# design 1

design_1/port_trees.png
Drawn at 6 px/µm.
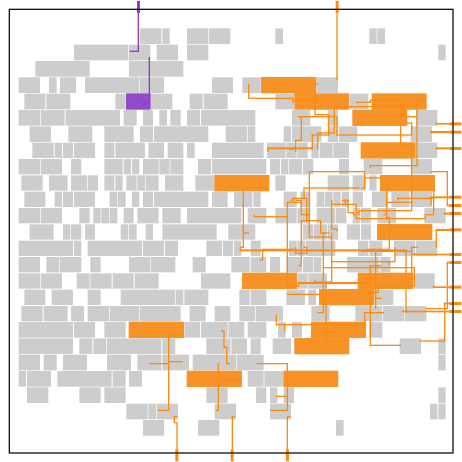
design_1/m3.png
Drawn at 4 px/µm.
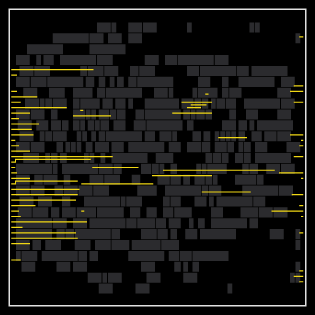
===== config.mk =====
export PLATFORM = sky130hd
export DESIGN_NAME = control_sequencer
export DESIGN_NICKNAME = d
export VERILOG_FILES = /design/src/rtl/control_sequencer.sv
export SDC_FILE = /design/constraint.sdc
export NUM_CORES = 1
export LEC_CHECK = 0
export ABC_CLOCK_PERIOD_IN_PS = 6800
export CAP_MARGIN = 10
export CORE_UTILIZATION = 45
export DETAILED_ROUTE_END_ITERATION = 7
export PLACE_DENSITY = 0.86
export SETUP_SLACK_MARGIN = 0.3
export SLEW_MARGIN = 20
export SYNTH_ARGS = -nofsm -noshare
export SYNTH_HDL_FRONTEND = slang
export SYNTH_SLANG_ARGS = --single-unit

===== constraint.sdc =====
create_clock -name CLK -period 6.8 [get_ports CLK]
set_input_delay 1.36 -clock CLK [delete_from_list [all_inputs] [get_ports CLK]]
set_output_delay 1.36 -clock CLK [all_outputs]
set_load 0.1 [all_outputs]

===== src/rtl/control_sequencer.sv =====
// Multi-cycle fetch/decode/execute sequencer feeding the datapath control word.
// Owns PC and IR, handshakes instruction fetch and data-memory access, resolves Z/N branches.
module control_sequencer #(
  parameter logic [15:0] PC_RESET = 16'h0000
) (
  input  logic        CLK,
  input  logic        RESET,
  output logic [15:0] IADDR,
  output logic        IREQ,
  input  logic [15:0] IDATA,
  input  logic        IVALID,
  output logic        MR,
  output logic        MW,
  input  logic        MRDY,
  input  logic        V,
  input  logic        C,
  input  logic        N,
  input  logic        Z,
  output logic [15:0] CTRWRD,
  output logic [15:0] Cin,
  output logic        HALTED
);

  typedef enum logic [2:0] {
    S_INIT   = 3'd0,
    S_FETCH  = 3'd1,
    S_EXEC   = 3'd2,
    S_BRANCH = 3'd3,
    S_HALT   = 3'd4
  } state_t;

  localparam logic [3:0] OP_NOP  = 4'h0;
  localparam logic [3:0] OP_MOV  = 4'h1;
  localparam logic [3:0] OP_ADD  = 4'h2;
  localparam logic [3:0] OP_SUB  = 4'h3;
  localparam logic [3:0] OP_AND  = 4'h4;
  localparam logic [3:0] OP_OR   = 4'h5;
  localparam logic [3:0] OP_XOR  = 4'h6;
  localparam logic [3:0] OP_NOT  = 4'h7;
  localparam logic [3:0] OP_SHL  = 4'h8;
  localparam logic [3:0] OP_SHR  = 4'h9;
  localparam logic [3:0] OP_ADI  = 4'hA;
  localparam logic [3:0] OP_LD   = 4'hB;
  localparam logic [3:0] OP_ST   = 4'hC;
  localparam logic [3:0] OP_BRZ  = 4'hD;
  localparam logic [3:0] OP_BRN  = 4'hE;
  localparam logic [3:0] OP_HALT = 4'hF;

  localparam logic [3:0] FS_PASS_A = 4'b0000;
  localparam logic [3:0] FS_ADD    = 4'b0010;
  localparam logic [3:0] FS_SUB    = 4'b0101;
  localparam logic [3:0] FS_AND    = 4'b1000;
  localparam logic [3:0] FS_OR     = 4'b1001;
  localparam logic [3:0] FS_XOR    = 4'b1010;
  localparam logic [3:0] FS_NOT    = 4'b1011;
  localparam logic [3:0] FS_SHR    = 4'b1101;
  localparam logic [3:0] FS_SHL    = 4'b1110;

  // Datapath function select for the register-writing ALU opcodes.
  function automatic logic [3:0] fs_for_op(input logic [3:0] op);
    logic [3:0] fs;
    case (op)
      OP_MOV:  fs = FS_PASS_A;
      OP_ADD:  fs = FS_ADD;
      OP_SUB:  fs = FS_SUB;
      OP_AND:  fs = FS_AND;
      OP_OR:   fs = FS_OR;
      OP_XOR:  fs = FS_XOR;
      OP_NOT:  fs = FS_NOT;
      OP_SHL:  fs = FS_SHL;
      OP_SHR:  fs = FS_SHR;
      OP_ADI:  fs = FS_ADD;
      default: fs = FS_PASS_A;
    endcase
    return fs;
  endfunction

  state_t      state_r, state_nx;
  logic [15:0] pc_r, pc_nx;
  logic [15:0] ir_r, ir_nx;
  logic        z_r, z_nx;
  logic        n_r, n_nx;

  logic [3:0]  op_s;
  logic [2:0]  dr_s, sa_s, sb_s;
  logic [15:0] imm_s, off_s;
  logic        take_s;

  logic [2:0]  da_s, aa_s, ba_s;
  logic [3:0]  fs_s;
  logic        mb_s, md_s, rw_s;
  logic        ireq_s, mr_s, mw_s, halted_s;
  logic        unused_s;

  assign op_s  = ir_r[15:12];
  assign dr_s  = ir_r[11:9];
  assign sa_s  = ir_r[8:6];
  assign sb_s  = ir_r[5:3];
  assign imm_s = {13'd0, sb_s};
  assign off_s = {{10{ir_r[11]}}, ir_r[11:9], ir_r[5:3]};
  assign take_s = (op_s == OP_BRN) ? n_r : z_r;

  // V and C are reserved status inputs; IR[2:0] carries no information.
  assign unused_s = ^{V, C, ir_r[2:0]};

  // Sequencer state, program counter, instruction register and branch flag latches.
  always_ff @(posedge CLK or posedge RESET) begin
    if (RESET) begin
      state_r <= S_INIT;
      pc_r    <= PC_RESET;
      ir_r    <= 16'h0000;
      z_r     <= 1'b0;
      n_r     <= 1'b0;
    end else begin
      state_r <= state_nx;
      pc_r    <= pc_nx;
      ir_r    <= ir_nx;
      z_r     <= z_nx;
      n_r     <= n_nx;
    end
  end

  // Next-state logic and per-state control word decode.
  always_comb begin
    state_nx = state_r;
    pc_nx    = pc_r;
    ir_nx    = ir_r;
    z_nx     = z_r;
    n_nx     = n_r;
    da_s     = 3'd0;
    aa_s     = 3'd0;
    ba_s     = 3'd0;
    mb_s     = 1'b0;
    fs_s     = FS_PASS_A;
    md_s     = 1'b0;
    rw_s     = 1'b0;
    ireq_s   = 1'b0;
    mr_s     = 1'b0;
    mw_s     = 1'b0;
    halted_s = 1'b0;
    case (state_r)
      S_INIT: begin
        state_nx = S_FETCH;
      end
      S_FETCH: begin
        ireq_s = 1'b1;
        if (IVALID) begin
          ir_nx    = IDATA;
          pc_nx    = pc_r + 16'd1;
          state_nx = S_EXEC;
        end else begin
          state_nx = S_FETCH;
        end
      end
      S_EXEC: begin
        case (op_s)
          OP_NOP: begin
            state_nx = S_FETCH;
          end
          OP_MOV, OP_ADD, OP_SUB, OP_AND, OP_OR, OP_XOR,
          OP_NOT, OP_SHL, OP_SHR, OP_ADI: begin
            da_s     = dr_s;
            aa_s     = sa_s;
            ba_s     = sb_s;
            mb_s     = (op_s == OP_ADI);
            fs_s     = fs_for_op(op_s);
            rw_s     = 1'b1;
            state_nx = S_FETCH;
          end
          OP_LD: begin
            // Write-back happens only in the cycle memory delivers data on Din.
            da_s = dr_s;
            aa_s = sa_s;
            md_s = 1'b1;
            mr_s = 1'b1;
            rw_s = MRDY;
            if (MRDY) begin
              state_nx = S_FETCH;
            end else begin
              state_nx = S_EXEC;
            end
          end
          OP_ST: begin
            aa_s = sa_s;
            ba_s = sb_s;
            mw_s = 1'b1;
            if (MRDY) begin
              state_nx = S_FETCH;
            end else begin
              state_nx = S_EXEC;
            end
          end
          OP_BRZ, OP_BRN: begin
            aa_s     = sa_s;
            fs_s     = FS_PASS_A;
            z_nx     = Z;
            n_nx     = N;
            state_nx = S_BRANCH;
          end
          OP_HALT: begin
            state_nx = S_HALT;
          end
          default: begin
            state_nx = S_FETCH;
          end
        endcase
      end
      S_BRANCH: begin
        // PC already points past the branch, so the offset is relative to the next instruction.
        if (take_s) begin
          pc_nx = pc_r + off_s;
        end else begin
          pc_nx = pc_r;
        end
        state_nx = S_FETCH;
      end
      S_HALT: begin
        halted_s = 1'b1;
        state_nx = S_HALT;
      end
      default: begin
        state_nx = S_INIT;
      end
    endcase
  end

  assign IADDR  = pc_r;
  assign IREQ   = ireq_s;
  assign MR     = mr_s;
  assign MW     = mw_s;
  assign HALTED = halted_s;
  assign CTRWRD = {da_s, aa_s, ba_s, mb_s, fs_s, md_s, rw_s};
  assign Cin    = mb_s ? imm_s : 16'h0000;

endmodule


==> CHANGELOG.md <==
## Flow update

- Clk_buf instances: 7
- Arithmetic-cell share of the synthesized area counting full adders, half adders and majority gates: 3.57%
- Number of synthesized flops with an enable pin: 0
- Clock Latency Late Sink: 0.29 ns
- Startpoint class of the critical path: primary input
- Die footprint: 5430 µm²
- Cell Type Count: 51
- Final GP Congestion: 0.834
- Buffer count excluding the clock tree in the final layout: 58
- FILL cells: 425
- Vias in the first global route: ~1,900
- Length of routed wiring on met1: 2170 µm
- Tally of yosys warning messages: 0
- Xor/xnor cell area share of the yosys netlist: 6.05%
- Leading power group: combinational cells
- Fraction of layout cells with a size suffix above 1: 12.1%
- Number of DRC violations after detailed-routing iteration 0: between 150 and 200
- Transition time at the pin with the least slew margin: just over 1 ns
- Non-clock buffer share: 19.7%
- Status: finished clean
- Via/cell ratio: 5.34
- Launching element of the worst setup path: MRDY
- Combinational Gates: about 190
- First-pass DRT Iterations: 4
- Element type at the critical path end: primary output
- Crit path max-delay family: buffers and inverters
- Post-synthesis cell type with the largest instance count: dfrtp_1
- R2r startpoint: state_r[0]
- X dimension of the die: 73.7 µm
- Syn-to-layout area delta: 26.7%
About design_1/port_trees.png:
- `Z`: purple (bits 1; direction input; edge top; end cells 1; buffers 1; wire 16.8 µm)
- `IADDR`: orange (bits 16; direction output; edge 12 right, 3 bottom, 1 top; end cells 16; buffers 16; wire 710 µm)

About design_1/m3.png:
- main direction: horizontal
- share of all routed wire: 8.2%


# design 2

File: src/rtl/cp0_exception_commit_pkg.sv
// Shared exception encodings, ExcCode values, CP0 register numbers and field positions.
// The interrupt/exception prioritiser imports the same package.
package cp0_exception_commit_pkg;

  localparam logic [31:0] EncNone   = 32'h00;
  localparam logic [31:0] EncInt0   = 32'h01;
  localparam logic [31:0] EncInt7   = 32'h08;
  localparam logic [31:0] EncAdelIf = 32'h09;
  localparam logic [31:0] EncSys    = 32'h0A;
  localparam logic [31:0] EncRi     = 32'h0B;
  localparam logic [31:0] EncOv     = 32'h0C;
  localparam logic [31:0] EncTr     = 32'h0D;
  localparam logic [31:0] EncBp     = 32'h0E;
  localparam logic [31:0] EncAdelLd = 32'h0F;
  localparam logic [31:0] EncAdes   = 32'h10;
  localparam logic [31:0] EncEret   = 32'h11;

  localparam logic [4:0] ExcInt  = 5'd0;
  localparam logic [4:0] ExcAdel = 5'd4;
  localparam logic [4:0] ExcAdes = 5'd5;
  localparam logic [4:0] ExcSys  = 5'd8;
  localparam logic [4:0] ExcBp   = 5'd9;
  localparam logic [4:0] ExcRi   = 5'd10;
  localparam logic [4:0] ExcOv   = 5'd12;
  localparam logic [4:0] ExcTr   = 5'd13;

  localparam logic [4:0] RegBadVAddr = 5'd8;
  localparam logic [4:0] RegCount    = 5'd9;
  localparam logic [4:0] RegCompare  = 5'd11;
  localparam logic [4:0] RegStatus   = 5'd12;
  localparam logic [4:0] RegCause    = 5'd13;
  localparam logic [4:0] RegEpc      = 5'd14;

  localparam int unsigned StatusBev = 22;
  localparam int unsigned StatusExl = 1;
  localparam int unsigned StatusIe  = 0;
  localparam int unsigned CauseBd   = 31;
  localparam int unsigned CauseTi   = 30;

  typedef enum logic [1:0] {BadvNone, BadvPc, BadvAddr} badv_sel_e;

  typedef struct packed {
    logic       exc;
    logic       eret;
    logic [4:0] exc_code;
    badv_sel_e  badv_sel;
  } exc_dec_t;

  // Unknown non-zero codes fall through to the reserved-instruction default.
  function automatic exc_dec_t decode_exc(input logic [31:0] code);
    exc_dec_t dec;
    dec = '{exc: 1'b1, eret: 1'b0, exc_code: ExcRi, badv_sel: BadvNone};
    if (code == EncNone) begin
      dec.exc = 1'b0;
    end else if (code == EncEret) begin
      dec.exc  = 1'b0;
      dec.eret = 1'b1;
    end else if (code >= EncInt0 && code <= EncInt7) begin
      dec.exc_code = ExcInt;
    end else begin
      case (code)
        EncAdelIf: begin dec.exc_code = ExcAdel; dec.badv_sel = BadvPc;   end
        EncAdelLd: begin dec.exc_code = ExcAdel; dec.badv_sel = BadvAddr; end
        EncAdes:   begin dec.exc_code = ExcAdes; dec.badv_sel = BadvAddr; end
        EncSys:    dec.exc_code = ExcSys;
        EncBp:     dec.exc_code = ExcBp;
        EncRi:     dec.exc_code = ExcRi;
        EncOv:     dec.exc_code = ExcOv;
        EncTr:     dec.exc_code = ExcTr;
        default:   dec.exc_code = ExcRi;
      endcase
    end
    return dec;
  endfunction

endpackage

File: src/rtl/cp0_exception_commit_timer.sv
// CP0 Count/Compare timer: Count advances every second cycle, TI latches on a match.
module cp0_timer (
  input  logic        clk,
  input  logic        resetn,
  input  logic        count_we_i,
  input  logic        compare_we_i,
  input  logic [31:0] wdata_i,
  output logic [31:0] count_o,
  output logic [31:0] compare_o,
  output logic        ti_o
);

  logic        toggle_q, toggle_d;
  logic [31:0] count_q, count_d;
  logic [31:0] compare_q, compare_d;
  logic        ti_q, ti_d;

  always_comb begin
    toggle_d  = ~toggle_q;
    count_d   = toggle_q ? count_q + 32'd1 : count_q;
    compare_d = compare_q;
    ti_d      = ti_q;
    if (count_we_i) count_d = wdata_i;
    // A Compare write acknowledges the interrupt even if a match happens this cycle.
    if (compare_we_i) begin
      compare_d = wdata_i;
      ti_d      = 1'b0;
    end else if (count_q == compare_q && compare_q != 32'd0) begin
      ti_d = 1'b1;
    end
  end

  always_ff @(posedge clk) begin
    if (!resetn) begin
      toggle_q  <= 1'b0;
      count_q   <= '0;
      compare_q <= '0;
      ti_q      <= 1'b0;
    end else begin
      toggle_q  <= toggle_d;
      count_q   <= count_d;
      compare_q <= compare_d;
      ti_q      <= ti_d;
    end
  end

  assign count_o   = count_q;
  assign compare_o = compare_q;
  assign ti_o      = ti_q;

endmodule

File: src/rtl/cp0_exception_commit.sv
// Commit-side CP0: decodes the committed exception word, owns the CP0 registers,
// and raises flush plus redirect PC for exceptions and eret.
module cp0_exception_commit
  import cp0_exception_commit_pkg::*;
#(
  parameter logic [31:0] EXC_VECTOR = 32'hBFC0_0380
) (
  input  logic        clk,
  input  logic        resetn,
  input  logic [31:0] excepttype_i,
  input  logic [31:0] current_inst_pc_i,
  input  logic        is_in_delayslot_i,
  input  logic [31:0] bad_addr_i,
  input  logic        cp0_we_i,
  input  logic [4:0]  cp0_waddr_i,
  input  logic [31:0] cp0_wdata_i,
  input  logic [4:0]  cp0_raddr_i,
  output logic [31:0] cp0_rdata_o,
  input  logic [5:0]  hw_int_i,
  output logic [31:0] cp0_status_o,
  output logic [31:0] cp0_cause_o,
  output logic [31:0] cp0_epc_o,
  output logic        flush_o,
  output logic [31:0] new_pc_o
);

  exc_dec_t    dec;
  logic [31:0] badvaddr_q, badvaddr_d;
  logic [31:0] epc_q, epc_d;
  logic [7:0]  im_q, im_d;
  logic        exl_q, exl_d;
  logic        ie_q, ie_d;
  logic        bd_q, bd_d;
  logic [4:0]  exc_code_q, exc_code_d;
  logic [1:0]  ip_sw_q, ip_sw_d;
  logic [5:0]  ip_hw_q, ip_hw_d;
  logic [31:0] count, compare;
  logic        ti;

  assign dec = decode_exc(excepttype_i);

  cp0_timer u_timer (
    .clk          (clk),
    .resetn       (resetn),
    .count_we_i   (cp0_we_i && (cp0_waddr_i == RegCount)),
    .compare_we_i (cp0_we_i && (cp0_waddr_i == RegCompare)),
    .wdata_i      (cp0_wdata_i),
    .count_o      (count),
    .compare_o    (compare),
    .ti_o         (ti)
  );

  // mtc0 is applied first so that exception/eret updates override shared fields.
  always_comb begin
    badvaddr_d = badvaddr_q;
    epc_d      = epc_q;
    im_d       = im_q;
    exl_d      = exl_q;
    ie_d       = ie_q;
    bd_d       = bd_q;
    exc_code_d = exc_code_q;
    ip_sw_d    = ip_sw_q;
    ip_hw_d    = {hw_int_i[5] | ti, hw_int_i[4:0]};
    if (cp0_we_i) begin
      case (cp0_waddr_i)
        RegStatus: begin
          im_d  = cp0_wdata_i[15:8];
          exl_d = cp0_wdata_i[StatusExl];
          ie_d  = cp0_wdata_i[StatusIe];
        end
        RegCause: ip_sw_d = cp0_wdata_i[9:8];
        RegEpc:   epc_d   = cp0_wdata_i;
        default: ;
      endcase
    end
    if (dec.exc) begin
      exc_code_d = dec.exc_code;
      exl_d      = 1'b1;
      if (!exl_q) begin
        epc_d = is_in_delayslot_i ? current_inst_pc_i - 32'd4 : current_inst_pc_i;
        bd_d  = is_in_delayslot_i;
      end
      if (dec.badv_sel == BadvPc)   badvaddr_d = current_inst_pc_i;
      if (dec.badv_sel == BadvAddr) badvaddr_d = bad_addr_i;
    end else if (dec.eret) begin
      exl_d = 1'b0;
    end
  end

  always_ff @(posedge clk) begin
    if (!resetn) begin
      badvaddr_q <= '0;
      epc_q      <= '0;
      im_q       <= '0;
      exl_q      <= 1'b0;
      ie_q       <= 1'b0;
      bd_q       <= 1'b0;
      exc_code_q <= '0;
      ip_sw_q    <= '0;
      ip_hw_q    <= '0;
    end else begin
      badvaddr_q <= badvaddr_d;
      epc_q      <= epc_d;
      im_q       <= im_d;
      exl_q      <= exl_d;
      ie_q       <= ie_d;
      bd_q       <= bd_d;
      exc_code_q <= exc_code_d;
      ip_sw_q    <= ip_sw_d;
      ip_hw_q    <= ip_hw_d;
    end
  end

  always_comb begin
    cp0_status_o             = '0;
    cp0_status_o[StatusBev]  = 1'b1;
    cp0_status_o[15:8]       = im_q;
    cp0_status_o[StatusExl]  = exl_q;
    cp0_status_o[StatusIe]   = ie_q;
    cp0_cause_o              = '0;
    cp0_cause_o[CauseBd]     = bd_q;
    cp0_cause_o[CauseTi]     = ti;
    cp0_cause_o[15:10]       = ip_hw_q;
    cp0_cause_o[9:8]         = ip_sw_q;
    cp0_cause_o[6:2]         = exc_code_q;
  end

  assign cp0_epc_o = epc_q;
  assign flush_o   = resetn && (dec.exc || dec.eret);
  assign new_pc_o  = (resetn && dec.eret) ? epc_q : EXC_VECTOR;

  always_comb begin
    cp0_rdata_o = '0;
    if (resetn) begin
      case (cp0_raddr_i)
        RegBadVAddr: cp0_rdata_o = badvaddr_q;
        RegCount:    cp0_rdata_o = count;
        RegCompare:  cp0_rdata_o = compare;
        RegStatus:   cp0_rdata_o = cp0_status_o;
        RegCause:    cp0_rdata_o = cp0_cause_o;
        RegEpc:      cp0_rdata_o = epc_q;
        default:     cp0_rdata_o = '0;
      endcase
    end
  end

endmodule

File: config.mk
export PLATFORM = sky130hd
export DESIGN_NAME = cp0_exception_commit
export DESIGN_NICKNAME = d
export VERILOG_FILES = /design/src/rtl/cp0_exception_commit_pkg.sv /design/src/rtl/cp0_exception_commit_timer.sv /design/src/rtl/cp0_exception_commit.sv
export SDC_FILE = /design/constraint.sdc
export NUM_CORES = 1
export LEC_CHECK = 0
export CORE_MARGIN = 4
export CORE_UTILIZATION = 48
export CTS_BUF_LIST = sky130_fd_sc_hd__clkbuf_4
export DETAILED_ROUTE_END_ITERATION = 10
export PLACE_DENSITY = 0.87
export REMOVE_ABC_BUFFERS = 1
export SLEW_MARGIN = 10
export SYNTH_ARGS = -nofsm -noshare
export SYNTH_HDL_FRONTEND = slang
export SYNTH_SLANG_ARGS = --single-unit
File: constraint.sdc
create_clock -name clk -period 3.31 [get_ports clk]
set_clock_uncertainty 0.1 [all_clocks]
set_input_delay 0.4965 -clock clk [delete_from_list [all_inputs] [get_ports clk]]
set_output_delay 0.4965 -clock clk [all_outputs]
set_load 0.05 [all_outputs]
design_2/clock_nets.png
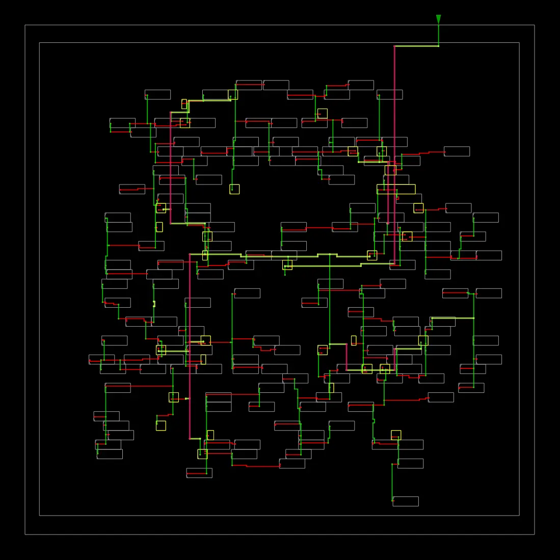
clock group power: 1.03 mW
number of sequential cells: 153

==> CHANGELOG.md <==
## Flow update

- Status: finished clean
- Non-CTS inverters: 6
- Non-clock buffer share: about 28%
- Final-layout worst hold slack: 0.236 ns
- Async S/R FF share, synth: 0%
- Vias in the first global route: roughly 9,400
- Seq/total area: 24.0%
- Met2 Track Usage GR: about half
- # nets final: 1,495
- Number of antenna violations at the first check in global routing: 2
- Tot Pwr: around 3.9 mW
- GR Util All Layers: 29.6%
- Share of the final layout cell area in multi-input gates: 43.8%
- Worst Hold Path Cells: 2
- Post-synthesis cell count: around 1,100
- First-pass GRT wire length: 51,300 µm
- FILL cells: 1,475
- Fraction of met3 tracks used by global routing: under 10%
- Most Frequent Cell on Critical Path: buf_4
- Worst setup path end: new_pc_o[7]
- Clock tree cell share of total cell area: 1.82%
- Length of routed wiring on met1: roughly 13,000 µm
- Total power per unit cell area: 303 nW/µm²
- Hold wc startpoint: resetn
- R2r startpoint: u_timer.count_o[0]
- Syn-to-layout area delta: 38.8%
- Post-layout period usage: 96.6%
- Final standard cell count with taps included and fillers excluded: 1,592
- Finished Core Util: 68.1%
- Worst-case setup slack after placement: -0.0179 ns

# design 3

[src/rtl/error_campaign_ctrl_pkg.sv]
// Shared definitions for the bit-error campaign slice: controller state encoding
// and the stream width used by the lfsr/flipper/checker chain.
package err_pkg;

   localparam int unsigned N_DEFAULT = 5;

   typedef enum logic [1:0] {
      ST_IDLE  = 2'd0,
      ST_PRIME = 2'd1,
      ST_RUN   = 2'd2,
      ST_DONE  = 2'd3
   } state_t;

endpackage

[src/rtl/error_campaign_ctrl_popcount.sv]
// Combinational population count of the checker's per-bit mismatch vector.
module popcount #(
   parameter int unsigned N = 5,
   parameter int unsigned W = $clog2(N + 1)
) (
   input  logic [1:N]   bits,
   output logic [W-1:0] count
);

   always_comb begin
      count = '0;
      for (int unsigned i = 1; i <= N; i++) begin
         count = count + W'(bits[i]);
      end
   end

endmodule

[src/rtl/error_campaign_ctrl.sv]
// Sequences one bit-error measurement campaign: primes the datapath out of reset,
// samples the checker for window_len cycles into saturating totals, then pulses done.
module error_campaign_ctrl
   import err_pkg::*;
#(
   parameter int unsigned N         = N_DEFAULT,
   parameter int unsigned WIN_W     = 8,
   parameter int unsigned CNT_W     = 16,
   parameter int unsigned PRIME_CYC = 2
) (
   input  logic             clk,
   input  logic             reset,
   input  logic             start,
   input  logic             abort,
   input  logic [WIN_W-1:0] window_len,
   input  logic             error,
   input  logic [1:N]       bitError,
   output logic             ds_rst,
   output logic             busy,
   output logic             done,
   output logic [CNT_W-1:0] err_words,
   output logic [CNT_W-1:0] err_bits
);

   localparam int unsigned PC_W = $clog2(N + 1);
   localparam int unsigned SUM_W = CNT_W + 1;
   localparam logic [WIN_W-1:0] PRIME_LOAD = WIN_W'(PRIME_CYC - 1);

   state_t           state;
   logic [WIN_W-1:0] cnt;
   logic [WIN_W-1:0] win_q;
   logic [PC_W-1:0]  pc;
   logic [SUM_W-1:0] words_sum;
   logic [SUM_W-1:0] bits_sum;
   logic [CNT_W-1:0] words_next;
   logic [CNT_W-1:0] bits_next;

   popcount #(.N(N), .W(PC_W)) u_popcount (
      .bits  (bitError),
      .count (pc)
   );

   // One extra sum bit flags overflow so the totals clamp instead of wrapping.
   always_comb begin
      words_sum  = {1'b0, err_words} + SUM_W'(error);
      bits_sum   = {1'b0, err_bits} + SUM_W'(pc);
      words_next = words_sum[CNT_W] ? '1 : words_sum[CNT_W-1:0];
      bits_next  = bits_sum[CNT_W] ? '1 : bits_sum[CNT_W-1:0];
   end

   always_ff @(posedge clk or negedge reset) begin
      if (!reset) begin
         state     <= ST_IDLE;
         ds_rst    <= 1'b1;
         busy      <= 1'b0;
         done      <= 1'b0;
         err_words <= '0;
         err_bits  <= '0;
         cnt       <= '0;
         win_q     <= '0;
      end else begin
         done <= 1'b0;
         case (state)
            ST_IDLE: begin
               if (start) begin
                  state     <= ST_PRIME;
                  busy      <= 1'b1;
                  win_q     <= window_len;
                  cnt       <= PRIME_LOAD;
                  err_words <= '0;
                  err_bits  <= '0;
               end
            end
            ST_PRIME: begin
               if (abort) begin
                  state <= ST_IDLE;
                  busy  <= 1'b0;
               end else if (cnt == '0) begin
                  if (win_q == '0) begin
                     state <= ST_DONE;
                     done  <= 1'b1;
                  end else begin
                     state  <= ST_RUN;
                     ds_rst <= 1'b0;
                     cnt    <= win_q;
                  end
               end else begin
                  cnt <= cnt - 1'b1;
               end
            end
            ST_RUN: begin
               // The aborting edge is not sampled; totals keep only completed samples.
               if (abort) begin
                  state  <= ST_IDLE;
                  busy   <= 1'b0;
                  ds_rst <= 1'b1;
               end else begin
                  err_words <= words_next;
                  err_bits  <= bits_next;
                  cnt       <= cnt - 1'b1;
                  if (cnt == WIN_W'(1)) begin
                     state  <= ST_DONE;
                     done   <= 1'b1;
                     ds_rst <= 1'b1;
                  end
               end
            end
            ST_DONE: begin
               state <= ST_IDLE;
               busy  <= 1'b0;
            end
            default: state <= ST_IDLE;
         endcase
      end
   end

endmodule
[config.mk]
export PLATFORM = sky130hd
export DESIGN_NAME = error_campaign_ctrl
export DESIGN_NICKNAME = d
export VERILOG_FILES = /design/src/rtl/error_campaign_ctrl_pkg.sv /design/src/rtl/error_campaign_ctrl_popcount.sv /design/src/rtl/error_campaign_ctrl.sv
export SDC_FILE = /design/constraint.sdc
export NUM_CORES = 1
export LEC_CHECK = 0
export CORE_MARGIN = 2
export CORE_UTILIZATION = 40
export CTS_CLUSTER_SIZE = 20
export DETAILED_ROUTE_END_ITERATION = 7
export GPL_TIMING_DRIVEN = 0
export MAX_ROUTING_LAYER = met4
export PLACE_DENSITY = 0.62
export SLEW_MARGIN = 20
export SYNTH_ARGS = -nofsm -noshare
export SYNTH_HDL_FRONTEND = slang
export SYNTH_HIERARCHICAL = 1
export SYNTH_SLANG_ARGS = --single-unit
[constraint.sdc]
create_clock -name clk -period 4.9 [get_ports clk]
set_input_delay 0.98 -clock clk [delete_from_list [all_inputs] [get_ports clk]]
set_output_delay 0.98 -clock clk [all_outputs]
set_load 0.005 [all_outputs]
==> CHANGELOG.md <==
## Flow update

- Fraction of post-synthesis cell area in the top cell type by area: 40.2%
- Area fraction in and, or, nand and nor cells after synthesis: between 15 and 20%
- Number of DRC violations after detailed-routing iteration 0: 202
- Hold Buf Count CTS: 0
- Synth Seq Share: 41.0%
- Clock tree cell share of total cell area: 3.01%
- R2r startpoint: err_bits[0]
- Number of sinks on the clock net: 53
- FILL cells: 744
- Seq/total area: about 33%
- Status: finished clean
- Leading area contributor after synthesis: dfrtp_1
- M1 GR Usage: between 30% and 40%
- Destination of the worst register-to-register timing path: err_bits[11]
- Post-route DRC: 0
- Final worst slack: between 0.5 and 0.6 ns
design_3/m3.png
Drawn at 4 px/µm.
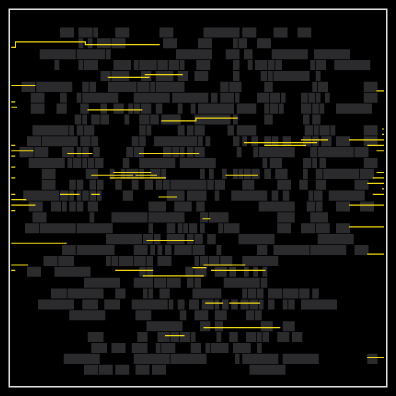
- wire length on this layer: 398 µm
- longest straight run: 18.9 µm
- share of all routed wire: 4.8%
- main direction: horizontal
- nets with wire on the layer: 56

design_3/clock_nets.png
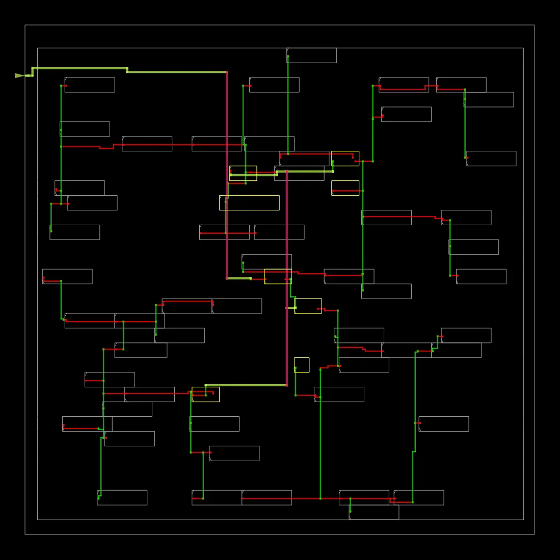
Clock Latency Late Sink: 0.32 ns
number of buffers inserted during clock tree synthesis: 5
skew final: 0.0148 ns


# design 4

design_4/port_trees.png
Drawn at 4 px/µm.
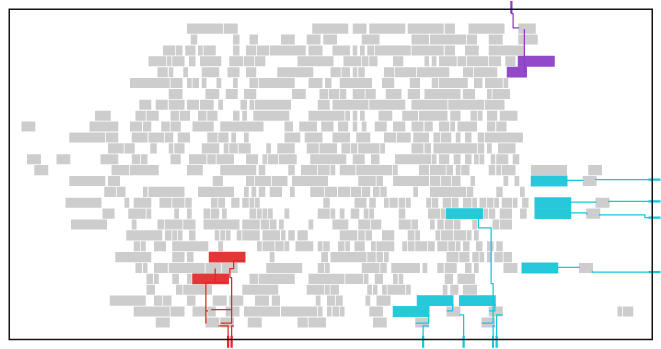
design_4/clock_nets.png
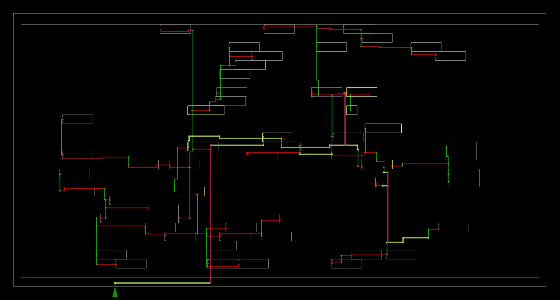
--- src/rtl/vend_pkg.sv ---
// vend_pkg: shared states, error codes and coin constants for the vending controller
package vend_pkg;
  typedef enum logic [1:0] {ST_SELECT, ST_VEND, ST_CHANGE, ST_CLEAR} state_e;
  typedef enum logic [1:0] {ERR_NONE, ERR_NOSEL, ERR_FUNDS, ERR_DESEL} err_e;
  localparam logic [7:0] NICKEL  = 8'd5;
  localparam logic [7:0] DIME    = 8'd10;
  localparam logic [7:0] QUARTER = 8'd25;
  localparam logic [7:0] BCD_SAT = 8'h99;
endpackage

--- src/rtl/vend_bin2bcd.sv ---
// vend_bin2bcd: 8-bit binary to two-digit BCD, saturating at 99
module vend_bin2bcd
  import vend_pkg::*;
(
  input  logic [7:0] bin_i,
  output logic [7:0] bcd_o
);
  assign bcd_o = (bin_i > 8'd99) ? BCD_SAT : {4'(bin_i / 8'd10), 4'(bin_i % 8'd10)};
endmodule

--- src/rtl/vend_ctrl_param.sv ---
// vend_ctrl_param: parametrised vending controller with paced change return; COMBO_DISCOUNT_EN enables the combo discount
module vend_ctrl_param
  import vend_pkg::*;
#(
  parameter int                          N_ITEMS        = 4,
  parameter int                          PRICE_W        = 7,
  parameter logic [N_ITEMS*PRICE_W-1:0]  PRICES         = {7'd80, 7'd65, 7'd50, 7'd25},
  parameter int                          MAX_CREDIT     = 95,
  parameter int                          VEND_CYCLES    = 8,
  parameter int                          CHANGE_GAP     = 4,
  parameter logic [N_ITEMS-1:0]          COMBO_MASK     = 4'b0101,
  parameter int                          COMBO_DISCOUNT = 10
)(
  input  logic               clk,
  input  logic               reset,
  input  logic               i_nickel,
  input  logic               i_dime,
  input  logic               i_quarter,
  input  logic [N_ITEMS-1:0] i_sel,
  input  logic               i_buy,
  input  logic               i_cancel,
  output logic [N_ITEMS-1:0] o_vend,
  output logic               o_coin_n,
  output logic               o_coin_d,
  output logic               o_coin_q,
  output logic               o_coin_reject,
  output logic               o_error,
  output logic [1:0]         o_err_code,
  output logic [7:0]         o_cost_bcd,
  output logic [7:0]         o_credit_bcd,
  output logic [1:0]         o_state,
  output logic               o_discount
);
`ifdef COMBO_DISCOUNT_EN
  localparam bit COMBO_EN = 1'b1;
`else
  localparam bit COMBO_EN = 1'b0;
`endif
  localparam int CW = PRICE_W + $clog2(N_ITEMS);
  localparam int WW = CW + 8;
  localparam int VW = $clog2(VEND_CYCLES + 1);
  localparam int GW = $clog2(CHANGE_GAP + 1);
  localparam logic [WW-1:0] MAXW = WW'(MAX_CREDIT);
  localparam logic [WW-1:0] DISC = WW'(COMBO_DISCOUNT);
  state_e state_q, state_d;
  err_e err_q, err_d;
  logic [6:0] credit_q, credit_d;
  logic [N_ITEMS-1:0] mask_q, mask_d, sel_q;
  logic [VW-1:0] vcnt_q, vcnt_d;
  logic [GW-1:0] gap_q, gap_d;
  logic [4:0] prev_q, ins, ev;
  logic [7:0] cost_bcd_q, credit_bcd_q, cost_bcd, credit_bcd, cost_sat, coin_v, credit_add, chg;
  logic [WW-1:0] sum, cost, credit_w;
  logic combo, discount_q, reject_q, reject_d, over, pulse;
  assign ins = {i_cancel, i_buy, i_quarter, i_dime, i_nickel};
  assign ev = ins & ~prev_q;
  assign coin_v = (ev[0] ? NICKEL : 8'd0) + (ev[1] ? DIME : 8'd0) + (ev[2] ? QUARTER : 8'd0);
  assign credit_add = {1'b0, credit_q} + coin_v;
  assign over = credit_add > 8'(MAX_CREDIT);
  assign credit_w = WW'(credit_q);
  assign chg = ({1'b0, credit_q} >= QUARTER) ? QUARTER : ({1'b0, credit_q} >= DIME) ? DIME : NICKEL;
  assign pulse = (state_q == ST_CHANGE) && (gap_q == '0) && (credit_q != '0);
  assign cost_sat = (cost > WW'(255)) ? 8'hFF : cost[7:0];
  // Price of the current selection, less the combo discount when enabled and matched
  always_comb begin
    sum = '0;
    for (int k = 0; k < N_ITEMS; k++)
      sum = sum + (i_sel[k] ? WW'(PRICES[k*PRICE_W +: PRICE_W]) : '0);
    combo = COMBO_EN && ((i_sel & COMBO_MASK) == COMBO_MASK);
    cost = !combo ? sum : (sum > DISC) ? sum - DISC : '0;
  end
  vend_bin2bcd u_cost_bcd   (.bin_i(cost_sat),          .bcd_o(cost_bcd));
  vend_bin2bcd u_credit_bcd (.bin_i({1'b0, credit_q}),  .bcd_o(credit_bcd));
  // Next-state, credit bookkeeping and error handling
  always_comb begin
    state_d = state_q;
    credit_d = credit_q;
    mask_d = mask_q;
    vcnt_d = vcnt_q;
    gap_d = gap_q;
    err_d = err_q;
    reject_d = coin_v != 8'd0;
    unique case (state_q)
      ST_SELECT: begin
        reject_d = (coin_v != 8'd0) && over;
        if (coin_v != 8'd0 && !over) begin
          credit_d = credit_add[6:0];
          err_d = ERR_NONE;
        end
        if (i_sel != sel_q) err_d = ERR_NONE;
        if (ev[4]) begin
          err_d = ERR_NONE;
          gap_d = '0;
          state_d = ST_CHANGE;
        end else if (ev[3]) begin
          if (cost == '0) err_d = ERR_NOSEL;
          else if (cost > MAXW) err_d = ERR_DESEL;
          else if (credit_w < cost) err_d = ERR_FUNDS;
          else begin
            err_d = ERR_NONE;
            mask_d = i_sel;
            credit_d = 7'(WW'(credit_d) - cost);
            vcnt_d = VW'(VEND_CYCLES - 1);
            state_d = ST_VEND;
          end
        end
      end
      ST_VEND: begin
        if (vcnt_q == '0) begin
          gap_d = '0;
          state_d = ST_CHANGE;
        end else vcnt_d = vcnt_q - 1'b1;
      end
      ST_CHANGE: begin
        if (credit_q == '0) state_d = ST_CLEAR;
        else if (gap_q == '0) begin
          credit_d = 7'({1'b0, credit_q} - chg);
          gap_d = GW'(CHANGE_GAP - 1);
        end else gap_d = gap_q - 1'b1;
      end
      ST_CLEAR: begin
        err_d = ERR_NONE;
        if (i_sel == '0) state_d = ST_SELECT;
      end
    endcase
  end
  // State, edge-detect history and registered display outputs
  always_ff @(posedge clk or negedge reset) begin
    if (!reset) begin
      state_q <= ST_SELECT;
      err_q <= ERR_NONE;
      credit_q <= '0;
      mask_q <= '0;
      sel_q <= '0;
      vcnt_q <= '0;
      gap_q <= '0;
      prev_q <= '0;
      cost_bcd_q <= '0;
      credit_bcd_q <= '0;
      discount_q <= 1'b0;
      reject_q <= 1'b0;
    end else begin
      state_q <= state_d;
      err_q <= err_d;
      credit_q <= credit_d;
      mask_q <= mask_d;
      sel_q <= i_sel;
      vcnt_q <= vcnt_d;
      gap_q <= gap_d;
      prev_q <= ins;
      cost_bcd_q <= cost_bcd;
      credit_bcd_q <= credit_bcd;
      discount_q <= combo;
      reject_q <= reject_d;
    end
  end
  assign o_vend = (state_q == ST_VEND) ? mask_q : '0;
  assign o_coin_q = pulse && (chg == QUARTER);
  assign o_coin_d = pulse && (chg == DIME);
  assign o_coin_n = pulse && (chg == NICKEL);
  assign o_coin_reject = reject_q;
  assign o_error = err_q != ERR_NONE;
  assign o_err_code = err_q;
  assign o_cost_bcd = cost_bcd_q;
  assign o_credit_bcd = credit_bcd_q;
  assign o_state = state_q;
  assign o_discount = discount_q;
endmodule

--- config.mk ---
export PLATFORM = sky130hd
export DESIGN_NAME = vend_ctrl_param
export DESIGN_NICKNAME = d
export VERILOG_FILES = /design/src/rtl/vend_pkg.sv /design/src/rtl/vend_bin2bcd.sv /design/src/rtl/vend_ctrl_param.sv
export SDC_FILE = /design/constraint.sdc
export NUM_CORES = 1
export LEC_CHECK = 0
export CORE_ASPECT_RATIO = 0.5
export CORE_MARGIN = 2
export CORE_UTILIZATION = 35
export CTS_CLUSTER_DIAMETER = 150
export DETAILED_ROUTE_END_ITERATION = 10
export GPL_TIMING_DRIVEN = 0
export PLACE_DENSITY = 0.64
export SYNTH_ARGS = -nofsm -noshare
export SYNTH_HDL_FRONTEND = slang
export SYNTH_SLANG_ARGS = --single-unit
--- constraint.sdc ---
create_clock -name clk -period 5.5 [get_ports clk]
set_clock_uncertainty 0.1 [all_clocks]
set_input_delay 1.1 -clock clk [delete_from_list [all_inputs] [get_ports clk]]
set_output_delay 1.1 -clock clk [all_outputs]
set_load 0.02 [all_outputs]
==> CHANGELOG.md <==
## Flow update

- Status: finished clean
- Syn-to-layout area delta: 25.7%
- Number of routed nets with antenna violations: 0
- Seq group: ~0.58 mW
- Detailed Route WL: 11,000 µm
- Arrival time worst endpoint: ~5.5 ns
- Worst path max stage delay: 0.45 ns
- Seq/total area: approximately 22%
- Clock tree from TritonCTS: done
- Synthesis area per yosys: ~4300 µm²
- Async S/R FF share, synth: 100%
- Met2 Track Usage GR: 27.4%
- Pin count of the biggest net entering global routing: 29
- Area taken by flip-flops and latches: 1200 µm²
- Tally of yosys warning messages: 0
- Final worst slack: ~0.04 ns
- Share of cell area taken by muxes after synthesis: between 2 and 3%
- R2R depth: 22
- Input/output buffers: 39
- Crit path max-delay family: adder cells
- Highest metal layer with signal wires: met4
- Chain of cells forming the critical path: clkdlybuf4s50_1 -> nor2b_4 -> ha_4 -> ha_2 -> inv_1 -> fa_1 -> nor2b_1 -> o31a_1 -> mux2i_1 -> nand2_1 -> a21o_1 -> buf_6 -> mux2_4 -> inv_1 -> ha_1 -> nor2b_1 -> o21ai_1 -> a21boi_1 -> o21a_1 -> or3_1 -> a21oi_2 -> nor4_2
## Picture notes: design_4/port_trees.png
- `o_credit_bcd`: cyan (bits 8; direction output; edge 4 bottom, 4 right; end cells 8; buffers 8; wire 139 µm)
- `o_err_code`: red (bits 2; direction output; edge bottom; end cells 2; buffers 2; wire 55.7 µm)
- `i_dime`: purple (bits 1; direction input; edge top; end cells 2; buffers 1; wire 17.1 µm)

## Picture notes: design_4/clock_nets.png
clk_buf instances: 5
number of sequential cells: 48
clock group power: 0.418 mW
number of buffers inserted during clock tree synthesis: 5


# design 5

### config.mk
export PLATFORM = sky130hd
export DESIGN_NAME = muldiv_unit
export DESIGN_NICKNAME = d
export VERILOG_FILES = /design/src/rtl/muldiv_unit.sv
export SDC_FILE = /design/constraint.sdc
export NUM_CORES = 1
export LEC_CHECK = 0
export CAP_MARGIN = 40
export CORE_ASPECT_RATIO = 1.25
export CORE_MARGIN = 3
export CORE_UTILIZATION = 53
export DETAILED_ROUTE_END_ITERATION = 12
export PLACE_DENSITY = 0.73
export SLEW_MARGIN = 20
export SYNTH_ARGS = -nofsm -noshare
export SYNTH_HDL_FRONTEND = slang
export SYNTH_SLANG_ARGS = --single-unit
### constraint.sdc
create_clock -name clk -period 13.95 [get_ports clk]
set_input_delay 2.79 -clock clk [delete_from_list [all_inputs] [get_ports clk]]
set_output_delay 2.79 -clock clk [all_outputs]
set_load 0.01 [all_outputs]
### src/rtl/muldiv_unit.sv
// Iterative RV32M multiply/divide unit: shift-add multiply and restoring divide,
// BITS_PER_CYCLE bits retired per CALC cycle, sign fix-up in a final FIX cycle.
module muldiv_unit #(
    parameter int XLEN           = 32,
    parameter int BITS_PER_CYCLE = 1
) (
    input  logic            clk,
    input  logic            reset,
    input  logic            start,
    input  logic [2:0]      funct3,
    input  logic [XLEN-1:0] op1,
    input  logic [XLEN-1:0] op2,
    input  logic            kill,
    output logic            ready,
    output logic            busy,
    output logic            done,
    output logic [XLEN-1:0] result
);

    localparam int N     = XLEN / BITS_PER_CYCLE;
    localparam int CNT_W = (N > 1) ? $clog2(N) : 1;
    localparam logic [CNT_W-1:0] CNT_LAST = CNT_W'(N - 1);

    localparam logic [2:0] F_MUL    = 3'b000;
    localparam logic [2:0] F_MULH   = 3'b001;
    localparam logic [2:0] F_MULHSU = 3'b010;
    localparam logic [2:0] F_DIV    = 3'b100;
    localparam logic [2:0] F_REM    = 3'b110;

    typedef enum logic [1:0] {IDLE, CALC, FIX, DONE} state_t;

    state_t            state, state_next;
    logic [2:0]        op_q;
    logic              neg_q;
    logic [CNT_W-1:0]  cnt;
    logic [2*XLEN-1:0] acc;
    logic [XLEN-1:0]   opb;

    logic              accept;
    logic              is_div_in;
    logic              sign1_in, sign2_in;
    logic              neg1, neg2, neg_in;
    logic [XLEN-1:0]   mag1, mag2;
    logic              div_zero, overflow, special;
    logic [XLEN-1:0]   special_res;

    logic [2*XLEN-1:0] step;
    logic [XLEN:0]     trial;
    logic [XLEN:0]     sum;

    logic [2*XLEN-1:0] prod_fixed;
    logic [XLEN-1:0]   div_sel, div_fixed, fix_res;

    // Operand decode on the request inputs; only used on the accepting edge.
    always_comb begin
        is_div_in = funct3[2];
        sign1_in  = (funct3 == F_MULH) || (funct3 == F_MULHSU) ||
                    (funct3 == F_DIV)  || (funct3 == F_REM);
        sign2_in  = (funct3 == F_MULH) || (funct3 == F_DIV) || (funct3 == F_REM);
        neg1      = sign1_in & op1[XLEN-1];
        neg2      = sign2_in & op2[XLEN-1];
        mag1      = neg1 ? -op1 : op1;
        mag2      = neg2 ? -op2 : op2;
        // Remainder takes the dividend's sign; products and quotients the XOR.
        if (is_div_in && funct3[1]) begin
            neg_in = neg1;
        end else begin
            neg_in = neg1 ^ neg2;
        end
        div_zero = is_div_in && (op2 == '0);
        overflow = ((funct3 == F_DIV) || (funct3 == F_REM)) &&
                   (op1 == {1'b1, {(XLEN-1){1'b0}}}) && (op2 == '1);
        special  = div_zero || overflow;
        if (div_zero) begin
            special_res = funct3[1] ? op1 : '1;
        end else begin
            special_res = funct3[1] ? '0 : op1;
        end
    end

    always_comb begin
        ready = (state == IDLE) || (state == DONE);
        busy  = (state == CALC) || (state == FIX);
        done  = (state == DONE);
    end

    assign accept = ready && start && !kill;

    // One CALC cycle: acc holds {product high, multiplier} for multiply
    // and {remainder, dividend/quotient} for divide.
    always_comb begin
        step  = acc;
        trial = '0;
        sum   = '0;
        for (int unsigned i = 0; i < BITS_PER_CYCLE; i++) begin
            if (op_q[2]) begin
                trial = {step[2*XLEN-1:XLEN], step[XLEN-1]} - {1'b0, opb};
                if (!trial[XLEN]) begin
                    step = {trial[XLEN-1:0], step[XLEN-2:0], 1'b1};
                end else begin
                    step = {step[2*XLEN-2:0], 1'b0};
                end
            end else begin
                sum  = {1'b0, step[2*XLEN-1:XLEN]} + (step[0] ? {1'b0, opb} : '0);
                step = {sum, step[XLEN-1:1]};
            end
        end
    end

    always_comb begin
        prod_fixed = neg_q ? -acc : acc;
        div_sel    = op_q[1] ? acc[2*XLEN-1:XLEN] : acc[XLEN-1:0];
        div_fixed  = neg_q ? -div_sel : div_sel;
        if (op_q[2]) begin
            fix_res = div_fixed;
        end else if (op_q == F_MUL) begin
            fix_res = prod_fixed[XLEN-1:0];
        end else begin
            fix_res = prod_fixed[2*XLEN-1:XLEN];
        end
    end

    always_ff @(posedge clk) begin
        if (reset) begin
            state <= IDLE;
        end else begin
            state <= state_next;
        end
    end

    always_comb begin
        state_next = state;
        if (kill) begin
            state_next = IDLE;
        end else begin
            case (state)
                IDLE, DONE: begin
                    if (start) begin
                        state_next = special ? DONE : CALC;
                    end else begin
                        state_next = IDLE;
                    end
                end
                CALC: begin
                    if (cnt == CNT_LAST) begin
                        state_next = FIX;
                    end
                end
                FIX:     state_next = DONE;
                default: state_next = IDLE;
            endcase
        end
    end

    always_ff @(posedge clk) begin
        if (reset) begin
            op_q   <= '0;
            neg_q  <= 1'b0;
            cnt    <= '0;
            acc    <= '0;
            opb    <= '0;
            result <= '0;
        end else if (!kill) begin
            if (accept) begin
                op_q  <= funct3;
                neg_q <= neg_in;
                cnt   <= '0;
                if (special) begin
                    result <= special_res;
                end else if (is_div_in) begin
                    acc <= {{XLEN{1'b0}}, mag1};
                    opb <= mag2;
                end else begin
                    acc <= {{XLEN{1'b0}}, mag2};
                    opb <= mag1;
                end
            end else if (state == CALC) begin
                acc <= step;
                cnt <= cnt + CNT_W'(1);
            end else if (state == FIX) begin
                result <= fix_res;
            end
        end
    end

endmodule

design_5/port_trees.png
Drawn at 2 px/µm.
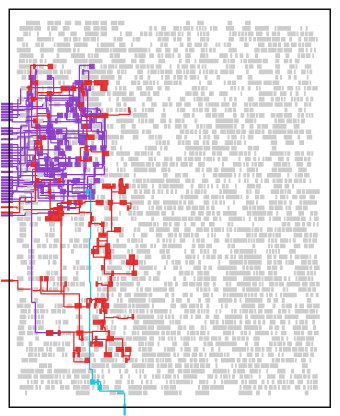
- `start`: cyan (bits 1; direction input; edge bottom; end cells 4; buffers 1; wire 132 µm)
- `op1`: purple (bits 32; direction input; edge left; end cells 122; buffers 32; wire 1,970 µm)
- `funct3`: red (bits 3; direction input; edge left; end cells 123; buffers 5; wire 920 µm)

==> CHANGELOG.md <==
## Flow update

- Status: finished clean
- Post-route DRC: 0
- Post-Place Cells: about 2,600
- Power attributed to combinational cells: 0.562 mW
- Xor/xnor cell area share of the yosys netlist: a little over a tenth
- Finish-stage setup viols: 0
- Number of sinks on the clock net: 139
- Max-slew violation count: 0
- Highest metal layer with signal wires: met4
- Largest registers ranked by flip-flop count: acc: 64 flops, opb: 32 flops, result: 32 flops
- Switching share of power: slightly below 40%
- Area fraction in and, or, nand and nor cells after synthesis: about a quarter
- Share of cell area taken by muxes after synthesis: under 10%
- R2R depth: 12
- Level count of the clock H-tree: 4
- Diode insertion count for antenna repair: 0
- Clk_buf instances: 18
- # nets final: about 2,400
- Worst slew slack as a fraction of its limit: 38.9%
- Final standard cell count with taps included and fillers excluded: 2,655
- X dimension of the die: 160 µm
design_5/clock_wires.png
Drawn at 2 px/µm.
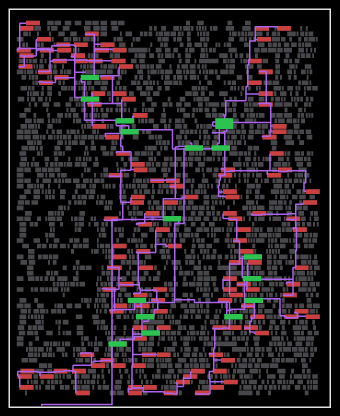
- clock-net drivers: green (count 17)
- clock wires: purple (length 2,060 µm)
- flip-flops: red (count 139)
- flops lie: all over the die


# design 6

File: config.mk
export PLATFORM = sky130hd
export DESIGN_NAME = retire_trace_tx
export DESIGN_NICKNAME = d
export VERILOG_FILES = /design/src/rtl/retire_trace_tx.sv
export SDC_FILE = /design/constraint.sdc
export NUM_CORES = 1
export LEC_CHECK = 0
export CAP_MARGIN = 20
export CORE_UTILIZATION = 54
export CTS_CLUSTER_DIAMETER = 200
export DETAILED_ROUTE_END_ITERATION = 8
export PLACE_DENSITY_LB_ADDON = 0.25
export SYNTH_ARGS = -nofsm -noshare
export SYNTH_HDL_FRONTEND = slang
export SYNTH_SLANG_ARGS = --single-unit
File: constraint.sdc
create_clock -name clk -period 9.9 [get_ports clk]
set_clock_uncertainty 0.15 [all_clocks]
set_input_delay 1.98 -clock clk [delete_from_list [all_inputs] [get_ports clk]]
set_output_delay 1.98 -clock clk [all_outputs]
set_load 0.01 [all_outputs]
File: src/rtl/retire_trace_tx.sv
// Retirement trace producer: captures one retire event per cycle into a small FIFO
// and serialises each as a 2-4 word record on a 16-bit valid/ready stream.
module retire_trace_tx #(
  parameter int DEPTH   = 8,
  parameter int CYCLE_W = 32
) (
  input  logic        clk,
  input  logic        rst_n,
  input  logic        ret_valid,
  input  logic [15:0] ret_pc,
  input  logic        ret_regwrite,
  input  logic [3:0]  ret_reg,
  input  logic [15:0] ret_wdata,
  input  logic        ret_memwrite,
  input  logic [15:0] ret_addr,
  input  logic [15:0] ret_mdata,
  input  logic        ret_halt,
  output logic        tx_valid,
  output logic [15:0] tx_data,
  output logic        tx_last,
  input  logic        tx_ready,
  output logic        overflow,
  output logic [15:0] inst_count,
  output logic        done,
  output logic [2:0]  dbg_state
);

  // Stream contract: a word moves only when tx_valid && tx_ready on a rising edge;
  // while tx_valid=1 and tx_ready=0 the word is held, and tx_valid only falls
  // after a handshake (or on reset).

  localparam int PW = $clog2(DEPTH);
  localparam int CW = PW + 1;
  localparam logic [CW-1:0] FULL = CW'(DEPTH);

  localparam logic [2:0] S_IDLE = 3'd0;
  localparam logic [2:0] S_HDR  = 3'd1;
  localparam logic [2:0] S_PC   = 3'd2;
  localparam logic [2:0] S_W2   = 3'd3;
  localparam logic [2:0] S_W3   = 3'd4;

  localparam logic [1:0] T_PLAIN = 2'd0;
  localparam logic [1:0] T_REG   = 2'd1;
  localparam logic [1:0] T_MEM   = 2'd2;
  localparam logic [1:0] T_HALT  = 2'd3;

  typedef struct packed {
    logic [1:0]  typ;
    logic [3:0]  rg;
    logic [9:0]  inum;
    logic [15:0] pc;
    logic [15:0] w2;
    logic [15:0] w3;
  } entry_t;

  entry_t             fifo_q [DEPTH];
  logic [PW-1:0]      wr_ptr_q, rd_ptr_q;
  logic [CW-1:0]      count_q, count_d;
  logic [CYCLE_W-1:0] cycle_q;
  logic [15:0]        inst_count_q;
  logic               done_latched_q, done_q, done_d, overflow_q;
  logic [2:0]         state_q, state_d;
  logic               tx_valid_q, tx_valid_d, tx_last_q, tx_last_d;
  logic [15:0]        tx_data_q, tx_data_d;

  logic   capture, push, pop, hs;
  entry_t new_e, head, next_head;

  assign capture = ret_valid && !done_latched_q;
  // Fullness uses the registered count, so a same-cycle pop never rescues a push.
  assign push    = capture && (count_q != FULL);
  assign hs      = tx_valid_q && tx_ready;
  assign head      = fifo_q[rd_ptr_q];
  assign next_head = fifo_q[PW'(rd_ptr_q + 1'b1)];

  always_comb begin
    new_e      = '0;
    new_e.inum = inst_count_q[9:0];
    new_e.pc   = ret_pc;
    if (ret_halt) begin
      new_e.typ = T_HALT;
      new_e.w2  = cycle_q[15:0];
      new_e.w3  = inst_count_q + 16'd1;
    end else if (ret_regwrite) begin
      new_e.typ = T_REG;
      new_e.rg  = ret_reg;
      new_e.w2  = ret_wdata;
    end else if (ret_memwrite) begin
      new_e.typ = T_MEM;
      new_e.w2  = ret_addr;
      new_e.w3  = ret_mdata;
    end else begin
      new_e.typ = T_PLAIN;
    end
  end

  always_comb begin
    state_d    = state_q;
    tx_valid_d = tx_valid_q;
    tx_data_d  = tx_data_q;
    tx_last_d  = tx_last_q;
    done_d     = done_q;
    pop        = 1'b0;
    case (state_q)
      S_IDLE: begin
        if (count_q != '0) begin
          state_d    = S_HDR;
          tx_valid_d = 1'b1;
          tx_data_d  = {head.typ, head.rg, head.inum};
          tx_last_d  = 1'b0;
        end
      end
      S_HDR: begin
        if (hs) begin
          state_d   = S_PC;
          tx_data_d = head.pc;
          tx_last_d = (head.typ == T_PLAIN);
        end
      end
      S_PC: begin
        if (hs) begin
          if (head.typ == T_PLAIN) begin
            pop = 1'b1;
          end else begin
            state_d   = S_W2;
            tx_data_d = head.w2;
            tx_last_d = (head.typ == T_REG);
          end
        end
      end
      S_W2: begin
        if (hs) begin
          if (head.typ == T_REG) begin
            pop = 1'b1;
          end else begin
            state_d   = S_W3;
            tx_data_d = head.w3;
            tx_last_d = 1'b1;
          end
        end
      end
      S_W3: begin
        if (hs) begin
          pop = 1'b1;
          if (head.typ == T_HALT) done_d = 1'b1;
        end
      end
      default: begin
        state_d    = S_IDLE;
        tx_valid_d = 1'b0;
        tx_data_d  = '0;
        tx_last_d  = 1'b0;
      end
    endcase
    // A record finishing with another entry queued chains straight into its header.
    if (pop) begin
      if (count_q > CW'(1)) begin
        state_d    = S_HDR;
        tx_valid_d = 1'b1;
        tx_data_d  = {next_head.typ, next_head.rg, next_head.inum};
        tx_last_d  = 1'b0;
      end else begin
        state_d    = S_IDLE;
        tx_valid_d = 1'b0;
        tx_data_d  = '0;
        tx_last_d  = 1'b0;
      end
    end
  end

  assign count_d = count_q + CW'(push) - CW'(pop);

  always_ff @(posedge clk) begin
    if (push) fifo_q[wr_ptr_q] <= new_e;
  end

  always_ff @(posedge clk) begin
    if (!rst_n) begin
      wr_ptr_q       <= '0;
      rd_ptr_q       <= '0;
      count_q        <= '0;
      cycle_q        <= '0;
      inst_count_q   <= '0;
      done_latched_q <= 1'b0;
      done_q         <= 1'b0;
      overflow_q     <= 1'b0;
      state_q        <= S_IDLE;
      tx_valid_q     <= 1'b0;
      tx_data_q      <= '0;
      tx_last_q      <= 1'b0;
    end else begin
      cycle_q    <= cycle_q + 1'b1;
      count_q    <= count_d;
      state_q    <= state_d;
      tx_valid_q <= tx_valid_d;
      tx_data_q  <= tx_data_d;
      tx_last_q  <= tx_last_d;
      done_q     <= done_d;
      if (push) wr_ptr_q <= wr_ptr_q + 1'b1;
      if (pop)  rd_ptr_q <= rd_ptr_q + 1'b1;
      if (capture) begin
        inst_count_q <= inst_count_q + 16'd1;
        if (!push) overflow_q <= 1'b1;
        if (ret_halt) done_latched_q <= 1'b1;
      end
    end
  end

  assign tx_valid   = tx_valid_q;
  assign tx_data    = tx_data_q;
  assign tx_last    = tx_last_q;
  assign overflow   = overflow_q;
  assign inst_count = inst_count_q;
  assign done       = done_q;
  assign dbg_state  = state_q;

endmodule

design_6/clock_nets.png
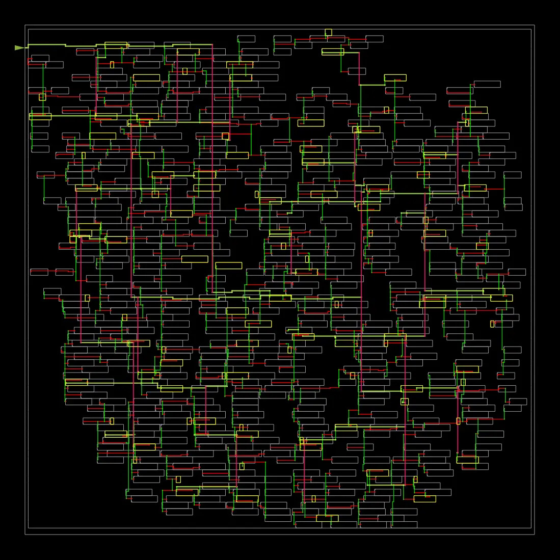
clk_buf instances: 70
number of sinks on the clock net: 581
number of buffers inserted during clock tree synthesis: 57

==> CHANGELOG.md <==
## Flow update

- Worst slew slack as a fraction of its limit: 25.9%
- Syn-to-layout area delta: 15.4%
- Final routed wire length divided by cell count: 26.7 µm
- Setup repair after global routing missed its margin: no
- Buffer count excluding the clock tree in the final layout: roughly 140
- Worst hold path endpoint: done
- Vertical die size: about 210 µm
- First-pass DRT Iterations: 6
- Switching share of power: 24.8%
- Met2 wire length: 27,200 µm
- Xor/xnor cell area share of the yosys netlist: 1.58%
- Synth Seq Share: 69.1%
- Clock group power: ~2.3 mW
- Clock Pin Slew Worst Setup and Hold Paths: 0.06 ns
- Tot Pwr: 5.94 mW
- Finish-stage setup viols: 0
- Count of maximum capacitance violations: 0
- Worst Path Class, Setup: primary input to flop
- Clock tree from TritonCTS: done
- Post-CTS setup buffer count: 0
- Total placed instance area: between 20,000 and 30,000 µm²
- Routed vias: 13,246
- Status: finished clean

# design 7

design_7/port_trees.png
Drawn at 2 px/µm.
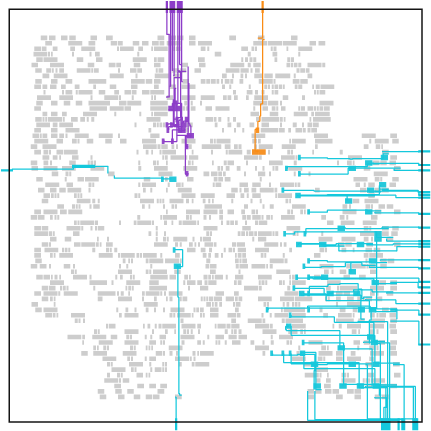
design_7/clock_nets.png
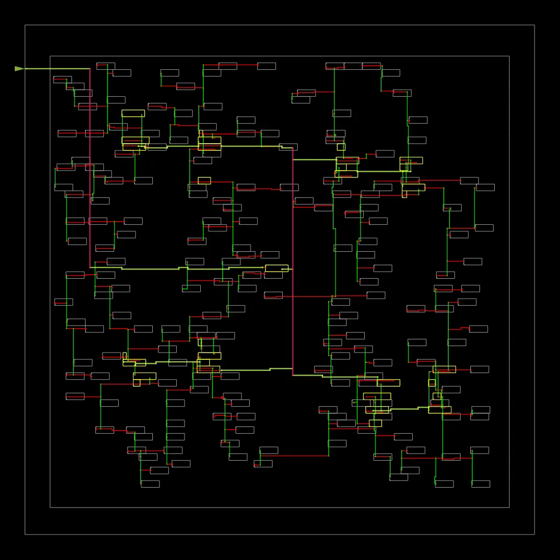
--- src/rtl/fpu_dispatch.sv ---
// Float op dispatcher: compares in-house, arithmetic issued to an external fixed-latency datapath.
// Optional FPU_ILLEGAL_TRAP_EN adds an fpu_illegal pulse alongside fpu_valid for undecodable ops.
module fpu_dispatch #(
    parameter int unsigned LAT_ADD  = 1,
    parameter int unsigned LAT_MUL  = 2,
    parameter int unsigned LAT_DIV  = 10,
    parameter int unsigned LAT_SQRT = 10,
    parameter int unsigned LAT_CVT  = 1
) (
    input  logic        clk,
    input  logic        rstn,
    input  logic        fpu_go,
    input  logic [6:0]  funct7,
    input  logic [2:0]  funct3,
    input  logic [31:0] fsrc1,
    input  logic [31:0] fsrc2,
    input  logic [31:0] isrc1,
    output logic        fpu_valid,
    output logic        fregwb,
    output logic [31:0] fpu_result,
    output logic        unit_start,
    output logic [2:0]  unit_op,
    output logic [31:0] unit_a,
    output logic [31:0] unit_b,
    input  logic [31:0] unit_result
`ifdef FPU_ILLEGAL_TRAP_EN
    ,
    output logic        fpu_illegal
`endif
);

    localparam int unsigned CNT_W = 16;

    localparam logic [2:0] OP_ADD     = 3'd0;
    localparam logic [2:0] OP_SUB     = 3'd1;
    localparam logic [2:0] OP_MUL     = 3'd2;
    localparam logic [2:0] OP_DIV     = 3'd3;
    localparam logic [2:0] OP_SQRT    = 3'd4;
    localparam logic [2:0] OP_CVT_W_S = 3'd5;
    localparam logic [2:0] OP_CVT_S_W = 3'd6;

    localparam logic [6:0] F7_CMP = 7'b1010000;

    typedef enum logic [2:0] {IDLE, ISSUE, WAIT, CMP, DONE} state_t;

    state_t           state;
    logic [CNT_W-1:0] cnt;
    logic [6:0]       f7_q;
    logic [2:0]       f3_q;
    logic [31:0]      a_q;
    logic [31:0]      b_q;
    logic [3:0]       dec_in;
    logic             cmp_legal;
    logic             cmp_true;

    // {is_datapath_op, unit_op}; compare and illegal encodings report 0 in the top bit
    function automatic logic [3:0] decode_f7(input logic [6:0] f7);
        logic [3:0] d;
        case (f7)
            7'b0000000: d = {1'b1, OP_ADD};
            7'b0000100: d = {1'b1, OP_SUB};
            7'b0001000: d = {1'b1, OP_MUL};
            7'b0001100: d = {1'b1, OP_DIV};
            7'b0101100: d = {1'b1, OP_SQRT};
            7'b1100000: d = {1'b1, OP_CVT_W_S};
            7'b1101000: d = {1'b1, OP_CVT_S_W};
            default:    d = 4'd0;
        endcase
        return d;
    endfunction

    function automatic logic [31:0] lat_raw(input logic [2:0] op);
        logic [31:0] l;
        case (op)
            OP_ADD, OP_SUB:         l = 32'(LAT_ADD);
            OP_MUL:                 l = 32'(LAT_MUL);
            OP_DIV:                 l = 32'(LAT_DIV);
            OP_SQRT:                l = 32'(LAT_SQRT);
            OP_CVT_W_S, OP_CVT_S_W: l = 32'(LAT_CVT);
            default:                l = 32'd1;
        endcase
        return l;
    endfunction

    // A zero latency would never satisfy the count==1 capture, so it is clamped to one cycle
    function automatic logic [CNT_W-1:0] lat_of(input logic [2:0] op);
        logic [31:0] l;
        l = lat_raw(op);
        return (l == 32'd0) ? CNT_W'(1) : CNT_W'(l);
    endfunction

    function automatic logic cmp_eval(input logic [2:0] f3, input logic [31:0] a,
                                      input logic [31:0] b);
        logic nan_a, nan_b, both_zero, eq, lt, r;
        nan_a     = (a[30:23] == 8'hFF) && (a[22:0] != 23'd0);
        nan_b     = (b[30:23] == 8'hFF) && (b[22:0] != 23'd0);
        both_zero = (a[30:0] == 31'd0) && (b[30:0] == 31'd0);
        eq        = (a == b) || both_zero;
        if (a[31] != b[31])
            lt = a[31] && !both_zero;
        else if (!a[31])
            lt = a[30:0] < b[30:0];
        else
            lt = a[30:0] > b[30:0];
        case (f3)
            3'b010:  r = eq;
            3'b001:  r = lt;
            3'b000:  r = lt || eq;
            default: r = 1'b0;
        endcase
        return r && !nan_a && !nan_b;
    endfunction

    always_comb begin
        dec_in    = decode_f7(funct7);
        cmp_legal = (f7_q == F7_CMP) && (f3_q <= 3'b010);
        cmp_true  = cmp_eval(f3_q, a_q, b_q);
    end

    always_ff @(posedge clk) begin
        if (!rstn) begin
            state      <= IDLE;
            cnt        <= '0;
            f7_q       <= '0;
            f3_q       <= '0;
            a_q        <= '0;
            b_q        <= '0;
            fpu_valid  <= 1'b0;
            fregwb     <= 1'b0;
            fpu_result <= '0;
            unit_start <= 1'b0;
            unit_op    <= '0;
            unit_a     <= '0;
            unit_b     <= '0;
`ifdef FPU_ILLEGAL_TRAP_EN
            fpu_illegal <= 1'b0;
`endif
        end else begin
            unit_start <= 1'b0;
            fpu_valid  <= 1'b0;
`ifdef FPU_ILLEGAL_TRAP_EN
            fpu_illegal <= 1'b0;
`endif
            case (state)
                IDLE: begin
                    if (fpu_go) begin
                        f7_q <= funct7;
                        f3_q <= funct3;
                        a_q  <= fsrc1;
                        b_q  <= fsrc2;
                        if (dec_in[3]) begin
                            state      <= ISSUE;
                            unit_start <= 1'b1;
                            unit_op    <= dec_in[2:0];
                            unit_a     <= (dec_in[2:0] == OP_CVT_S_W) ? isrc1 : fsrc1;
                            unit_b     <= fsrc2;
                        end else begin
                            state <= CMP;
                        end
                    end
                end
                ISSUE: begin
                    cnt   <= lat_of(unit_op);
                    state <= WAIT;
                end
                WAIT: begin
                    if (cnt == CNT_W'(1)) begin
                        fpu_result <= unit_result;
                        fregwb     <= (unit_op == OP_CVT_W_S);
                        fpu_valid  <= 1'b1;
                        cnt        <= '0;
                        state      <= DONE;
                    end else begin
                        cnt <= cnt - CNT_W'(1);
                    end
                end
                CMP: begin
                    fpu_result <= {31'd0, cmp_legal && cmp_true};
                    fregwb     <= cmp_legal;
                    fpu_valid  <= 1'b1;
`ifdef FPU_ILLEGAL_TRAP_EN
                    fpu_illegal <= !cmp_legal;
`endif
                    state      <= DONE;
                end
                DONE:    state <= IDLE;
                default: state <= IDLE;
            endcase
        end
    end

    // Flags a zero latency parameter at the moment it would be used
    always @(posedge clk) begin
        if (rstn && state == ISSUE)
            assert (lat_raw(unit_op) != 32'd0)
            else $error("fpu_dispatch: zero latency configured for unit_op %0d", unit_op);
    end

endmodule

--- config.mk ---
export PLATFORM = sky130hd
export DESIGN_NAME = fpu_dispatch
export DESIGN_NICKNAME = d
export VERILOG_FILES = /design/src/rtl/fpu_dispatch.sv
export SDC_FILE = /design/constraint.sdc
export NUM_CORES = 1
export LEC_CHECK = 0
export CAP_MARGIN = 10
export CORE_MARGIN = 10
export CORE_UTILIZATION = 25
export DETAILED_ROUTE_END_ITERATION = 12
export GPL_TIMING_DRIVEN = 0
export HOLD_SLACK_MARGIN = 0.05
export PLACE_DENSITY_LB_ADDON = 0.1
export SETUP_SLACK_MARGIN = 0.15
export SLEW_MARGIN = 20
export SYNTH_ARGS = -nofsm -noshare
export SYNTH_HDL_FRONTEND = slang
export SYNTH_SLANG_ARGS = --single-unit
--- constraint.sdc ---
create_clock -name clk -period 6.2 [get_ports clk]
set_input_delay 0.93 -clock clk [delete_from_list [all_inputs] [get_ports clk]]
set_output_delay 0.93 -clock clk [all_outputs]
set_load 0.02 [all_outputs]
==> CHANGELOG.md <==
## Flow update

- Logic area: 4250 µm²
- Detailed Route WL: 33,500 µm
- Floorplan Core Area: 33,800 µm²
- Cell Type Count: between 60 and 70
- Number of DRC violations after detailed-routing iteration 0: slightly below 400
- Element type at the critical path end: flop
- Hold wc startpoint: unit_b[21]
- Post-Place Cells: 1,734
- Status: finished clean
- Level count of the clock H-tree: 4
- Async S/R FF share, synth: 0%
- Worst slew slack as a fraction of its limit: between 40% and 50%
- Number of routed nets with antenna violations: 0
- Post-synthesis area per instance: between 8 and 9 µm²
- Tot Pwr: 3.24 mW
- Share of cell area taken by muxes after synthesis: under 10%
- Most common cell after layout, fill and taps aside: clkdlybuf4s50_1
- Total non-filler cell area in the finished layout: 12,200 µm²
- Tap cell count: 448
- Count of maximum capacitance violations: 0
- Number of register bits inferred by synthesis: 195
- Number of hold violations in the final report: 0
- Destination of the worst register-to-register timing path: fpu_result[0]
- Crit path required time: 6.58 ns
- Clock Latency Late Sink: approximately 0.44 ns
About design_7/port_trees.png:
- `fpu_go`: orange (bits 1; direction input; edge top; end cells 3; buffers 1; wire 78.7 µm)
- `funct7`: purple (bits 7; direction input; edge top; end cells 18; buffers 7; wire 535 µm)
- `fsrc1`: cyan (bits 32; direction input; edge 19 right, 12 bottom, 1 left; end cells 64; buffers 32; wire 2,650 µm)

About design_7/clock_nets.png:
number of sequential cells: 195
clk_buf instances: 23
clock group power: 1.15 mW


# design 8

### src/rtl/mem_wb_stage.sv
// mem_wb_stage
//   MEM stage plus the MEM/WB pipeline register. Non-memory instructions pass
//   straight through to the MEM/WB register with one cycle of latency. Loads and
//   stores spend one IDLE cycle and then at least one BUSY cycle. The BUSY cycles
//   run a req/ready handshake with the data memory. While the access is
//   outstanding, the front of the pipeline is held with stall_m. If an access
//   waits too long it is aborted, and the sticky mem_err flag is raised.
//
// Ports
//   clk, rst                 rising-edge clock, asynchronous active-low reset
//   *_m                      EX/MEM register contents (held stable while stall_m=1)
//   dmem_req/we/addr/wdata   data memory request side
//   dmem_rdata/ready         data memory response side
//   stall_m                  hold PC, IF/ID, ID/EX and EX/MEM this cycle
//   result_w, rd_w           MEM/WB register: write-back value and destination
//   reg_write_w              MEM/WB write enable (0 marks a bubble)
//   mem_err                  sticky access-timeout flag, cleared only by reset
module mem_wb_stage #(
    parameter int XLEN     = 32,
    parameter int WAIT_MAX = 15
) (
    input  logic            clk,
    input  logic            rst,
    input  logic [XLEN-1:0] alu_result_m,
    input  logic [XLEN-1:0] write_data_m,
    input  logic [XLEN-1:0] pc_plus4_m,
    input  logic [XLEN-1:0] ext_imm_m,
    input  logic [4:0]      rd_m,
    input  logic            reg_write_m,
    input  logic            mem_write_m,
    input  logic [1:0]      result_src_m,
    input  logic            lui_m,
    output logic            dmem_req,
    output logic            dmem_we,
    output logic [XLEN-1:0] dmem_addr,
    output logic [XLEN-1:0] dmem_wdata,
    input  logic [XLEN-1:0] dmem_rdata,
    input  logic            dmem_ready,
    output logic            stall_m,
    output logic [XLEN-1:0] result_w,
    output logic [4:0]      rd_w,
    output logic            reg_write_w,
    output logic            mem_err
);

    localparam int CW = $clog2(WAIT_MAX + 1);
    localparam logic [CW-1:0] WCNT_LAST = CW'(WAIT_MAX - 1);

    typedef enum logic {
        IDLE = 1'b0,
        BUSY = 1'b1
    } state_t;

    state_t          state_reg;
    logic [CW-1:0]   wcnt_reg;
    logic            is_load;
    logic            mem_op;
    logic            timeout;
    logic [XLEN-1:0] pass_result;

    // lui overrides result_src. A lui is therefore never a load.
    assign is_load = (result_src_m == 2'b01) && !lui_m;
    assign mem_op  = mem_write_m || is_load;
    assign timeout = (wcnt_reg == WCNT_LAST);

    // Address and data come straight from EX/MEM. stall_m keeps them stable
    // for the whole access.
    assign dmem_addr  = alu_result_m;
    assign dmem_wdata = write_data_m;

    // Qualify with rst so the request and the stall fall immediately on reset,
    // even in the middle of an access.
    assign dmem_req = rst && (state_reg == BUSY);
    assign dmem_we  = dmem_req && mem_write_m;

    always_comb begin
        stall_m = 1'b0;
        if (rst) begin
            if (state_reg == IDLE)
                stall_m = mem_op;
            else
                stall_m = !dmem_ready && !timeout;  // the abort cycle releases the pipeline
        end
    end

    // Reserved encoding 11 falls back to the ALU result.
    always_comb begin
        pass_result = alu_result_m;
        if (lui_m)
            pass_result = ext_imm_m;
        else if (result_src_m == 2'b10)
            pass_result = pc_plus4_m;
    end

    always_ff @(posedge clk or negedge rst) begin
        if (!rst) begin
            state_reg   <= IDLE;
            wcnt_reg    <= '0;
            result_w    <= '0;
            rd_w        <= '0;
            reg_write_w <= 1'b0;
            mem_err     <= 1'b0;
        end else begin
            case (state_reg)
                IDLE: begin
                    if (mem_op) begin
                        state_reg   <= BUSY;
                        wcnt_reg    <= '0;
                        reg_write_w <= 1'b0;
                    end else begin
                        result_w    <= pass_result;
                        rd_w        <= rd_m;
                        reg_write_w <= reg_write_m;
                    end
                end
                BUSY: begin
                    if (dmem_ready) begin
                        state_reg   <= IDLE;
                        result_w    <= is_load ? dmem_rdata : alu_result_m;
                        rd_w        <= rd_m;
                        reg_write_w <= reg_write_m;
                    end else if (timeout) begin
                        // Drop the instruction. Nothing is written back.
                        state_reg   <= IDLE;
                        mem_err     <= 1'b1;
                        reg_write_w <= 1'b0;
                    end else begin
                        wcnt_reg    <= wcnt_reg + CW'(1);
                        reg_write_w <= 1'b0;
                    end
                end
                default: state_reg <= IDLE;
            endcase
        end
    end

endmodule

### config.mk
export PLATFORM = sky130hd
export DESIGN_NAME = mem_wb_stage
export DESIGN_NICKNAME = d
export VERILOG_FILES = /design/src/rtl/mem_wb_stage.sv
export SDC_FILE = /design/constraint.sdc
export NUM_CORES = 1
export LEC_CHECK = 0
export CAP_MARGIN = 0
export CORE_ASPECT_RATIO = 1.1
export CORE_UTILIZATION = 25
export DETAILED_ROUTE_END_ITERATION = 7
export SLEW_MARGIN = 5
export SYNTH_ARGS = -nofsm -noshare
export SYNTH_HDL_FRONTEND = slang
export SYNTH_SLANG_ARGS = --single-unit
### constraint.sdc
create_clock -name clk -period 2 [get_ports clk]
set_input_delay 0.2 -clock clk [delete_from_list [all_inputs] [get_ports clk]]
set_output_delay 0.2 -clock clk [all_outputs]
set_load 0.05 [all_outputs]
design_8/clock_wires.png
Drawn at 4 px/µm.
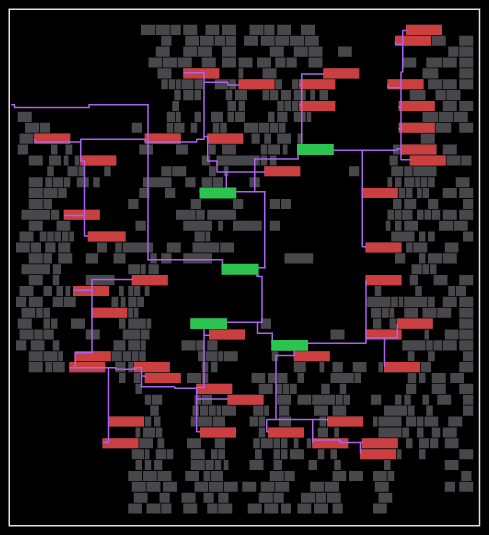
- clock wires: purple (length 701 µm)
- flip-flops: red (count 44)
- clock-net drivers: green (count 5)
- routed clock nets: 6
- flops lie: all over the die

==> CHANGELOG.md <==
## Flow update

- Length of routed wiring on met1: 4970 µm
- Clock tree from TritonCTS: done
- Element type at the critical path end: primary output
- FILL cells: 1,390
- Synth Cell Area: around 3600 µm²
- Final-layout worst hold slack: 0.393 ns
- Level count of the clock H-tree: 2
- Synthesized Nets: 628
- Destination of the worst register-to-register timing path: result_w[17]
- Crit path max-delay family: AND-OR/OR-AND gates
- Dominant comb cell: simple AND/OR/NAND/NOR gates
- Num rows: 45
- Final routed wire length divided by cell count: 17.2 µm
- GR Util All Layers: between 10% and 20%
- Worst vdd ir: 0.000345 V
- Post-synthesis area per instance: approximately 8.1 µm²
- Number of gates given a new drive strength after cts: 0
- Status: finished clean
- Final GP Congestion: 0.794
- Most common cell after layout, fill and taps aside: clkdlybuf4s50_1
- Total non-filler cell area in the finished layout: 5770 µm²

# design 9

[src/rtl/i2c_seq_pkg.sv]
// i2c_seq_pkg: shared state encoding, widths and helpers for the I2C init sequencer
package i2c_seq_pkg;

    localparam int CMD_W = 16;
    localparam logic MODE_WRITE = 1'b1;

    typedef enum logic [2:0] {
        S_IDLE,
        S_LOAD,
        S_BYTE0,
        S_BYTE1,
        S_WAIT_DONE,
        S_GAP,
        S_DONE
    } state_t;

    // Counter/index width able to hold 0..n-1, never narrower than one bit
    function automatic int idx_width(input int n);
        return (n > 1) ? $clog2(n) : 1;
    endfunction

endpackage

[src/rtl/i2c_init_sequencer.sv]
// i2c_init_sequencer: walks a register-write table, issuing each word to i2c_controller as a two-byte write.
// Defining I2C_SEQ_GAP_EN inserts a GAP_CYCLES idle period between consecutive commands.
module i2c_init_sequencer
    import i2c_seq_pkg::*;
#(
`ifdef I2C_SEQ_GAP_EN
    parameter int GAP_CYCLES = 1000,
`endif
    parameter int NUM_CMDS = 10,
    parameter logic [6:0] PERIPH_ADDR = 7'h1A,
    localparam int IDX_W = idx_width(NUM_CMDS)
) (
    input  logic             clk,
    input  logic             reset_n,
    input  logic             start,
    output logic [IDX_W-1:0] cmd_index,
    input  logic [CMD_W-1:0] cmd_data,
    input  logic             ctrl_ready,
    input  logic             ctrl_write_in_progress,
    output logic             ctrl_enable,
    output logic             ctrl_mode,
    output logic [6:0]       ctrl_periph_addr,
    output logic [7:0]       ctrl_input_byte,
    output logic             busy,
    output logic             done
);

    localparam logic [IDX_W-1:0] LAST_IDX = IDX_W'(NUM_CMDS - 1);

    state_t           state_d, state_q;
    logic [IDX_W-1:0] idx_d, idx_q;
    logic [7:0]       byte_d, byte_q;
    logic             en_d, en_q;
    logic             busy_d, busy_q;
    logic             done_d, done_q;
    logic             wip_q, rdy_q;
    logic             wip_rise, rdy_rise;

`ifdef I2C_SEQ_GAP_EN
    localparam int GAP_W = idx_width(GAP_CYCLES);
    localparam logic [GAP_W-1:0] GAP_LAST = GAP_W'(GAP_CYCLES - 1);
    logic [GAP_W-1:0] gap_d, gap_q;
`endif

    assign wip_rise = ctrl_write_in_progress & ~wip_q;
    assign rdy_rise = ctrl_ready & ~rdy_q;

    // Next-state logic: enable stays high through the hi-byte ACK and drops once the lo byte is latched
    always_comb begin
        state_d = state_q;
        idx_d   = idx_q;
        byte_d  = byte_q;
        en_d    = en_q;
        busy_d  = busy_q;
        done_d  = done_q;
`ifdef I2C_SEQ_GAP_EN
        gap_d   = gap_q;
`endif
        case (state_q)
            S_IDLE, S_DONE: begin
                if (start && ctrl_ready) begin
                    state_d = S_LOAD;
                    idx_d   = '0;
                    busy_d  = 1'b1;
                    done_d  = 1'b0;
                end
            end
            S_LOAD: begin
                byte_d  = cmd_data[15:8];
                en_d    = 1'b1;
                state_d = S_BYTE0;
            end
            S_BYTE0: begin
                if (wip_rise) begin
                    byte_d  = cmd_data[7:0];
                    state_d = S_BYTE1;
                end
            end
            S_BYTE1: begin
                if (wip_rise) begin
                    en_d    = 1'b0;
                    state_d = S_WAIT_DONE;
                end
            end
            S_WAIT_DONE: begin
                if (rdy_rise) begin
                    if (idx_q == LAST_IDX) begin
                        state_d = S_DONE;
                        busy_d  = 1'b0;
                        done_d  = 1'b1;
                    end else begin
                        idx_d = idx_q + 1'b1;
`ifdef I2C_SEQ_GAP_EN
                        state_d = S_GAP;
                        gap_d   = '0;
`else
                        state_d = S_LOAD;
`endif
                    end
                end
            end
`ifdef I2C_SEQ_GAP_EN
            S_GAP: begin
                if (gap_q == GAP_LAST) state_d = S_LOAD;
                else gap_d = gap_q + 1'b1;
            end
`endif
            default: state_d = S_IDLE;
        endcase
    end

    // State and registered outputs; controller handshakes sampled once for edge detection
    always_ff @(posedge clk) begin
        if (!reset_n) begin
            state_q <= S_IDLE;
            idx_q   <= '0;
            byte_q  <= '0;
            en_q    <= 1'b0;
            busy_q  <= 1'b0;
            done_q  <= 1'b0;
            wip_q   <= 1'b0;
            rdy_q   <= 1'b0;
`ifdef I2C_SEQ_GAP_EN
            gap_q   <= '0;
`endif
        end else begin
            state_q <= state_d;
            idx_q   <= idx_d;
            byte_q  <= byte_d;
            en_q    <= en_d;
            busy_q  <= busy_d;
            done_q  <= done_d;
            wip_q   <= ctrl_write_in_progress;
            rdy_q   <= ctrl_ready;
`ifdef I2C_SEQ_GAP_EN
            gap_q   <= gap_d;
`endif
        end
    end

    assign cmd_index        = idx_q;
    assign ctrl_enable      = en_q;
    assign ctrl_input_byte  = byte_q;
    assign busy             = busy_q;
    assign done             = done_q;
    assign ctrl_mode        = MODE_WRITE;
    assign ctrl_periph_addr = PERIPH_ADDR;

endmodule

[config.mk]
export PLATFORM = sky130hd
export DESIGN_NAME = i2c_init_sequencer
export DESIGN_NICKNAME = d
export VERILOG_FILES = /design/src/rtl/i2c_seq_pkg.sv /design/src/rtl/i2c_init_sequencer.sv
export SDC_FILE = /design/constraint.sdc
export NUM_CORES = 1
export LEC_CHECK = 0
export CAP_MARGIN = 0
export CORE_UTILIZATION = 39
export DETAILED_ROUTE_END_ITERATION = 8
export PLACE_DENSITY = 0.73
export SYNTH_ARGS = -nofsm -noshare
export SYNTH_HDL_FRONTEND = slang
export SYNTH_SLANG_ARGS = --single-unit
[constraint.sdc]
create_clock -name clk -period 1.6 [get_ports clk]
set_clock_uncertainty 0.15 [all_clocks]
set_input_delay 0.32 -clock clk [delete_from_list [all_inputs] [get_ports clk]]
set_output_delay 0.32 -clock clk [all_outputs]
set_load 0.1 [all_outputs]
design_9/clock_wires.png
Drawn at 8 px/µm.
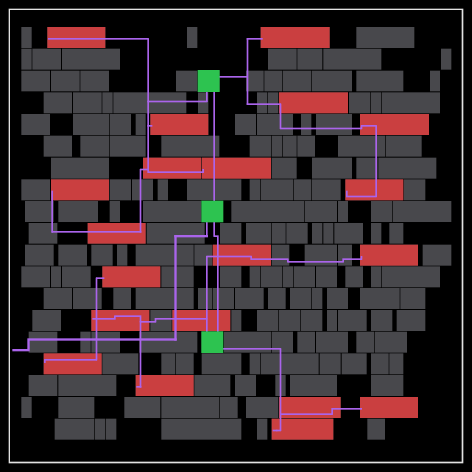
- flip-flops: red (count 20)
- clock wires: purple (length 300 µm)
- clock-net drivers: green (count 3)
- flops lie: all over the die

==> CHANGELOG.md <==
## Flow update

- Cell Type Count: around 44
- Number of synthesized flops with an enable pin: 0
- Failing checks: negative setup slack
- Status: finished, violations left
- Final GP Congestion: 0.811
- Diode insertion count for antenna repair: 0
- Syn-to-layout area delta: 79.8%
- Level count of the clock H-tree: 1
- Via/cell ratio: 5.40
- Routed vias: 1,199
- Leading area contributor after synthesis: dfxtp_1
- Primary FF master, synth: dfxtp_1
- Finish-stage setup viols: 6
- Hold Buf Count CTS: 0
- Vias in the first global route: 1,180
- Cell type taking the most area: logic gates
- Final worst slack: -0.0608 ns
- Non-clock buffer share: 37.2%
- Pin count of the biggest net entering global routing: 17
- Synth Cell Area: 1160 µm²
- Root cell of the clock tree: clkbuf_4
- Worst vdd ir: 0.00140 V
- Xor/xnor cell area share of the yosys netlist: 0%
design_9/m3.png
Drawn at 6 px/µm.
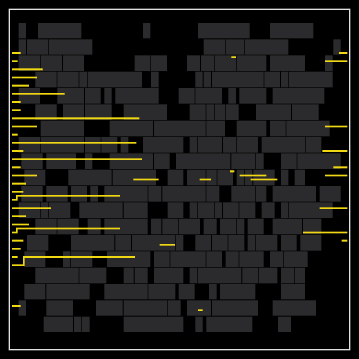
- nets with wire on the layer: 42
- share of all routed wire: 6.4%
- main direction: horizontal
- longest straight run: 21.4 µm


# design 10

design_10/port_trees.png
Drawn at 3 px/µm.
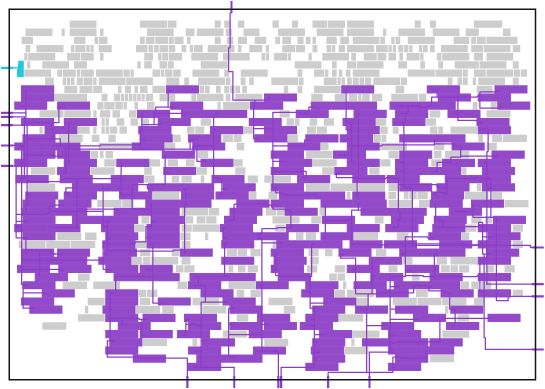
design_10/m3.png
Drawn at 2 px/µm.
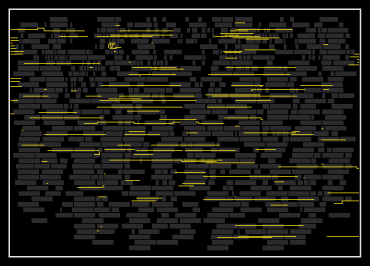
`src/rtl/capture_pkg.sv`:
```
// Shared types and helpers for the capture sequencer.
//   state_e  : sequencer states (idle, collect, drain, flush)
//   SAMPLE_W : generator / USB word width
//   cnt_w()  : bit width needed to hold a count in the range 0..n
package capture_pkg;

  localparam int unsigned SAMPLE_W = 16;

  typedef enum logic [1:0] {
    StIdle,
    StCollect,
    StDrain,
    StFlush
  } state_e;

  function automatic int unsigned cnt_w(input int unsigned n);
    return $clog2(n + 1);
  endfunction

endpackage

```
`src/rtl/capture_fifo.sv`:
```
// Single-clock synchronous FIFO with registered read data.
//   inclk  : clock
//   nReset : asynchronous active-low reset (empties the FIFO, clears dout)
//   push   : write din this cycle (never issued when full)
//   pop    : read one word; it appears on dout after the clock edge (never issued when empty)
//   din    : write data
//   dout   : registered read data, holds until the next pop
//   count  : words currently stored, 0..Depth
module capture_fifo
  import capture_pkg::*;
#(
  parameter int unsigned Depth = 16
) (
  input  logic                       inclk,
  input  logic                       nReset,
  input  logic                       push,
  input  logic                       pop,
  input  logic [SAMPLE_W-1:0]        din,
  output logic [SAMPLE_W-1:0]        dout,
  output logic [cnt_w(Depth)-1:0]    count
);

  localparam int unsigned PtrW = $clog2(Depth);
  localparam int unsigned CntW = cnt_w(Depth);

  logic [SAMPLE_W-1:0] mem_q [Depth];
  logic [PtrW-1:0]     wr_ptr_q, rd_ptr_q;
  logic [CntW-1:0]     count_q;
  logic [SAMPLE_W-1:0] dout_q;

  // Depth is a power of two, so pointers wrap naturally.
  always_ff @(posedge inclk or negedge nReset) begin
    if (!nReset) begin
      wr_ptr_q <= '0;
      rd_ptr_q <= '0;
      count_q  <= '0;
      dout_q   <= '0;
    end else begin
      if (push) wr_ptr_q <= wr_ptr_q + PtrW'(1);
      if (pop) begin
        rd_ptr_q <= rd_ptr_q + PtrW'(1);
        dout_q   <= mem_q[rd_ptr_q];
      end
      case ({push, pop})
        2'b10:   count_q <= count_q + CntW'(1);
        2'b01:   count_q <= count_q - CntW'(1);
        default: count_q <= count_q;
      endcase
    end
  end

  always_ff @(posedge inclk) begin
    if (push) mem_q[wr_ptr_q] <= din;
  end

  assign dout  = dout_q;
  assign count = count_q;

endmodule

```
`src/rtl/capture_sequencer.sv`:
```
// Capture session sequencer: gates the sample generator, paces reads into an internal FIFO
// and hands words to the USB write side in fixed-length bursts, flushing the tail on stop.
//   inclk, nReset        : clock, asynchronous active-low reset
//   collectEnable        : host capture request (level)
//   testModeIn/testMode  : host test-mode select / value latched at session start
//   genAvailable/genData : generator has a sample / sample word
//   collectData/readData : generator enable / one-cycle read strobe
//   usbReady             : USB side can take a full burst
//   usbWrite/usbData     : USB word valid / word
//   burstEnd             : last word of a burst
//   overflow             : sticky, a sample was refused during capture
//   busy                 : sequencer not idle
// Build option CAPTURE_PAD_EN: pad the short final burst with zero words to BURST_LEN.
module capture_sequencer
  import capture_pkg::*;
#(
  parameter int unsigned FIFO_DEPTH  = 16,
  parameter int unsigned BURST_LEN   = 8,
  parameter int unsigned GEN_LATENCY = 1
) (
  input  logic                inclk,
  input  logic                nReset,
  input  logic                collectEnable,
  input  logic                testModeIn,
  input  logic                genAvailable,
  input  logic [SAMPLE_W-1:0] genData,
  output logic                collectData,
  output logic                readData,
  output logic                testMode,
  input  logic                usbReady,
  output logic                usbWrite,
  output logic [SAMPLE_W-1:0] usbData,
  output logic                burstEnd,
  output logic                overflow,
  output logic                busy
);

  localparam int unsigned CntW = cnt_w(FIFO_DEPTH);
  localparam int unsigned BlW  = cnt_w(BURST_LEN);
  localparam int unsigned LatW = cnt_w(GEN_LATENCY);

  state_e                 state_q, state_d;
  logic                   test_mode_q, test_mode_d;
  logic                   overflow_q, overflow_d;
  logic [GEN_LATENCY-1:0] vld_q, vld_d;
  logic [LatW-1:0]        in_flight;
  logic                   space_ok;

  logic                   burst_q, burst_d;
  logic [BlW-1:0]         words_left_q, words_left_d;  // emits still owed after this one
  logic [BlW-1:0]         data_left_q, data_left_d;    // pops still owed after this one
  logic [BlW-1:0]         avail;
  logic                   start_ok;
  logic                   usb_write_q, usb_write_d;
  logic                   burst_end_q, burst_end_d;
  logic                   pad_q, pad_d;

  logic                   fifo_pop;
  logic [CntW-1:0]        fifo_count;
  logic [SAMPLE_W-1:0]    fifo_dout;

  capture_fifo #(
    .Depth(FIFO_DEPTH)
  ) u_fifo (
    .inclk (inclk),
    .nReset(nReset),
    .push  (vld_q[GEN_LATENCY-1]),
    .pop   (fifo_pop),
    .din   (genData),
    .dout  (fifo_dout),
    .count (fifo_count)
  );

  // Read strobes travel alongside the generator latency; the tail pushes genData.
  if (GEN_LATENCY == 1) begin : g_lat1
    assign vld_d = readData;
  end else begin : g_latn
    assign vld_d = {vld_q[GEN_LATENCY-2:0], readData};
  end

  always_comb begin
    in_flight = '0;
    for (int unsigned i = 0; i < GEN_LATENCY; i++) begin
      in_flight = in_flight + LatW'(vld_q[i]);
    end
  end

  // Pops this cycle are not credited, keeping the check conservative.
  assign space_ok = (32'(fifo_count) + 32'(in_flight)) < FIFO_DEPTH;

  always_comb begin
    state_d     = state_q;
    test_mode_d = test_mode_q;
    overflow_d  = overflow_q;
    collectData = 1'b0;
    readData    = 1'b0;
    unique case (state_q)
      StIdle: begin
        if (collectEnable) begin
          test_mode_d = testModeIn;
          overflow_d  = 1'b0;
          state_d     = StCollect;
        end
      end
      StCollect: begin
        collectData = 1'b1;
        if (!collectEnable) begin
          state_d = StDrain;
        end else if (genAvailable) begin
          if (space_ok) readData = 1'b1;
          else          overflow_d = 1'b1;
        end
      end
      StDrain: begin
        if (in_flight == '0) state_d = StFlush;
      end
      StFlush: begin
        if (fifo_count == '0 && !burst_q) state_d = StIdle;
      end
      default: state_d = StIdle;
    endcase
  end

  // Burst engine: the start cycle issues the first pop, so usbWrite (registered) runs for
  // exactly the burst length on consecutive cycles.
  assign avail = (32'(fifo_count) >= BURST_LEN) ? BlW'(BURST_LEN) : BlW'(fifo_count);
  assign start_ok = !burst_q && usbReady && (state_q != StIdle) &&
                    ((32'(fifo_count) >= BURST_LEN) ||
                     (state_q == StFlush && fifo_count != '0));

  always_comb begin
    burst_d      = burst_q;
    words_left_d = words_left_q;
    data_left_d  = data_left_q;
    usb_write_d  = 1'b0;
    burst_end_d  = 1'b0;
    pad_d        = 1'b0;
    fifo_pop     = 1'b0;
    if (burst_q) begin
      usb_write_d  = 1'b1;
      fifo_pop     = (data_left_q != '0);
      pad_d        = !fifo_pop;
      burst_end_d  = (words_left_q == BlW'(1));
      words_left_d = words_left_q - BlW'(1);
      if (fifo_pop) data_left_d = data_left_q - BlW'(1);
      burst_d      = !burst_end_d;
    end else if (start_ok) begin
      usb_write_d  = 1'b1;
      fifo_pop     = 1'b1;
`ifdef CAPTURE_PAD_EN
      words_left_d = BlW'(BURST_LEN - 1);
`else
      words_left_d = avail - BlW'(1);
`endif
      data_left_d  = avail - BlW'(1);
      burst_end_d  = (words_left_d == '0);
      burst_d      = !burst_end_d;
    end
  end

  always_ff @(posedge inclk or negedge nReset) begin
    if (!nReset) begin
      state_q      <= StIdle;
      test_mode_q  <= 1'b0;
      overflow_q   <= 1'b0;
      vld_q        <= '0;
      burst_q      <= 1'b0;
      words_left_q <= '0;
      data_left_q  <= '0;
      usb_write_q  <= 1'b0;
      burst_end_q  <= 1'b0;
      pad_q        <= 1'b0;
    end else begin
      state_q      <= state_d;
      test_mode_q  <= test_mode_d;
      overflow_q   <= overflow_d;
      vld_q        <= vld_d;
      burst_q      <= burst_d;
      words_left_q <= words_left_d;
      data_left_q  <= data_left_d;
      usb_write_q  <= usb_write_d;
      burst_end_q  <= burst_end_d;
      pad_q        <= pad_d;
    end
  end

  assign usbWrite = usb_write_q;
  assign usbData  = pad_q ? '0 : fifo_dout;
  assign burstEnd = burst_end_q;
  assign overflow = overflow_q;
  assign testMode = test_mode_q;
  assign busy     = (state_q != StIdle);

endmodule

```
`config.mk`:
```
export PLATFORM = sky130hd
export DESIGN_NAME = capture_sequencer
export DESIGN_NICKNAME = d
export VERILOG_FILES = /design/src/rtl/capture_pkg.sv /design/src/rtl/capture_fifo.sv /design/src/rtl/capture_sequencer.sv
export SDC_FILE = /design/constraint.sdc
export NUM_CORES = 1
export LEC_CHECK = 0
export CELL_PAD_IN_SITES_DETAIL_PLACEMENT = 0
export CELL_PAD_IN_SITES_GLOBAL_PLACEMENT = 1
export CORE_ASPECT_RATIO = 0.7
export CORE_UTILIZATION = 59
export CTS_CLUSTER_DIAMETER = 200
export DETAILED_ROUTE_END_ITERATION = 12
export DONT_BUFFER_PORTS = 1
export PLACE_DENSITY = 0.81
export SYNTH_ARGS = -nofsm -noshare
export SYNTH_HDL_FRONTEND = slang
export SYNTH_SLANG_ARGS = --single-unit
```
`constraint.sdc`:
```
create_clock -name inclk -period 7.2 [get_ports inclk]
set_clock_uncertainty 0.2 [all_clocks]
set_input_delay 1.44 -clock inclk [delete_from_list [all_inputs] [get_ports inclk]]
set_output_delay 1.44 -clock inclk [all_outputs]
set_load 0.02 [all_outputs]
```
==> CHANGELOG.md <==
## Flow update

- Internal Pwr Total: 3.54 mW
- Finished Core Util: between 60 and 70%
- Post-CTS setup buffer count: 0
- Routed vias: roughly 6,400
- R2R depth: 14
- Number of DRC violations after detailed-routing iteration 0: between 500 and 600
- GRT Max-Usage Layer: met2
- Non-CTS inverters: 15
- Post-synthesis cell type with the largest instance count: edfxtp_1
- Primary FF master, synth: edfxtp_1
- Tot Pwr: 5.28 mW
- Status: finished clean
- Clock Pin Slew Worst Setup and Hold Paths: around 0.07 ns
- Post-route DRC: 0
- Tally of yosys warning messages: 0
- Synthesized-area fraction occupied by ao, oa, aoi and oai cells: 5.90%
- Worst-case setup slack after placement: 2.56 ns
Notes on design_10/port_trees.png above:
- `genData`: purple (bits 16; direction input; edge 6 bottom, 5 left, 4 right, 1 top; end cells 256; buffers 0; wire 2,550 µm)
- `genAvailable`: cyan (bits 1; direction input; edge left; end cells 2; buffers 0; wire 5.60 µm)

Notes on design_10/m3.png above:
- longest straight run: 55.2 µm
- nets with wire on the layer: 73
- share of all routed wire: 7.4%


# design 11

design_11/clock_nets.png
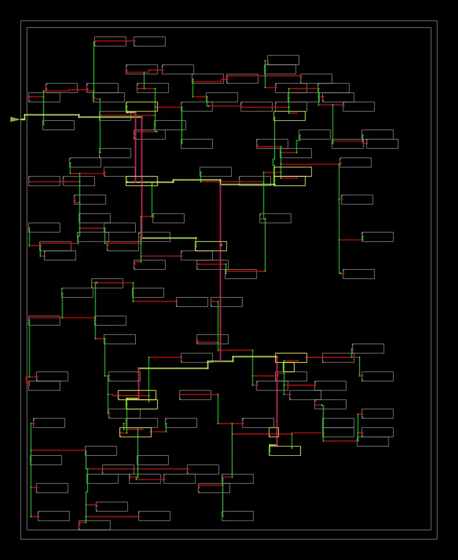
### config.mk
export PLATFORM = sky130hd
export DESIGN_NAME = lsu
export DESIGN_NICKNAME = d
export VERILOG_FILES = /design/src/rtl/lsu.sv
export SDC_FILE = /design/constraint.sdc
export NUM_CORES = 1
export LEC_CHECK = 0
export CAP_MARGIN = 20
export CELL_PAD_IN_SITES_DETAIL_PLACEMENT = 1
export CELL_PAD_IN_SITES_GLOBAL_PLACEMENT = 1
export CORE_ASPECT_RATIO = 1.25
export CORE_MARGIN = 1.5
export CORE_UTILIZATION = 30
export CTS_BUF_LIST = sky130_fd_sc_hd__clkbuf_16
export DETAILED_ROUTE_END_ITERATION = 8
export PLACE_DENSITY = 0.78
export SKIP_LAST_GASP = 1
export SYNTH_ARGS = -nofsm -noshare
export SYNTH_HDL_FRONTEND = slang
export SYNTH_SLANG_ARGS = --single-unit
### constraint.sdc
create_clock -name clk -period 2.08 [get_ports clk]
set_clock_uncertainty 0.15 [all_clocks]
set_input_delay 0.416 -clock clk [delete_from_list [all_inputs] [get_ports clk]]
set_output_delay 0.416 -clock clk [all_outputs]
set_load 0.01 [all_outputs]
### src/rtl/lsu.sv
// Load/store unit: one byte/halfword/word access at a time against a single-port
// RAM with one-cycle registered reads and byte-masked writes.
module lsu #(
  parameter int XLEN = 32
) (
  input  logic            clk,
  input  logic            resetn,
  input  logic            req_valid,
  output logic            req_ready,
  input  logic            req_we,
  input  logic [2:0]      req_funct3,
  input  logic [XLEN-1:0] req_addr,
  input  logic [XLEN-1:0] req_wdata,
  output logic            resp_valid,
  output logic [XLEN-1:0] resp_rdata,
  output logic            resp_err,
  output logic [XLEN-1:0] mem_addr,
  output logic            mem_rstrb,
  input  logic [XLEN-1:0] mem_rdata,
  output logic [XLEN-1:0] mem_wdata,
  output logic [3:0]      mem_wmask
);

  typedef enum logic [1:0] {
    IDLE  = 2'd0,
    ISSUE = 2'd1,
    WAIT  = 2'd2,
    RESP  = 2'd3
  } state_t;

  localparam logic [2:0] F3_B  = 3'b000;
  localparam logic [2:0] F3_H  = 3'b001;
  localparam logic [2:0] F3_W  = 3'b010;
  localparam logic [2:0] F3_BU = 3'b100;
  localparam logic [2:0] F3_HU = 3'b101;

  state_t          state;
  state_t          state_next;
  logic            handshake;
  logic            req_err;
  logic            lat_we;
  logic [2:0]      lat_funct3;
  logic [1:0]      lat_offset;
  logic [XLEN-1:0] store_data;
  logic [3:0]      store_mask;
  logic [XLEN-1:0] rdata_shifted;
  logic [XLEN-1:0] load_data;

  assign handshake = req_valid & req_ready;

  // Misaligned or unsupported requests are answered directly from IDLE.
  // NOTE: every always_comb output gets a default first so no path can infer a latch.
  always_comb begin
    req_err = 1'b0;
    case (req_funct3)
      F3_B:    req_err = 1'b0;
      F3_H:    req_err = req_addr[0];
      F3_W:    req_err = |req_addr[1:0];
      F3_BU:   req_err = req_we;
      F3_HU:   req_err = req_we | req_addr[0];
      default: req_err = 1'b1;
    endcase
  end

  // Store data is replicated into every lane; the mask selects the live bytes.
  always_comb begin
    store_data = req_wdata;
    store_mask = 4'b1111;
    case (req_funct3[1:0])
      2'b00: begin
        store_data = {4{req_wdata[7:0]}};
        store_mask = 4'b0001 << req_addr[1:0];
      end
      2'b01: begin
        store_data = {2{req_wdata[15:0]}};
        store_mask = 4'b0011 << req_addr[1:0];
      end
      default: begin
        store_data = req_wdata;
        store_mask = 4'b1111;
      end
    endcase
  end

  assign rdata_shifted = mem_rdata >> {lat_offset, 3'b000};

  always_comb begin
    load_data = rdata_shifted;
    case (lat_funct3)
      F3_B:    load_data = {{24{rdata_shifted[7]}}, rdata_shifted[7:0]};
      F3_H:    load_data = {{16{rdata_shifted[15]}}, rdata_shifted[15:0]};
      F3_BU:   load_data = {24'h0, rdata_shifted[7:0]};
      F3_HU:   load_data = {16'h0, rdata_shifted[15:0]};
      default: load_data = rdata_shifted;
    endcase
  end

  // State register.
  // NOTE: sequential state uses non-blocking assignments so every flop samples pre-edge values.
  always_ff @(posedge clk or negedge resetn) begin
    if (!resetn) begin
      state <= IDLE;
    end else begin
      state <= state_next;
    end
  end

  // Next-state logic.
  always_comb begin
    state_next = state;
    case (state)
      IDLE: begin
        if (handshake) begin
          state_next = req_err ? RESP : ISSUE;
        end
      end
      ISSUE:   state_next = lat_we ? RESP : WAIT;
      WAIT:    state_next = RESP;
      RESP:    state_next = IDLE;
      default: state_next = IDLE;
    endcase
  end

  // Handshake-side outputs.
  always_comb begin
    req_ready  = (state == IDLE);
    resp_valid = (state == RESP);
  end

  // Memory-port and response registers. The strobes are loaded at the handshake
  // edge so they are visible for exactly the ISSUE cycle, and cleared elsewhere.
  always_ff @(posedge clk or negedge resetn) begin
    if (!resetn) begin
      lat_we     <= 1'b0;
      lat_funct3 <= 3'b000;
      lat_offset <= 2'b00;
      mem_addr   <= '0;
      mem_wdata  <= '0;
      mem_rstrb  <= 1'b0;
      mem_wmask  <= 4'b0000;
      resp_rdata <= '0;
      resp_err   <= 1'b0;
    end else begin
      mem_rstrb <= 1'b0;
      mem_wmask <= 4'b0000;
      case (state)
        IDLE: begin
          if (handshake) begin
            lat_we     <= req_we;
            lat_funct3 <= req_funct3;
            lat_offset <= req_addr[1:0];
            if (req_err) begin
              resp_err   <= 1'b1;
              resp_rdata <= '0;
            end else begin
              mem_addr <= {req_addr[XLEN-1:2], 2'b00};
              if (req_we) begin
                mem_wdata <= store_data;
                mem_wmask <= store_mask;
              end else begin
                mem_rstrb <= 1'b1;
              end
            end
          end
        end
        ISSUE: begin
          if (lat_we) begin
            resp_err   <= 1'b0;
            resp_rdata <= '0;
          end
        end
        WAIT: begin
          resp_err   <= 1'b0;
          resp_rdata <= load_data;
        end
        default: ;
      endcase
    end
  end

endmodule

==> CHANGELOG.md <==
## Flow update

- Status: finished clean
- Count of maximum capacitance violations: 0
- Number of sinks on the clock net: 108
- Detailed Route WL: 17,200 µm
- Highest net fanout along the worst path: 21
- Top cells by area, synth: dfrtp_1 51%, mux2_2 11%, mux2i_1 9.1%
- Seq group: 3.41 mW
- Non-CTS inverters: 14
- Pin count of the biggest net entering global routing: 43
- Total non-filler cell area in the finished layout: ~8200 µm²
- Hold Buf Count CTS: 1
- Launching element of the worst setup path: req_funct3[0]
- Starting density of the core: approximately 31%
- Element type at the critical path end: flop
- GRT Max-Usage Layer: met2
- M1 GR Usage: approximately a fifth
- Root cell of the clock tree: clkbuf_16
- FILL cells: 1,873
- Vertical die size: approximately 150 µm
- Routed vias: 4,465
- Cell Type Count: approximately 48
- Leading area contributor after synthesis: dfrtp_1
- Total placed instance area: 7880 µm²
- Finish-stage setup viols: 0
- Number of DRC violations after detailed-routing iteration 0: 203
- Length of routed met3 wiring: around 1200 µm
- Tot Pwr: 10.6 mW
- Number of register bits inferred by synthesis: 108
- Async S/R FF share, synth: 100%
Notes on design_11/clock_nets.png above:
clock group power: 1.82 mW
number of buffers inserted during clock tree synthesis: 9
clk_buf instances: 9


# design 12

**src/rtl/channel_loop_sequencer_pkg.sv**
```systemverilog
// Shared definitions for the conv-layer channel loop sequencer: phase-strobe encoding and
// width helpers common to the sequencer and the layer controller.
package channel_loop_sequencer_pkg;

   localparam int unsigned NumStrobes = 5;

   // Bit positions of the phase strobes in the packed strobe vector.
   typedef enum int unsigned {
      StrbCout  = 0,
      StrbCLoad = 1,
      StrbCin   = 2,
      StrbConv  = 3,
      StrbPool  = 4
   } strobe_e;

   function automatic int unsigned co_width(input int unsigned n);
      return (n <= 1) ? 1 : $clog2(n);
   endfunction

   function automatic logic multi_hot(input logic [NumStrobes-1:0] s);
      return (s & (s - NumStrobes'(1))) != '0;
   endfunction

endpackage

```
**src/rtl/channel_loop_sequencer_addr.sv**
```systemverilog
// Base-address register with load / step-by-STRIDE / hold; keeps address math multiplier-free.
module stride_addr_gen #(
   parameter int unsigned ADDR_W = 16,
   parameter int unsigned STRIDE = 1
) (
   input  logic              clk_i,
   input  logic              rst_ni,
   input  logic              load_i,
   input  logic [ADDR_W-1:0] load_val_i,
   input  logic              step_i,
   output logic [ADDR_W-1:0] q_o
);

   logic [ADDR_W-1:0] q_q, q_d;

   always_comb begin
      q_d = q_q;
      if (load_i) begin
         q_d = load_val_i;
      end else if (step_i) begin
         q_d = q_q + ADDR_W'(STRIDE);
      end
   end

   always_ff @(posedge clk_i or negedge rst_ni) begin
      if (!rst_ni) begin
         q_q <= '0;
      end else begin
         q_q <= q_d;
      end
   end

   assign q_o = q_q;

endmodule

```
**src/rtl/channel_loop_sequencer.sv**
```systemverilog
// Responder for the conv-layer phase handshake: owns channel counters and per-pass base
// addresses, reports loop status and flags handshake violations.
module channel_loop_sequencer
   import channel_loop_sequencer_pkg::*;
#(
   parameter int unsigned NUM_IN_CH    = 3,
   parameter int unsigned NUM_OUT_CH   = 2,
   parameter int unsigned KERNEL_WORDS = 9,
   parameter int unsigned IFMAP_WORDS  = 64,
   parameter int unsigned OFMAP_WORDS  = 16,
   parameter int unsigned ADDR_W       = 16,
   localparam int unsigned CI_W        = $clog2(NUM_IN_CH + 1),
   localparam int unsigned CO_W        = co_width(NUM_OUT_CH)
) (
   input  logic              clk_i,
   input  logic              rst_ni,
   input  logic              cout_i,
   input  logic              c_load_i,
   input  logic              cin_i,
   input  logic              conv_i,
   input  logic              pool_i,
   output logic              cin_done_o,
   output logic              cout_done_o,
   output logic              is_single_input_channel_o,
   output logic [CI_W-1:0]   ci_idx_o,
   output logic [CO_W-1:0]   co_idx_o,
   output logic [ADDR_W-1:0] w_base_o,
   output logic [ADDR_W-1:0] if_base_o,
   output logic [ADDR_W-1:0] of_base_o,
   output logic              first_pass_o,
   output logic              last_pass_o,
   output logic              all_done_o,
   output logic              proto_err_o
);

   localparam bit                Single    = (NUM_IN_CH == 1);
   localparam logic [CI_W-1:0]   CiMax     = CI_W'(NUM_IN_CH);
   localparam logic [CI_W-1:0]   CiLast    = CI_W'(NUM_IN_CH - 1);
   localparam logic [CO_W-1:0]   CoLast    = CO_W'(NUM_OUT_CH - 1);
   localparam logic [ADDR_W-1:0] WCoStride = ADDR_W'(NUM_IN_CH * KERNEL_WORDS);

   logic [CI_W-1:0]   ci_cnt_q, ci_cnt_d, ci_idx_q, ci_idx_d;
   logic [CO_W-1:0]   co_idx_q, co_idx_d;
   logic [ADDR_W-1:0] w_co_base_q, w_co_base_d;
   logic              first_pass_q, first_pass_d, last_pass_q, last_pass_d;
   logic              all_done_q, all_done_d, proto_err_q, proto_err_d;
   logic              cin_done_seen_q, cin_done_seen_d;
   logic              cin_done, cout_done, ci_step, co_step;
   logic [NumStrobes-1:0] strobes;

   assign strobes   = {pool_i, conv_i, cin_i, c_load_i, cout_i};
   assign cin_done  = !Single && (ci_cnt_q == CiMax);
   assign cout_done = (co_idx_q == CoLast);

   // The first cin of a pass only counts; bases stay where c_load put them.
   assign ci_step = !c_load_i && cin_i && !cin_done && (ci_cnt_q != '0);
   assign co_step = !c_load_i && !cin_i && cout_i && !cout_done;

   always_comb begin
      ci_cnt_d     = ci_cnt_q;
      ci_idx_d     = ci_idx_q;
      co_idx_d     = co_idx_q;
      w_co_base_d  = w_co_base_q;
      first_pass_d = first_pass_q;
      last_pass_d  = last_pass_q;
      all_done_d   = all_done_q;
      if (c_load_i) begin
         ci_cnt_d     = '0;
         ci_idx_d     = '0;
         first_pass_d = 1'b1;
         last_pass_d  = Single;
      end else if (cin_i) begin
         if (!cin_done) begin
            ci_cnt_d    = ci_cnt_q + CI_W'(1);
            last_pass_d = (ci_cnt_q == CiLast);
            if (ci_cnt_q != '0) begin
               ci_idx_d     = ci_cnt_q;
               first_pass_d = 1'b0;
            end
         end
      end else if (cout_i) begin
         if (cout_done) begin
            all_done_d = 1'b1;
         end else begin
            co_idx_d    = co_idx_q + CO_W'(1);
            w_co_base_d = w_co_base_q + WCoStride;
         end
      end
   end

   always_comb begin
      cin_done_seen_d = cin_done_seen_q;
      if (c_load_i || cout_i) begin
         cin_done_seen_d = 1'b0;
      end else if (cin_i && cin_done) begin
         cin_done_seen_d = 1'b1;
      end
      proto_err_d = proto_err_q | multi_hot(strobes) | (cin_i & Single)
                  | ((|strobes) & all_done_q) | (cin_i & cin_done & cin_done_seen_q);
   end

   always_ff @(posedge clk_i or negedge rst_ni) begin
      if (!rst_ni) begin
         ci_cnt_q        <= '0;
         ci_idx_q        <= '0;
         co_idx_q        <= '0;
         w_co_base_q     <= '0;
         first_pass_q    <= 1'b0;
         last_pass_q     <= 1'b0;
         all_done_q      <= 1'b0;
         proto_err_q     <= 1'b0;
         cin_done_seen_q <= 1'b0;
      end else begin
         ci_cnt_q        <= ci_cnt_d;
         ci_idx_q        <= ci_idx_d;
         co_idx_q        <= co_idx_d;
         w_co_base_q     <= w_co_base_d;
         first_pass_q    <= first_pass_d;
         last_pass_q     <= last_pass_d;
         all_done_q      <= all_done_d;
         proto_err_q     <= proto_err_d;
         cin_done_seen_q <= cin_done_seen_d;
      end
   end

   stride_addr_gen #(.ADDR_W(ADDR_W), .STRIDE(KERNEL_WORDS)) u_w_base (
      .clk_i      (clk_i),
      .rst_ni     (rst_ni),
      .load_i     (c_load_i),
      .load_val_i (w_co_base_q),
      .step_i     (ci_step),
      .q_o        (w_base_o)
   );

   stride_addr_gen #(.ADDR_W(ADDR_W), .STRIDE(IFMAP_WORDS)) u_if_base (
      .clk_i      (clk_i),
      .rst_ni     (rst_ni),
      .load_i     (c_load_i),
      .load_val_i ('0),
      .step_i     (ci_step),
      .q_o        (if_base_o)
   );

   stride_addr_gen #(.ADDR_W(ADDR_W), .STRIDE(OFMAP_WORDS)) u_of_base (
      .clk_i      (clk_i),
      .rst_ni     (rst_ni),
      .load_i     (1'b0),
      .load_val_i ('0),
      .step_i     (co_step),
      .q_o        (of_base_o)
   );

   assign cin_done_o                = cin_done;
   assign cout_done_o               = cout_done;
   assign is_single_input_channel_o = Single;
   assign ci_idx_o                  = ci_idx_q;
   assign co_idx_o                  = co_idx_q;
   assign first_pass_o              = first_pass_q;
   assign last_pass_o               = last_pass_q;
   assign all_done_o                = all_done_q;
   assign proto_err_o               = proto_err_q;

endmodule
```
**config.mk**
```make
export PLATFORM = sky130hd
export DESIGN_NAME = channel_loop_sequencer
export DESIGN_NICKNAME = d
export VERILOG_FILES = /design/src/rtl/channel_loop_sequencer_pkg.sv /design/src/rtl/channel_loop_sequencer_addr.sv /design/src/rtl/channel_loop_sequencer.sv
export SDC_FILE = /design/constraint.sdc
export NUM_CORES = 1
export LEC_CHECK = 0
export CORE_MARGIN = 4
export CORE_UTILIZATION = 30
export DETAILED_ROUTE_END_ITERATION = 7
export GPL_ROUTABILITY_DRIVEN = 0
export MAX_ROUTING_LAYER = met4
export PLACE_DENSITY = 0.61
export SLEW_MARGIN = 5
export SYNTH_ARGS = -nofsm -noshare
export SYNTH_HDL_FRONTEND = slang
export SYNTH_SLANG_ARGS = --single-unit
```
**constraint.sdc**
```tcl
create_clock -name clk_i -period 3.6 [get_ports clk_i]
set_clock_uncertainty 0.2 [all_clocks]
set_input_delay 0.72 -clock clk_i [delete_from_list [all_inputs] [get_ports clk_i]]
set_output_delay 0.72 -clock clk_i [all_outputs]
set_load 0.005 [all_outputs]
```
design_12/class_map.png
Drawn at 2 px/µm.
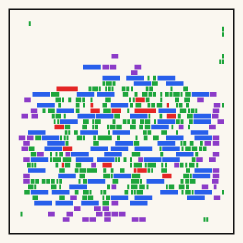
- registers: blue (cells 64)
- clock drivers and dummy loads: red (cells 15)
- remaining logic cells: green (cells 241)
- remaining buffers and delay cells: purple (cells 59)

==> CHANGELOG.md <==
## Flow update

- # nets final: 389
- Final routed wire length divided by cell count: 13.7 µm
- Chain of cells forming the critical path: clkdlybuf4s50_1 -> or3b_1 -> nor3_1 -> mux2i_1 -> nand3_1
- Length of routed wiring on met1: roughly 3500 µm
- Tot Pwr: 1.97 mW
- GRT Max-Usage Layer: met2
- Number of antenna violations at the first check in global routing: 0
- Number of logic stages on the critical path including buffering: 5
- Post-route DRC: 0
- Number of routed nets with antenna violations: 0
- Number of gates given a new drive strength after cts: 0
- Setup TNS: 0 ns
- Status: finished clean
- First-pass DRT Iterations: 4
- Sum of overflow across all layers after global routing: 0
- Post-synthesis area per instance: 10.1 µm²
- X dimension of the die: ~110 µm
- Worst vdd ir: 0.000245 V
- Area fraction in and, or, nand and nor cells after synthesis: 20.3%
- Final-layout worst hold slack: 0.0791 ns
- Vias in the first global route: 2,487
- Starting density of the core: between 30 and 40%
- Synthesized-area fraction occupied by ao, oa, aoi and oai cells: 6.85%
- Combinational Gates: 233
- Share of the final layout cell area in multi-input gates: a little over a third
- Post-CTS setup buffer count: 0
- Met2 Track Usage GR: 18.5%
design_12/port_trees.png
Drawn at 4 px/µm.
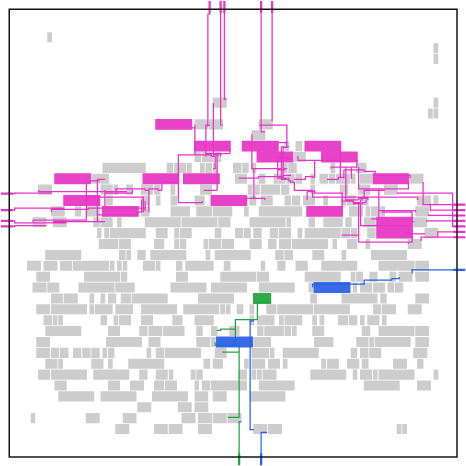
- `cin_done_o`: green (bits 1; direction output; edge bottom; end cells 1; buffers 1; wire 64.9 µm)
- `w_base_o`: magenta (bits 16; direction output; edge 7 right, 5 top, 4 left; end cells 16; buffers 16; wire 853 µm)
- `ci_idx_o`: blue (bits 2; direction output; edge 1 right, 1 bottom; end cells 2; buffers 2; wire 71.7 µm)


# design 13

design_13/clock_nets.png
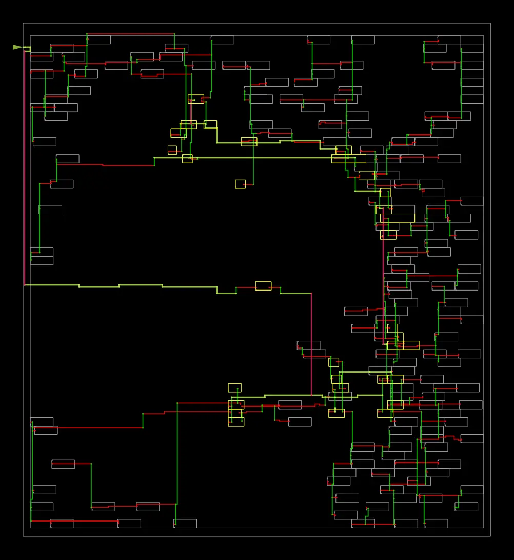
### config.mk
export PLATFORM = sky130hd
export DESIGN_NAME = mac_requant
export DESIGN_NICKNAME = d
export VERILOG_FILES = /design/src/rtl/mac_pkg.sv /design/src/rtl/mac_requant_fifo2.sv /design/src/rtl/mac_requant.sv
export SDC_FILE = /design/constraint.sdc
export NUM_CORES = 1
export LEC_CHECK = 0
export CORE_ASPECT_RATIO = 1.1
export CORE_MARGIN = 2
export CORE_UTILIZATION = 50
export CTS_BUF_LIST = sky130_fd_sc_hd__clkbuf_8
export DETAILED_ROUTE_END_ITERATION = 6
export MAX_ROUTING_LAYER = met4
export PLACE_DENSITY_LB_ADDON = 0.2
export SYNTH_ARGS = -nofsm -noshare
export SYNTH_HDL_FRONTEND = slang
export SYNTH_SLANG_ARGS = --single-unit
### constraint.sdc
create_clock -name clk -period 5.5 [get_ports clk]
set_clock_uncertainty 0.05 [all_clocks]
set_input_delay 1.1 -clock clk [delete_from_list [all_inputs] [get_ports clk]]
set_output_delay 1.1 -clock clk [all_outputs]
set_load 0.02 [all_outputs]
### src/rtl/mac_pkg.sv
// Shared widths, saturation limits and word types for the MAC requantisation stage.
// Imported by mac_requant and its output buffer.
package mac_pkg;

  localparam int ACC_W   = 36;
  localparam int OUT_W   = 16;
  localparam int LEN_W   = 8;
  localparam int SHIFT_W = 6;
  localparam int WIDE_W  = ACC_W + 1;

  typedef logic signed [ACC_W-1:0]  acc_t;
  typedef logic signed [WIDE_W-1:0] wide_t;
  typedef logic signed [OUT_W-1:0]  out_t;

  localparam out_t OUT_MAX = {1'b0, {(OUT_W-1){1'b1}}};
  localparam out_t OUT_MIN = {1'b1, {(OUT_W-1){1'b0}}};

  localparam logic [SHIFT_W-1:0] SHIFT_MAX = SHIFT_W'(ACC_W - 1);

  // One buffered result: the saturation marker travels with its data word.
  typedef struct packed {
    logic sat;
    out_t data;
  } res_t;

  function automatic logic [SHIFT_W-1:0] clamp_shift(input logic [SHIFT_W-1:0] sh);
    return (sh > SHIFT_MAX) ? SHIFT_MAX : sh;
  endfunction

  function automatic res_t saturate(input wide_t v);
    res_t r;
    if (v > wide_t'(OUT_MAX)) begin
      r.sat  = 1'b1;
      r.data = OUT_MAX;
    end else if (v < wide_t'(OUT_MIN)) begin
      r.sat  = 1'b1;
      r.data = OUT_MIN;
    end else begin
      r.sat  = 1'b0;
      r.data = v[OUT_W-1:0];
    end
    return r;
  endfunction

endpackage

### src/rtl/mac_requant_fifo2.sv
// Two-entry valid/ready result buffer; a write while full only lands if the
// head is popped on the same edge.
module mac_requant_fifo2
  import mac_pkg::*;
(
  input  logic clk,
  input  logic rst,
  input  logic wr_en,
  input  res_t wr_data,
  output logic full,
  output logic rd_valid,
  input  logic rd_ready,
  output res_t rd_data
);

  res_t       mem_q [2];
  res_t       mem_d [2];
  logic       wr_ptr_q, wr_ptr_d;
  logic       rd_ptr_q, rd_ptr_d;
  logic [1:0] count_q, count_d;
  logic       push, pop;

  always_comb begin
    full     = (count_q == 2'd2);
    rd_valid = (count_q != 2'd0);
    rd_data  = mem_q[rd_ptr_q];
    pop      = rd_valid & rd_ready;
    push     = wr_en & (~full | pop);
    mem_d    = mem_q;
    wr_ptr_d = wr_ptr_q;
    rd_ptr_d = rd_ptr_q;
    count_d  = count_q;
    if (push) begin
      mem_d[wr_ptr_q] = wr_data;
      wr_ptr_d        = ~wr_ptr_q;
    end
    if (pop) begin
      rd_ptr_d = ~rd_ptr_q;
    end
    case ({push, pop})
      2'b10:   count_d = count_q + 2'd1;
      2'b01:   count_d = count_q - 2'd1;
      default: count_d = count_q;
    endcase
  end

  always_ff @(posedge clk) begin
    if (rst) begin
      mem_q[0] <= '0;
      mem_q[1] <= '0;
      wr_ptr_q <= 1'b0;
      rd_ptr_q <= 1'b0;
      count_q  <= 2'd0;
    end else begin
      mem_q    <= mem_d;
      wr_ptr_q <= wr_ptr_d;
      rd_ptr_q <= rd_ptr_d;
      count_q  <= count_d;
    end
  end

endmodule

### src/rtl/mac_requant.sv
// Requantisation stage behind the MAC accumulator: finds the last beat of each
// dot product, rounds/shifts/saturates the sum and queues it for the consumer.
module mac_requant
  import mac_pkg::*;
(
  input  logic                      clk,
  input  logic                      rst,
  input  logic signed [ACC_W-1:0]   acc_in,
  input  logic                      acc_vld,
  input  logic        [LEN_W-1:0]   cfg_len,
  input  logic        [SHIFT_W-1:0] cfg_shift,
  output logic                      acc_clr,
  output logic signed [OUT_W-1:0]   out_data,
  output logic                      out_valid,
  input  logic                      out_ready,
  output logic                      sat_flag,
  output logic                      overflow_err,
  output logic                      busy
);

  logic [LEN_W-1:0]   cnt_q, cnt_d;
  logic [LEN_W-1:0]   len_q, len_d;
  logic [SHIFT_W-1:0] shift_q, shift_d;
  logic               clr_q, clr_d;
  acc_t               s1_q, s1_d;
  logic [SHIFT_W-1:0] s1_sh_q, s1_sh_d;
  logic               s1_v_q, s1_v_d;
  wide_t              s2_q, s2_d;
  logic               s2_v_q, s2_v_d;
  res_t               s3_q, s3_d;
  logic               s3_v_q, s3_v_d;
  logic               ovf_q, ovf_d;

  logic               first_beat;
  logic [LEN_W-1:0]   cur_len;
  logic [LEN_W-1:0]   len_m1;
  logic [SHIFT_W-1:0] cur_shift;
  logic               last_beat;
  wide_t              round_add;
  wide_t              sum_w;

  logic               fifo_full;
  logic               fifo_valid;
  res_t               fifo_head;
  logic               pop;

  // On the first beat of a frame the live config is used and latched, so a
  // one-beat frame and the following frame can each carry their own settings.
  always_comb begin
    first_beat = (cnt_q == '0);
    cur_len    = first_beat ? cfg_len : len_q;
    cur_shift  = first_beat ? clamp_shift(cfg_shift) : shift_q;
    len_m1     = cur_len - LEN_W'(1);
    last_beat  = acc_vld & (cnt_q == len_m1);

    len_d   = len_q;
    shift_d = shift_q;
    cnt_d   = cnt_q;
    if (acc_vld) begin
      if (first_beat) begin
        len_d   = cfg_len;
        shift_d = cur_shift;
      end
      cnt_d = last_beat ? '0 : cnt_q + LEN_W'(1);
    end
    clr_d = last_beat;

    s1_d    = last_beat ? acc_in : s1_q;
    s1_sh_d = last_beat ? cur_shift : s1_sh_q;
    s1_v_d  = last_beat;

    // Half-LSB offset before the arithmetic shift gives round-half-up.
    round_add = (s1_sh_q == '0) ? '0 : (wide_t'(1) << (s1_sh_q - SHIFT_W'(1)));
    sum_w     = wide_t'(s1_q) + round_add;
    s2_d      = sum_w >>> s1_sh_q;
    s2_v_d    = s1_v_q;

    s3_d   = saturate(s2_q);
    s3_v_d = s2_v_q;

    pop   = fifo_valid & out_ready;
    ovf_d = ovf_q | (s3_v_q & fifo_full & ~pop);
  end

  always_ff @(posedge clk) begin
    if (rst) begin
      cnt_q   <= '0;
      len_q   <= '0;
      shift_q <= '0;
      clr_q   <= 1'b0;
      s1_q    <= '0;
      s1_sh_q <= '0;
      s1_v_q  <= 1'b0;
      s2_q    <= '0;
      s2_v_q  <= 1'b0;
      s3_q    <= '0;
      s3_v_q  <= 1'b0;
      ovf_q   <= 1'b0;
    end else begin
      cnt_q   <= cnt_d;
      len_q   <= len_d;
      shift_q <= shift_d;
      clr_q   <= clr_d;
      s1_q    <= s1_d;
      s1_sh_q <= s1_sh_d;
      s1_v_q  <= s1_v_d;
      s2_q    <= s2_d;
      s2_v_q  <= s2_v_d;
      s3_q    <= s3_d;
      s3_v_q  <= s3_v_d;
      ovf_q   <= ovf_d;
    end
  end

  mac_requant_fifo2 u_fifo (
    .clk      (clk),
    .rst      (rst),
    .wr_en    (s3_v_q),
    .wr_data  (s3_q),
    .full     (fifo_full),
    .rd_valid (fifo_valid),
    .rd_ready (out_ready),
    .rd_data  (fifo_head)
  );

  always_comb begin
    acc_clr      = clr_q;
    out_data     = fifo_head.data;
    sat_flag     = fifo_head.sat;
    out_valid    = fifo_valid;
    overflow_err = ovf_q;
    busy         = (cnt_q != '0) | s1_v_q | s2_v_q | s3_v_q | fifo_valid;
  end

endmodule

==> CHANGELOG.md <==
## Flow update

- Pin count of the biggest net entering global routing: 69
- Final standard cell count with taps included and fillers excluded: 1,887
- Cell type taking the most area: logic gates
- Max-slew violation count: 0
- Number of register bits inferred by synthesis: 160
- Primary FF master, synth: dfxtp_1
- Largest registers ranked by flip-flop count: s2_q: 37 flops, s1_q: 36 flops, u_fifo.mem_q: 34 flops
- Leakage power total: 5.19 nW
- Post-route DRC: 0
- Final-layout worst hold slack: 0.385 ns
- Hold Buf Count CTS: 0
- Status: finished clean
- Clock tree cell share of total cell area: 3.10%
- Final routed wire length divided by cell count: around 23 µm
- Crit path max-delay family: AND-OR/OR-AND gates
- FILL cells: about 2,200
- Transition time at the pin with the least slew margin: 1.23 ns
- Share of cell area taken by muxes after synthesis: 11.0%
- Tap cell count: 300
- Post-synthesis cell type with the largest instance count: nand2_1
- Flip-flop count of the largest register, all copies and words added: 37
- Seq/total area: between 20% and 30%
- Proportion of power drawn by the clock network: 39.3%
- Input/output buffers: 74
About design_13/clock_nets.png:
number of sinks on the clock net: 160
Clock Latency Late Sink: 0.48 ns
clk_buf instances: 18
number of sequential cells: 160
clock group power: 0.954 mW


# design 14

design_14/port_trees.png
Drawn at 4 px/µm.
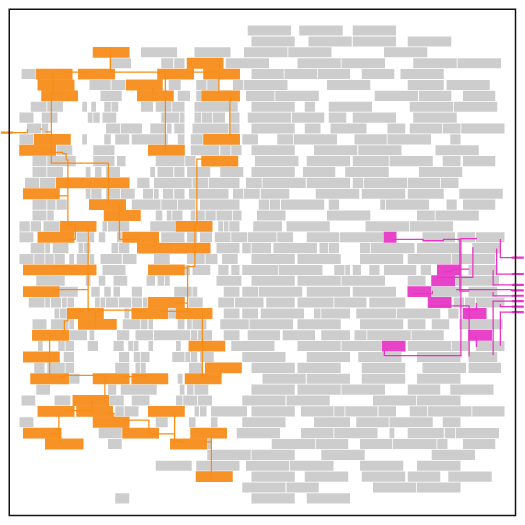
design_14/class_map.png
Drawn at 2 px/µm.
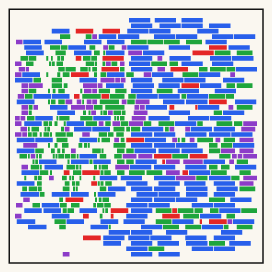
design_14/clock_nets.png
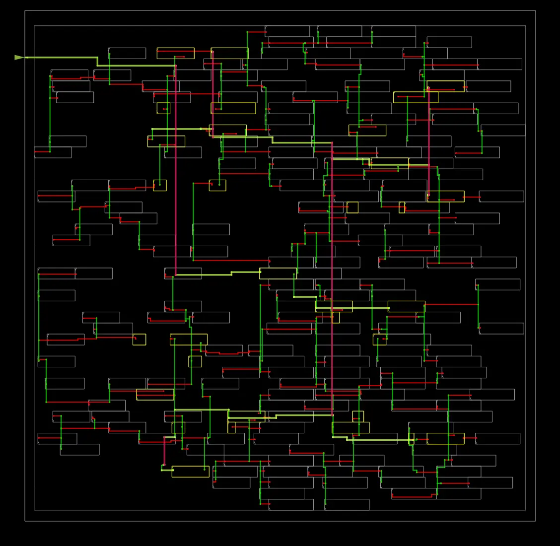
`src/rtl/spi_slave_pkg.sv`:
```
// Shared types, constants and bit-order helpers for the SPI slave receiver.
package spi_slave_pkg;

    typedef enum logic [1:0] {
        ST_IDLE  = 2'd0,
        ST_LOAD  = 2'd1,
        ST_SHIFT = 2'd2
    } state_t;

    localparam int SYNC_STAGES = 2;
    localparam int BIT_CNT_W   = 3;

    // Next bit to leave the slave for the selected bit order.
    function automatic logic out_bit(input logic [7:0] b, input logic msb);
        return msb ? b[7] : b[0];
    endfunction

    function automatic logic [7:0] shift_out(input logic [7:0] b, input logic msb);
        return msb ? {b[6:0], 1'b0} : {1'b0, b[7:1]};
    endfunction

    function automatic logic [7:0] shift_in(input logic [7:0] b, input logic d, input logic msb);
        return msb ? {b[6:0], d} : {d, b[7:1]};
    endfunction

endpackage

```
`src/rtl/spi_rx_fifo.sv`:
```
// First-word fall-through byte FIFO; head reads as zero while empty.
module spi_rx_fifo #(
    parameter int DEPTH = 16
) (
    input  logic       clk,
    input  logic       nrst,
    input  logic       push,
    input  logic [7:0] push_data,
    input  logic       pop,
    output logic [7:0] head,
    output logic       valid,
    output logic       full
);

    localparam int AW = $clog2(DEPTH);

    logic [7:0]  mem [DEPTH];
    logic [AW:0] wr_ptr;
    logic [AW:0] rd_ptr;
    logic        do_pop;
    logic        do_push;

    assign valid   = (wr_ptr != rd_ptr);
    assign full    = (wr_ptr[AW] != rd_ptr[AW]) && (wr_ptr[AW-1:0] == rd_ptr[AW-1:0]);
    assign do_pop  = pop && valid;
    assign do_push = push && (!full || do_pop);
    assign head    = valid ? mem[rd_ptr[AW-1:0]] : 8'h00;

    // NOTE: sequential state uses non-blocking assignments so every flop samples pre-edge values.
    always_ff @(posedge clk or negedge nrst) begin
        if (!nrst) begin
            wr_ptr <= '0;
            rd_ptr <= '0;
        end else begin
            if (do_push) wr_ptr <= wr_ptr + (AW+1)'(1);
            if (do_pop)  rd_ptr <= rd_ptr + (AW+1)'(1);
        end
    end

    // NOTE: storage has no reset; the pointers alone define which entries are meaningful.
    always_ff @(posedge clk) begin
        if (do_push) mem[wr_ptr[AW-1:0]] <= push_data;
    end

endmodule

```
`src/rtl/spi_slave_rx.sv`:
```
// SPI slave oversampled in the clk domain: receives MOSI bytes into a FIFO and replies on MISO.
module spi_slave_rx
    import spi_slave_pkg::*;
#(
    parameter int         FIFO_DEPTH = 16,
    parameter logic [7:0] FILL_BYTE  = 8'hFF
) (
    input  logic       clk,
    input  logic       nrst,
    input  logic       spi_clk,
    input  logic       spi_mosi,
    input  logic       spi_cs_n,
    output logic       spi_miso,
    input  logic       cpol,
    input  logic       cpha,
    input  logic       msb_first,
    output logic [7:0] rx_data,
    output logic       rx_valid,
    input  logic       rx_ready,
    input  logic [7:0] tx_data,
    input  logic       tx_valid,
    output logic       tx_ready,
    output logic       rx_overflow,
    output logic       tx_underrun,
    input  logic       status_clr,
    output logic       frame_active
);

    logic [SYNC_STAGES-1:0] sclk_sync, mosi_sync, cs_sync;
    logic sclk_prev, cs_prev;
    logic sclk_s, mosi_s, cs_s, cs_fall;
    logic sclk_rise, sclk_fall, lead_edge, trail_edge, sample_edge, shift_edge;
    logic cpol_q, cpha_q, msb_q;

    state_t state, state_next;
    logic [BIT_CNT_W-1:0] bit_cnt;
    logic [7:0] rx_sr, tx_sr, tx_hold, tx_load;
    logic tx_full, push_pending, fifo_full, overflow_evt, underrun_evt;

    always_ff @(posedge clk or negedge nrst) begin
        if (!nrst) begin
            sclk_sync <= '0;
            mosi_sync <= '0;
            cs_sync   <= '1;
            sclk_prev <= 1'b0;
            cs_prev   <= 1'b1;
        end else begin
            sclk_sync <= {sclk_sync[SYNC_STAGES-2:0], spi_clk};
            mosi_sync <= {mosi_sync[SYNC_STAGES-2:0], spi_mosi};
            cs_sync   <= {cs_sync[SYNC_STAGES-2:0], spi_cs_n};
            sclk_prev <= sclk_s;
            cs_prev   <= cs_s;
        end
    end

    assign sclk_s  = sclk_sync[SYNC_STAGES-1];
    assign mosi_s  = mosi_sync[SYNC_STAGES-1];
    assign cs_s    = cs_sync[SYNC_STAGES-1];
    assign cs_fall = cs_prev && !cs_s;

    // Mode is frozen for the whole frame once chip select drops.
    always_ff @(posedge clk or negedge nrst) begin
        if (!nrst) begin
            cpol_q <= 1'b0;
            cpha_q <= 1'b0;
            msb_q  <= 1'b0;
        end else if (cs_s) begin
            cpol_q <= cpol;
            cpha_q <= cpha;
            msb_q  <= msb_first;
        end
    end

    assign sclk_rise   = sclk_s && !sclk_prev;
    assign sclk_fall   = !sclk_s && sclk_prev;
    assign lead_edge   = cpol_q ? sclk_fall : sclk_rise;
    assign trail_edge  = cpol_q ? sclk_rise : sclk_fall;
    assign sample_edge = cpha_q ? trail_edge : lead_edge;
    assign shift_edge  = cpha_q ? lead_edge : trail_edge;

    always_ff @(posedge clk or negedge nrst) begin
        if (!nrst) state <= ST_IDLE;
        else       state <= state_next;
    end

    // NOTE: defaults first so every path assigns each output and no latch is inferred.
    always_comb begin
        state_next   = state;
        frame_active = 1'b0;
        case (state)
            ST_IDLE:  if (cs_fall) state_next = ST_LOAD;
            ST_LOAD:  begin
                frame_active = 1'b1;
                state_next   = ST_SHIFT;
            end
            ST_SHIFT: begin
                frame_active = 1'b1;
                if (sample_edge && bit_cnt == '1) state_next = ST_LOAD;
            end
            default:  state_next = ST_IDLE;
        endcase
        if (cs_s) state_next = ST_IDLE;
    end

    assign tx_load      = tx_full ? tx_hold : FILL_BYTE;
    assign tx_ready     = !tx_full;
    assign underrun_evt = (state == ST_LOAD) && !tx_full;
    assign overflow_evt = push_pending && fifo_full && !(rx_valid && rx_ready);

    always_ff @(posedge clk or negedge nrst) begin
        if (!nrst) begin
            tx_hold <= 8'h00;
            tx_full <= 1'b0;
        end else if (tx_valid && tx_ready) begin
            tx_hold <= tx_data;
            tx_full <= 1'b1;
        end else if (state == ST_LOAD) begin
            tx_full <= 1'b0;
        end
    end

    // A shift edge with bit_cnt==0 is the byte's first MISO bit for cpha=1, and the
    // trailing edge of the previous byte's last clock for cpha=0 (already driven in LOAD).
    always_ff @(posedge clk or negedge nrst) begin
        if (!nrst) begin
            bit_cnt      <= '0;
            rx_sr        <= 8'h00;
            tx_sr        <= 8'h00;
            spi_miso     <= 1'b1;
            push_pending <= 1'b0;
        end else begin
            push_pending <= 1'b0;
            case (state)
                ST_LOAD: begin
                    tx_sr <= tx_load;
                    if (!cpha_q) spi_miso <= out_bit(tx_load, msb_q);
                end
                ST_SHIFT: begin
                    if (sample_edge) begin
                        rx_sr   <= shift_in(rx_sr, mosi_s, msb_q);
                        bit_cnt <= bit_cnt + 1'b1;
                        if (bit_cnt == '1) push_pending <= 1'b1;
                    end
                    if (shift_edge && bit_cnt != '0) begin
                        tx_sr    <= shift_out(tx_sr, msb_q);
                        spi_miso <= out_bit(shift_out(tx_sr, msb_q), msb_q);
                    end else if (shift_edge && cpha_q) begin
                        spi_miso <= out_bit(tx_sr, msb_q);
                    end
                end
                default: begin
                    bit_cnt  <= '0;
                    spi_miso <= 1'b1;
                end
            endcase
        end
    end

    always_ff @(posedge clk or negedge nrst) begin
        if (!nrst) begin
            rx_overflow <= 1'b0;
            tx_underrun <= 1'b0;
        end else begin
            if (overflow_evt)    rx_overflow <= 1'b1;
            else if (status_clr) rx_overflow <= 1'b0;
            if (underrun_evt)    tx_underrun <= 1'b1;
            else if (status_clr) tx_underrun <= 1'b0;
        end
    end

    spi_rx_fifo #(.DEPTH(FIFO_DEPTH)) u_fifo (
        .clk       (clk),
        .nrst      (nrst),
        .push      (push_pending),
        .push_data (rx_sr),
        .pop       (rx_ready),
        .head      (rx_data),
        .valid     (rx_valid),
        .full      (fifo_full)
    );

endmodule

```
`config.mk`:
```
export PLATFORM = sky130hd
export DESIGN_NAME = spi_slave_rx
export DESIGN_NICKNAME = d
export VERILOG_FILES = /design/src/rtl/spi_slave_pkg.sv /design/src/rtl/spi_rx_fifo.sv /design/src/rtl/spi_slave_rx.sv
export SDC_FILE = /design/constraint.sdc
export NUM_CORES = 1
export LEC_CHECK = 0
export ABC_CLOCK_PERIOD_IN_PS = 2200
export CAP_MARGIN = 20
export CORE_MARGIN = 2
export CORE_UTILIZATION = 52
export CTS_CLUSTER_SIZE = 25
export DETAILED_ROUTE_END_ITERATION = 6
export MAX_ROUTING_LAYER = met4
export PLACE_DENSITY = 0.7
export SLEW_MARGIN = 20
export SYNTH_ARGS = -nofsm -noshare
export SYNTH_HDL_FRONTEND = slang
export SYNTH_HIERARCHICAL = 1
export SYNTH_SLANG_ARGS = --single-unit
```
`constraint.sdc`:
```
create_clock -name clk -period 2.2 [get_ports clk]
set_input_delay 0.44 -clock clk [delete_from_list [all_inputs] [get_ports clk]]
set_output_delay 0.44 -clock clk [all_outputs]
set_load 0.1 [all_outputs]
```
==> CHANGELOG.md <==
## Flow update

- Failing checks: negative setup slack
- Worst path max stage delay: about 0.55 ns
- Number of register bits inferred by synthesis: 183
- Worst-case setup slack after placement: -0.196 ns
- Top cells by area, synth: edfxtp_1 50%, dfrtp_1 16%, mux4_2 9.3%
- Comb pwr share: 39.8%
- Relative contribution of sequential cells to total power: approximately 36%
- Number of DRC violations after detailed-routing iteration 0: 327
- Fraction of layout cells with a size suffix above 1: 37.5%
- Number of cells in Yosys stat: ~460
- Finish-stage setup viols: 81
- Clk_buf instances: 18
- Chain of cells forming the critical path: buf_6 -> buf_16 -> mux4_2 -> a22oi_2 -> a21oi_4 -> buf_12
- Status: finished, violations left
- Final worst slack: -0.497 ns
- Type of the most critical hold path: flop to flop
About design_14/port_trees.png:
- `rx_data`: magenta (bits 8; direction output; edge right; end cells 8; buffers 8; wire 224 µm)
- `nrst`: orange (bits 1; direction input; edge left; end cells 55; buffers 3; wire 424 µm)

About design_14/class_map.png:
- remaining buffers and delay cells: purple (cells 89)
- clock drivers and dummy loads: red (cells 32)
- registers: blue (cells 183)
- remaining logic cells: green (cells 253)

About design_14/clock_nets.png:
number of buffers inserted during clock tree synthesis: 17
Clock Latency Late Sink: 0.43 ns


# design 15

design_15/port_trees.png
Drawn at 4 px/µm.
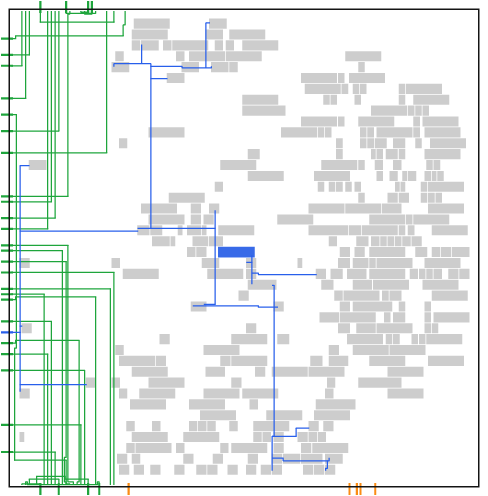
design_15/class_map.png
Drawn at 2 px/µm.
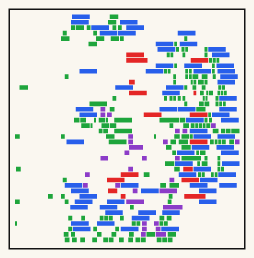
`src/rtl/imhotep_pkg.sv`:
```
// Shared core types for the writeback stage: datapath width, grant encoding
// and the result record carried by each writeback channel.
package imhotep_pkg;

  localparam int XLEN  = 32;
  localparam int NREGS = 32;

  typedef enum logic [1:0] {
    WB_NONE = 2'd0,
    WB_ALU  = 2'd1,
    WB_LSU  = 2'd2
  } wb_src_e;

  typedef struct packed {
    logic [4:0]      rd;
    logic [XLEN-1:0] data;
  } wb_req_t;

endpackage

```
`src/rtl/wb_scoreboard.sv`:
```
// Pending-write scoreboard: one busy bit per architectural register, set at
// issue and cleared when the matching result is accepted. x0 is never busy.
module wb_scoreboard
  import imhotep_pkg::*;
(
  input  logic             clk,
  input  logic             reset_n,
  input  logic             set_i,
  input  logic [4:0]       set_rd_i,
  input  logic             clr_i,
  input  logic [4:0]       clr_rd_i,
  output logic [NREGS-1:0] busy_o
);

  logic [NREGS-1:0] busy_q, busy_d;

  assign busy_d[0] = 1'b0;

  // Set is tested first so a same-cycle issue to a retiring rd stays pending.
  for (genvar n = 1; n < NREGS; n++) begin : g_bit
    always_comb begin
      busy_d[n] = busy_q[n];
      if (set_i && set_rd_i == 5'(n))
        busy_d[n] = 1'b1;
      else if (clr_i && clr_rd_i == 5'(n))
        busy_d[n] = 1'b0;
    end
  end

  always_ff @(posedge clk or negedge reset_n) begin
    if (!reset_n) busy_q <= '0;
    else          busy_q <= busy_d;
  end

  assign busy_o = busy_q;

endmodule

```
`src/rtl/writeback_unit.sv`:
```
// Writeback arbiter between ALU and LSU result channels with an ALU anti-starvation
// counter, pending-write scoreboard and optional operand forwarding (WB_FORWARD_EN).
module writeback_unit
  import imhotep_pkg::*;
#(
  parameter int STARVE_MAX = 2
) (
  input  logic            clk,
  input  logic            reset_n,
  input  logic            alu_valid_i,
  input  logic [4:0]      alu_rd_i,
  input  logic [XLEN-1:0] alu_result_i,
  output logic            alu_ready_o,
  input  logic            lsu_valid_i,
  input  logic [4:0]      lsu_rd_i,
  input  logic [XLEN-1:0] lsu_data_i,
  output logic            lsu_ready_o,
  input  logic            issue_valid_i,
  input  logic [4:0]      issue_rd_i,
  output logic [31:0]     busy_o,
  output logic [4:0]      w_addr_o,
  output logic [XLEN-1:0] w_value_o,
  input  logic [4:0]      r1_addr_i,
  input  logic [4:0]      r2_addr_i,
  input  logic [XLEN-1:0] rf_r1_i,
  input  logic [XLEN-1:0] rf_r2_i,
  output logic [XLEN-1:0] r1_value_o,
  output logic [XLEN-1:0] r2_value_o
);

  localparam int            SW   = (STARVE_MAX < 1) ? 1 : $clog2(STARVE_MAX + 1);
  localparam logic [SW-1:0] SMAX = SW'(STARVE_MAX);

  wb_src_e         grant;
  wb_req_t         alu_req, lsu_req, sel;
  logic [SW-1:0]   starve_q, starve_d;
  logic [4:0]      w_addr_q, w_addr_d;
  logic [XLEN-1:0] w_value_q, w_value_d;

  assign alu_req = '{rd: alu_rd_i, data: alu_result_i};
  assign lsu_req = '{rd: lsu_rd_i, data: lsu_data_i};

  // Loads win ties unless the ALU has already waited STARVE_MAX cycles.
  always_comb begin
    grant = WB_NONE;
    if (!reset_n)
      grant = WB_NONE;
    else if (alu_valid_i && lsu_valid_i)
      grant = (starve_q == SMAX) ? WB_ALU : WB_LSU;
    else if (alu_valid_i)
      grant = WB_ALU;
    else if (lsu_valid_i)
      grant = WB_LSU;
  end

  assign alu_ready_o = (grant == WB_ALU);
  assign lsu_ready_o = (grant == WB_LSU);

  always_comb begin
    sel = '0;
    case (grant)
      WB_ALU:  sel = alu_req;
      WB_LSU:  sel = lsu_req;
      default: sel = '0;
    endcase
    w_addr_d  = sel.rd;
    w_value_d = sel.data;

    starve_d = '0;
    if (alu_valid_i && grant != WB_ALU)
      starve_d = (starve_q == SMAX) ? SMAX : starve_q + 1'b1;
  end

  always_ff @(posedge clk or negedge reset_n) begin
    if (!reset_n) begin
      starve_q  <= '0;
      w_addr_q  <= '0;
      w_value_q <= '0;
    end else begin
      starve_q  <= starve_d;
      w_addr_q  <= w_addr_d;
      w_value_q <= w_value_d;
    end
  end

  assign w_addr_o  = w_addr_q;
  assign w_value_o = w_value_q;

  // w_addr_d is the accepted rd (0 when nothing is granted, which clears nothing).
  wb_scoreboard u_sb (
    .clk      (clk),
    .reset_n  (reset_n),
    .set_i    (issue_valid_i),
    .set_rd_i (issue_rd_i),
    .clr_i    (grant != WB_NONE),
    .clr_rd_i (w_addr_d),
    .busy_o   (busy_o)
  );

`ifdef WB_FORWARD_EN
  assign r1_value_o = (r1_addr_i == w_addr_q && w_addr_q != 5'd0) ? w_value_q : rf_r1_i;
  assign r2_value_o = (r2_addr_i == w_addr_q && w_addr_q != 5'd0) ? w_value_q : rf_r2_i;
`else
  logic unused_fwd;
  assign unused_fwd = ^{r1_addr_i, r2_addr_i};
  assign r1_value_o = rf_r1_i;
  assign r2_value_o = rf_r2_i;
`endif

endmodule

```
`config.mk`:
```
export PLATFORM = sky130hd
export DESIGN_NAME = writeback_unit
export DESIGN_NICKNAME = d
export VERILOG_FILES = /design/src/rtl/imhotep_pkg.sv /design/src/rtl/wb_scoreboard.sv /design/src/rtl/writeback_unit.sv
export SDC_FILE = /design/constraint.sdc
export NUM_CORES = 1
export LEC_CHECK = 0
export ABC_CLOCK_PERIOD_IN_PS = 2700
export CAP_MARGIN = 5
export CORE_AREA = 2 2 115 117
export CTS_CLUSTER_DIAMETER = 30
export DETAILED_ROUTE_END_ITERATION = 10
export DIE_AREA = 0 0 117 119
export DONT_BUFFER_PORTS = 1
export SETUP_SLACK_MARGIN = 0.2
export SYNTH_ARGS = -nofsm -noshare
export SYNTH_HDL_FRONTEND = slang
export SYNTH_HIERARCHICAL = 1
export SYNTH_SLANG_ARGS = --single-unit
```
`constraint.sdc`:
```
create_clock -name clk -period 2.7 [get_ports clk]
set_clock_uncertainty 0.05 [all_clocks]
set_input_delay 0.54 -clock clk [delete_from_list [all_inputs] [get_ports clk]]
set_output_delay 0.54 -clock clk [all_outputs]
set_load 0.02 [all_outputs]
```
==> CHANGELOG.md <==
## Flow update

- Leading cell types in the layout, fill and taps excluded: 70 x dfrtp_1, 50 x o21ai_0, 32 x nor2b_1
- Leakage power total: around 1.6 nW
- Status: finished clean
- Vertical die size: 119 µm
- Area taken by flip-flops and latches: between 1500 and 2000 µm²
- Tally of yosys warning messages: 6
- Length of routed met3 wiring: 1610 µm
- Total placed instance area: around 3300 µm²
- Setup TNS: 0 ns
- Die footprint: ~14,000 µm²
- Clock tree from TritonCTS: done
- R2R depth: 11
- Max-slew violation count: 0
- Xor/xnor cell area share of the yosys netlist: 0%
- Clock Pin Slew Worst Setup and Hold Paths: approximately 0.06 ns
- Logic area: 1380 µm²
- Tot Pwr: 3.14 mW
- Met2 wire length: 6160 µm
- Leading power group: registers
- Final worst slack: approximately 0.25 ns
About design_15/port_trees.png:
- `r2_addr_i`: orange (bits 5; direction input; edge bottom; end cells 0; buffers 0)
- `r2_value_o`: green (bits 32; direction output; edge 24 left, 4 bottom, 4 top; end cells 0; buffers 0; wire 1,370 µm)
- `alu_ready_o`: blue (bits 1; direction output; edge left; end cells 1; buffers 3; wire 364 µm)

About design_15/class_map.png:
- remaining buffers and delay cells: purple (cells 30)
- registers: blue (cells 70)
- remaining logic cells: green (cells 187)
- clock drivers and dummy loads: red (cells 16)


# design 16

[config.mk]
export PLATFORM = sky130hd
export DESIGN_NAME = mem_port_arbiter
export DESIGN_NICKNAME = d
export VERILOG_FILES = /design/src/rtl/mem_port_arbiter.sv
export SDC_FILE = /design/constraint.sdc
export NUM_CORES = 1
export LEC_CHECK = 0
export CAP_MARGIN = 20
export CORE_MARGIN = 2
export CORE_UTILIZATION = 35
export DETAILED_ROUTE_END_ITERATION = 6
export PLACE_DENSITY_LB_ADDON = 0.12
export SKIP_CTS_REPAIR_TIMING = 1
export SLEW_MARGIN = 10
export SYNTH_ARGS = -nofsm -noshare
export SYNTH_HDL_FRONTEND = slang
export SYNTH_SLANG_ARGS = --single-unit
[constraint.sdc]
create_clock -name clk -period 1.8 [get_ports clk]
set_clock_uncertainty 0.05 [all_clocks]
set_input_delay 0.36 -clock clk [delete_from_list [all_inputs] [get_ports clk]]
set_output_delay 0.36 -clock clk [all_outputs]
set_load 0.02 [all_outputs]
[src/rtl/mem_port_arbiter.sv]
// Shared memory port arbiter for the fetch unit and the LSU.
// Ports: clk/rst_n; fetch req/addr/kill/ack/rdata; lsu req/we/addr/wdata/sel/ack/rdata; mem port.
module mem_port_arbiter #(
   parameter int unsigned STARVE_LIMIT = 4
) (
   input  logic        clk,
   input  logic        rst_n,
   input  logic        if_req_i,
   input  logic [31:0] if_addr_i,
   input  logic        if_kill_i,
   output logic        if_ack_o,
   output logic [31:0] if_rdata_o,
   input  logic        lsu_req_i,
   input  logic        lsu_we_i,
   input  logic [31:0] lsu_addr_i,
   input  logic [31:0] lsu_wdata_i,
   input  logic [3:0]  lsu_sel_i,
   output logic        lsu_ack_o,
   output logic [31:0] lsu_rdata_o,
   output logic        mem_req_o,
   output logic        mem_we_o,
   output logic [31:0] mem_addr_o,
   output logic [31:0] mem_wdata_o,
   output logic [3:0]  mem_sel_o,
   input  logic        mem_ack_i,
   input  logic [31:0] mem_rdata_i
);

   localparam logic [3:0] LIMIT = 4'(STARVE_LIMIT);

   typedef enum logic [1:0] {
      IDLE,
      BUSY_IF,
      BUSY_LSU,
      DRAIN_IF
   } state_t;

   state_t      state_q;
   state_t      state_d;
   logic [3:0]  starve_q;
   logic [3:0]  starve_d;
   logic [31:0] addr_q;
   logic [31:0] addr_d;
   logic [31:0] wdata_q;
   logic [31:0] wdata_d;
   logic [3:0]  sel_q;
   logic [3:0]  sel_d;
   logic        we_q;
   logic        we_d;

   logic        arb_en;
   logic        if_cand;
   logic        lsu_cand;
   logic        if_win;
   logic        lsu_win;

   always_ff @(posedge clk or negedge rst_n) begin
      if (!rst_n) begin
         state_q  <= IDLE;
         starve_q <= '0;
         addr_q   <= '0;
         wdata_q  <= '0;
         sel_q    <= '0;
         we_q     <= 1'b0;
      end else begin
         state_q  <= state_d;
         starve_q <= starve_d;
         addr_q   <= addr_d;
         wdata_q  <= wdata_d;
         sel_q    <= sel_d;
         we_q     <= we_d;
      end
   end

   always_comb begin
      state_d     = state_q;
      starve_d    = starve_q;
      addr_d      = addr_q;
      wdata_d     = wdata_q;
      sel_d       = sel_q;
      we_d        = we_q;
      arb_en      = 1'b0;
      if_cand     = 1'b0;
      lsu_cand    = 1'b0;
      if_win      = 1'b0;
      lsu_win     = 1'b0;
      if_ack_o    = 1'b0;
      if_rdata_o  = '0;
      lsu_ack_o   = 1'b0;
      lsu_rdata_o = '0;

      // The completing requester is left out of the ack-cycle
      // arbitration: its request line is still high but stale.
      unique case (state_q)
         IDLE: begin
            arb_en   = 1'b1;
            if_cand  = if_req_i && !if_kill_i;
            lsu_cand = lsu_req_i;
         end
         BUSY_IF: begin
            if (mem_ack_i) begin
               arb_en     = 1'b1;
               lsu_cand   = lsu_req_i;
               if_ack_o   = !if_kill_i;
               if_rdata_o = if_kill_i ? 32'h0 : mem_rdata_i;
            end else if (if_kill_i) begin
               state_d = DRAIN_IF;
            end
         end
         BUSY_LSU: begin
            if (mem_ack_i) begin
               arb_en      = 1'b1;
               if_cand     = if_req_i && !if_kill_i;
               lsu_ack_o   = 1'b1;
               lsu_rdata_o = mem_rdata_i;
            end
         end
         DRAIN_IF: begin
            if (mem_ack_i) begin
               arb_en   = 1'b1;
               lsu_cand = lsu_req_i;
            end
         end
         default: begin
            state_d = IDLE;
         end
      endcase

      if (arb_en) begin
         if_win  = if_cand && (!lsu_cand || starve_q == LIMIT);
         lsu_win = lsu_cand && !if_win;
         unique case (1'b1)
            if_win: begin
               state_d = BUSY_IF;
               addr_d  = if_addr_i;
               wdata_d = '0;
               sel_d   = 4'hF;
               we_d    = 1'b0;
            end
            lsu_win: begin
               state_d = BUSY_LSU;
               addr_d  = lsu_addr_i;
               wdata_d = lsu_wdata_i;
               sel_d   = lsu_sel_i;
               we_d    = lsu_we_i;
            end
            default: begin
               state_d = IDLE;
            end
         endcase
      end

      if (!if_req_i || if_win) begin
         starve_d = '0;
      end else if (lsu_win && starve_q != LIMIT) begin
         starve_d = starve_q + 4'd1;
      end
   end

   assign mem_req_o   = (state_q != IDLE);
   assign mem_addr_o  = addr_q;
   assign mem_wdata_o = wdata_q;
   assign mem_sel_o   = sel_q;
   assign mem_we_o    = we_q;

endmodule

design_16/clock_wires.png
Drawn at 4 px/µm.
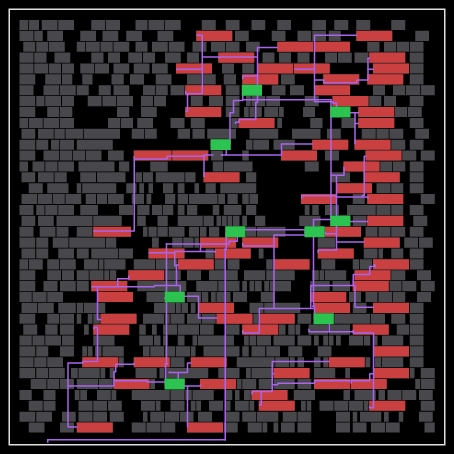
- flip-flops: red (count 75)
- clock-net drivers: green (count 9)
- clock wires: purple (length 977 µm)
- routed clock nets: 10

==> CHANGELOG.md <==
## Flow update

- Number of logic stages on the critical path including buffering: 5
- Finish-stage setup viols: roughly 90
- Failing checks: negative setup slack
- Setup repair after global routing missed its margin: yes
- Number of sequential cells: ~75
- Finished Core Util: 74.1%
- R2r startpoint: starve_q[1]
- Pin count of the biggest net entering global routing: 38
- Fraction of layout cells with a size suffix above 1: 33.9%
- Async S/R FF share, synth: 100%
- Top cells by instance count after synthesis: 75 x dfrtp_1, 68 x inv_1, 66 x and2_1, 34 x nor3_1, 33 x a22o_1
- Clk_buf instances: 13
- Comb pwr share: 55.3%
- Status: finished, violations left
- Final worst slack: -0.285 ns

# design 17

design_17/clock_wires.png
Drawn at 2 px/µm.
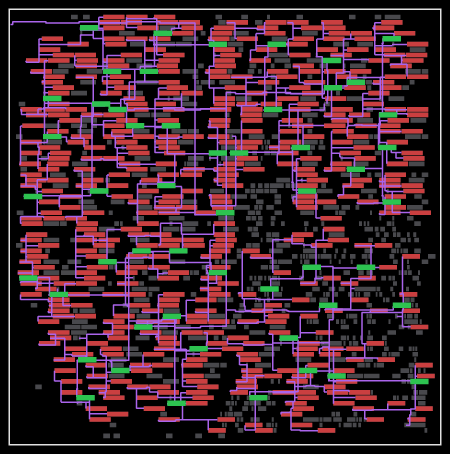
$ cat src/rtl/telephony_pkg.sv
// Shared definitions for the telephony transport path: command codes,
// TX framing FSM states and header field widths.
package telephony_pkg;

  localparam int CMD_W   = 2;
  localparam int PHONE_W = 8;
  localparam int DATA_W  = 16;
  localparam int SEQ_W   = 6;
  localparam int LEN_W   = 6;
  localparam int BYTE_W  = 8;

  typedef enum logic [1:0] {
    CMD_NONE  = 2'b00,
    CMD_VOICE = 2'b01,
    CMD_CTRL  = 2'b10,
    CMD_FLUSH = 2'b11
  } cmd_e;

  typedef enum logic [2:0] {
    ST_IDLE,
    ST_DEST,
    ST_SEQ,
    ST_LEN,
    ST_PAY_HI,
    ST_PAY_LO,
    ST_CSUM
  } tx_state_e;

  typedef struct packed {
    logic [CMD_W-1:0]   cmd;
    logic [PHONE_W-1:0] phone;
    logic [DATA_W-1:0]  data;
  } word_t;

  localparam int WORD_W = $bits(word_t);

endpackage

$ cat src/rtl/tp_fifo.sv
// Show-ahead synchronous FIFO: rdata always presents the oldest entry.
// Push when full and pop when empty are ignored.
module tp_fifo #(
  parameter int W     = 8,
  parameter int DEPTH = 4
) (
  input  logic         clk,
  input  logic         reset,
  input  logic         push,
  input  logic [W-1:0] wdata,
  input  logic         pop,
  output logic [W-1:0] rdata,
  output logic         full,
  output logic         empty
);

  localparam int AW = (DEPTH > 1) ? $clog2(DEPTH) : 1;

  logic [W-1:0]  mem [DEPTH];
  logic [AW-1:0] wp, rp;
  logic [AW:0]   cnt;
  logic          push_ok, pop_ok;

  function automatic logic [AW-1:0] inc(input logic [AW-1:0] p);
    return (p == AW'(DEPTH - 1)) ? '0 : p + AW'(1);
  endfunction

  assign push_ok = push & ~full;
  assign pop_ok  = pop & ~empty;

  always_ff @(posedge clk or negedge reset) begin
    if (!reset) begin
      wp  <= '0;
      rp  <= '0;
      cnt <= '0;
    end else begin
      if (push_ok) wp <= inc(wp);
      if (pop_ok)  rp <= inc(rp);
      case ({push_ok, pop_ok})
        2'b10:   cnt <= cnt + (AW+1)'(1);
        2'b01:   cnt <= cnt - (AW+1)'(1);
        default: ;
      endcase
    end
  end

  always_ff @(posedge clk) begin
    if (push_ok) mem[wp] <= wdata;
  end

  assign rdata = mem[rp];
  assign full  = (cnt == (AW+1)'(DEPTH));
  assign empty = (cnt == '0);

endmodule

$ cat src/rtl/transport_tx.sv
// Packetises session words into DEST/SEQ/LEN/payload byte frames.
// Define CHECKSUM_EN to append a modulo-256 checksum byte to every packet.
module transport_tx
  import telephony_pkg::*;
#(
  parameter int PKT_WORDS  = 8,
  parameter int FIFO_DEPTH = 16
) (
  input  logic               clk,
  input  logic               reset,
  input  logic               sess_valid,
  input  logic [PHONE_W-1:0] phoneNum,
  input  logic [CMD_W-1:0]   cmd,
  input  logic [DATA_W-1:0]  data,
  output logic               transportBusy,
  output logic [BYTE_W-1:0]  tx_byte,
  output logic               tx_valid,
  input  logic               tx_ready,
  output logic               tx_sof,
  output logic               tx_eof
);

  localparam logic [LEN_W-1:0] PKT_LEN = LEN_W'(PKT_WORDS);

  tx_state_e         state, nxt;
  word_t             wr_word, head;
  logic [LEN_W-1:0]  open_cnt, len_head, rem, close_len;
  logic [SEQ_W-1:0]  seq;
  logic              pay_full, pay_empty, len_full, len_empty;
  logic              accept, close, fire, pay_pop, len_pop;

  assign accept    = sess_valid & ~transportBusy;
  assign close_len = open_cnt + LEN_W'(1);
  assign close     = accept & ((close_len == PKT_LEN) | (cmd == CMD_FLUSH));
  assign wr_word   = '{cmd: cmd, phone: phoneNum, data: data};
  assign fire      = tx_valid & tx_ready;
  assign pay_pop   = fire & (state == ST_PAY_LO) & ~pay_empty;
  assign len_pop   = fire & (state == ST_LEN);

  assign transportBusy = pay_full | len_full;

  tp_fifo #(.W(WORD_W), .DEPTH(FIFO_DEPTH)) u_pay (
    .clk(clk), .reset(reset), .push(accept), .wdata(wr_word),
    .pop(pay_pop), .rdata(head), .full(pay_full), .empty(pay_empty)
  );

  tp_fifo #(.W(LEN_W), .DEPTH(4)) u_len (
    .clk(clk), .reset(reset), .push(close), .wdata(close_len),
    .pop(len_pop), .rdata(len_head), .full(len_full), .empty(len_empty)
  );

  always_ff @(posedge clk or negedge reset) begin
    if (!reset) begin
      state    <= ST_IDLE;
      open_cnt <= '0;
      rem      <= '0;
      seq      <= '0;
    end else begin
      state <= nxt;
      if (accept) open_cnt <= close ? '0 : close_len;
      // rem counts payload words still to send, including the head word
      if (len_pop)               rem <= len_head;
      else if (pay_pop)          rem <= rem - LEN_W'(1);
      if (fire && tx_eof)        seq <= seq + SEQ_W'(1);
    end
  end

`ifdef CHECKSUM_EN
  logic [BYTE_W-1:0] csum;

  always_ff @(posedge clk or negedge reset) begin
    if (!reset)    csum <= '0;
    else if (fire) csum <= (state == ST_DEST) ? tx_byte : csum + tx_byte;
  end
`endif

  // Outputs decode from state and FIFO heads, which only move on acceptance,
  // so a stalled byte stays stable without extra holding registers.
  always_comb begin
    nxt      = state;
    tx_byte  = '0;
    tx_valid = 1'b1;
    tx_sof   = 1'b0;
    tx_eof   = 1'b0;
    case (state)
      ST_IDLE: begin
        tx_valid = 1'b0;
        if (!len_empty) nxt = ST_DEST;
      end
      ST_DEST: begin
        tx_byte = head.phone;
        tx_sof  = 1'b1;
        if (fire) nxt = ST_SEQ;
      end
      ST_SEQ: begin
        tx_byte = {head.cmd, seq};
        if (fire) nxt = ST_LEN;
      end
      ST_LEN: begin
        tx_byte = {2'b00, len_head};
        if (fire) nxt = ST_PAY_HI;
      end
      ST_PAY_HI: begin
        tx_byte = head.data[15:8];
        if (fire) nxt = ST_PAY_LO;
      end
      ST_PAY_LO: begin
        tx_byte = head.data[7:0];
        if (rem != LEN_W'(1)) begin
          if (fire) nxt = ST_PAY_HI;
        end else begin
`ifdef CHECKSUM_EN
          if (fire) nxt = ST_CSUM;
`else
          tx_eof = 1'b1;
          if (fire) nxt = len_empty ? ST_IDLE : ST_DEST;
`endif
        end
      end
`ifdef CHECKSUM_EN
      ST_CSUM: begin
        tx_byte = csum;
        tx_eof  = 1'b1;
        if (fire) nxt = len_empty ? ST_IDLE : ST_DEST;
      end
`endif
      default: begin
        tx_valid = 1'b0;
        nxt      = ST_IDLE;
      end
    endcase
  end

endmodule
$ cat config.mk
export PLATFORM = sky130hd
export DESIGN_NAME = transport_tx
export DESIGN_NICKNAME = d
export VERILOG_FILES = /design/src/rtl/telephony_pkg.sv /design/src/rtl/tp_fifo.sv /design/src/rtl/transport_tx.sv
export SDC_FILE = /design/constraint.sdc
export NUM_CORES = 1
export LEC_CHECK = 0
export CAP_MARGIN = 20
export CELL_PAD_IN_SITES_DETAIL_PLACEMENT = 0
export CELL_PAD_IN_SITES_GLOBAL_PLACEMENT = 2
export CORE_AREA = 2 2 213 215
export CTS_BUF_LIST = sky130_fd_sc_hd__clkbuf_16
export CTS_CLUSTER_SIZE = 28
export DETAILED_ROUTE_END_ITERATION = 8
export DIE_AREA = 0 0 215 217
export PLACE_DENSITY_LB_ADDON = 0.08
export SYNTH_ARGS = -nofsm -noshare
export SYNTH_HDL_FRONTEND = slang
export SYNTH_SLANG_ARGS = --single-unit
export TNS_END_PERCENT = 10
$ cat constraint.sdc
create_clock -name clk -period 3.76 [get_ports clk]
set_input_delay 0.752 -clock clk [delete_from_list [all_inputs] [get_ports clk]]
set_output_delay 0.752 -clock clk [all_outputs]
set_load 0.02 [all_outputs]
==> CHANGELOG.md <==
## Flow update

- Switching component of the power: 4.82 mW
- First-pass DRT Iterations: 5
- R2r startpoint: u_pay.cnt[1]
- Root cell of the clock tree: clkbuf_16
- Minimum clock period after layout: ~3.8 ns
- Crit path max-delay family: multiplexers
- Cell type taking the most area: sequential cells
- Final standard cell count with taps included and fillers excluded: between 1,500 and 2,000
- Tap cell count: around 600
- Worst-case setup slack after placement: -0.130 ns
- Cell Type Count: roughly 48
- Status: finished clean
- Synthesis area per yosys: 19,300 µm²
- Top cells by area, synth: edfxtp_1 68%, mux4_2 14%, dfrtp_1 5.3%
- Length of routed met3 wiring: roughly 2000 µm
- Worst slew slack as a fraction of its limit: 44.7%
- Number of DRC violations after detailed-routing iteration 0: 753
- Die footprint: ~47,000 µm²
- Buffer count excluding the clock tree in the final layout: 138
- Cell at the slowest stage of the critical path: mux4_2
## Picture notes: design_17/clock_wires.png
- clock-net drivers: green (count 52)
- clock wires: purple (length 5,860 µm)
- flip-flops: red (count 481)
- flops lie: all over the die
- routed clock nets: 53


# design 18

design_18/clock_nets.png
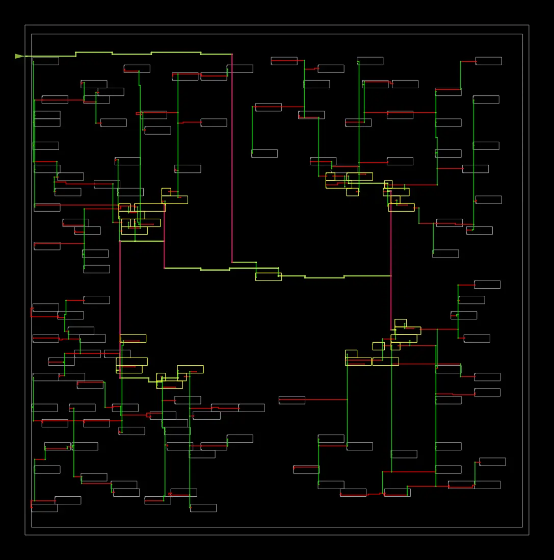
design_18/class_map.png
Drawn at 1.5 px/µm.
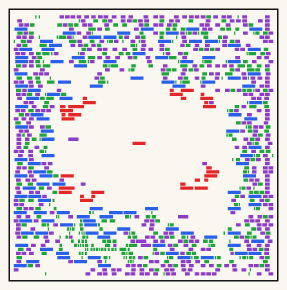
===== src/rtl/axi_lite_arbiter.sv =====
// axi_lite_arbiter: round-robin arbiter sharing one AXI4-Lite master port
// among NREQ single-beat register requesters, one transaction at a time.
//
// Ports:
//   clk, xrst              clock, asynchronous active-high reset
//   req/we/addr/wdata      per-requester request level, direction, packed
//                          address and write data (requester i at slice i)
//   ack                    one-cycle completion pulse to the grantee
//   rdata_o, resp_o        read data / response code, valid with ack
//   busy, gnt_id           transaction in progress, current/last grantee
//   aw*/w*/b*              AXI4-Lite write channels
//   ar*/r*                 AXI4-Lite read channels
module axi_lite_arbiter #(
    parameter int NREQ    = 4,
    parameter int REQ_BIT = $clog2(NREQ),
    parameter int DWIDTH  = 32,
    parameter int REGSIZE = 32
) (
    input  logic                    clk,
    input  logic                    xrst,
    input  logic [NREQ-1:0]         req,
    input  logic [NREQ-1:0]         we,
    input  logic [NREQ*REGSIZE-1:0] addr,
    input  logic [NREQ*DWIDTH-1:0]  wdata,
    output logic [NREQ-1:0]         ack,
    output logic [DWIDTH-1:0]       rdata_o,
    output logic [1:0]              resp_o,
    output logic                    busy,
    output logic [REQ_BIT-1:0]      gnt_id,
    output logic                    awvalid,
    input  logic                    awready,
    output logic [REGSIZE-1:0]      awaddr,
    output logic [2:0]              awprot,
    output logic                    wvalid,
    input  logic                    wready,
    output logic [DWIDTH-1:0]       wdata_m,
    output logic [DWIDTH/8-1:0]     wstrb,
    input  logic                    bvalid,
    output logic                    bready,
    input  logic [1:0]              bresp,
    output logic                    arvalid,
    input  logic                    arready,
    output logic [REGSIZE-1:0]      araddr,
    output logic [2:0]              arprot,
    input  logic                    rvalid,
    output logic                    rready,
    input  logic [DWIDTH-1:0]       rdata,
    input  logic [1:0]              rresp
);

    localparam int CW = REQ_BIT + 1;

    typedef enum logic [2:0] {
        IDLE,
        WADDR,
        WRESP,
        RADDR,
        RRESP,
        ACK
    } state_t;

    state_t               state_q, state_d;
    logic [REQ_BIT-1:0]   gnt_q, gnt_d;
    logic [REQ_BIT-1:0]   last_q, last_d;
    logic [REGSIZE-1:0]   addr_q, addr_d;
    logic [DWIDTH-1:0]    wdat_q, wdat_d;
    logic                 awvalid_q, awvalid_d;
    logic                 wvalid_q, wvalid_d;
    logic                 bready_q, bready_d;
    logic                 arvalid_q, arvalid_d;
    logic                 rready_q, rready_d;
    logic [NREQ-1:0]      ack_q, ack_d;
    logic                 busy_q, busy_d;
    logic [DWIDTH-1:0]    rdata_q, rdata_d;
    logic [1:0]           resp_q, resp_d;

    logic                 found;
    logic [REQ_BIT-1:0]   win;
    logic [CW-1:0]        cand;

    // Scan from last_gnt+1 upward with wrap, so the previous grantee
    // is looked at last and therefore has the lowest priority.
    always_comb begin
        found = 1'b0;
        win   = '0;
        cand  = '0;
        for (int i = 1; i <= NREQ; i++) begin
            cand = {1'b0, last_q} + CW'(i);
            if (cand >= CW'(NREQ)) begin
                cand = cand - CW'(NREQ);
            end
            if (!found && req[cand[REQ_BIT-1:0]]) begin
                found = 1'b1;
                win   = cand[REQ_BIT-1:0];
            end
        end
    end

    always_comb begin
        state_d   = state_q;
        gnt_d     = gnt_q;
        last_d    = last_q;
        addr_d    = addr_q;
        wdat_d    = wdat_q;
        awvalid_d = awvalid_q;
        wvalid_d  = wvalid_q;
        bready_d  = bready_q;
        arvalid_d = arvalid_q;
        rready_d  = rready_q;
        ack_d     = '0;
        busy_d    = busy_q;
        rdata_d   = rdata_q;
        resp_d    = resp_q;

        unique case (state_q)
            IDLE: begin
                if (found) begin
                    gnt_d  = win;
                    addr_d = addr[win*REGSIZE +: REGSIZE];
                    wdat_d = wdata[win*DWIDTH +: DWIDTH];
                    busy_d = 1'b1;
                    if (we[win]) begin
                        state_d   = WADDR;
                        awvalid_d = 1'b1;
                        wvalid_d  = 1'b1;
                    end else begin
                        state_d   = RADDR;
                        arvalid_d = 1'b1;
                    end
                end
            end
            WADDR: begin
                // Address and data channels retire independently.
                if (awvalid_q && awready) begin
                    awvalid_d = 1'b0;
                end
                if (wvalid_q && wready) begin
                    wvalid_d = 1'b0;
                end
                if (!awvalid_d && !wvalid_d) begin
                    state_d  = WRESP;
                    bready_d = 1'b1;
                end
            end
            WRESP: begin
                if (bvalid) begin
                    state_d       = ACK;
                    bready_d      = 1'b0;
                    resp_d        = bresp;
                    ack_d[gnt_q]  = 1'b1;
                end
            end
            RADDR: begin
                if (arready) begin
                    state_d   = RRESP;
                    arvalid_d = 1'b0;
                    rready_d  = 1'b1;
                end
            end
            RRESP: begin
                if (rvalid) begin
                    state_d      = ACK;
                    rready_d     = 1'b0;
                    rdata_d      = rdata;
                    resp_d       = rresp;
                    ack_d[gnt_q] = 1'b1;
                end
            end
            ACK: begin
                // No grant here: the requester needs this cycle to
                // see its ack and drop req before arbitration resumes.
                state_d = IDLE;
                last_d  = gnt_q;
                busy_d  = 1'b0;
            end
            default: begin
                state_d = IDLE;
            end
        endcase
    end

    always_ff @(posedge clk or posedge xrst) begin
        if (xrst) begin
            state_q   <= IDLE;
            gnt_q     <= '0;
            last_q    <= REQ_BIT'(NREQ - 1);
            addr_q    <= '0;
            wdat_q    <= '0;
            awvalid_q <= 1'b0;
            wvalid_q  <= 1'b0;
            bready_q  <= 1'b0;
            arvalid_q <= 1'b0;
            rready_q  <= 1'b0;
            ack_q     <= '0;
            busy_q    <= 1'b0;
            rdata_q   <= '0;
            resp_q    <= '0;
        end else begin
            state_q   <= state_d;
            gnt_q     <= gnt_d;
            last_q    <= last_d;
            addr_q    <= addr_d;
            wdat_q    <= wdat_d;
            awvalid_q <= awvalid_d;
            wvalid_q  <= wvalid_d;
            bready_q  <= bready_d;
            arvalid_q <= arvalid_d;
            rready_q  <= rready_d;
            ack_q     <= ack_d;
            busy_q    <= busy_d;
            rdata_q   <= rdata_d;
            resp_q    <= resp_d;
        end
    end

    assign ack     = ack_q;
    assign rdata_o = rdata_q;
    assign resp_o  = resp_q;
    assign busy    = busy_q;
    assign gnt_id  = gnt_q;
    assign awvalid = awvalid_q;
    assign awaddr  = addr_q;
    assign awprot  = 3'b000;
    assign wvalid  = wvalid_q;
    assign wdata_m = wdat_q;
    assign wstrb   = '1;
    assign bready  = bready_q;
    assign arvalid = arvalid_q;
    assign araddr  = addr_q;
    assign arprot  = 3'b000;
    assign rready  = rready_q;

endmodule


===== config.mk =====
export PLATFORM = sky130hd
export DESIGN_NAME = axi_lite_arbiter
export DESIGN_NICKNAME = d
export VERILOG_FILES = /design/src/rtl/axi_lite_arbiter.sv
export SDC_FILE = /design/constraint.sdc
export NUM_CORES = 1
export LEC_CHECK = 0
export CAP_MARGIN = 20
export CORE_AREA = 2 2 176 178
export DETAILED_ROUTE_END_ITERATION = 8
export DIE_AREA = 0 0 178 180
export SLEW_MARGIN = 20
export SYNTH_ARGS = -nofsm -noshare
export SYNTH_HDL_FRONTEND = slang
export SYNTH_SLANG_ARGS = --single-unit

===== constraint.sdc =====
create_clock -name clk -period 4.2 [get_ports clk]
set_input_delay 0.84 -clock clk [delete_from_list [all_inputs] [get_ports clk]]
set_output_delay 0.84 -clock clk [all_outputs]
set_load 0.02 [all_outputs]

==> CHANGELOG.md <==
## Flow update

- Status: finished clean
- Setup TNS: 0 ns
- Element type at the critical path end: flop
- Cell at the slowest stage of the critical path: clkdlybuf4s50_1
- Total power per unit cell area: 707 nW/µm²
- Post-synthesis area per instance: 11.7 µm²
- Detailed Route WL: 26,000 µm
- Worst setup path end: wdata_m[8]
- Logic area: 3100 µm²
- Worst reg-to-reg setup slack: 1.70 ns
- Num rows: 64
- Power attributed to combinational cells: 4.64 mW
- Starting density of the core: 22.0%
- Most common cell after layout, fill and taps aside: clkdlybuf4s50_1
- Launching element of the worst setup path: req[3]
- Hold wc startpoint: rdata_o[16]
- Synth Seq Share: 43.3%
- Transition time at the pin with the least slew margin: 1.08 ns
- Internal Pwr Total: approximately 4.8 mW
- Arithmetic-cell share of the synthesized area counting full adders, half adders and majority gates: 0%
- Synth Cell Area: between 6000 and 7000 µm²
- Async S/R FF share, synth: 100%
- Buffer count excluding the clock tree in the final layout: 455
Notes on design_18/clock_nets.png above:
skew final: 0.0119 ns
Clock Latency Late Sink: 0.42 ns

Notes on design_18/class_map.png above:
- remaining logic cells: green (cells 380)
- registers: blue (cells 115)
- clock drivers and dummy loads: red (cells 32)
- remaining buffers and delay cells: purple (cells 455)


# design 19

`src/rtl/sensor_frontend.sv`:
```
// -----------------------------------------------------------------------------
// sensor_frontend
//
// Ultrasonic ranging front end. On request it fires a trigger burst on
// trig_out, blanks the echo input for a hold-off period, then waits for the
// transducer echo and measures how long it stays high, in clock cycles.
//
// Ports
//   clk             in   single clock, all logic on the rising edge
//   reset           in   asynchronous, active-low reset
//   start_trigger   in   measurement request (only honoured in IDLE)
//   clear_registers in   synchronous abort/clear, wins over everything else
//   echo_raw        in   asynchronous echo pin from the transducer
//   trig_out        out  trigger pin to the transducer
//   trigger_done    out  one-cycle pulse, first cycle after the burst
//   echo_pulse      out  conditioned echo level (high only in ECHO_HIGH)
//   echo_width      out  [15:0] last measured echo high time in clocks
//   echo_valid      out  one-cycle pulse, echo_width updated
//   timeout         out  one-cycle pulse, no echo or echo too long
//   state_dbg       out  [2:0] current FSM state (IDLE=0 .. ECHO_HIGH=4)
//
// Optional build macro
//   ECHO_GLITCH_FILTER_EN  adds a 3-cycle stability filter after the
//                          synchronizer; echo levels shorter than 3 cycles
//                          are rejected. Undefined: echo_s is the plain
//                          2-flop synchronizer output.
//
// Request/event semantics: start_trigger and clear_registers are levels
// sampled on every rising edge (no ready/acknowledge). trigger_done,
// echo_valid and timeout are single-cycle event strobes with no back
// pressure; echo_width holds its value until the next measurement, a clear
// or reset.
// -----------------------------------------------------------------------------
module sensor_frontend #(
  parameter int          TRIG_CYCLES    = 200,
  parameter int          HOLDOFF_CYCLES = 40,
  parameter logic [15:0] TIMEOUT_CYCLES = 16'd60000
) (
  input  logic        clk,
  input  logic        reset,
  input  logic        start_trigger,
  input  logic        clear_registers,
  input  logic        echo_raw,
  output logic        trig_out,
  output logic        trigger_done,
  output logic        echo_pulse,
  output logic [15:0] echo_width,
  output logic        echo_valid,
  output logic        timeout,
  output logic [2:0]  state_dbg
);

  typedef enum logic [2:0] {
    IDLE      = 3'd0,
    TRIG      = 3'd1,
    HOLDOFF   = 3'd2,
    WAIT_ECHO = 3'd3,
    ECHO_HIGH = 3'd4
  } state_t;

  // Terminal counts: each timed state runs its counter from 0 up to LAST.
  localparam logic [15:0] TRIG_LAST    = 16'(TRIG_CYCLES - 1);
  localparam logic [15:0] HOLD_LAST    = 16'(HOLDOFF_CYCLES - 1);
  localparam logic [15:0] TIMEOUT_LAST = TIMEOUT_CYCLES - 16'd1;

  // ---------------------------------------------------------------------------
  // Echo input conditioning
  // ---------------------------------------------------------------------------
  logic sync1_q, sync1_d;
  logic sync2_q, sync2_d;
  logic echo_s;

  always_comb begin
    sync1_d = echo_raw;
    sync2_d = sync1_q;
  end

  always_ff @(posedge clk or negedge reset) begin
    if (!reset) begin
      sync1_q <= 1'b0;
      sync2_q <= 1'b0;
    end else begin
      sync1_q <= sync1_d;
      sync2_q <= sync2_d;
    end
  end

`ifdef ECHO_GLITCH_FILTER_EN
  // The filtered level follows the synchronizer only after it has disagreed
  // for 3 consecutive cycles. Both edges see the same added delay, so the
  // measured width is unchanged for pulses of 3 cycles or more.
  logic       filt_q, filt_d;
  logic [1:0] stab_q, stab_d;

  always_comb begin
    filt_d = filt_q;
    stab_d = 2'd0;
    if (sync2_q != filt_q) begin
      if (stab_q == 2'd2) begin
        filt_d = sync2_q;
      end else begin
        stab_d = stab_q + 2'd1;
      end
    end
  end

  always_ff @(posedge clk or negedge reset) begin
    if (!reset) begin
      filt_q <= 1'b0;
      stab_q <= 2'd0;
    end else begin
      filt_q <= filt_d;
      stab_q <= stab_d;
    end
  end

  assign echo_s = filt_q;
`else
  assign echo_s = sync2_q;
`endif

  // ---------------------------------------------------------------------------
  // Measurement FSM
  // ---------------------------------------------------------------------------
  state_t      state_q, state_d;
  logic [15:0] cnt_q, cnt_d;
  // armed: a low echo has been seen in WAIT_ECHO, so a high is a true rise.
  logic        armed_q, armed_d;
  logic [15:0] echo_width_q, echo_width_d;
  logic        trig_out_q, trig_out_d;
  logic        trigger_done_q, trigger_done_d;
  logic        echo_pulse_q, echo_pulse_d;
  logic        echo_valid_q, echo_valid_d;
  logic        timeout_q, timeout_d;

  always_comb begin
    state_d        = state_q;
    cnt_d          = cnt_q;
    armed_d        = 1'b0;
    echo_width_d   = echo_width_q;
    trigger_done_d = 1'b0;
    echo_valid_d   = 1'b0;
    timeout_d      = 1'b0;

    if (clear_registers) begin
      state_d      = IDLE;
      cnt_d        = 16'd0;
      echo_width_d = 16'd0;
    end else begin
      case (state_q)
        IDLE: begin
          if (start_trigger) begin
            state_d = TRIG;
            cnt_d   = 16'd0;
          end
        end

        TRIG: begin
          if (cnt_q == TRIG_LAST) begin
            state_d        = HOLDOFF;
            cnt_d          = 16'd0;
            trigger_done_d = 1'b1;
          end else begin
            cnt_d = cnt_q + 16'd1;
          end
        end

        HOLDOFF: begin
          if (cnt_q == HOLD_LAST) begin
            state_d = WAIT_ECHO;
            cnt_d   = 16'd0;
          end else begin
            cnt_d = cnt_q + 16'd1;
          end
        end

        WAIT_ECHO: begin
          if (echo_s && armed_q) begin
            // Count the rise cycle itself so the width matches echo_raw.
            state_d = ECHO_HIGH;
            cnt_d   = 16'd1;
          end else if (cnt_q == TIMEOUT_LAST) begin
            state_d   = IDLE;
            cnt_d     = 16'd0;
            timeout_d = 1'b1;
          end else begin
            cnt_d   = cnt_q + 16'd1;
            armed_d = armed_q | ~echo_s;
          end
        end

        ECHO_HIGH: begin
          if (!echo_s) begin
            state_d      = IDLE;
            cnt_d        = 16'd0;
            echo_width_d = cnt_q;
            echo_valid_d = 1'b1;
          end else if (cnt_q == 16'hFFFF) begin
            // Echo longer than the counter range: report saturated width
            // and flag it as a timeout in the same cycle.
            state_d      = IDLE;
            cnt_d        = 16'd0;
            echo_width_d = 16'hFFFF;
            echo_valid_d = 1'b1;
            timeout_d    = 1'b1;
          end else begin
            cnt_d = cnt_q + 16'd1;
          end
        end

        default: begin
          state_d = IDLE;
          cnt_d   = 16'd0;
        end
      endcase
    end

    // Level outputs are registered copies of the next state, so they line up
    // exactly with state_q and drop together with the strobes.
    trig_out_d   = (state_d == TRIG);
    echo_pulse_d = (state_d == ECHO_HIGH);
  end

  always_ff @(posedge clk or negedge reset) begin
    if (!reset) begin
      state_q        <= IDLE;
      cnt_q          <= 16'd0;
      armed_q        <= 1'b0;
      echo_width_q   <= 16'd0;
      trig_out_q     <= 1'b0;
      trigger_done_q <= 1'b0;
      echo_pulse_q   <= 1'b0;
      echo_valid_q   <= 1'b0;
      timeout_q      <= 1'b0;
    end else begin
      state_q        <= state_d;
      cnt_q          <= cnt_d;
      armed_q        <= armed_d;
      echo_width_q   <= echo_width_d;
      trig_out_q     <= trig_out_d;
      trigger_done_q <= trigger_done_d;
      echo_pulse_q   <= echo_pulse_d;
      echo_valid_q   <= echo_valid_d;
      timeout_q      <= timeout_d;
    end
  end

  assign trig_out     = trig_out_q;
  assign trigger_done = trigger_done_q;
  assign echo_pulse   = echo_pulse_q;
  assign echo_width   = echo_width_q;
  assign echo_valid   = echo_valid_q;
  assign timeout      = timeout_q;
  assign state_dbg    = state_q;

endmodule

```
`config.mk`:
```
export PLATFORM = sky130hd
export DESIGN_NAME = sensor_frontend
export DESIGN_NICKNAME = d
export VERILOG_FILES = /design/src/rtl/sensor_frontend.sv
export SDC_FILE = /design/constraint.sdc
export NUM_CORES = 1
export LEC_CHECK = 0
export ABC_AREA = 0
export CORE_ASPECT_RATIO = 1.1
export CORE_MARGIN = 2
export CORE_UTILIZATION = 32
export CTS_CLUSTER_SIZE = 10
export DETAILED_ROUTE_END_ITERATION = 12
export HOLD_SLACK_MARGIN = 0.06
export PLACE_DENSITY = 0.58
export SLEW_MARGIN = 0
export SYNTH_ARGS = -nofsm -noshare
export SYNTH_HDL_FRONTEND = slang
export SYNTH_SLANG_ARGS = --single-unit
```
`constraint.sdc`:
```
create_clock -name clk -period 2.13 [get_ports clk]
set_input_delay 0.213 -clock clk [delete_from_list [all_inputs] [get_ports clk]]
set_output_delay 0.213 -clock clk [all_outputs]
set_load 0.005 [all_outputs]
```
design_19/port_trees.png
Drawn at 4 px/µm.
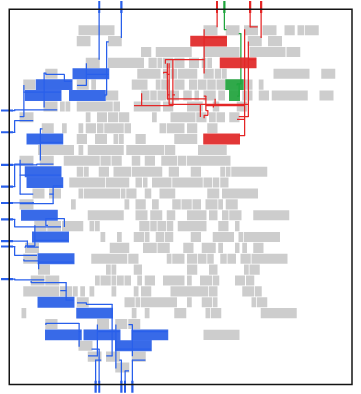
- `echo_width`: blue (bits 16; direction output; edge 9 left, 5 bottom, 2 top; end cells 16; buffers 16; wire 402 µm)
- `state_dbg`: red (bits 3; direction output; edge top; end cells 3; buffers 3; wire 193 µm)
- `start_trigger`: green (bits 1; direction input; edge top; end cells 2; buffers 1; wire 22.9 µm)

==> CHANGELOG.md <==
## Flow update

- Transition time at the pin with the least slew margin: ~0.56 ns
- Status: finished clean
- Type of the most critical hold path: primary input to flop
- Relative contribution of sequential cells to total power: 52.1%
- Worst Path Class, Setup: flop to flop
- Diode insertion count for antenna repair: 0
- Routed vias: 2,067
- Number of hold violations in the final report: 0
- R2r startpoint: cnt_q[0]
- Comb pwr share: 7.9%
- Met2 wire length: 2910 µm
- Die footprint: 7980 µm²
- Cell Type Count: 53
- Number of logic stages on the critical path including buffering: 7
- Root cell of the clock tree: clkbuf_8
- Seq group: ~0.83 mW
- Skew final: 0.00516 ns
- First-pass GRT wire length: 10,100 µm
- Post-synthesis cell type with the largest instance count: dfrtp_1
- Number of buffers inserted during clock tree synthesis: 5
- Clock tree cell share of total cell area: 3.45%
- Synthesis area per yosys: 2330 µm²
- Post-synthesis cell count: 243

# design 20

--- src/rtl/stepper_pkg.sv ---
// -----------------------------------------------------------------------------
// stepper_pkg
// Shared definitions for the step/direction/enable generator:
//   - FSM state encoding (localparams and the enum built from them)
//   - default timing constants for direction setup and step high time
//   - the driver enable polarity and a helper that maps on/off to a pin level
// -----------------------------------------------------------------------------
package stepper_pkg;

   localparam logic [1:0] ST_IDLE_ENC  = 2'd0;
   localparam logic [1:0] ST_SETUP_ENC = 2'd1;
   localparam logic [1:0] ST_HIGH_ENC  = 2'd2;
   localparam logic [1:0] ST_LOW_ENC   = 2'd3;

   typedef enum logic [1:0] {
      ST_IDLE  = ST_IDLE_ENC,
      ST_SETUP = ST_SETUP_ENC,
      ST_HIGH  = ST_HIGH_ENC,
      ST_LOW   = ST_LOW_ENC
   } state_e;

   localparam int DEFAULT_DIR_SETUP_CYCLES = 50;
   localparam int DEFAULT_STEP_HIGH_CYCLES = 100;

   // The motor driver enable pin is active-low.
   localparam logic ENABLE_ACTIVE = 1'b0;

   function automatic logic enable_level(input logic on);
      return on ? ENABLE_ACTIVE : ~ENABLE_ACTIVE;
   endfunction

endpackage

--- src/rtl/stepper_pulse_gen_timer.sv ---
// -----------------------------------------------------------------------------
// phase_timer
// Loadable down counter with a zero flag, shared by the SETUP, HIGH and LOW
// phases. Loading value N makes zero_o rise N cycles later, so a phase of C
// cycles is started by loading C-1 and ends in the cycle zero_o is high.
// Ports:
//   clk, reset   clock, asynchronous active-high reset
//   load_i       load load_val_i this cycle (takes priority over counting)
//   load_val_i   value to load
//   zero_o       counter is zero
// -----------------------------------------------------------------------------
module phase_timer
   import stepper_pkg::*;
#(
   parameter int W = 32
) (
   input  logic         clk,
   input  logic         reset,
   input  logic         load_i,
   input  logic [W-1:0] load_val_i,
   output logic         zero_o
);

   logic [W-1:0] count_q, count_d;

   // NOTE: count_d starts from the held value, so every path assigns it and
   // no latch is inferred.
   always_comb begin
      count_d = count_q;
      if (load_i) begin
         count_d = load_val_i;
      end else if (count_q != '0) begin
         count_d = count_q - W'(1);
      end
   end

   // NOTE: flops use non-blocking assignments so every register samples the
   // values from before the clock edge.
   always_ff @(posedge clk or posedge reset) begin
      if (reset) begin
         count_q <= '0;
      end else begin
         count_q <= count_d;
      end
   end

   assign zero_o = (count_q == '0);

endmodule

--- src/rtl/stepper_pulse_gen.sv ---
// -----------------------------------------------------------------------------
// stepper_pulse_gen
// Single-axis step/direction/enable generator. Accepts one move command
// (steps, direction, period) and produces driver signals with a guaranteed
// direction setup time and step high time.
// Ports:
//   clk, reset                      clock, asynchronous active-high reset
//   cmd_valid / cmd_ready           command handshake (ready == IDLE)
//   cmd_steps, cmd_direction,
//   cmd_period                      move command fields
//   inversion                       motor inversion bit
//   hold_enable                     keep driver enabled after a move
//   abort                           stop at the next safe point
//   stepper_enable (active low),
//   stepper_step, stepper_direction driver outputs (registered)
//   busy, done, aborted,
//   steps_remaining                 status
// -----------------------------------------------------------------------------
module stepper_pulse_gen
   import stepper_pkg::*;
#(
   parameter int DIR_SETUP_CYCLES = DEFAULT_DIR_SETUP_CYCLES,
   parameter int STEP_HIGH_CYCLES = DEFAULT_STEP_HIGH_CYCLES,
   parameter int PERIOD_W         = 32
) (
   input  logic                clk,
   input  logic                reset,
   input  logic                cmd_valid,
   output logic                cmd_ready,
   input  logic [31:0]         cmd_steps,
   input  logic                cmd_direction,
   input  logic [PERIOD_W-1:0] cmd_period,
   input  logic                inversion,
   input  logic                hold_enable,
   input  logic                abort,
   output logic                stepper_enable,
   output logic                stepper_step,
   output logic                stepper_direction,
   output logic                busy,
   output logic                done,
   output logic                aborted,
   output logic [31:0]         steps_remaining
);

   // Shortest legal period leaves at least one LOW cycle.
   localparam logic [PERIOD_W-1:0] MIN_PERIOD = PERIOD_W'(STEP_HIGH_CYCLES + 1);
   localparam logic [PERIOD_W-1:0] SETUP_LOAD = PERIOD_W'(DIR_SETUP_CYCLES - 1);
   localparam logic [PERIOD_W-1:0] HIGH_LOAD  = PERIOD_W'(STEP_HIGH_CYCLES - 1);

   state_e              state_q, state_d;
   logic                step_q, step_d;
   logic                dir_q, dir_d;
   logic                en_q, en_d;
   logic                done_q, done_d;
   logic                aborted_q, aborted_d;
   logic                abort_pend_q, abort_pend_d;
   logic [31:0]         steps_q, steps_d;
   logic [PERIOD_W-1:0] period_q, period_d;

   logic                tmr_load;
   logic [PERIOD_W-1:0] tmr_val;
   logic                tmr_zero;

   logic                go_high;
   logic                go_idle;
   logic                end_aborted;

   phase_timer #(.W(PERIOD_W)) u_timer (
      .clk        (clk),
      .reset      (reset),
      .load_i     (tmr_load),
      .load_val_i (tmr_val),
      .zero_o     (tmr_zero)
   );

   always_comb begin
      state_d      = state_q;
      step_d       = step_q;
      dir_d        = dir_q;
      en_d         = en_q;
      done_d       = 1'b0;
      aborted_d    = aborted_q;
      abort_pend_d = abort_pend_q;
      steps_d      = steps_q;
      period_d     = period_q;
      tmr_load     = 1'b0;
      tmr_val      = '0;
      go_high      = 1'b0;
      go_idle      = 1'b0;
      end_aborted  = 1'b0;

      unique case (state_q)
         ST_IDLE: begin
            if (cmd_valid) begin
               aborted_d = 1'b0;
               steps_d   = cmd_steps;
               if (cmd_steps == '0) begin
                  // Nothing to move: report completion, leave the pins alone.
                  done_d = 1'b1;
               end else begin
                  state_d  = ST_SETUP;
                  dir_d    = cmd_direction ^ inversion;
                  en_d     = ENABLE_ACTIVE;
                  period_d = (cmd_period < MIN_PERIOD) ? MIN_PERIOD : cmd_period;
                  tmr_load = 1'b1;
                  tmr_val  = SETUP_LOAD;
               end
            end
         end

         ST_SETUP: begin
            if (abort) begin
               go_idle     = 1'b1;
               end_aborted = 1'b1;
            end else if (tmr_zero) begin
               go_high = 1'b1;
            end
         end

         ST_HIGH: begin
            // An abort during the pulse is remembered so the pulse keeps its
            // full width; the move ends when the high time runs out.
            if (abort) begin
               abort_pend_d = 1'b1;
            end
            if (tmr_zero) begin
               step_d = 1'b0;
               if (abort || abort_pend_q) begin
                  go_idle     = 1'b1;
                  end_aborted = 1'b1;
               end else begin
                  state_d  = ST_LOW;
                  tmr_load = 1'b1;
                  // LOW lasts period - high cycles, so load one less.
                  tmr_val  = period_q - MIN_PERIOD;
               end
            end
         end

         ST_LOW: begin
            if (abort) begin
               go_idle     = 1'b1;
               end_aborted = 1'b1;
            end else if (tmr_zero) begin
               if (steps_q != '0) begin
                  go_high = 1'b1;
               end else begin
                  go_idle = 1'b1;
               end
            end
         end

         default: state_d = ST_IDLE;
      endcase

      if (go_high) begin
         state_d  = ST_HIGH;
         step_d   = 1'b1;
         steps_d  = steps_q - 32'd1;
         tmr_load = 1'b1;
         tmr_val  = HIGH_LOAD;
      end

      if (go_idle) begin
         state_d      = ST_IDLE;
         step_d       = 1'b0;
         done_d       = 1'b1;
         aborted_d    = end_aborted;
         abort_pend_d = 1'b0;
         en_d         = enable_level(hold_enable);
      end
   end

   always_ff @(posedge clk or posedge reset) begin
      if (reset) begin
         state_q      <= ST_IDLE;
         step_q       <= 1'b0;
         dir_q        <= 1'b0;
         en_q         <= ~ENABLE_ACTIVE;
         done_q       <= 1'b0;
         aborted_q    <= 1'b0;
         abort_pend_q <= 1'b0;
         steps_q      <= '0;
         period_q     <= MIN_PERIOD;
      end else begin
         state_q      <= state_d;
         step_q       <= step_d;
         dir_q        <= dir_d;
         en_q         <= en_d;
         done_q       <= done_d;
         aborted_q    <= aborted_d;
         abort_pend_q <= abort_pend_d;
         steps_q      <= steps_d;
         period_q     <= period_d;
      end
   end

   assign cmd_ready         = (state_q == ST_IDLE);
   assign busy              = (state_q != ST_IDLE);
   assign stepper_step      = step_q;
   assign stepper_direction = dir_q;
   assign stepper_enable    = en_q;
   assign done              = done_q;
   assign aborted           = aborted_q;
   assign steps_remaining   = steps_q;

endmodule

--- config.mk ---
export PLATFORM = sky130hd
export DESIGN_NAME = stepper_pulse_gen
export DESIGN_NICKNAME = d
export VERILOG_FILES = /design/src/rtl/stepper_pkg.sv /design/src/rtl/stepper_pulse_gen_timer.sv /design/src/rtl/stepper_pulse_gen.sv
export SDC_FILE = /design/constraint.sdc
export NUM_CORES = 1
export LEC_CHECK = 0
export ABC_AREA = 0
export CAP_MARGIN = 20
export CORE_MARGIN = 2
export CORE_UTILIZATION = 45
export CTS_BUF_LIST = sky130_fd_sc_hd__clkbuf_4 sky130_fd_sc_hd__clkbuf_8
export DETAILED_ROUTE_END_ITERATION = 6
export HOLD_SLACK_MARGIN = 0.06
export PLACE_DENSITY = 0.7
export SLEW_MARGIN = 25
export SYNTH_ARGS = -nofsm -noshare
export SYNTH_HDL_FRONTEND = slang
export SYNTH_HIERARCHICAL = 1
export SYNTH_SLANG_ARGS = --single-unit
--- constraint.sdc ---
create_clock -name clk -period 8.3 [get_ports clk]
set_clock_uncertainty 0.05 [all_clocks]
set_input_delay 0.83 -clock clk [delete_from_list [all_inputs] [get_ports clk]]
set_output_delay 0.83 -clock clk [all_outputs]
set_load 0.02 [all_outputs]
design_20/port_trees.png
Drawn at 4 px/µm.
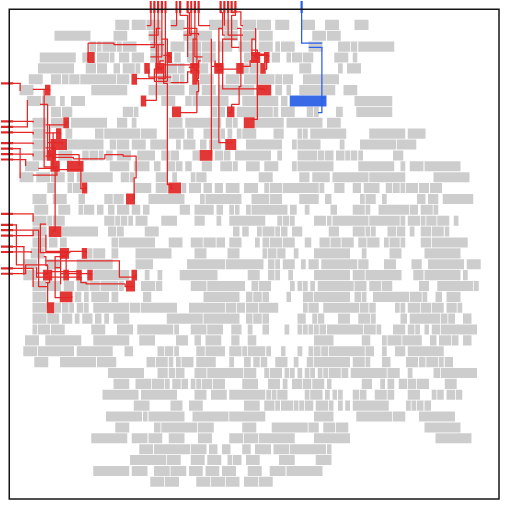
- `aborted`: blue (bits 1; direction output; edge top; end cells 1; buffers 1; wire 34.5 µm)
- `cmd_steps`: red (bits 32; direction input; edge 16 left, 16 top; end cells 40; buffers 32; wire 965 µm)

==> CHANGELOG.md <==
## Flow update

- Type of the most critical hold path: flop to flop
- Fmax: 0.238 GHz
- Max-slew violation count: 0
- Post-Place Cells: 953
- Number of sinks on the clock net: ~100
- Syn-to-layout area delta: 23.3%
- FILL cells: ~1,200
- Status: finished clean
- Via/cell ratio: 5.81
- Arithmetic-cell share of the synthesized area counting full adders, half adders and majority gates: 0.798%
- Final routed wire length divided by cell count: 17.7 µm
- Worst Path Class, Setup: flop to flop
- Tap cell count: 180
- Relative contribution of sequential cells to total power: 39.5%
- Post-synthesis cell type with the largest instance count: dfrtp_1
- Leading cell types in the layout, fill and taps excluded: 109 x clkdlybuf4s50_1, 99 x dfrtp_1, 88 x nor2_1
- Seq group: approximately 1.0 mW
- GRT Max-Usage Layer: met2
design_20/m3.png
Drawn at 3 px/µm.
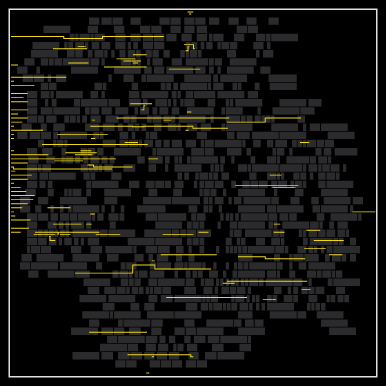
- nets with wire on the layer: 87
- longest straight run: 37.3 µm


# design 21

design_21/m3.png
Drawn at 4 px/µm.
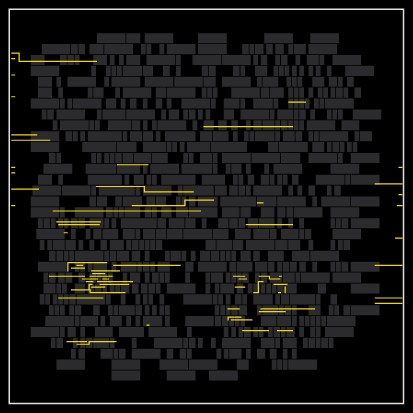
design_21/class_map.png
Drawn at 3 px/µm.
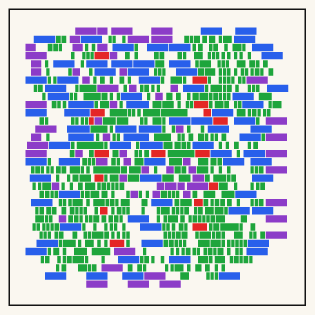
<file path="config.mk">
export PLATFORM = sky130hd
export DESIGN_NAME = pos_tracker
export DESIGN_NICKNAME = d
export VERILOG_FILES = /design/src/rtl/pos_tracker_pkg.sv /design/src/rtl/quad_axis.sv /design/src/rtl/pos_tracker.sv
export SDC_FILE = /design/constraint.sdc
export NUM_CORES = 1
export LEC_CHECK = 0
export ABC_AREA = 1
export CAP_MARGIN = 5
export CORE_MARGIN = 5
export CORE_UTILIZATION = 52
export CTS_CLUSTER_SIZE = 14
export DETAILED_ROUTE_END_ITERATION = 12
export HOLD_SLACK_MARGIN = 0.15
export PLACE_DENSITY_LB_ADDON = 0.08
export SKIP_LAST_GASP = 1
export SYNTH_ARGS = -nofsm -noshare
export SYNTH_HDL_FRONTEND = slang
export SYNTH_HIERARCHICAL = 1
export SYNTH_SLANG_ARGS = --single-unit
</file>
<file path="constraint.sdc">
create_clock -name clk -period 1.66 [get_ports clk]
set_input_delay 0.332 -clock clk [delete_from_list [all_inputs] [get_ports clk]]
set_output_delay 0.332 -clock clk [all_outputs]
set_load 0.1 [all_outputs]
</file>
<file path="src/rtl/pos_tracker_pkg.sv">
// Shared constants for the position tracker: status byte layout and the
// quadrature phase encoding used by both encoder axes.
package pos_tracker_pkg;

  localparam int STS_BTN     = 7;
  localparam int STS_XERR    = 6;
  localparam int STS_YERR    = 5;
  localparam int STS_XOVF    = 4;
  localparam int STS_YOVF    = 3;
  localparam int STS_MOVED   = 2;
  localparam int STS_SEQ_LSB = 0;

  // Forward rotation walks P0 -> P1 -> P2 -> P3 -> P0
  localparam logic [1:0] AB_P0 = 2'b00;
  localparam logic [1:0] AB_P1 = 2'b01;
  localparam logic [1:0] AB_P2 = 2'b11;
  localparam logic [1:0] AB_P3 = 2'b10;

  typedef enum logic [1:0] {
    STEP_NONE = 2'd0,
    STEP_FWD  = 2'd1,
    STEP_REV  = 2'd2,
    STEP_BAD  = 2'd3
  } step_e;

  function automatic logic [1:0] ab_next(input logic [1:0] ab);
    case (ab)
      AB_P0:   return AB_P1;
      AB_P1:   return AB_P2;
      AB_P2:   return AB_P3;
      default: return AB_P0;
    endcase
  endfunction

endpackage

</file>
<file path="src/rtl/quad_axis.sv">
// One encoder axis: 2-flop synchroniser, x4 quadrature decode against the
// previous AB, and an 8-bit saturating or wrapping position counter.
module quad_axis
  import pos_tracker_pkg::*;
#(
  parameter logic [7:0] INIT_POS = 8'd128,
  parameter bit         SATURATE = 1'b1
) (
  input  logic       clk,
  input  logic       rst_n,
  input  logic       a,
  input  logic       b,
  input  logic       recenter,
  output logic [7:0] pos,
  output logic       step_pulse,
  output logic       err_pulse,
  output logic       ovf_pulse
);

  logic [1:0] sync1_q, sync1_d, sync2_q, sync2_d, prev_q, prev_d;
  logic [7:0] pos_q, pos_d;
  step_e      step;

  always_comb begin
    sync1_d = {a, b};
    sync2_d = sync1_q;
    prev_d  = sync2_q;

    step = STEP_NONE;
    if (sync2_q != prev_q) begin
      if (sync2_q == ab_next(prev_q))      step = STEP_FWD;
      else if (prev_q == ab_next(sync2_q)) step = STEP_REV;
      else                                 step = STEP_BAD;
    end

    pos_d      = pos_q;
    step_pulse = 1'b0;
    err_pulse  = 1'b0;
    ovf_pulse  = 1'b0;
    // Recenter overrides any step in the same cycle and suppresses its flags
    if (recenter) begin
      pos_d = INIT_POS;
    end else begin
      case (step)
        STEP_FWD: begin
          step_pulse = 1'b1;
          if (pos_q == 8'hFF) begin
            ovf_pulse = 1'b1;
            pos_d     = SATURATE ? 8'hFF : 8'h00;
          end else begin
            pos_d = pos_q + 8'd1;
          end
        end
        STEP_REV: begin
          step_pulse = 1'b1;
          if (pos_q == 8'h00) begin
            ovf_pulse = 1'b1;
            pos_d     = SATURATE ? 8'h00 : 8'hFF;
          end else begin
            pos_d = pos_q - 8'd1;
          end
        end
        STEP_BAD: err_pulse = 1'b1;
        default:  ;
      endcase
    end
  end

  always_ff @(posedge clk) begin
    if (!rst_n) begin
      sync1_q <= 2'b00;
      sync2_q <= 2'b00;
      prev_q  <= 2'b00;
      pos_q   <= INIT_POS;
    end else begin
      sync1_q <= sync1_d;
      sync2_q <= sync2_d;
      prev_q  <= prev_d;
      pos_q   <= pos_d;
    end
  end

  assign pos = pos_q;

endmodule

</file>
<file path="src/rtl/pos_tracker.sv">
// Two-axis encoder + button tracker; a snapshot strobe latches a coherent
// {x_pos, y_pos, status} triple for the I2C slave to stream out.
module pos_tracker
  import pos_tracker_pkg::*;
#(
  parameter logic [7:0] INIT_POS        = 8'd128,
  parameter bit         SATURATE        = 1'b1,
  parameter int         DEBOUNCE_CYCLES = 1000
) (
  input  logic       clk,
  input  logic       rst_n,
  input  logic       enc_x_a,
  input  logic       enc_x_b,
  input  logic       enc_y_a,
  input  logic       enc_y_b,
  input  logic       btn_in,
  input  logic       recenter,
  input  logic       snap_req,
  output logic [7:0] x_pos,
  output logic [7:0] y_pos,
  output logic [7:0] status
);

  logic [7:0]  x_live, y_live;
  logic        x_step, x_err, x_ovf, y_step, y_err, y_ovf;
  logic        btn_s1_q, btn_s1_d, btn_s2_q, btn_s2_d, btn_state_q, btn_state_d;
  logic [15:0] dbc_q, dbc_d;
  logic [4:0]  flags_q, flags_d, events;
  logic [1:0]  seq_q, seq_d;
  logic [7:0]  x_pos_q, x_pos_d, y_pos_q, y_pos_d, status_q, status_d, sts_now;

  quad_axis #(.INIT_POS(INIT_POS), .SATURATE(SATURATE)) u_x (
    .clk(clk), .rst_n(rst_n), .a(enc_x_a), .b(enc_x_b), .recenter(recenter),
    .pos(x_live), .step_pulse(x_step), .err_pulse(x_err), .ovf_pulse(x_ovf)
  );

  quad_axis #(.INIT_POS(INIT_POS), .SATURATE(SATURATE)) u_y (
    .clk(clk), .rst_n(rst_n), .a(enc_y_a), .b(enc_y_b), .recenter(recenter),
    .pos(y_live), .step_pulse(y_step), .err_pulse(y_err), .ovf_pulse(y_ovf)
  );

  // flags_q order {x_err, y_err, x_ovf, y_ovf, moved} mirrors status[6:2]
  assign events = {x_err, y_err, x_ovf, y_ovf, x_step | y_step};

  always_comb begin
    btn_s1_d    = btn_in;
    btn_s2_d    = btn_s1_q;
    btn_state_d = btn_state_q;
    dbc_d       = 16'd0;
    if (btn_s2_q != btn_state_q) begin
      if (dbc_q == 16'(DEBOUNCE_CYCLES - 1)) btn_state_d = ~btn_state_q;
      else                                   dbc_d       = dbc_q + 16'd1;
    end

    sts_now                            = 8'h00;
    sts_now[STS_BTN]                   = btn_state_q;
    sts_now[STS_XERR]                  = flags_q[4];
    sts_now[STS_YERR]                  = flags_q[3];
    sts_now[STS_XOVF]                  = flags_q[2];
    sts_now[STS_YOVF]                  = flags_q[1];
    sts_now[STS_MOVED]                 = flags_q[0];
    sts_now[STS_SEQ_LSB+1:STS_SEQ_LSB] = seq_q;

    // Same-cycle event survives the snapshot clear
    flags_d  = (snap_req ? 5'd0 : flags_q) | events;
    seq_d    = snap_req ? seq_q + 2'd1 : seq_q;
    x_pos_d  = snap_req ? x_live  : x_pos_q;
    y_pos_d  = snap_req ? y_live  : y_pos_q;
    status_d = snap_req ? sts_now : status_q;
  end

  always_ff @(posedge clk) begin
    if (!rst_n) begin
      btn_s1_q    <= 1'b0;
      btn_s2_q    <= 1'b0;
      btn_state_q <= 1'b0;
      dbc_q       <= 16'd0;
      flags_q     <= 5'd0;
      seq_q       <= 2'd0;
      x_pos_q     <= INIT_POS;
      y_pos_q     <= INIT_POS;
      status_q    <= 8'h00;
    end else begin
      btn_s1_q    <= btn_s1_d;
      btn_s2_q    <= btn_s2_d;
      btn_state_q <= btn_state_d;
      dbc_q       <= dbc_d;
      flags_q     <= flags_d;
      seq_q       <= seq_d;
      x_pos_q     <= x_pos_d;
      y_pos_q     <= y_pos_d;
      status_q    <= status_d;
    end
  end

  assign x_pos  = x_pos_q;
  assign y_pos  = y_pos_q;
  assign status = status_q;

endmodule

</file>
==> CHANGELOG.md <==
## Flow update

- Status: finished, violations left
- Failing checks: negative setup slack
- Leading cell types in the layout, fill and taps excluded: 130 x nand2_1, 101 x nor2_1, 70 x dfxtp_1
- Number of logic stages on the critical path including buffering: 10
- Worst vdd ir: 0.000584 V
- Minimum clock period after layout: 1.71 ns
- Post-synthesis cell count: 588
- Worst reg-to-reg setup slack: -0.05 ns
- Final worst slack: -0.0541 ns
- Total power per unit cell area: a little over 900 nW/µm²
- Final standard cell count with taps included and fillers excluded: ~760
- Post-layout period usage: 103%
- Proportion of power drawn by the clock network: 27.0%
- Finish-stage setup viols: 11
- Post-Place Cells: around 730
- GRT Max-Usage Layer: met2
- Seq group: 2.10 mW
- Launching element of the worst setup path: u_y/prev_q[0]
## Picture notes: design_21/m3.png
- nets with wire on the layer: 54
- share of all routed wire: 4.3%
- main direction: horizontal
- longest straight run: 36.8 µm
- wire length on this layer: 422 µm

## Picture notes: design_21/class_map.png
- remaining buffers and delay cells: purple (cells 63)
- clock drivers and dummy loads: red (cells 16)
- remaining logic cells: green (cells 497)
- registers: blue (cells 78)


# design 22

==> src/rtl/instruction_fetch_if.sv <==
// Fetch-unit bus: instruction-memory request/ack, redirect input and decode-side
// valid/ready output, bundled so the fetch unit and its environment share one port.
interface instruction_fetch_if;
    logic        ImemReq;
    logic [31:0] ImemAddr;
    logic        ImemAck;
    logic [31:0] ImemData;
    logic        RedirectValid;
    logic [31:0] RedirectTarget;
    logic        OutValid;
    logic        OutReady;
    logic [31:0] Instruction;
    logic [31:0] OutPC;
    logic [31:0] OutPCPlus4;

    modport master (
        output ImemReq, ImemAddr, OutValid, Instruction, OutPC, OutPCPlus4,
        input  ImemAck, ImemData, RedirectValid, RedirectTarget, OutReady
    );

    modport slave (
        input  ImemReq, ImemAddr, OutValid, Instruction, OutPC, OutPCPlus4,
        output ImemAck, ImemData, RedirectValid, RedirectTarget, OutReady
    );
endinterface

==> src/rtl/instruction_fetch.sv <==
// Instruction fetch unit: issues one word request at a time, buffers up to two
// fetched {instruction, PC} pairs for decode, and flushes on branch redirect.
module instruction_fetch #(
    parameter logic [31:0] RESET_PC = 32'h0000_0000
) (
    input  logic                Clk,
    input  logic                Reset,
    instruction_fetch_if.master bus
);

    localparam logic [1:0] IDLE    = 2'd0;
    localparam logic [1:0] REQ     = 2'd1;
    localparam logic [1:0] DISCARD = 2'd2;

    logic [1:0]  state_q, state_d;
    logic [31:0] fetch_pc_q, fetch_pc_d;
    logic [31:0] req_addr_q, req_addr_d;
    logic [1:0]  count_q, count_d;
    logic [31:0] instr_q [2];
    logic [31:0] instr_d [2];
    logic [31:0] pc_q [2];
    logic [31:0] pc_d [2];

    logic        redirect;
    logic [31:0] redirect_tgt;
    logic        push;
    logic        pop;
    logic        wr_slot;

    always_comb begin
        redirect     = bus.RedirectValid;
        redirect_tgt = bus.RedirectTarget & ~32'h3;
        push         = (state_q == REQ) && bus.ImemAck && !redirect;
        pop          = (count_q != 2'd0) && bus.OutReady && !redirect;
        // Entry 0 is always the head; a push lands behind whatever survives the pop.
        wr_slot      = pop ? (count_q == 2'd2) : (count_q == 2'd1);
    end

    always_comb begin
        instr_d = instr_q;
        pc_d    = pc_q;
        count_d = count_q;
        if (redirect) begin
            count_d = 2'd0;
        end else begin
            if (pop) begin
                instr_d[0] = instr_q[1];
                pc_d[0]    = pc_q[1];
            end
            if (push) begin
                instr_d[wr_slot] = bus.ImemData;
                pc_d[wr_slot]    = req_addr_q;
            end
            count_d = count_q + {1'b0, push} - {1'b0, pop};
        end
    end

    always_comb begin
        state_d    = state_q;
        fetch_pc_d = fetch_pc_q;
        req_addr_d = req_addr_q;
        case (state_q)
            IDLE: begin
                if (redirect) begin
                    fetch_pc_d = redirect_tgt;
                end else if (count_q < 2'd2) begin
                    state_d    = REQ;
                    req_addr_d = fetch_pc_q;
                end
            end
            REQ: begin
                if (bus.ImemAck) begin
                    if (redirect) begin
                        fetch_pc_d = redirect_tgt;
                        req_addr_d = redirect_tgt;
                    end else begin
                        fetch_pc_d = req_addr_q + 32'd4;
                        if (count_d < 2'd2) begin
                            req_addr_d = req_addr_q + 32'd4;
                        end else begin
                            state_d = IDLE;
                        end
                    end
                end else if (redirect) begin
                    // The bus request cannot be withdrawn; wait it out and drop the data.
                    fetch_pc_d = redirect_tgt;
                    state_d    = DISCARD;
                end
            end
            DISCARD: begin
                if (redirect) begin
                    fetch_pc_d = redirect_tgt;
                end
                if (bus.ImemAck) begin
                    state_d    = REQ;
                    req_addr_d = fetch_pc_d;
                end
            end
            default: state_d = IDLE;
        endcase
    end

    always_ff @(posedge Clk) begin
        if (Reset) begin
            state_q    <= IDLE;
            count_q    <= 2'd0;
            fetch_pc_q <= RESET_PC;
            req_addr_q <= RESET_PC;
            instr_q[0] <= '0;
            instr_q[1] <= '0;
            pc_q[0]    <= '0;
            pc_q[1]    <= '0;
        end else begin
            state_q    <= state_d;
            count_q    <= count_d;
            fetch_pc_q <= fetch_pc_d;
            req_addr_q <= req_addr_d;
            instr_q    <= instr_d;
            pc_q       <= pc_d;
        end
    end

    assign bus.ImemReq     = (state_q == REQ) || (state_q == DISCARD);
    assign bus.ImemAddr    = req_addr_q;
    assign bus.OutValid    = (count_q != 2'd0);
    assign bus.Instruction = instr_q[0];
    assign bus.OutPC       = pc_q[0];
    assign bus.OutPCPlus4  = pc_q[0] + 32'd4;

endmodule

==> src/flat_wrapper.sv <==
// flat-port wrapper written by rule: the top's interface ports become plain ports
module instruction_fetch_flat 
#(
    parameter logic [31:0] RESET_PC = 32'h0000_0000
)
  (Clk, Reset, bus_ImemReq, bus_ImemAddr, bus_OutValid, bus_Instruction, bus_OutPC, bus_OutPCPlus4, bus_ImemAck, bus_ImemData, bus_RedirectValid, bus_RedirectTarget, bus_OutReady);
  instruction_fetch_if bus_i ();
  input  logic Clk;
  input  logic Reset;
  output wire logic [$bits(bus_i.ImemReq)-1:0] bus_ImemReq;
  output wire logic [$bits(bus_i.ImemAddr)-1:0] bus_ImemAddr;
  output wire logic [$bits(bus_i.OutValid)-1:0] bus_OutValid;
  output wire logic [$bits(bus_i.Instruction)-1:0] bus_Instruction;
  output wire logic [$bits(bus_i.OutPC)-1:0] bus_OutPC;
  output wire logic [$bits(bus_i.OutPCPlus4)-1:0] bus_OutPCPlus4;
  input wire logic [$bits(bus_i.ImemAck)-1:0] bus_ImemAck;
  input wire logic [$bits(bus_i.ImemData)-1:0] bus_ImemData;
  input wire logic [$bits(bus_i.RedirectValid)-1:0] bus_RedirectValid;
  input wire logic [$bits(bus_i.RedirectTarget)-1:0] bus_RedirectTarget;
  input wire logic [$bits(bus_i.OutReady)-1:0] bus_OutReady;
  assign bus_ImemReq = bus_i.ImemReq;
  assign bus_ImemAddr = bus_i.ImemAddr;
  assign bus_OutValid = bus_i.OutValid;
  assign bus_Instruction = bus_i.Instruction;
  assign bus_OutPC = bus_i.OutPC;
  assign bus_OutPCPlus4 = bus_i.OutPCPlus4;
  assign bus_i.ImemAck = bus_ImemAck;
  assign bus_i.ImemData = bus_ImemData;
  assign bus_i.RedirectValid = bus_RedirectValid;
  assign bus_i.RedirectTarget = bus_RedirectTarget;
  assign bus_i.OutReady = bus_OutReady;
  instruction_fetch #(.RESET_PC(RESET_PC)) u_core (.Clk(Clk), .Reset(Reset), .bus(bus_i));
endmodule
==> config.mk <==
export PLATFORM = sky130hd
export DESIGN_NAME = instruction_fetch_flat
export DESIGN_NICKNAME = d
export VERILOG_FILES = /design/src/rtl/instruction_fetch_if.sv /design/src/rtl/instruction_fetch.sv /design/src/flat_wrapper.sv
export SDC_FILE = /design/constraint.sdc
export NUM_CORES = 1
export LEC_CHECK = 0
export ABC_AREA = 1
export CELL_PAD_IN_SITES_DETAIL_PLACEMENT = 1
export CELL_PAD_IN_SITES_GLOBAL_PLACEMENT = 1
export CORE_MARGIN = 2
export CORE_UTILIZATION = 38
export CTS_CLUSTER_DIAMETER = 150
export CTS_CLUSTER_SIZE = 8
export DETAILED_ROUTE_END_ITERATION = 12
export GPL_TIMING_DRIVEN = 0
export PLACE_DENSITY_LB_ADDON = 0.1
export SLEW_MARGIN = 15
export SYNTH_ARGS = -nofsm -noshare
export SYNTH_HDL_FRONTEND = slang
export SYNTH_SLANG_ARGS = --single-unit
==> constraint.sdc <==
create_clock -name Clk -period 3.3 [get_ports Clk]
set_input_delay 0.495 -clock Clk [delete_from_list [all_inputs] [get_ports Clk]]
set_output_delay 0.495 -clock Clk [all_outputs]
set_load 0.01 [all_outputs]
==> CHANGELOG.md <==
## Flow update

- Met2 Track Usage GR: 46.8%
- Worst path max stage delay: 0.56 ns
- Worst Hold Path Cells: 2
- Clock Latency Late Sink: 0.45 ns
- R2r startpoint: u_core.count_q[1]
- Cell type taking the most area: logic gates
- Status: finished clean
- Level count of the clock H-tree: 4
- Post-synthesis area per instance: just under 7 µm²
- Switching share of power: 43.3%
- Starting density of the core: about two fifths
- Relative contribution of sequential cells to total power: 34.3%
- Highest net fanout along the worst path: 5
- Seq/total area: 27.8%
- Share of cell area taken by muxes after synthesis: 0%
- Top cells by area, synth: dfxtp_1 36%, nand2_1 12%, o21ai_0 9.2%
- Root cell of the clock tree: clkbuf_16
- Top cells by instance count after synthesis: 353 x nand2_1, 203 x o21ai_0, 196 x dfxtp_1, 149 x a21oi_1, 138 x nor2_1
- Clock Pin Slew Worst Setup and Hold Paths: ~0.080 ns
- Worst-case setup slack after placement: -0.458 ns
- Tap cell count: 384
- Post-CTS setup buffer count: 1
- Number of buffers inserted during clock tree synthesis: 17
- Length of routed wiring on met1: approximately 18,000 µm
- Fraction of layout cells with a size suffix above 1: 10.2%
- Worst vdd ir: 0.000341 V
- Skew final: 0.0182 ns
design_22/m3.png
Drawn at 2 px/µm.
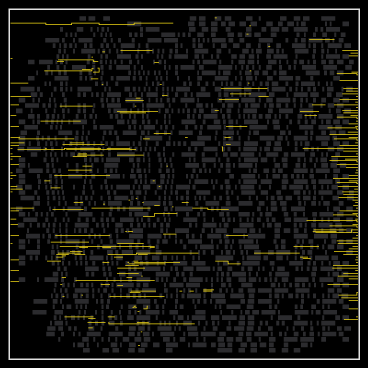
- share of all routed wire: 4.7%
- longest straight run: 47.2 µm
- nets with wire on the layer: 200
- wire length on this layer: 1,960 µm

design_22/clock_wires.png
Drawn at 3 px/µm.
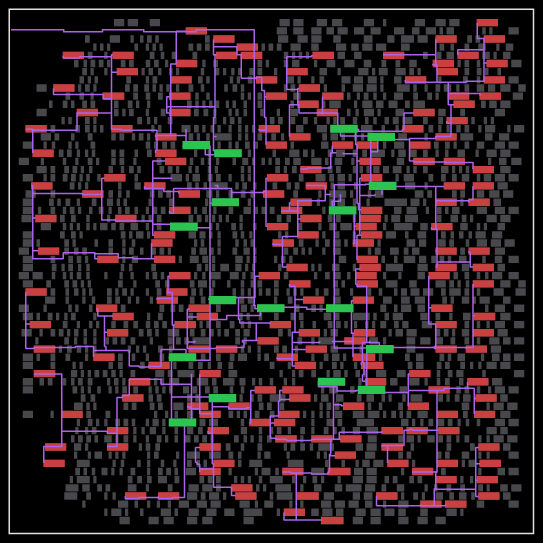
- flip-flops: red (count 196)
- clock-net drivers: green (count 17)
- clock wires: purple (length 2,760 µm)
- routed clock nets: 18
- flops lie: all over the die

design_22/port_trees.png
Drawn at 3 px/µm.
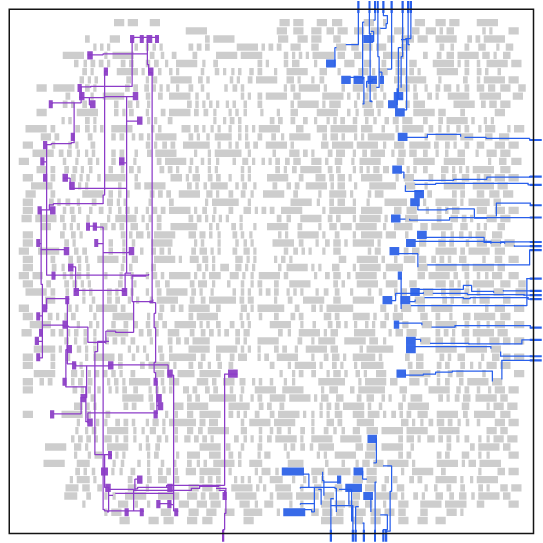
- `bus_RedirectValid`: purple (bits 1; direction input; edge bottom; end cells 63; buffers 7; wire 1,230 µm)
- `bus_OutPCPlus4`: blue (bits 32; direction output; edge 16 right, 9 top, 7 bottom; end cells 32; buffers 34; wire 1,150 µm)


# design 23

[src/rtl/osc_window_counter_pkg.sv]
// Shared types and constants for the ring-oscillator gate-window counter.
package osc_window_counter_pkg;

  typedef enum logic [1:0] {
    IDLE    = 2'd0,
    ARM     = 2'd1,
    MEASURE = 2'd2,
    LATCH   = 2'd3
  } state_e;

  localparam logic [3:0]  BCD_MAX_DIGIT = 4'd9;
  localparam logic [15:0] BCD_SAT       = 16'h9999;

endpackage

[src/rtl/osc_window_counter_bcd4_sat_counter.sv]
// Four-digit BCD up-counter that saturates at 9999 and flags any further increment.
module bcd4_sat_counter
  import osc_window_counter_pkg::*;
(
  input  logic        clk,
  input  logic        clr,
  input  logic        sync_clr,
  input  logic        inc,
  output logic [15:0] count,
  output logic        sat
);

  logic [15:0] count_q, count_d;
  logic        sat_q, sat_d;
  logic        carry;

  always_comb begin
    count_d = count_q;
    sat_d   = sat_q;
    carry   = 1'b1;
    if (sync_clr) begin
      count_d = '0;
      sat_d   = 1'b0;
    end else if (inc) begin
      if (count_q == BCD_SAT) begin
        sat_d = 1'b1;
      end else begin
        // Ripple the carry from the units digit upward.
        for (int i = 0; i < 4; i++) begin
          if (carry) begin
            if (count_q[4*i +: 4] == BCD_MAX_DIGIT) begin
              count_d[4*i +: 4] = 4'd0;
            end else begin
              count_d[4*i +: 4] = count_q[4*i +: 4] + 4'd1;
              carry             = 1'b0;
            end
          end
        end
      end
    end
  end

  always_ff @(posedge clk or negedge clr) begin
    if (!clr) begin
      count_q <= '0;
      sat_q   <= 1'b0;
    end else begin
      count_q <= count_d;
      sat_q   <= sat_d;
    end
  end

  assign count = count_q;
  assign sat   = sat_q;

endmodule

[src/rtl/osc_window_counter.sv]
// Debounced start, fixed gate window, BCD count of oscillator rising edges, latched result.
module osc_window_counter
  import osc_window_counter_pkg::*;
#(
  parameter int unsigned WINDOW          = 7000,
  parameter int unsigned DEBOUNCE_CYCLES = 1000000
) (
  input  logic        FPGA_clk,
  input  logic        clr,
  input  logic        start,
  input  logic        osc_in,
  output logic        busy,
  output logic        done,
  output logic [15:0] bcd_out,
  output logic        overflow
);

  localparam int unsigned   DbW     = $clog2(DEBOUNCE_CYCLES + 1);
  localparam logic [DbW-1:0] DbLast = DbW'(DEBOUNCE_CYCLES - 1);
  localparam logic [15:0]   WinLast = 16'(WINDOW - 1);

  logic           start_s1, start_s2;
  logic           osc_s1, osc_s2, osc_s3;
  logic           osc_rise;
  logic           start_db_q;
  logic [DbW-1:0] db_cnt_q;
  logic           start_go_q;

  state_e         state_q, state_d;
  logic [15:0]    win_cnt_q, win_cnt_d;
  logic           cnt_clr, cnt_inc, latch;
  logic [15:0]    work_bcd;
  logic           work_sat;
  logic [15:0]    bcd_out_q;
  logic           overflow_q;

  assign osc_rise = osc_s2 & ~osc_s3;

  always_ff @(posedge FPGA_clk or negedge clr) begin
    if (!clr) begin
      start_s1   <= 1'b0;
      start_s2   <= 1'b0;
      osc_s1     <= 1'b0;
      osc_s2     <= 1'b0;
      osc_s3     <= 1'b0;
      start_db_q <= 1'b0;
      db_cnt_q   <= '0;
      start_go_q <= 1'b0;
    end else begin
      start_s1   <= start;
      start_s2   <= start_s1;
      osc_s1     <= osc_in;
      osc_s2     <= osc_s1;
      osc_s3     <= osc_s2;
      start_go_q <= 1'b0;
      if (start_s2 == start_db_q) begin
        db_cnt_q <= '0;
      end else if (db_cnt_q == DbLast) begin
        db_cnt_q   <= '0;
        start_db_q <= start_s2;
        start_go_q <= start_s2;
      end else begin
        db_cnt_q <= db_cnt_q + DbW'(1);
      end
    end
  end

  always_comb begin
    state_d   = state_q;
    win_cnt_d = win_cnt_q;
    cnt_clr   = 1'b0;
    cnt_inc   = 1'b0;
    latch     = 1'b0;
    busy      = 1'b0;
    done      = 1'b0;
    unique case (state_q)
      IDLE: begin
        if (start_go_q) state_d = ARM;
      end
      ARM: begin
        busy      = 1'b1;
        cnt_clr   = 1'b1;
        win_cnt_d = '0;
        state_d   = MEASURE;
      end
      MEASURE: begin
        busy    = 1'b1;
        cnt_inc = osc_rise;
        if (win_cnt_q == WinLast) state_d = LATCH;
        else                      win_cnt_d = win_cnt_q + 16'd1;
      end
      LATCH: begin
        done    = 1'b1;
        latch   = 1'b1;
        state_d = IDLE;
      end
      default: state_d = IDLE;
    endcase
  end

  always_ff @(posedge FPGA_clk or negedge clr) begin
    if (!clr) begin
      state_q    <= IDLE;
      win_cnt_q  <= '0;
      bcd_out_q  <= '0;
      overflow_q <= 1'b0;
    end else begin
      state_q   <= state_d;
      win_cnt_q <= win_cnt_d;
      // Result is visible from the cycle after the done pulse.
      if (latch) begin
        bcd_out_q  <= work_bcd;
        overflow_q <= work_sat;
      end
    end
  end

  bcd4_sat_counter u_count (
    .clk      (FPGA_clk),
    .clr      (clr),
    .sync_clr (cnt_clr),
    .inc      (cnt_inc),
    .count    (work_bcd),
    .sat      (work_sat)
  );

  assign bcd_out  = bcd_out_q;
  assign overflow = overflow_q;

endmodule

[config.mk]
export PLATFORM = sky130hd
export DESIGN_NAME = osc_window_counter
export DESIGN_NICKNAME = d
export VERILOG_FILES = /design/src/rtl/osc_window_counter_pkg.sv /design/src/rtl/osc_window_counter_bcd4_sat_counter.sv /design/src/rtl/osc_window_counter.sv
export SDC_FILE = /design/constraint.sdc
export NUM_CORES = 1
export LEC_CHECK = 0
export CORE_ASPECT_RATIO = 0.6
export CORE_UTILIZATION = 28
export CTS_BUF_LIST = sky130_fd_sc_hd__clkbuf_4 sky130_fd_sc_hd__clkbuf_8 sky130_fd_sc_hd__clkbuf_16
export DETAILED_ROUTE_END_ITERATION = 12
export PLACE_DENSITY = 0.47
export SLEW_MARGIN = 20
export SYNTH_ARGS = -nofsm -noshare
export SYNTH_HDL_FRONTEND = slang
export SYNTH_SLANG_ARGS = --single-unit
[constraint.sdc]
create_clock -name FPGA_clk -period 2.9 [get_ports FPGA_clk]
set_input_delay 0.725 -clock FPGA_clk [delete_from_list [all_inputs] [get_ports FPGA_clk]]
set_output_delay 0.725 -clock FPGA_clk [all_outputs]
set_load 0.03 [all_outputs]
design_23/class_map.png
Drawn at 2 px/µm.
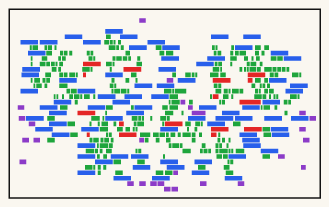
- remaining logic cells: green (cells 280)
- remaining buffers and delay cells: purple (cells 27)
- registers: blue (cells 79)
- clock drivers and dummy loads: red (cells 16)

design_23/port_trees.png
Drawn at 4 px/µm.
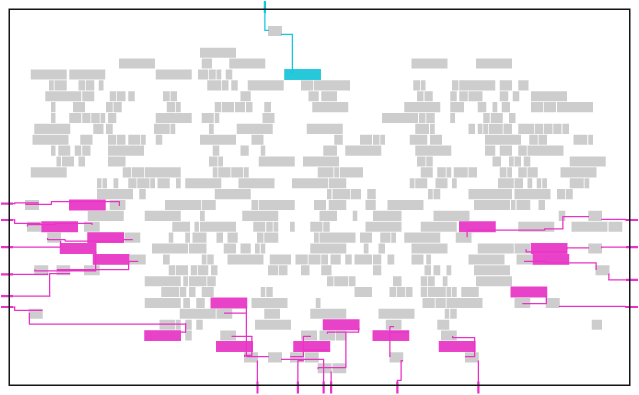
- `start`: cyan (bits 1; direction input; edge top; end cells 1; buffers 1; wire 18.5 µm)
- `bcd_out`: magenta (bits 16; direction output; edge 6 left, 6 bottom, 4 right; end cells 16; buffers 16; wire 482 µm)

design_23/m3.png
Drawn at 3 px/µm.
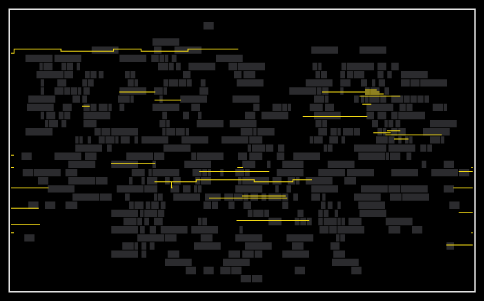
- main direction: horizontal
- share of all routed wire: 4.8%
- wire length on this layer: 417 µm

==> CHANGELOG.md <==
## Flow update

- Status: finished clean
- Setup repair after global routing missed its margin: no
- Via/cell ratio: 4.79
- Worst Path Class, Setup: flop to primary output
- GRT Max-Usage Layer: met1
- Leading cell types in the layout, fill and taps excluded: 79 x dfrtp_1, 32 x nor2_1, 26 x a21oi_1
- Buffer count excluding the clock tree in the final layout: 27
- Primary FF master, synth: dfrtp_1
- Skew final: 0.00543 ns
- Area fraction in and, or, nand and nor cells after synthesis: 21.4%
- Worst-case setup slack after placement: 0.677 ns
- Vias in the first global route: 2,693
- Worst reg-to-reg setup slack: between 0.6 and 0.7 ns
- Worst Hold Path Cells: 0
- Vertical die size: 93.6 µm
- Internal Pwr Total: 1.79 mW
- Crit path required time: 2.17 ns
- Post-CTS setup buffer count: 0
- Detailed placement HPWL: 5900 µm
- First-pass GRT wire length: 14,400 µm
- Met2 wire length: 3310 µm
- Switching component of the power: 0.508 mW
- Clock Latency Late Sink: approximately 0.34 ns
- Worst path max stage delay: 0.68 ns
- Number of synthesized flops with an enable pin: 0
- Tally of yosys warning messages: 0
- Synth Seq Share: 50.4%
- Total placed instance area: 4370 µm²
- Seq group: 1.11 mW

# design 24

design_24/class_map.png
Drawn at 4 px/µm.
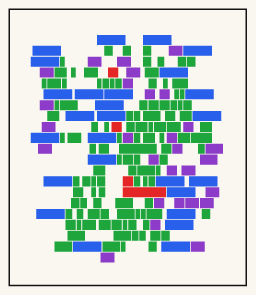
$ cat config.mk
export PLATFORM = sky130hd
export DESIGN_NAME = sbqm_teller_caller
export DESIGN_NICKNAME = d
export VERILOG_FILES = /design/src/rtl/sbqm_teller_caller.sv
export SDC_FILE = /design/constraint.sdc
export NUM_CORES = 1
export LEC_CHECK = 0
export CAP_MARGIN = 10
export CORE_ASPECT_RATIO = 1.2
export CORE_MARGIN = 5
export CORE_UTILIZATION = 45
export DETAILED_ROUTE_END_ITERATION = 7
export GPL_TIMING_DRIVEN = 1
export HOLD_SLACK_MARGIN = 0.15
export PLACE_DENSITY = 0.67
export SETUP_SLACK_MARGIN = 0.2
export SYNTH_ARGS = -nofsm -noshare
export SYNTH_HDL_FRONTEND = slang
export SYNTH_SLANG_ARGS = --single-unit
$ cat constraint.sdc
create_clock -name clk -period 2.4 [get_ports clk]
set_input_delay 0.72 -clock clk [delete_from_list [all_inputs] [get_ports clk]]
set_output_delay 0.72 -clock clk [all_outputs]
set_load 0.01 [all_outputs]
$ cat src/rtl/sbqm_teller_caller.sv
// Teller caller: detects teller call requests, grants them round-robin and drives the queue departure pulse.
// Optional macro SBQM_CALL_TIMEOUT_EN drops requests that stay pending too long while the queue is empty.
module sbqm_teller_caller #(
    parameter int unsigned PULSE_CYCLES   = 2,
    parameter int unsigned TIMEOUT_CYCLES = 64
) (
    input  logic       clk,
    input  logic       reset,
    input  logic [3:0] tellerReady,
    input  logic [1:0] Tcount,
    input  logic       emptyFlag,
    output logic       downSignal,
    output logic [1:0] servingTeller,
    output logic [2:0] ticketNum,
    output logic       callValid,
    output logic       busy
);

    localparam int unsigned CNT_W = 4;

    typedef enum logic [1:0] {S_IDLE, S_CALL, S_GAP} state_t;

    if (PULSE_CYCLES < 1 || PULSE_CYCLES > 15 || TIMEOUT_CYCLES < 1) begin : g_bad_param
        $error("sbqm_teller_caller: illegal PULSE_CYCLES or TIMEOUT_CYCLES");
    end

    state_t           r_state, w_state_nxt;
    logic [CNT_W-1:0] r_cnt, w_cnt_nxt;
    logic [3:0]       r_prev, r_pending, w_pending_nxt;
    logic [1:0]       r_last, w_last_nxt, r_grant, w_grant_nxt;
    logic             r_down, w_down_nxt;
    logic [1:0]       r_serving, w_serving_nxt;
    logic [2:0]       r_ticket, w_ticket_nxt;
    logic             r_valid, w_valid_nxt;
    logic             r_busy;
    logic [3:0]       w_rise, w_elig, w_req, w_clr, w_tmo;
    logic             w_found;
    logic [1:0]       w_gidx;

    assign w_rise = tellerReady & ~r_prev;
    assign w_req  = r_pending & w_elig;

    // Eligibility mask and round-robin search starting after the last grant
    always_comb begin
        w_elig  = '0;
        w_found = 1'b0;
        w_gidx  = '0;
        for (int i = 0; i < 4; i++) begin
            w_elig[i] = (2'(i) <= Tcount);
        end
        for (int k = 0; k < 4; k++) begin
            if (!w_found && w_req[2'(r_last + 2'(k + 1))]) begin
                w_found = 1'b1;
                w_gidx  = 2'(r_last + 2'(k + 1));
            end
        end
    end

`ifdef SBQM_CALL_TIMEOUT_EN
    localparam int unsigned AGE_W = $clog2(TIMEOUT_CYCLES + 1);
    logic [AGE_W-1:0] r_age [4];

    always_ff @(posedge clk) begin
        for (int i = 0; i < 4; i++) begin
            if (reset || !r_pending[i] || w_clr[i] || w_rise[i]) begin
                r_age[i] <= '0;
            end else if (emptyFlag) begin
                r_age[i] <= r_age[i] + AGE_W'(1);
            end
        end
    end

    always_comb begin
        w_tmo = '0;
        for (int i = 0; i < 4; i++) begin
            w_tmo[i] = r_pending[i] & emptyFlag & ~w_rise[i] &
                       (r_age[i] == AGE_W'(TIMEOUT_CYCLES - 1));
        end
    end
`else
    assign w_tmo = '0;
`endif

    // Next-state and registered-output logic
    always_comb begin
        w_state_nxt   = r_state;
        w_cnt_nxt     = r_cnt;
        w_down_nxt    = 1'b1;
        w_valid_nxt   = 1'b0;
        w_serving_nxt = r_serving;
        w_ticket_nxt  = r_ticket;
        w_last_nxt    = r_last;
        w_grant_nxt   = r_grant;
        w_clr         = '0;
        case (r_state)
            S_IDLE: begin
                if (w_found && !emptyFlag) begin
                    w_state_nxt   = S_CALL;
                    w_cnt_nxt     = '0;
                    w_down_nxt    = 1'b0;
                    w_grant_nxt   = w_gidx;
                    w_last_nxt    = w_gidx;
                    w_clr[w_gidx] = 1'b1;
                end
            end
            S_CALL: begin
                w_down_nxt = 1'b0;
                if (r_cnt == CNT_W'(PULSE_CYCLES - 1)) begin
                    w_state_nxt   = S_GAP;
                    w_cnt_nxt     = '0;
                    w_down_nxt    = 1'b1;
                    w_valid_nxt   = 1'b1;
                    w_serving_nxt = r_grant;
                    w_ticket_nxt  = r_ticket + 3'd1;
                end else begin
                    w_cnt_nxt = r_cnt + CNT_W'(1);
                end
            end
            S_GAP: begin
                if (r_cnt == CNT_W'(PULSE_CYCLES - 1)) begin
                    w_state_nxt = S_IDLE;
                    w_cnt_nxt   = '0;
                end else begin
                    w_cnt_nxt = r_cnt + CNT_W'(1);
                end
            end
            default: w_state_nxt = S_IDLE;
        endcase
        // A new rise beats a same-cycle grant clear or timeout
        w_pending_nxt = ((r_pending & ~w_clr & ~w_tmo) | w_rise) & w_elig;
    end

    always_ff @(posedge clk) begin
        if (reset) begin
            r_state   <= S_IDLE;
            r_cnt     <= '0;
            r_prev    <= '0;
            r_pending <= '0;
            r_last    <= 2'd3;
            r_grant   <= '0;
            r_down    <= 1'b1;
            r_serving <= '0;
            r_ticket  <= '0;
            r_valid   <= 1'b0;
            r_busy    <= 1'b0;
        end else begin
            r_state   <= w_state_nxt;
            r_cnt     <= w_cnt_nxt;
            r_prev    <= tellerReady;
            r_pending <= w_pending_nxt;
            r_last    <= w_last_nxt;
            r_grant   <= w_grant_nxt;
            r_down    <= w_down_nxt;
            r_serving <= w_serving_nxt;
            r_ticket  <= w_ticket_nxt;
            r_valid   <= w_valid_nxt;
            r_busy    <= (w_state_nxt != S_IDLE);
        end
    end

    assign downSignal    = r_down;
    assign servingTeller = r_serving;
    assign ticketNum     = r_ticket;
    assign callValid     = r_valid;
    assign busy          = r_busy;

endmodule
==> CHANGELOG.md <==
## Flow update

- Level count of the clock H-tree: 1
- Synth Cell Area: 1290 µm²
- Clock Pin Slew Worst Setup and Hold Paths: 0.15 ns
- Fmax: 0.498 GHz
- Worst Hold Path Cells: 1
- Share of the final layout cell area in multi-input gates: roughly 45%
- Share of cell area taken by muxes after synthesis: 2.33%
- Status: finished clean
- Top cells by area, synth: dfxtp_1 40%, ha_1 6.8%, nor2b_1 4.4%
- Tot Pwr: a little over 0.9 mW
- Num rows: 21
- Setup TNS: 0 ns
- # nets final: around 180
- Vertical die size: 68.7 µm
- Number of hold violations in the final report: 0
- Leading cell types in the layout, fill and taps excluded: 26 x dfxtp_1, 14 x nor2_1, 14 x clkdlybuf4s50_1
- Routed vias: between 1,000 and 1,500
- Worst slew slack as a fraction of its limit: 68.4%
- R2R depth: 6
- Post-CTS setup buffer count: 0
- Count of maximum capacitance violations: 0
- Clock tree from TritonCTS: done
- Number of antenna violations at the first check in global routing: 0
- Comb pwr share: around 17%
- Number of sinks on the clock net: 26
- Relative contribution of sequential cells to total power: 50.7%
- Largest registers ranked by flip-flop count: r_cnt: 4 flops, r_pending: 4 flops, r_prev: 4 flops
- Length of routed met3 wiring: between 80 and 90 µm
- Worst-case setup slack after placement: -0.104 ns
- Chain of cells forming the critical path: clkdlybuf4s50_1
Notes on design_24/class_map.png above:
- clock drivers and dummy loads: red (cells 4)
- remaining buffers and delay cells: purple (cells 28)
- registers: blue (cells 26)
- remaining logic cells: green (cells 109)


# design 25

## src/rtl/conv_layer_sched_if.sv

```systemverilog
// Handshake bundle between the layer/tile scheduler and its environment.
// The master modport is the scheduler side. The slave modport is the
// weight controller / MAC array / host side.
interface conv_layer_sched_if #(
  parameter int unsigned TW = 12
);
  logic          i_start;
  logic          i_abort;
  logic          o_wload_en;
  logic          i_wready;
  logic          o_tile_start;
  logic          i_tile_done;
  logic [1:0]    o_layer_idx;
  logic [TW-1:0] o_tile_idx;
  logic          o_busy;
  logic          o_done;

  modport master (
    input  i_start, i_abort, i_wready, i_tile_done,
    output o_wload_en, o_tile_start, o_layer_idx, o_tile_idx, o_busy, o_done
  );

  modport slave (
    output i_start, i_abort, i_wready, i_tile_done,
    input  o_wload_en, o_tile_start, o_layer_idx, o_tile_idx, o_busy, o_done
  );
endinterface

```

## src/rtl/conv_layer_sched.sv

```systemverilog
// Three-layer convolution pass scheduler. For each layer it loads weights,
// waits for the weight controller's ready handshake, and then runs that
// layer's tiles one at a time. A final load pulse rewinds the weight
// controller at the end of the pass.
module conv_layer_sched #(
  parameter int unsigned L0_TILES = 4,
  parameter int unsigned L1_TILES = 43,
  parameter int unsigned L2_TILES = 171,
  parameter int unsigned TW       = 12
) (
  input  logic               clk,
  input  logic               rst,
  conv_layer_sched_if.master bus
);

  typedef enum logic [2:0] {
    S_IDLE, S_WLOAD, S_WACK, S_WRDY, S_TSTART, S_TRUN, S_FIN, S_DONE
  } state_t;

  localparam logic [TW-1:0] LAST0 = TW'(L0_TILES - 1);
  localparam logic [TW-1:0] LAST1 = TW'(L1_TILES - 1);
  localparam logic [TW-1:0] LAST2 = TW'(L2_TILES - 1);

  state_t        state, state_nxt;
  logic [1:0]    layer_q, layer_nxt;
  logic [TW-1:0] tile_q, tile_nxt, tile_last;
  logic          wload_q, tstart_q, busy_q, done_q;
  logic          wload_nxt, tstart_nxt, busy_nxt, done_nxt;

  // Last tile index of the layer currently being processed
  always_comb begin
    unique case (layer_q)
      2'd0:    tile_last = LAST0;
      2'd1:    tile_last = LAST1;
      default: tile_last = LAST2;
    endcase
  end

  // State and layer/tile counter registers
  always_ff @(posedge clk or posedge rst) begin
    if (rst) begin
      state   <= S_IDLE;
      layer_q <= '0;
      tile_q  <= '0;
    end else begin
      state   <= state_nxt;
      layer_q <= layer_nxt;
      tile_q  <= tile_nxt;
    end
  end

  // Next-state and counter update; abort overrides every other input
  always_comb begin
    state_nxt = state;
    layer_nxt = layer_q;
    tile_nxt  = tile_q;
    if (state != S_IDLE && bus.i_abort) begin
      state_nxt = S_IDLE;
      layer_nxt = '0;
      tile_nxt  = '0;
    end else begin
      unique case (state)
        S_IDLE: begin
          if (bus.i_start && !bus.i_abort) begin
            state_nxt = S_WLOAD;
            layer_nxt = '0;
            tile_nxt  = '0;
          end
        end
        S_WLOAD:  state_nxt = S_WACK;
        S_WACK:   if (!bus.i_wready) state_nxt = S_WRDY;
        S_WRDY:   if (bus.i_wready)  state_nxt = S_TSTART;
        S_TSTART: state_nxt = S_TRUN;
        S_TRUN: begin
          if (bus.i_tile_done) begin
            if (tile_q != tile_last) begin
              tile_nxt  = tile_q + TW'(1);
              state_nxt = S_TSTART;
            end else if (layer_q != 2'd2) begin
              layer_nxt = layer_q + 2'd1;
              tile_nxt  = '0;
              state_nxt = S_WLOAD;
            end else begin
              state_nxt = S_FIN;
            end
          end
        end
        S_FIN:   state_nxt = S_DONE;
        S_DONE:  state_nxt = S_IDLE;
        default: state_nxt = S_IDLE;
      endcase
    end
  end

  // Output decode from the upcoming state so that every pulse is registered
  always_comb begin
    wload_nxt  = (state_nxt == S_WLOAD) || (state_nxt == S_FIN);
    tstart_nxt = (state_nxt == S_TSTART);
    done_nxt   = (state_nxt == S_DONE);
    busy_nxt   = (state_nxt != S_IDLE);
  end

  // Registered control outputs
  always_ff @(posedge clk or posedge rst) begin
    if (rst) begin
      wload_q  <= 1'b0;
      tstart_q <= 1'b0;
      busy_q   <= 1'b0;
      done_q   <= 1'b0;
    end else begin
      wload_q  <= wload_nxt;
      tstart_q <= tstart_nxt;
      busy_q   <= busy_nxt;
      done_q   <= done_nxt;
    end
  end

  assign bus.o_wload_en   = wload_q;
  assign bus.o_tile_start = tstart_q;
  assign bus.o_busy       = busy_q;
  assign bus.o_done       = done_q;
  assign bus.o_layer_idx  = layer_q;
  assign bus.o_tile_idx   = tile_q;

endmodule

```

## src/flat_wrapper.sv

```systemverilog
// flat-port wrapper written by rule: the top's interface ports become plain ports
module conv_layer_sched_flat 
#(
  parameter int unsigned L0_TILES = 4,
  parameter int unsigned L1_TILES = 43,
  parameter int unsigned L2_TILES = 171,
  parameter int unsigned TW       = 12
)
  (clk, rst, bus_i_start, bus_i_abort, bus_i_wready, bus_i_tile_done, bus_o_wload_en, bus_o_tile_start, bus_o_layer_idx, bus_o_tile_idx, bus_o_busy, bus_o_done);
  conv_layer_sched_if #(.TW(TW)) bus_i ();
  input  logic clk;
  input  logic rst;
  input wire logic [$bits(bus_i.i_start)-1:0] bus_i_start;
  input wire logic [$bits(bus_i.i_abort)-1:0] bus_i_abort;
  input wire logic [$bits(bus_i.i_wready)-1:0] bus_i_wready;
  input wire logic [$bits(bus_i.i_tile_done)-1:0] bus_i_tile_done;
  output wire logic [$bits(bus_i.o_wload_en)-1:0] bus_o_wload_en;
  output wire logic [$bits(bus_i.o_tile_start)-1:0] bus_o_tile_start;
  output wire logic [$bits(bus_i.o_layer_idx)-1:0] bus_o_layer_idx;
  output wire logic [$bits(bus_i.o_tile_idx)-1:0] bus_o_tile_idx;
  output wire logic [$bits(bus_i.o_busy)-1:0] bus_o_busy;
  output wire logic [$bits(bus_i.o_done)-1:0] bus_o_done;
  assign bus_i.i_start = bus_i_start;
  assign bus_i.i_abort = bus_i_abort;
  assign bus_i.i_wready = bus_i_wready;
  assign bus_i.i_tile_done = bus_i_tile_done;
  assign bus_o_wload_en = bus_i.o_wload_en;
  assign bus_o_tile_start = bus_i.o_tile_start;
  assign bus_o_layer_idx = bus_i.o_layer_idx;
  assign bus_o_tile_idx = bus_i.o_tile_idx;
  assign bus_o_busy = bus_i.o_busy;
  assign bus_o_done = bus_i.o_done;
  conv_layer_sched #(.L0_TILES(L0_TILES), .L1_TILES(L1_TILES), .L2_TILES(L2_TILES), .TW(TW)) u_core (.clk(clk), .rst(rst), .bus(bus_i));
endmodule
```

## config.mk

```make
export PLATFORM = sky130hd
export DESIGN_NAME = conv_layer_sched_flat
export DESIGN_NICKNAME = d
export VERILOG_FILES = /design/src/rtl/conv_layer_sched_if.sv /design/src/rtl/conv_layer_sched.sv /design/src/flat_wrapper.sv
export SDC_FILE = /design/constraint.sdc
export NUM_CORES = 1
export LEC_CHECK = 0
export ABC_AREA = 1
export ABC_CLOCK_PERIOD_IN_PS = 2500
export CAP_MARGIN = 20
export CORE_ASPECT_RATIO = 2
export CORE_MARGIN = 1.5
export CORE_UTILIZATION = 55
export DETAILED_ROUTE_END_ITERATION = 10
export PLACE_DENSITY = 0.79
export SLEW_MARGIN = 40
export SYNTH_ARGS = -nofsm -noshare
export SYNTH_HDL_FRONTEND = slang
export SYNTH_SLANG_ARGS = --single-unit
export TNS_END_PERCENT = 5
```

## constraint.sdc

```tcl
create_clock -name clk -period 2.5 [get_ports clk]
set_input_delay 0.375 -clock clk [delete_from_list [all_inputs] [get_ports clk]]
set_output_delay 0.375 -clock clk [all_outputs]
set_load 0.005 [all_outputs]
```

design_25/port_trees.png
Drawn at 8 px/µm.
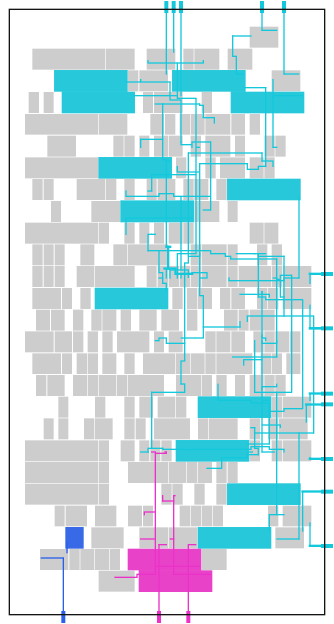
- `bus_o_layer_idx`: magenta (bits 2; direction output; edge bottom; end cells 2; buffers 2; wire 67.7 µm)
- `bus_o_tile_idx`: cyan (bits 12; direction output; edge 7 right, 5 top; end cells 12; buffers 12; wire 656 µm)
- `bus_i_wready`: blue (bits 1; direction input; edge bottom; end cells 1; buffers 1; wire 10.8 µm)

==> CHANGELOG.md <==
## Flow update

- Relative contribution of sequential cells to total power: 35.0%
- Clock Latency Late Sink: 0.27 ns
- Switching component of the power: 0.520 mW
- Worst reg-to-reg setup slack: 0.56 ns
- Worst slew slack as a fraction of its limit: 68.9%
- I/O pin count: 24
- Num rows: 26
- Synthesis area per yosys: 1450 µm²
- Number of routed nets with antenna violations: 0
- Final standard cell count with taps included and fillers excluded: 264
- Post-CTS setup buffer count: 0
- Seq/total area: 30.1%
- Leading cell types in the layout, fill and taps excluded: 64 x nand2_1, 28 x nor2_1, 23 x clkdlybuf4s50_1
- Vias in the first global route: between 1,000 and 1,500
- Type of the most critical hold path: primary input to asynchronous set/reset pin
- Post-route DRC: 0
- Seq group: 0.411 mW
- First-pass GRT wire length: 5600 µm
- Met2 Track Usage GR: 56.9%
- FILL cells: ~230
- Status: finished clean
- Setup repair after global routing missed its margin: no
- Leading power group: combinational cells
- Length of routed met3 wiring: 61 µm
- Worst Path Class, Setup: flop to flop
- Finish-stage setup viols: 0
- Transition time at the pin with the least slew margin: 0.466 ns
- Number of DRC violations after detailed-routing iteration 0: 47

# design 26

design_26/m3.png
Drawn at 4 px/µm.
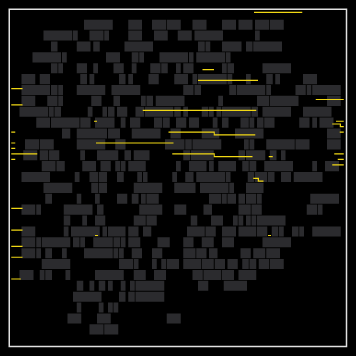
design_26/clock_wires.png
Drawn at 6 px/µm.
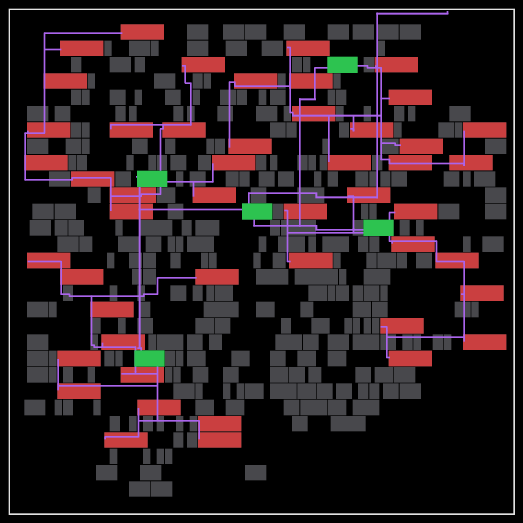
design_26/clock_nets.png
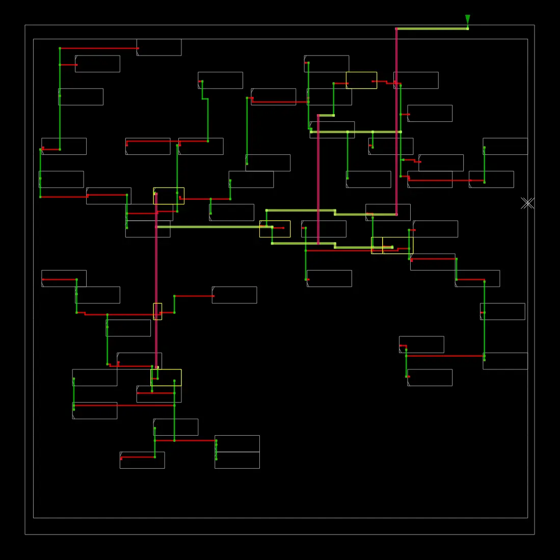
<file path="src/rtl/seq_mult_param.sv">
// Shift-and-add multiplier (unsigned or two's complement); WIDTH cycles from start-accept to o_done.
// No backpressure: a start is taken only in IDLE/DONE and ignored while busy; the product is held until the next completion.
module seq_mult_param #(
    parameter int WIDTH = 8
) (
    input  logic                 i_clk,
    input  logic                 i_rst,
    input  logic                 i_start,
    input  logic                 i_signed,
    input  logic [WIDTH-1:0]     i_a,
    input  logic [WIDTH-1:0]     i_b,
    output logic [2*WIDTH-1:0]   o_product,
    output logic                 o_busy,
    output logic                 o_done,
    output logic [1:0]           o_state
);

    localparam int CW = $clog2(WIDTH) + 1;
    localparam logic [CW-1:0] LAST_CNT = CW'(WIDTH - 1);

    typedef enum logic [1:0] {
        IDLE = 2'd0,
        CALC = 2'd1,
        DONE = 2'd2
    } state_t;

    state_t           state;
    logic [WIDTH-1:0] m;
    logic [WIDTH-1:0] acc;
    logic [WIDTH-1:0] q;
    logic [CW-1:0]    cnt;
    logic             mode;

    logic [WIDTH:0]   ext_acc;
    logic [WIDTH:0]   ext_m;
    logic [WIDTH:0]   sum;
    logic             last;

    // The multiplier MSB carries weight -2^(WIDTH-1) in signed mode, so the last step subtracts.
    always_comb begin
        ext_acc = {mode & acc[WIDTH-1], acc};
        ext_m   = {mode & m[WIDTH-1], m};
        last    = (cnt == LAST_CNT);
        sum     = ext_acc;
        if (q[0]) begin
            if (mode && last) begin
                sum = ext_acc - ext_m;
            end else begin
                sum = ext_acc + ext_m;
            end
        end
    end

    always_ff @(posedge i_clk) begin
        if (i_rst) begin
            state     <= IDLE;
            m         <= '0;
            acc       <= '0;
            q         <= '0;
            cnt       <= '0;
            mode      <= 1'b0;
            o_product <= '0;
            o_busy    <= 1'b0;
            o_done    <= 1'b0;
        end else begin
            case (state)
                IDLE, DONE: begin
                    o_done <= 1'b0;
                    if (i_start) begin
                        m      <= i_a;
                        q      <= i_b;
                        acc    <= '0;
                        cnt    <= '0;
                        mode   <= i_signed;
                        state  <= CALC;
                        o_busy <= 1'b1;
                    end else begin
                        state  <= IDLE;
                        o_busy <= 1'b0;
                    end
                end
                CALC: begin
                    acc <= sum[WIDTH:1];
                    q   <= {sum[0], q[WIDTH-1:1]};
                    cnt <= cnt + 1'b1;
                    if (last) begin
                        o_product <= {sum[WIDTH:1], sum[0], q[WIDTH-1:1]};
                        state     <= DONE;
                        o_busy    <= 1'b0;
                        o_done    <= 1'b1;
                    end
                end
                default: begin
                    state  <= IDLE;
                    o_busy <= 1'b0;
                    o_done <= 1'b0;
                end
            endcase
        end
    end

    assign o_state = state;

endmodule
</file>
<file path="config.mk">
export PLATFORM = sky130hd
export DESIGN_NAME = seq_mult_param
export DESIGN_NICKNAME = d
export VERILOG_FILES = /design/src/rtl/seq_mult_param.sv
export SDC_FILE = /design/constraint.sdc
export NUM_CORES = 1
export LEC_CHECK = 0
export CELL_PAD_IN_SITES_DETAIL_PLACEMENT = 0
export CELL_PAD_IN_SITES_GLOBAL_PLACEMENT = 1
export CORE_MARGIN = 1
export CORE_UTILIZATION = 35
export DETAILED_ROUTE_END_ITERATION = 10
export PLACE_DENSITY = 0.74
export SLEW_MARGIN = 20
export SYNTH_ARGS = -nofsm -noshare
export SYNTH_HDL_FRONTEND = slang
export SYNTH_SLANG_ARGS = --single-unit
</file>
<file path="constraint.sdc">
create_clock -name i_clk -period 2.8 [get_ports i_clk]
set_input_delay 0.28 -clock i_clk [delete_from_list [all_inputs] [get_ports i_clk]]
set_output_delay 0.28 -clock i_clk [all_outputs]
set_load 0.03 [all_outputs]
</file>
==> CHANGELOG.md <==
## Flow update

- Transition time at the pin with the least slew margin: 0.783 ns
- Synthesis area per yosys: 2350 µm²
- Clock tree cell share of total cell area: 2.61%
- R2R depth: 11
- Fraction of met3 tracks used by global routing: around 3.4%
- Combinational Gates: approximately 210
- Startpoint class of the critical path: flop
- Post-route DRC: 2
- Setup TNS: 0 ns
- Status: finished, violations left
- Hold wc startpoint: o_product[8]
- Failing checks: design-rule violations
- Total non-filler cell area in the finished layout: 2970 µm²
- Root cell of the clock tree: clkbuf_8
- Element type at the critical path end: flop
- Highest metal layer with signal wires: met4
- Final worst slack: 0.149 ns
- Finished Core Util: 46.3%
- First-pass GRT wire length: 9530 µm
- Primary FF master, synth: dfxtp_1
- Length of routed met3 wiring: 167 µm
- Xor/xnor cell area share of the yosys netlist: about 4.5%
- Internal Pwr Total: 1.03 mW
- Final-layout worst hold slack: 0.456 ns
## Picture notes: design_26/m3.png
- share of all routed wire: 3.0%
- longest straight run: 28.1 µm
- nets with wire on the layer: 25
- wire length on this layer: 167 µm
- main direction: horizontal

## Picture notes: design_26/clock_wires.png
- clock wires: purple (length 615 µm)
- flip-flops: red (count 48)
- clock-net drivers: green (count 5)
- flops lie: all over the die

## Picture notes: design_26/clock_nets.png
Clock Latency Late Sink: 0.30 ns
number of buffers inserted during clock tree synthesis: 5
clk_buf instances: 6


# design 27

`config.mk`:
```
export PLATFORM = sky130hd
export DESIGN_NAME = fetch_stage
export DESIGN_NICKNAME = d
export VERILOG_FILES = /design/src/rtl/fetch_stage.sv
export SDC_FILE = /design/constraint.sdc
export NUM_CORES = 1
export LEC_CHECK = 0
export CORE_ASPECT_RATIO = 1.75
export CORE_MARGIN = 4
export CORE_UTILIZATION = 50
export DETAILED_ROUTE_END_ITERATION = 8
export PLACE_DENSITY = 0.88
export RECOVER_POWER = 50
export SLEW_MARGIN = 15
export SYNTH_ARGS = -nofsm -noshare
export SYNTH_HDL_FRONTEND = slang
export SYNTH_SLANG_ARGS = --single-unit
```
`constraint.sdc`:
```
create_clock -name clk_i -period 8 [get_ports clk_i]
set_clock_uncertainty 0.05 [all_clocks]
set_input_delay 2 -clock clk_i [delete_from_list [all_inputs] [get_ports clk_i]]
set_output_delay 2 -clock clk_i [all_outputs]
set_load 0.005 [all_outputs]
```
`src/rtl/fetch_stage.sv`:
```
// Instruction-fetch front end: owns the fetch PC, drives a 1-cycle-latency imem and buffers words in a small FIFO.
// Define FETCH_MISALIGN_CHECK_EN to halt fetch on a misaligned redirect target.
module fetch_stage #(
  parameter int                  PC_WIDTH   = 16,
  parameter logic [PC_WIDTH-1:0] RESET_PC   = '0,
  parameter int                  FIFO_DEPTH = 2
) (
  input  logic                clk_i,
  input  logic                rst_i,
  output logic                imem_req_o,
  output logic [PC_WIDTH-1:0] imem_addr_o,
  input  logic [31:0]         imem_rdata_i,
  input  logic                redirect_i,
  input  logic [PC_WIDTH-1:0] redirect_pc_i,
  output logic                valid_o,
  input  logic                ready_i,
  output logic [31:0]         instr_o,
  output logic [PC_WIDTH-1:0] pc_o,
  output logic [PC_WIDTH-1:0] pc_inced_o,
  output logic                misalign_o
);

  localparam int PTR_W = $clog2(FIFO_DEPTH);
  localparam int CNT_W = PTR_W + 1;

  logic [PC_WIDTH-1:0] pc_q;
  logic [PC_WIDTH-1:0] inflight_pc_q;
  logic                inflight_q;
  logic [31:0]         fifo_instr_q [FIFO_DEPTH];
  logic [PC_WIDTH-1:0] fifo_pc_q    [FIFO_DEPTH];
  logic [PTR_W-1:0]    rd_ptr_q;
  logic [PTR_W-1:0]    wr_ptr_q;
  logic [CNT_W-1:0]    count_q;

  logic                pop;
  logic                push;
  logic                pop_eff;
  logic                fetch_en;
  logic [CNT_W:0]      occupied;
  logic [CNT_W:0]      limit;
  logic                credit_ok;

`ifdef FETCH_MISALIGN_CHECK_EN
  logic halted_q;

  always_ff @(posedge clk_i) begin
    if (rst_i) begin
      halted_q <= 1'b0;
    end else if (redirect_i) begin
      halted_q <= (redirect_pc_i[1:0] != 2'b00);
    end
  end

  assign misalign_o = halted_q;
  assign fetch_en   = !halted_q;
`else
  logic unused_redirect_lsbs;

  assign unused_redirect_lsbs = ^redirect_pc_i[1:0];
  assign misalign_o           = 1'b0;
  assign fetch_en             = 1'b1;
`endif

  assign valid_o    = (count_q != '0);
  assign pop        = valid_o & ready_i;
  assign pop_eff    = pop & !redirect_i;
  assign push       = inflight_q & !redirect_i;

  // credit > 0  <=>  count + inflight < FIFO_DEPTH + pop
  assign occupied   = {1'b0, count_q} + (CNT_W + 1)'(inflight_q);
  assign limit      = (CNT_W + 1)'(FIFO_DEPTH) + (CNT_W + 1)'(pop);
  assign credit_ok  = (occupied < limit);

  assign imem_req_o  = !rst_i & !redirect_i & fetch_en & credit_ok;
  assign imem_addr_o = pc_q;

  assign instr_o    = fifo_instr_q[rd_ptr_q];
  assign pc_o       = fifo_pc_q[rd_ptr_q];
  assign pc_inced_o = pc_o + PC_WIDTH'(4);

  always_ff @(posedge clk_i) begin
    if (rst_i) begin
      pc_q          <= RESET_PC;
      inflight_q    <= 1'b0;
      inflight_pc_q <= '0;
      rd_ptr_q      <= '0;
      wr_ptr_q      <= '0;
      count_q       <= '0;
    end else begin
      inflight_q <= imem_req_o;
      if (imem_req_o) begin
        pc_q          <= pc_q + PC_WIDTH'(4);
        inflight_pc_q <= pc_q;
      end
      if (redirect_i) begin
        pc_q     <= {redirect_pc_i[PC_WIDTH-1:2], 2'b00};
        rd_ptr_q <= '0;
        wr_ptr_q <= '0;
        count_q  <= '0;
      end else begin
        if (push) wr_ptr_q <= wr_ptr_q + PTR_W'(1);
        if (pop_eff) rd_ptr_q <= rd_ptr_q + PTR_W'(1);
        if (push && !pop_eff) begin
          count_q <= count_q + CNT_W'(1);
        end else if (!push && pop_eff) begin
          count_q <= count_q - CNT_W'(1);
        end
      end
    end
  end

  // Storage needs no reset: count_q gates visibility of every entry.
  always_ff @(posedge clk_i) begin
    if (push) begin
      fifo_instr_q[wr_ptr_q] <= imem_rdata_i;
      fifo_pc_q[wr_ptr_q]    <= inflight_pc_q;
    end
  end

endmodule

```
==> CHANGELOG.md <==
## Flow update

- Status: finished, violations left
- Top cells by area, synth: edfxtp_1 52%, dfxtp_1 13%, mux2_2 8.9%
- Synthesis area per yosys: around 5300 µm²
- Worst Path Class, Setup: primary input to primary output
- Die footprint: 12,400 µm²
- Final worst slack: 1.41 ns
- Relative contribution of sequential cells to total power: 43.8%
- Launching element of the worst setup path: ready_i
- Synthesized-area fraction occupied by ao, oa, aoi and oai cells: 8.89%
- First-pass DRT Iterations: 6
- Synth Cell Area: 5320 µm²
- Failing checks: max-capacitance violations, max-slew violations
- Proportion of power drawn by the clock network: between 40 and 50%
- Power attributed to combinational cells: 0.106 mW
- Seq group: roughly 0.73 mW
- Length of routed met3 wiring: 955 µm
- Worst path max stage delay: 0.95 ns
- Crit path max-delay family: buffers and inverters
- Max-slew violation count: between 40 and 50
- Vertical die size: 144 µm
- Count of maximum capacitance violations: 1
- Post-synthesis cell type with the largest instance count: edfxtp_1
- Internal Pwr Total: 1.33 mW
design_27/port_trees.png
Drawn at 4 px/µm.
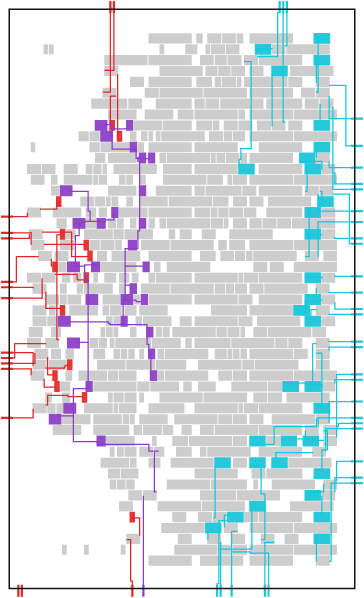
- `redirect_pc_i`: red (bits 16; direction input; edge 11 left, 3 bottom, 2 top; end cells 14; buffers 14; wire 284 µm)
- `instr_o`: cyan (bits 32; direction output; edge 24 right, 5 bottom, 3 top; end cells 32; buffers 32; wire 710 µm)
- `rst_i`: purple (bits 1; direction input; edge bottom; end cells 30; buffers 2; wire 272 µm)

design_27/class_map.png
Drawn at 2 px/µm.
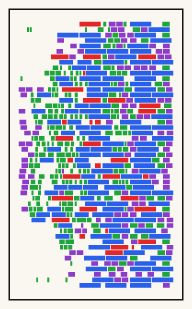
- remaining logic cells: green (cells 249)
- clock drivers and dummy loads: red (cells 32)
- remaining buffers and delay cells: purple (cells 130)
- registers: blue (cells 126)



## Gallery

Wires at chosen ports, followed through buffers.
picture 1
Drawn at 2 px/µm.
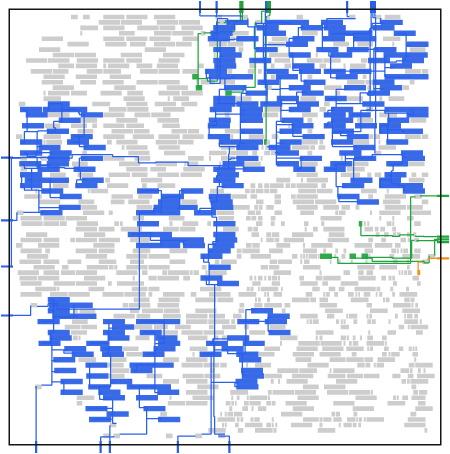
picture 2
Drawn at 3 px/µm.
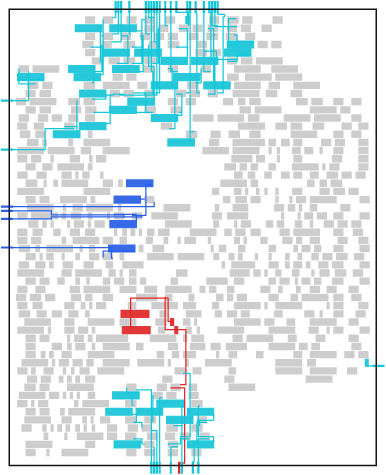
picture 3
Drawn at 2 px/µm.
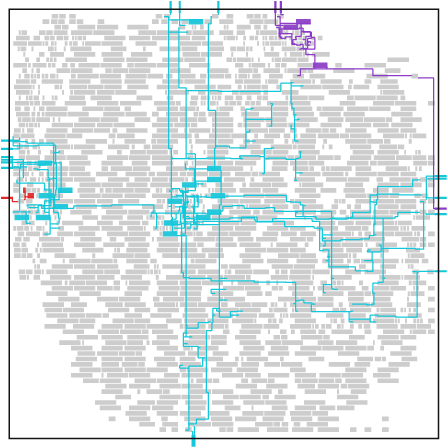
picture 4
Drawn at 4 px/µm.
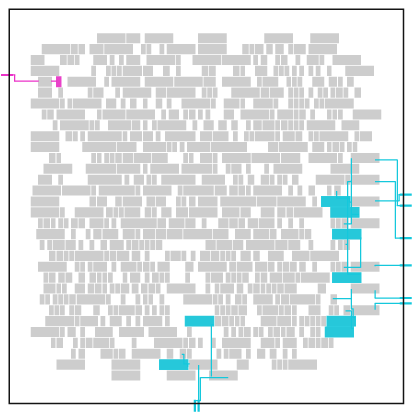
picture 5
Drawn at 4 px/µm.
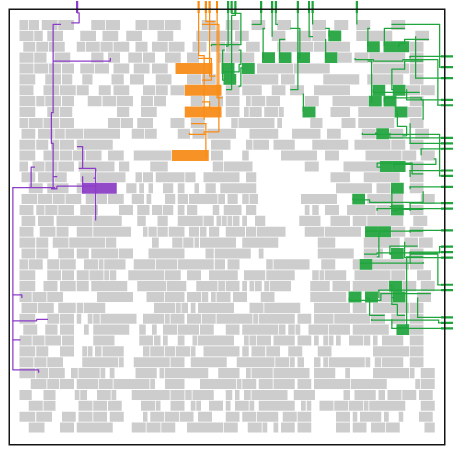
picture 6
Drawn at 4 px/µm.
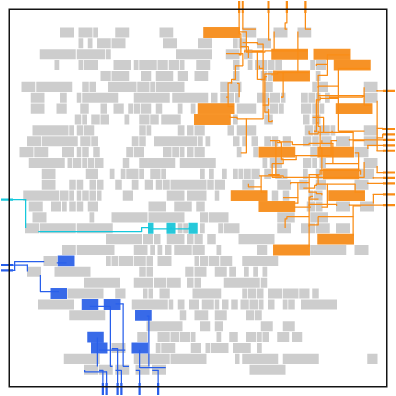
| picture | from |
|---|---|
| picture 5 | design 16 |
| picture 2 | design 11 |
| picture 3 | design 6 |
| picture 4 | design 21 |
| picture 6 | design 3 |
| picture 1 | design 17 |
Of these, most cells: picture 3

Key to picture 1:
- `tx_byte`: green (bits 8; direction output; edge 4 top, 4 right; end cells 8; buffers 8; wire 471 µm)
- `data`: blue (bits 16; direction input; edge 7 top, 5 bottom, 4 left; end cells 256; buffers 16; wire 2,880 µm)
- `transportBusy`: orange (bits 1; direction output; edge right; end cells 1; buffers 1; wire 15.2 µm)


## Gallery

M3 wires.
(a)
Drawn at 6 px/µm.
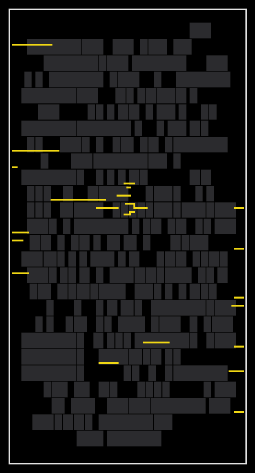
(b)
Drawn at 3 px/µm.
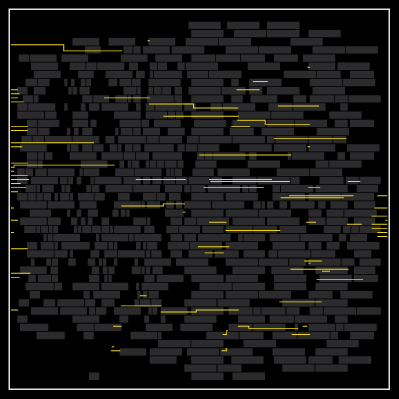
(c)
Drawn at 2 px/µm.
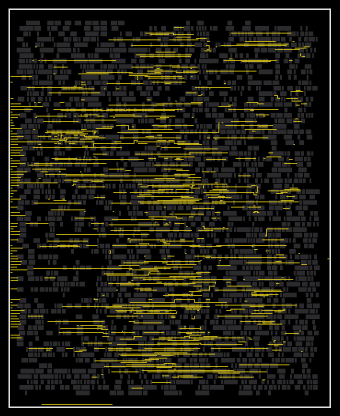
(d)
Drawn at 2 px/µm.
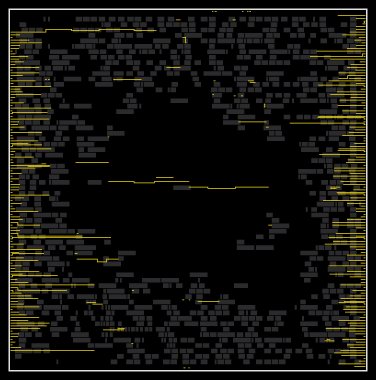
(e)
Drawn at 3 px/µm.
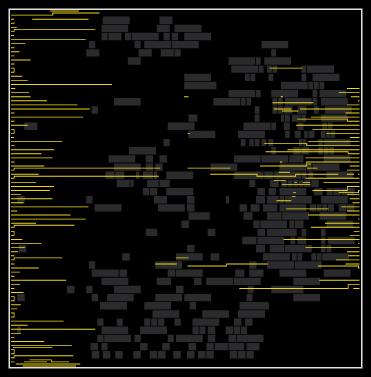
(f)
Drawn at 2 px/µm.
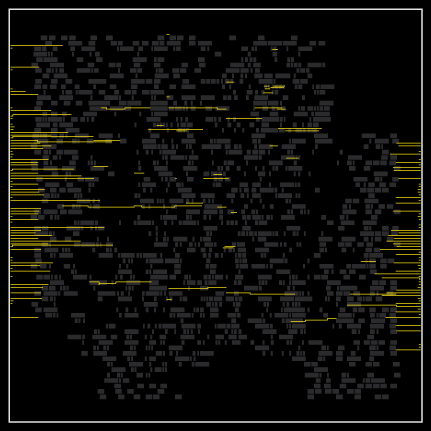
The one with the smallest die is (a).
The one with the largest die is (f).
| from | picture |
|---|---|
| design 25 | (a) |
| design 15 | (e) |
| design 7 | (f) |
| design 14 | (b) |
| design 18 | (d) |
| design 5 | (c) |

Key to (b):
- longest straight run: 33.4 µm
- main direction: horizontal
- wire length on this layer: 720 µm
- share of all routed wire: 4.5%
- nets with wire on the layer: 54

Power and IR drop assume default switching activity.
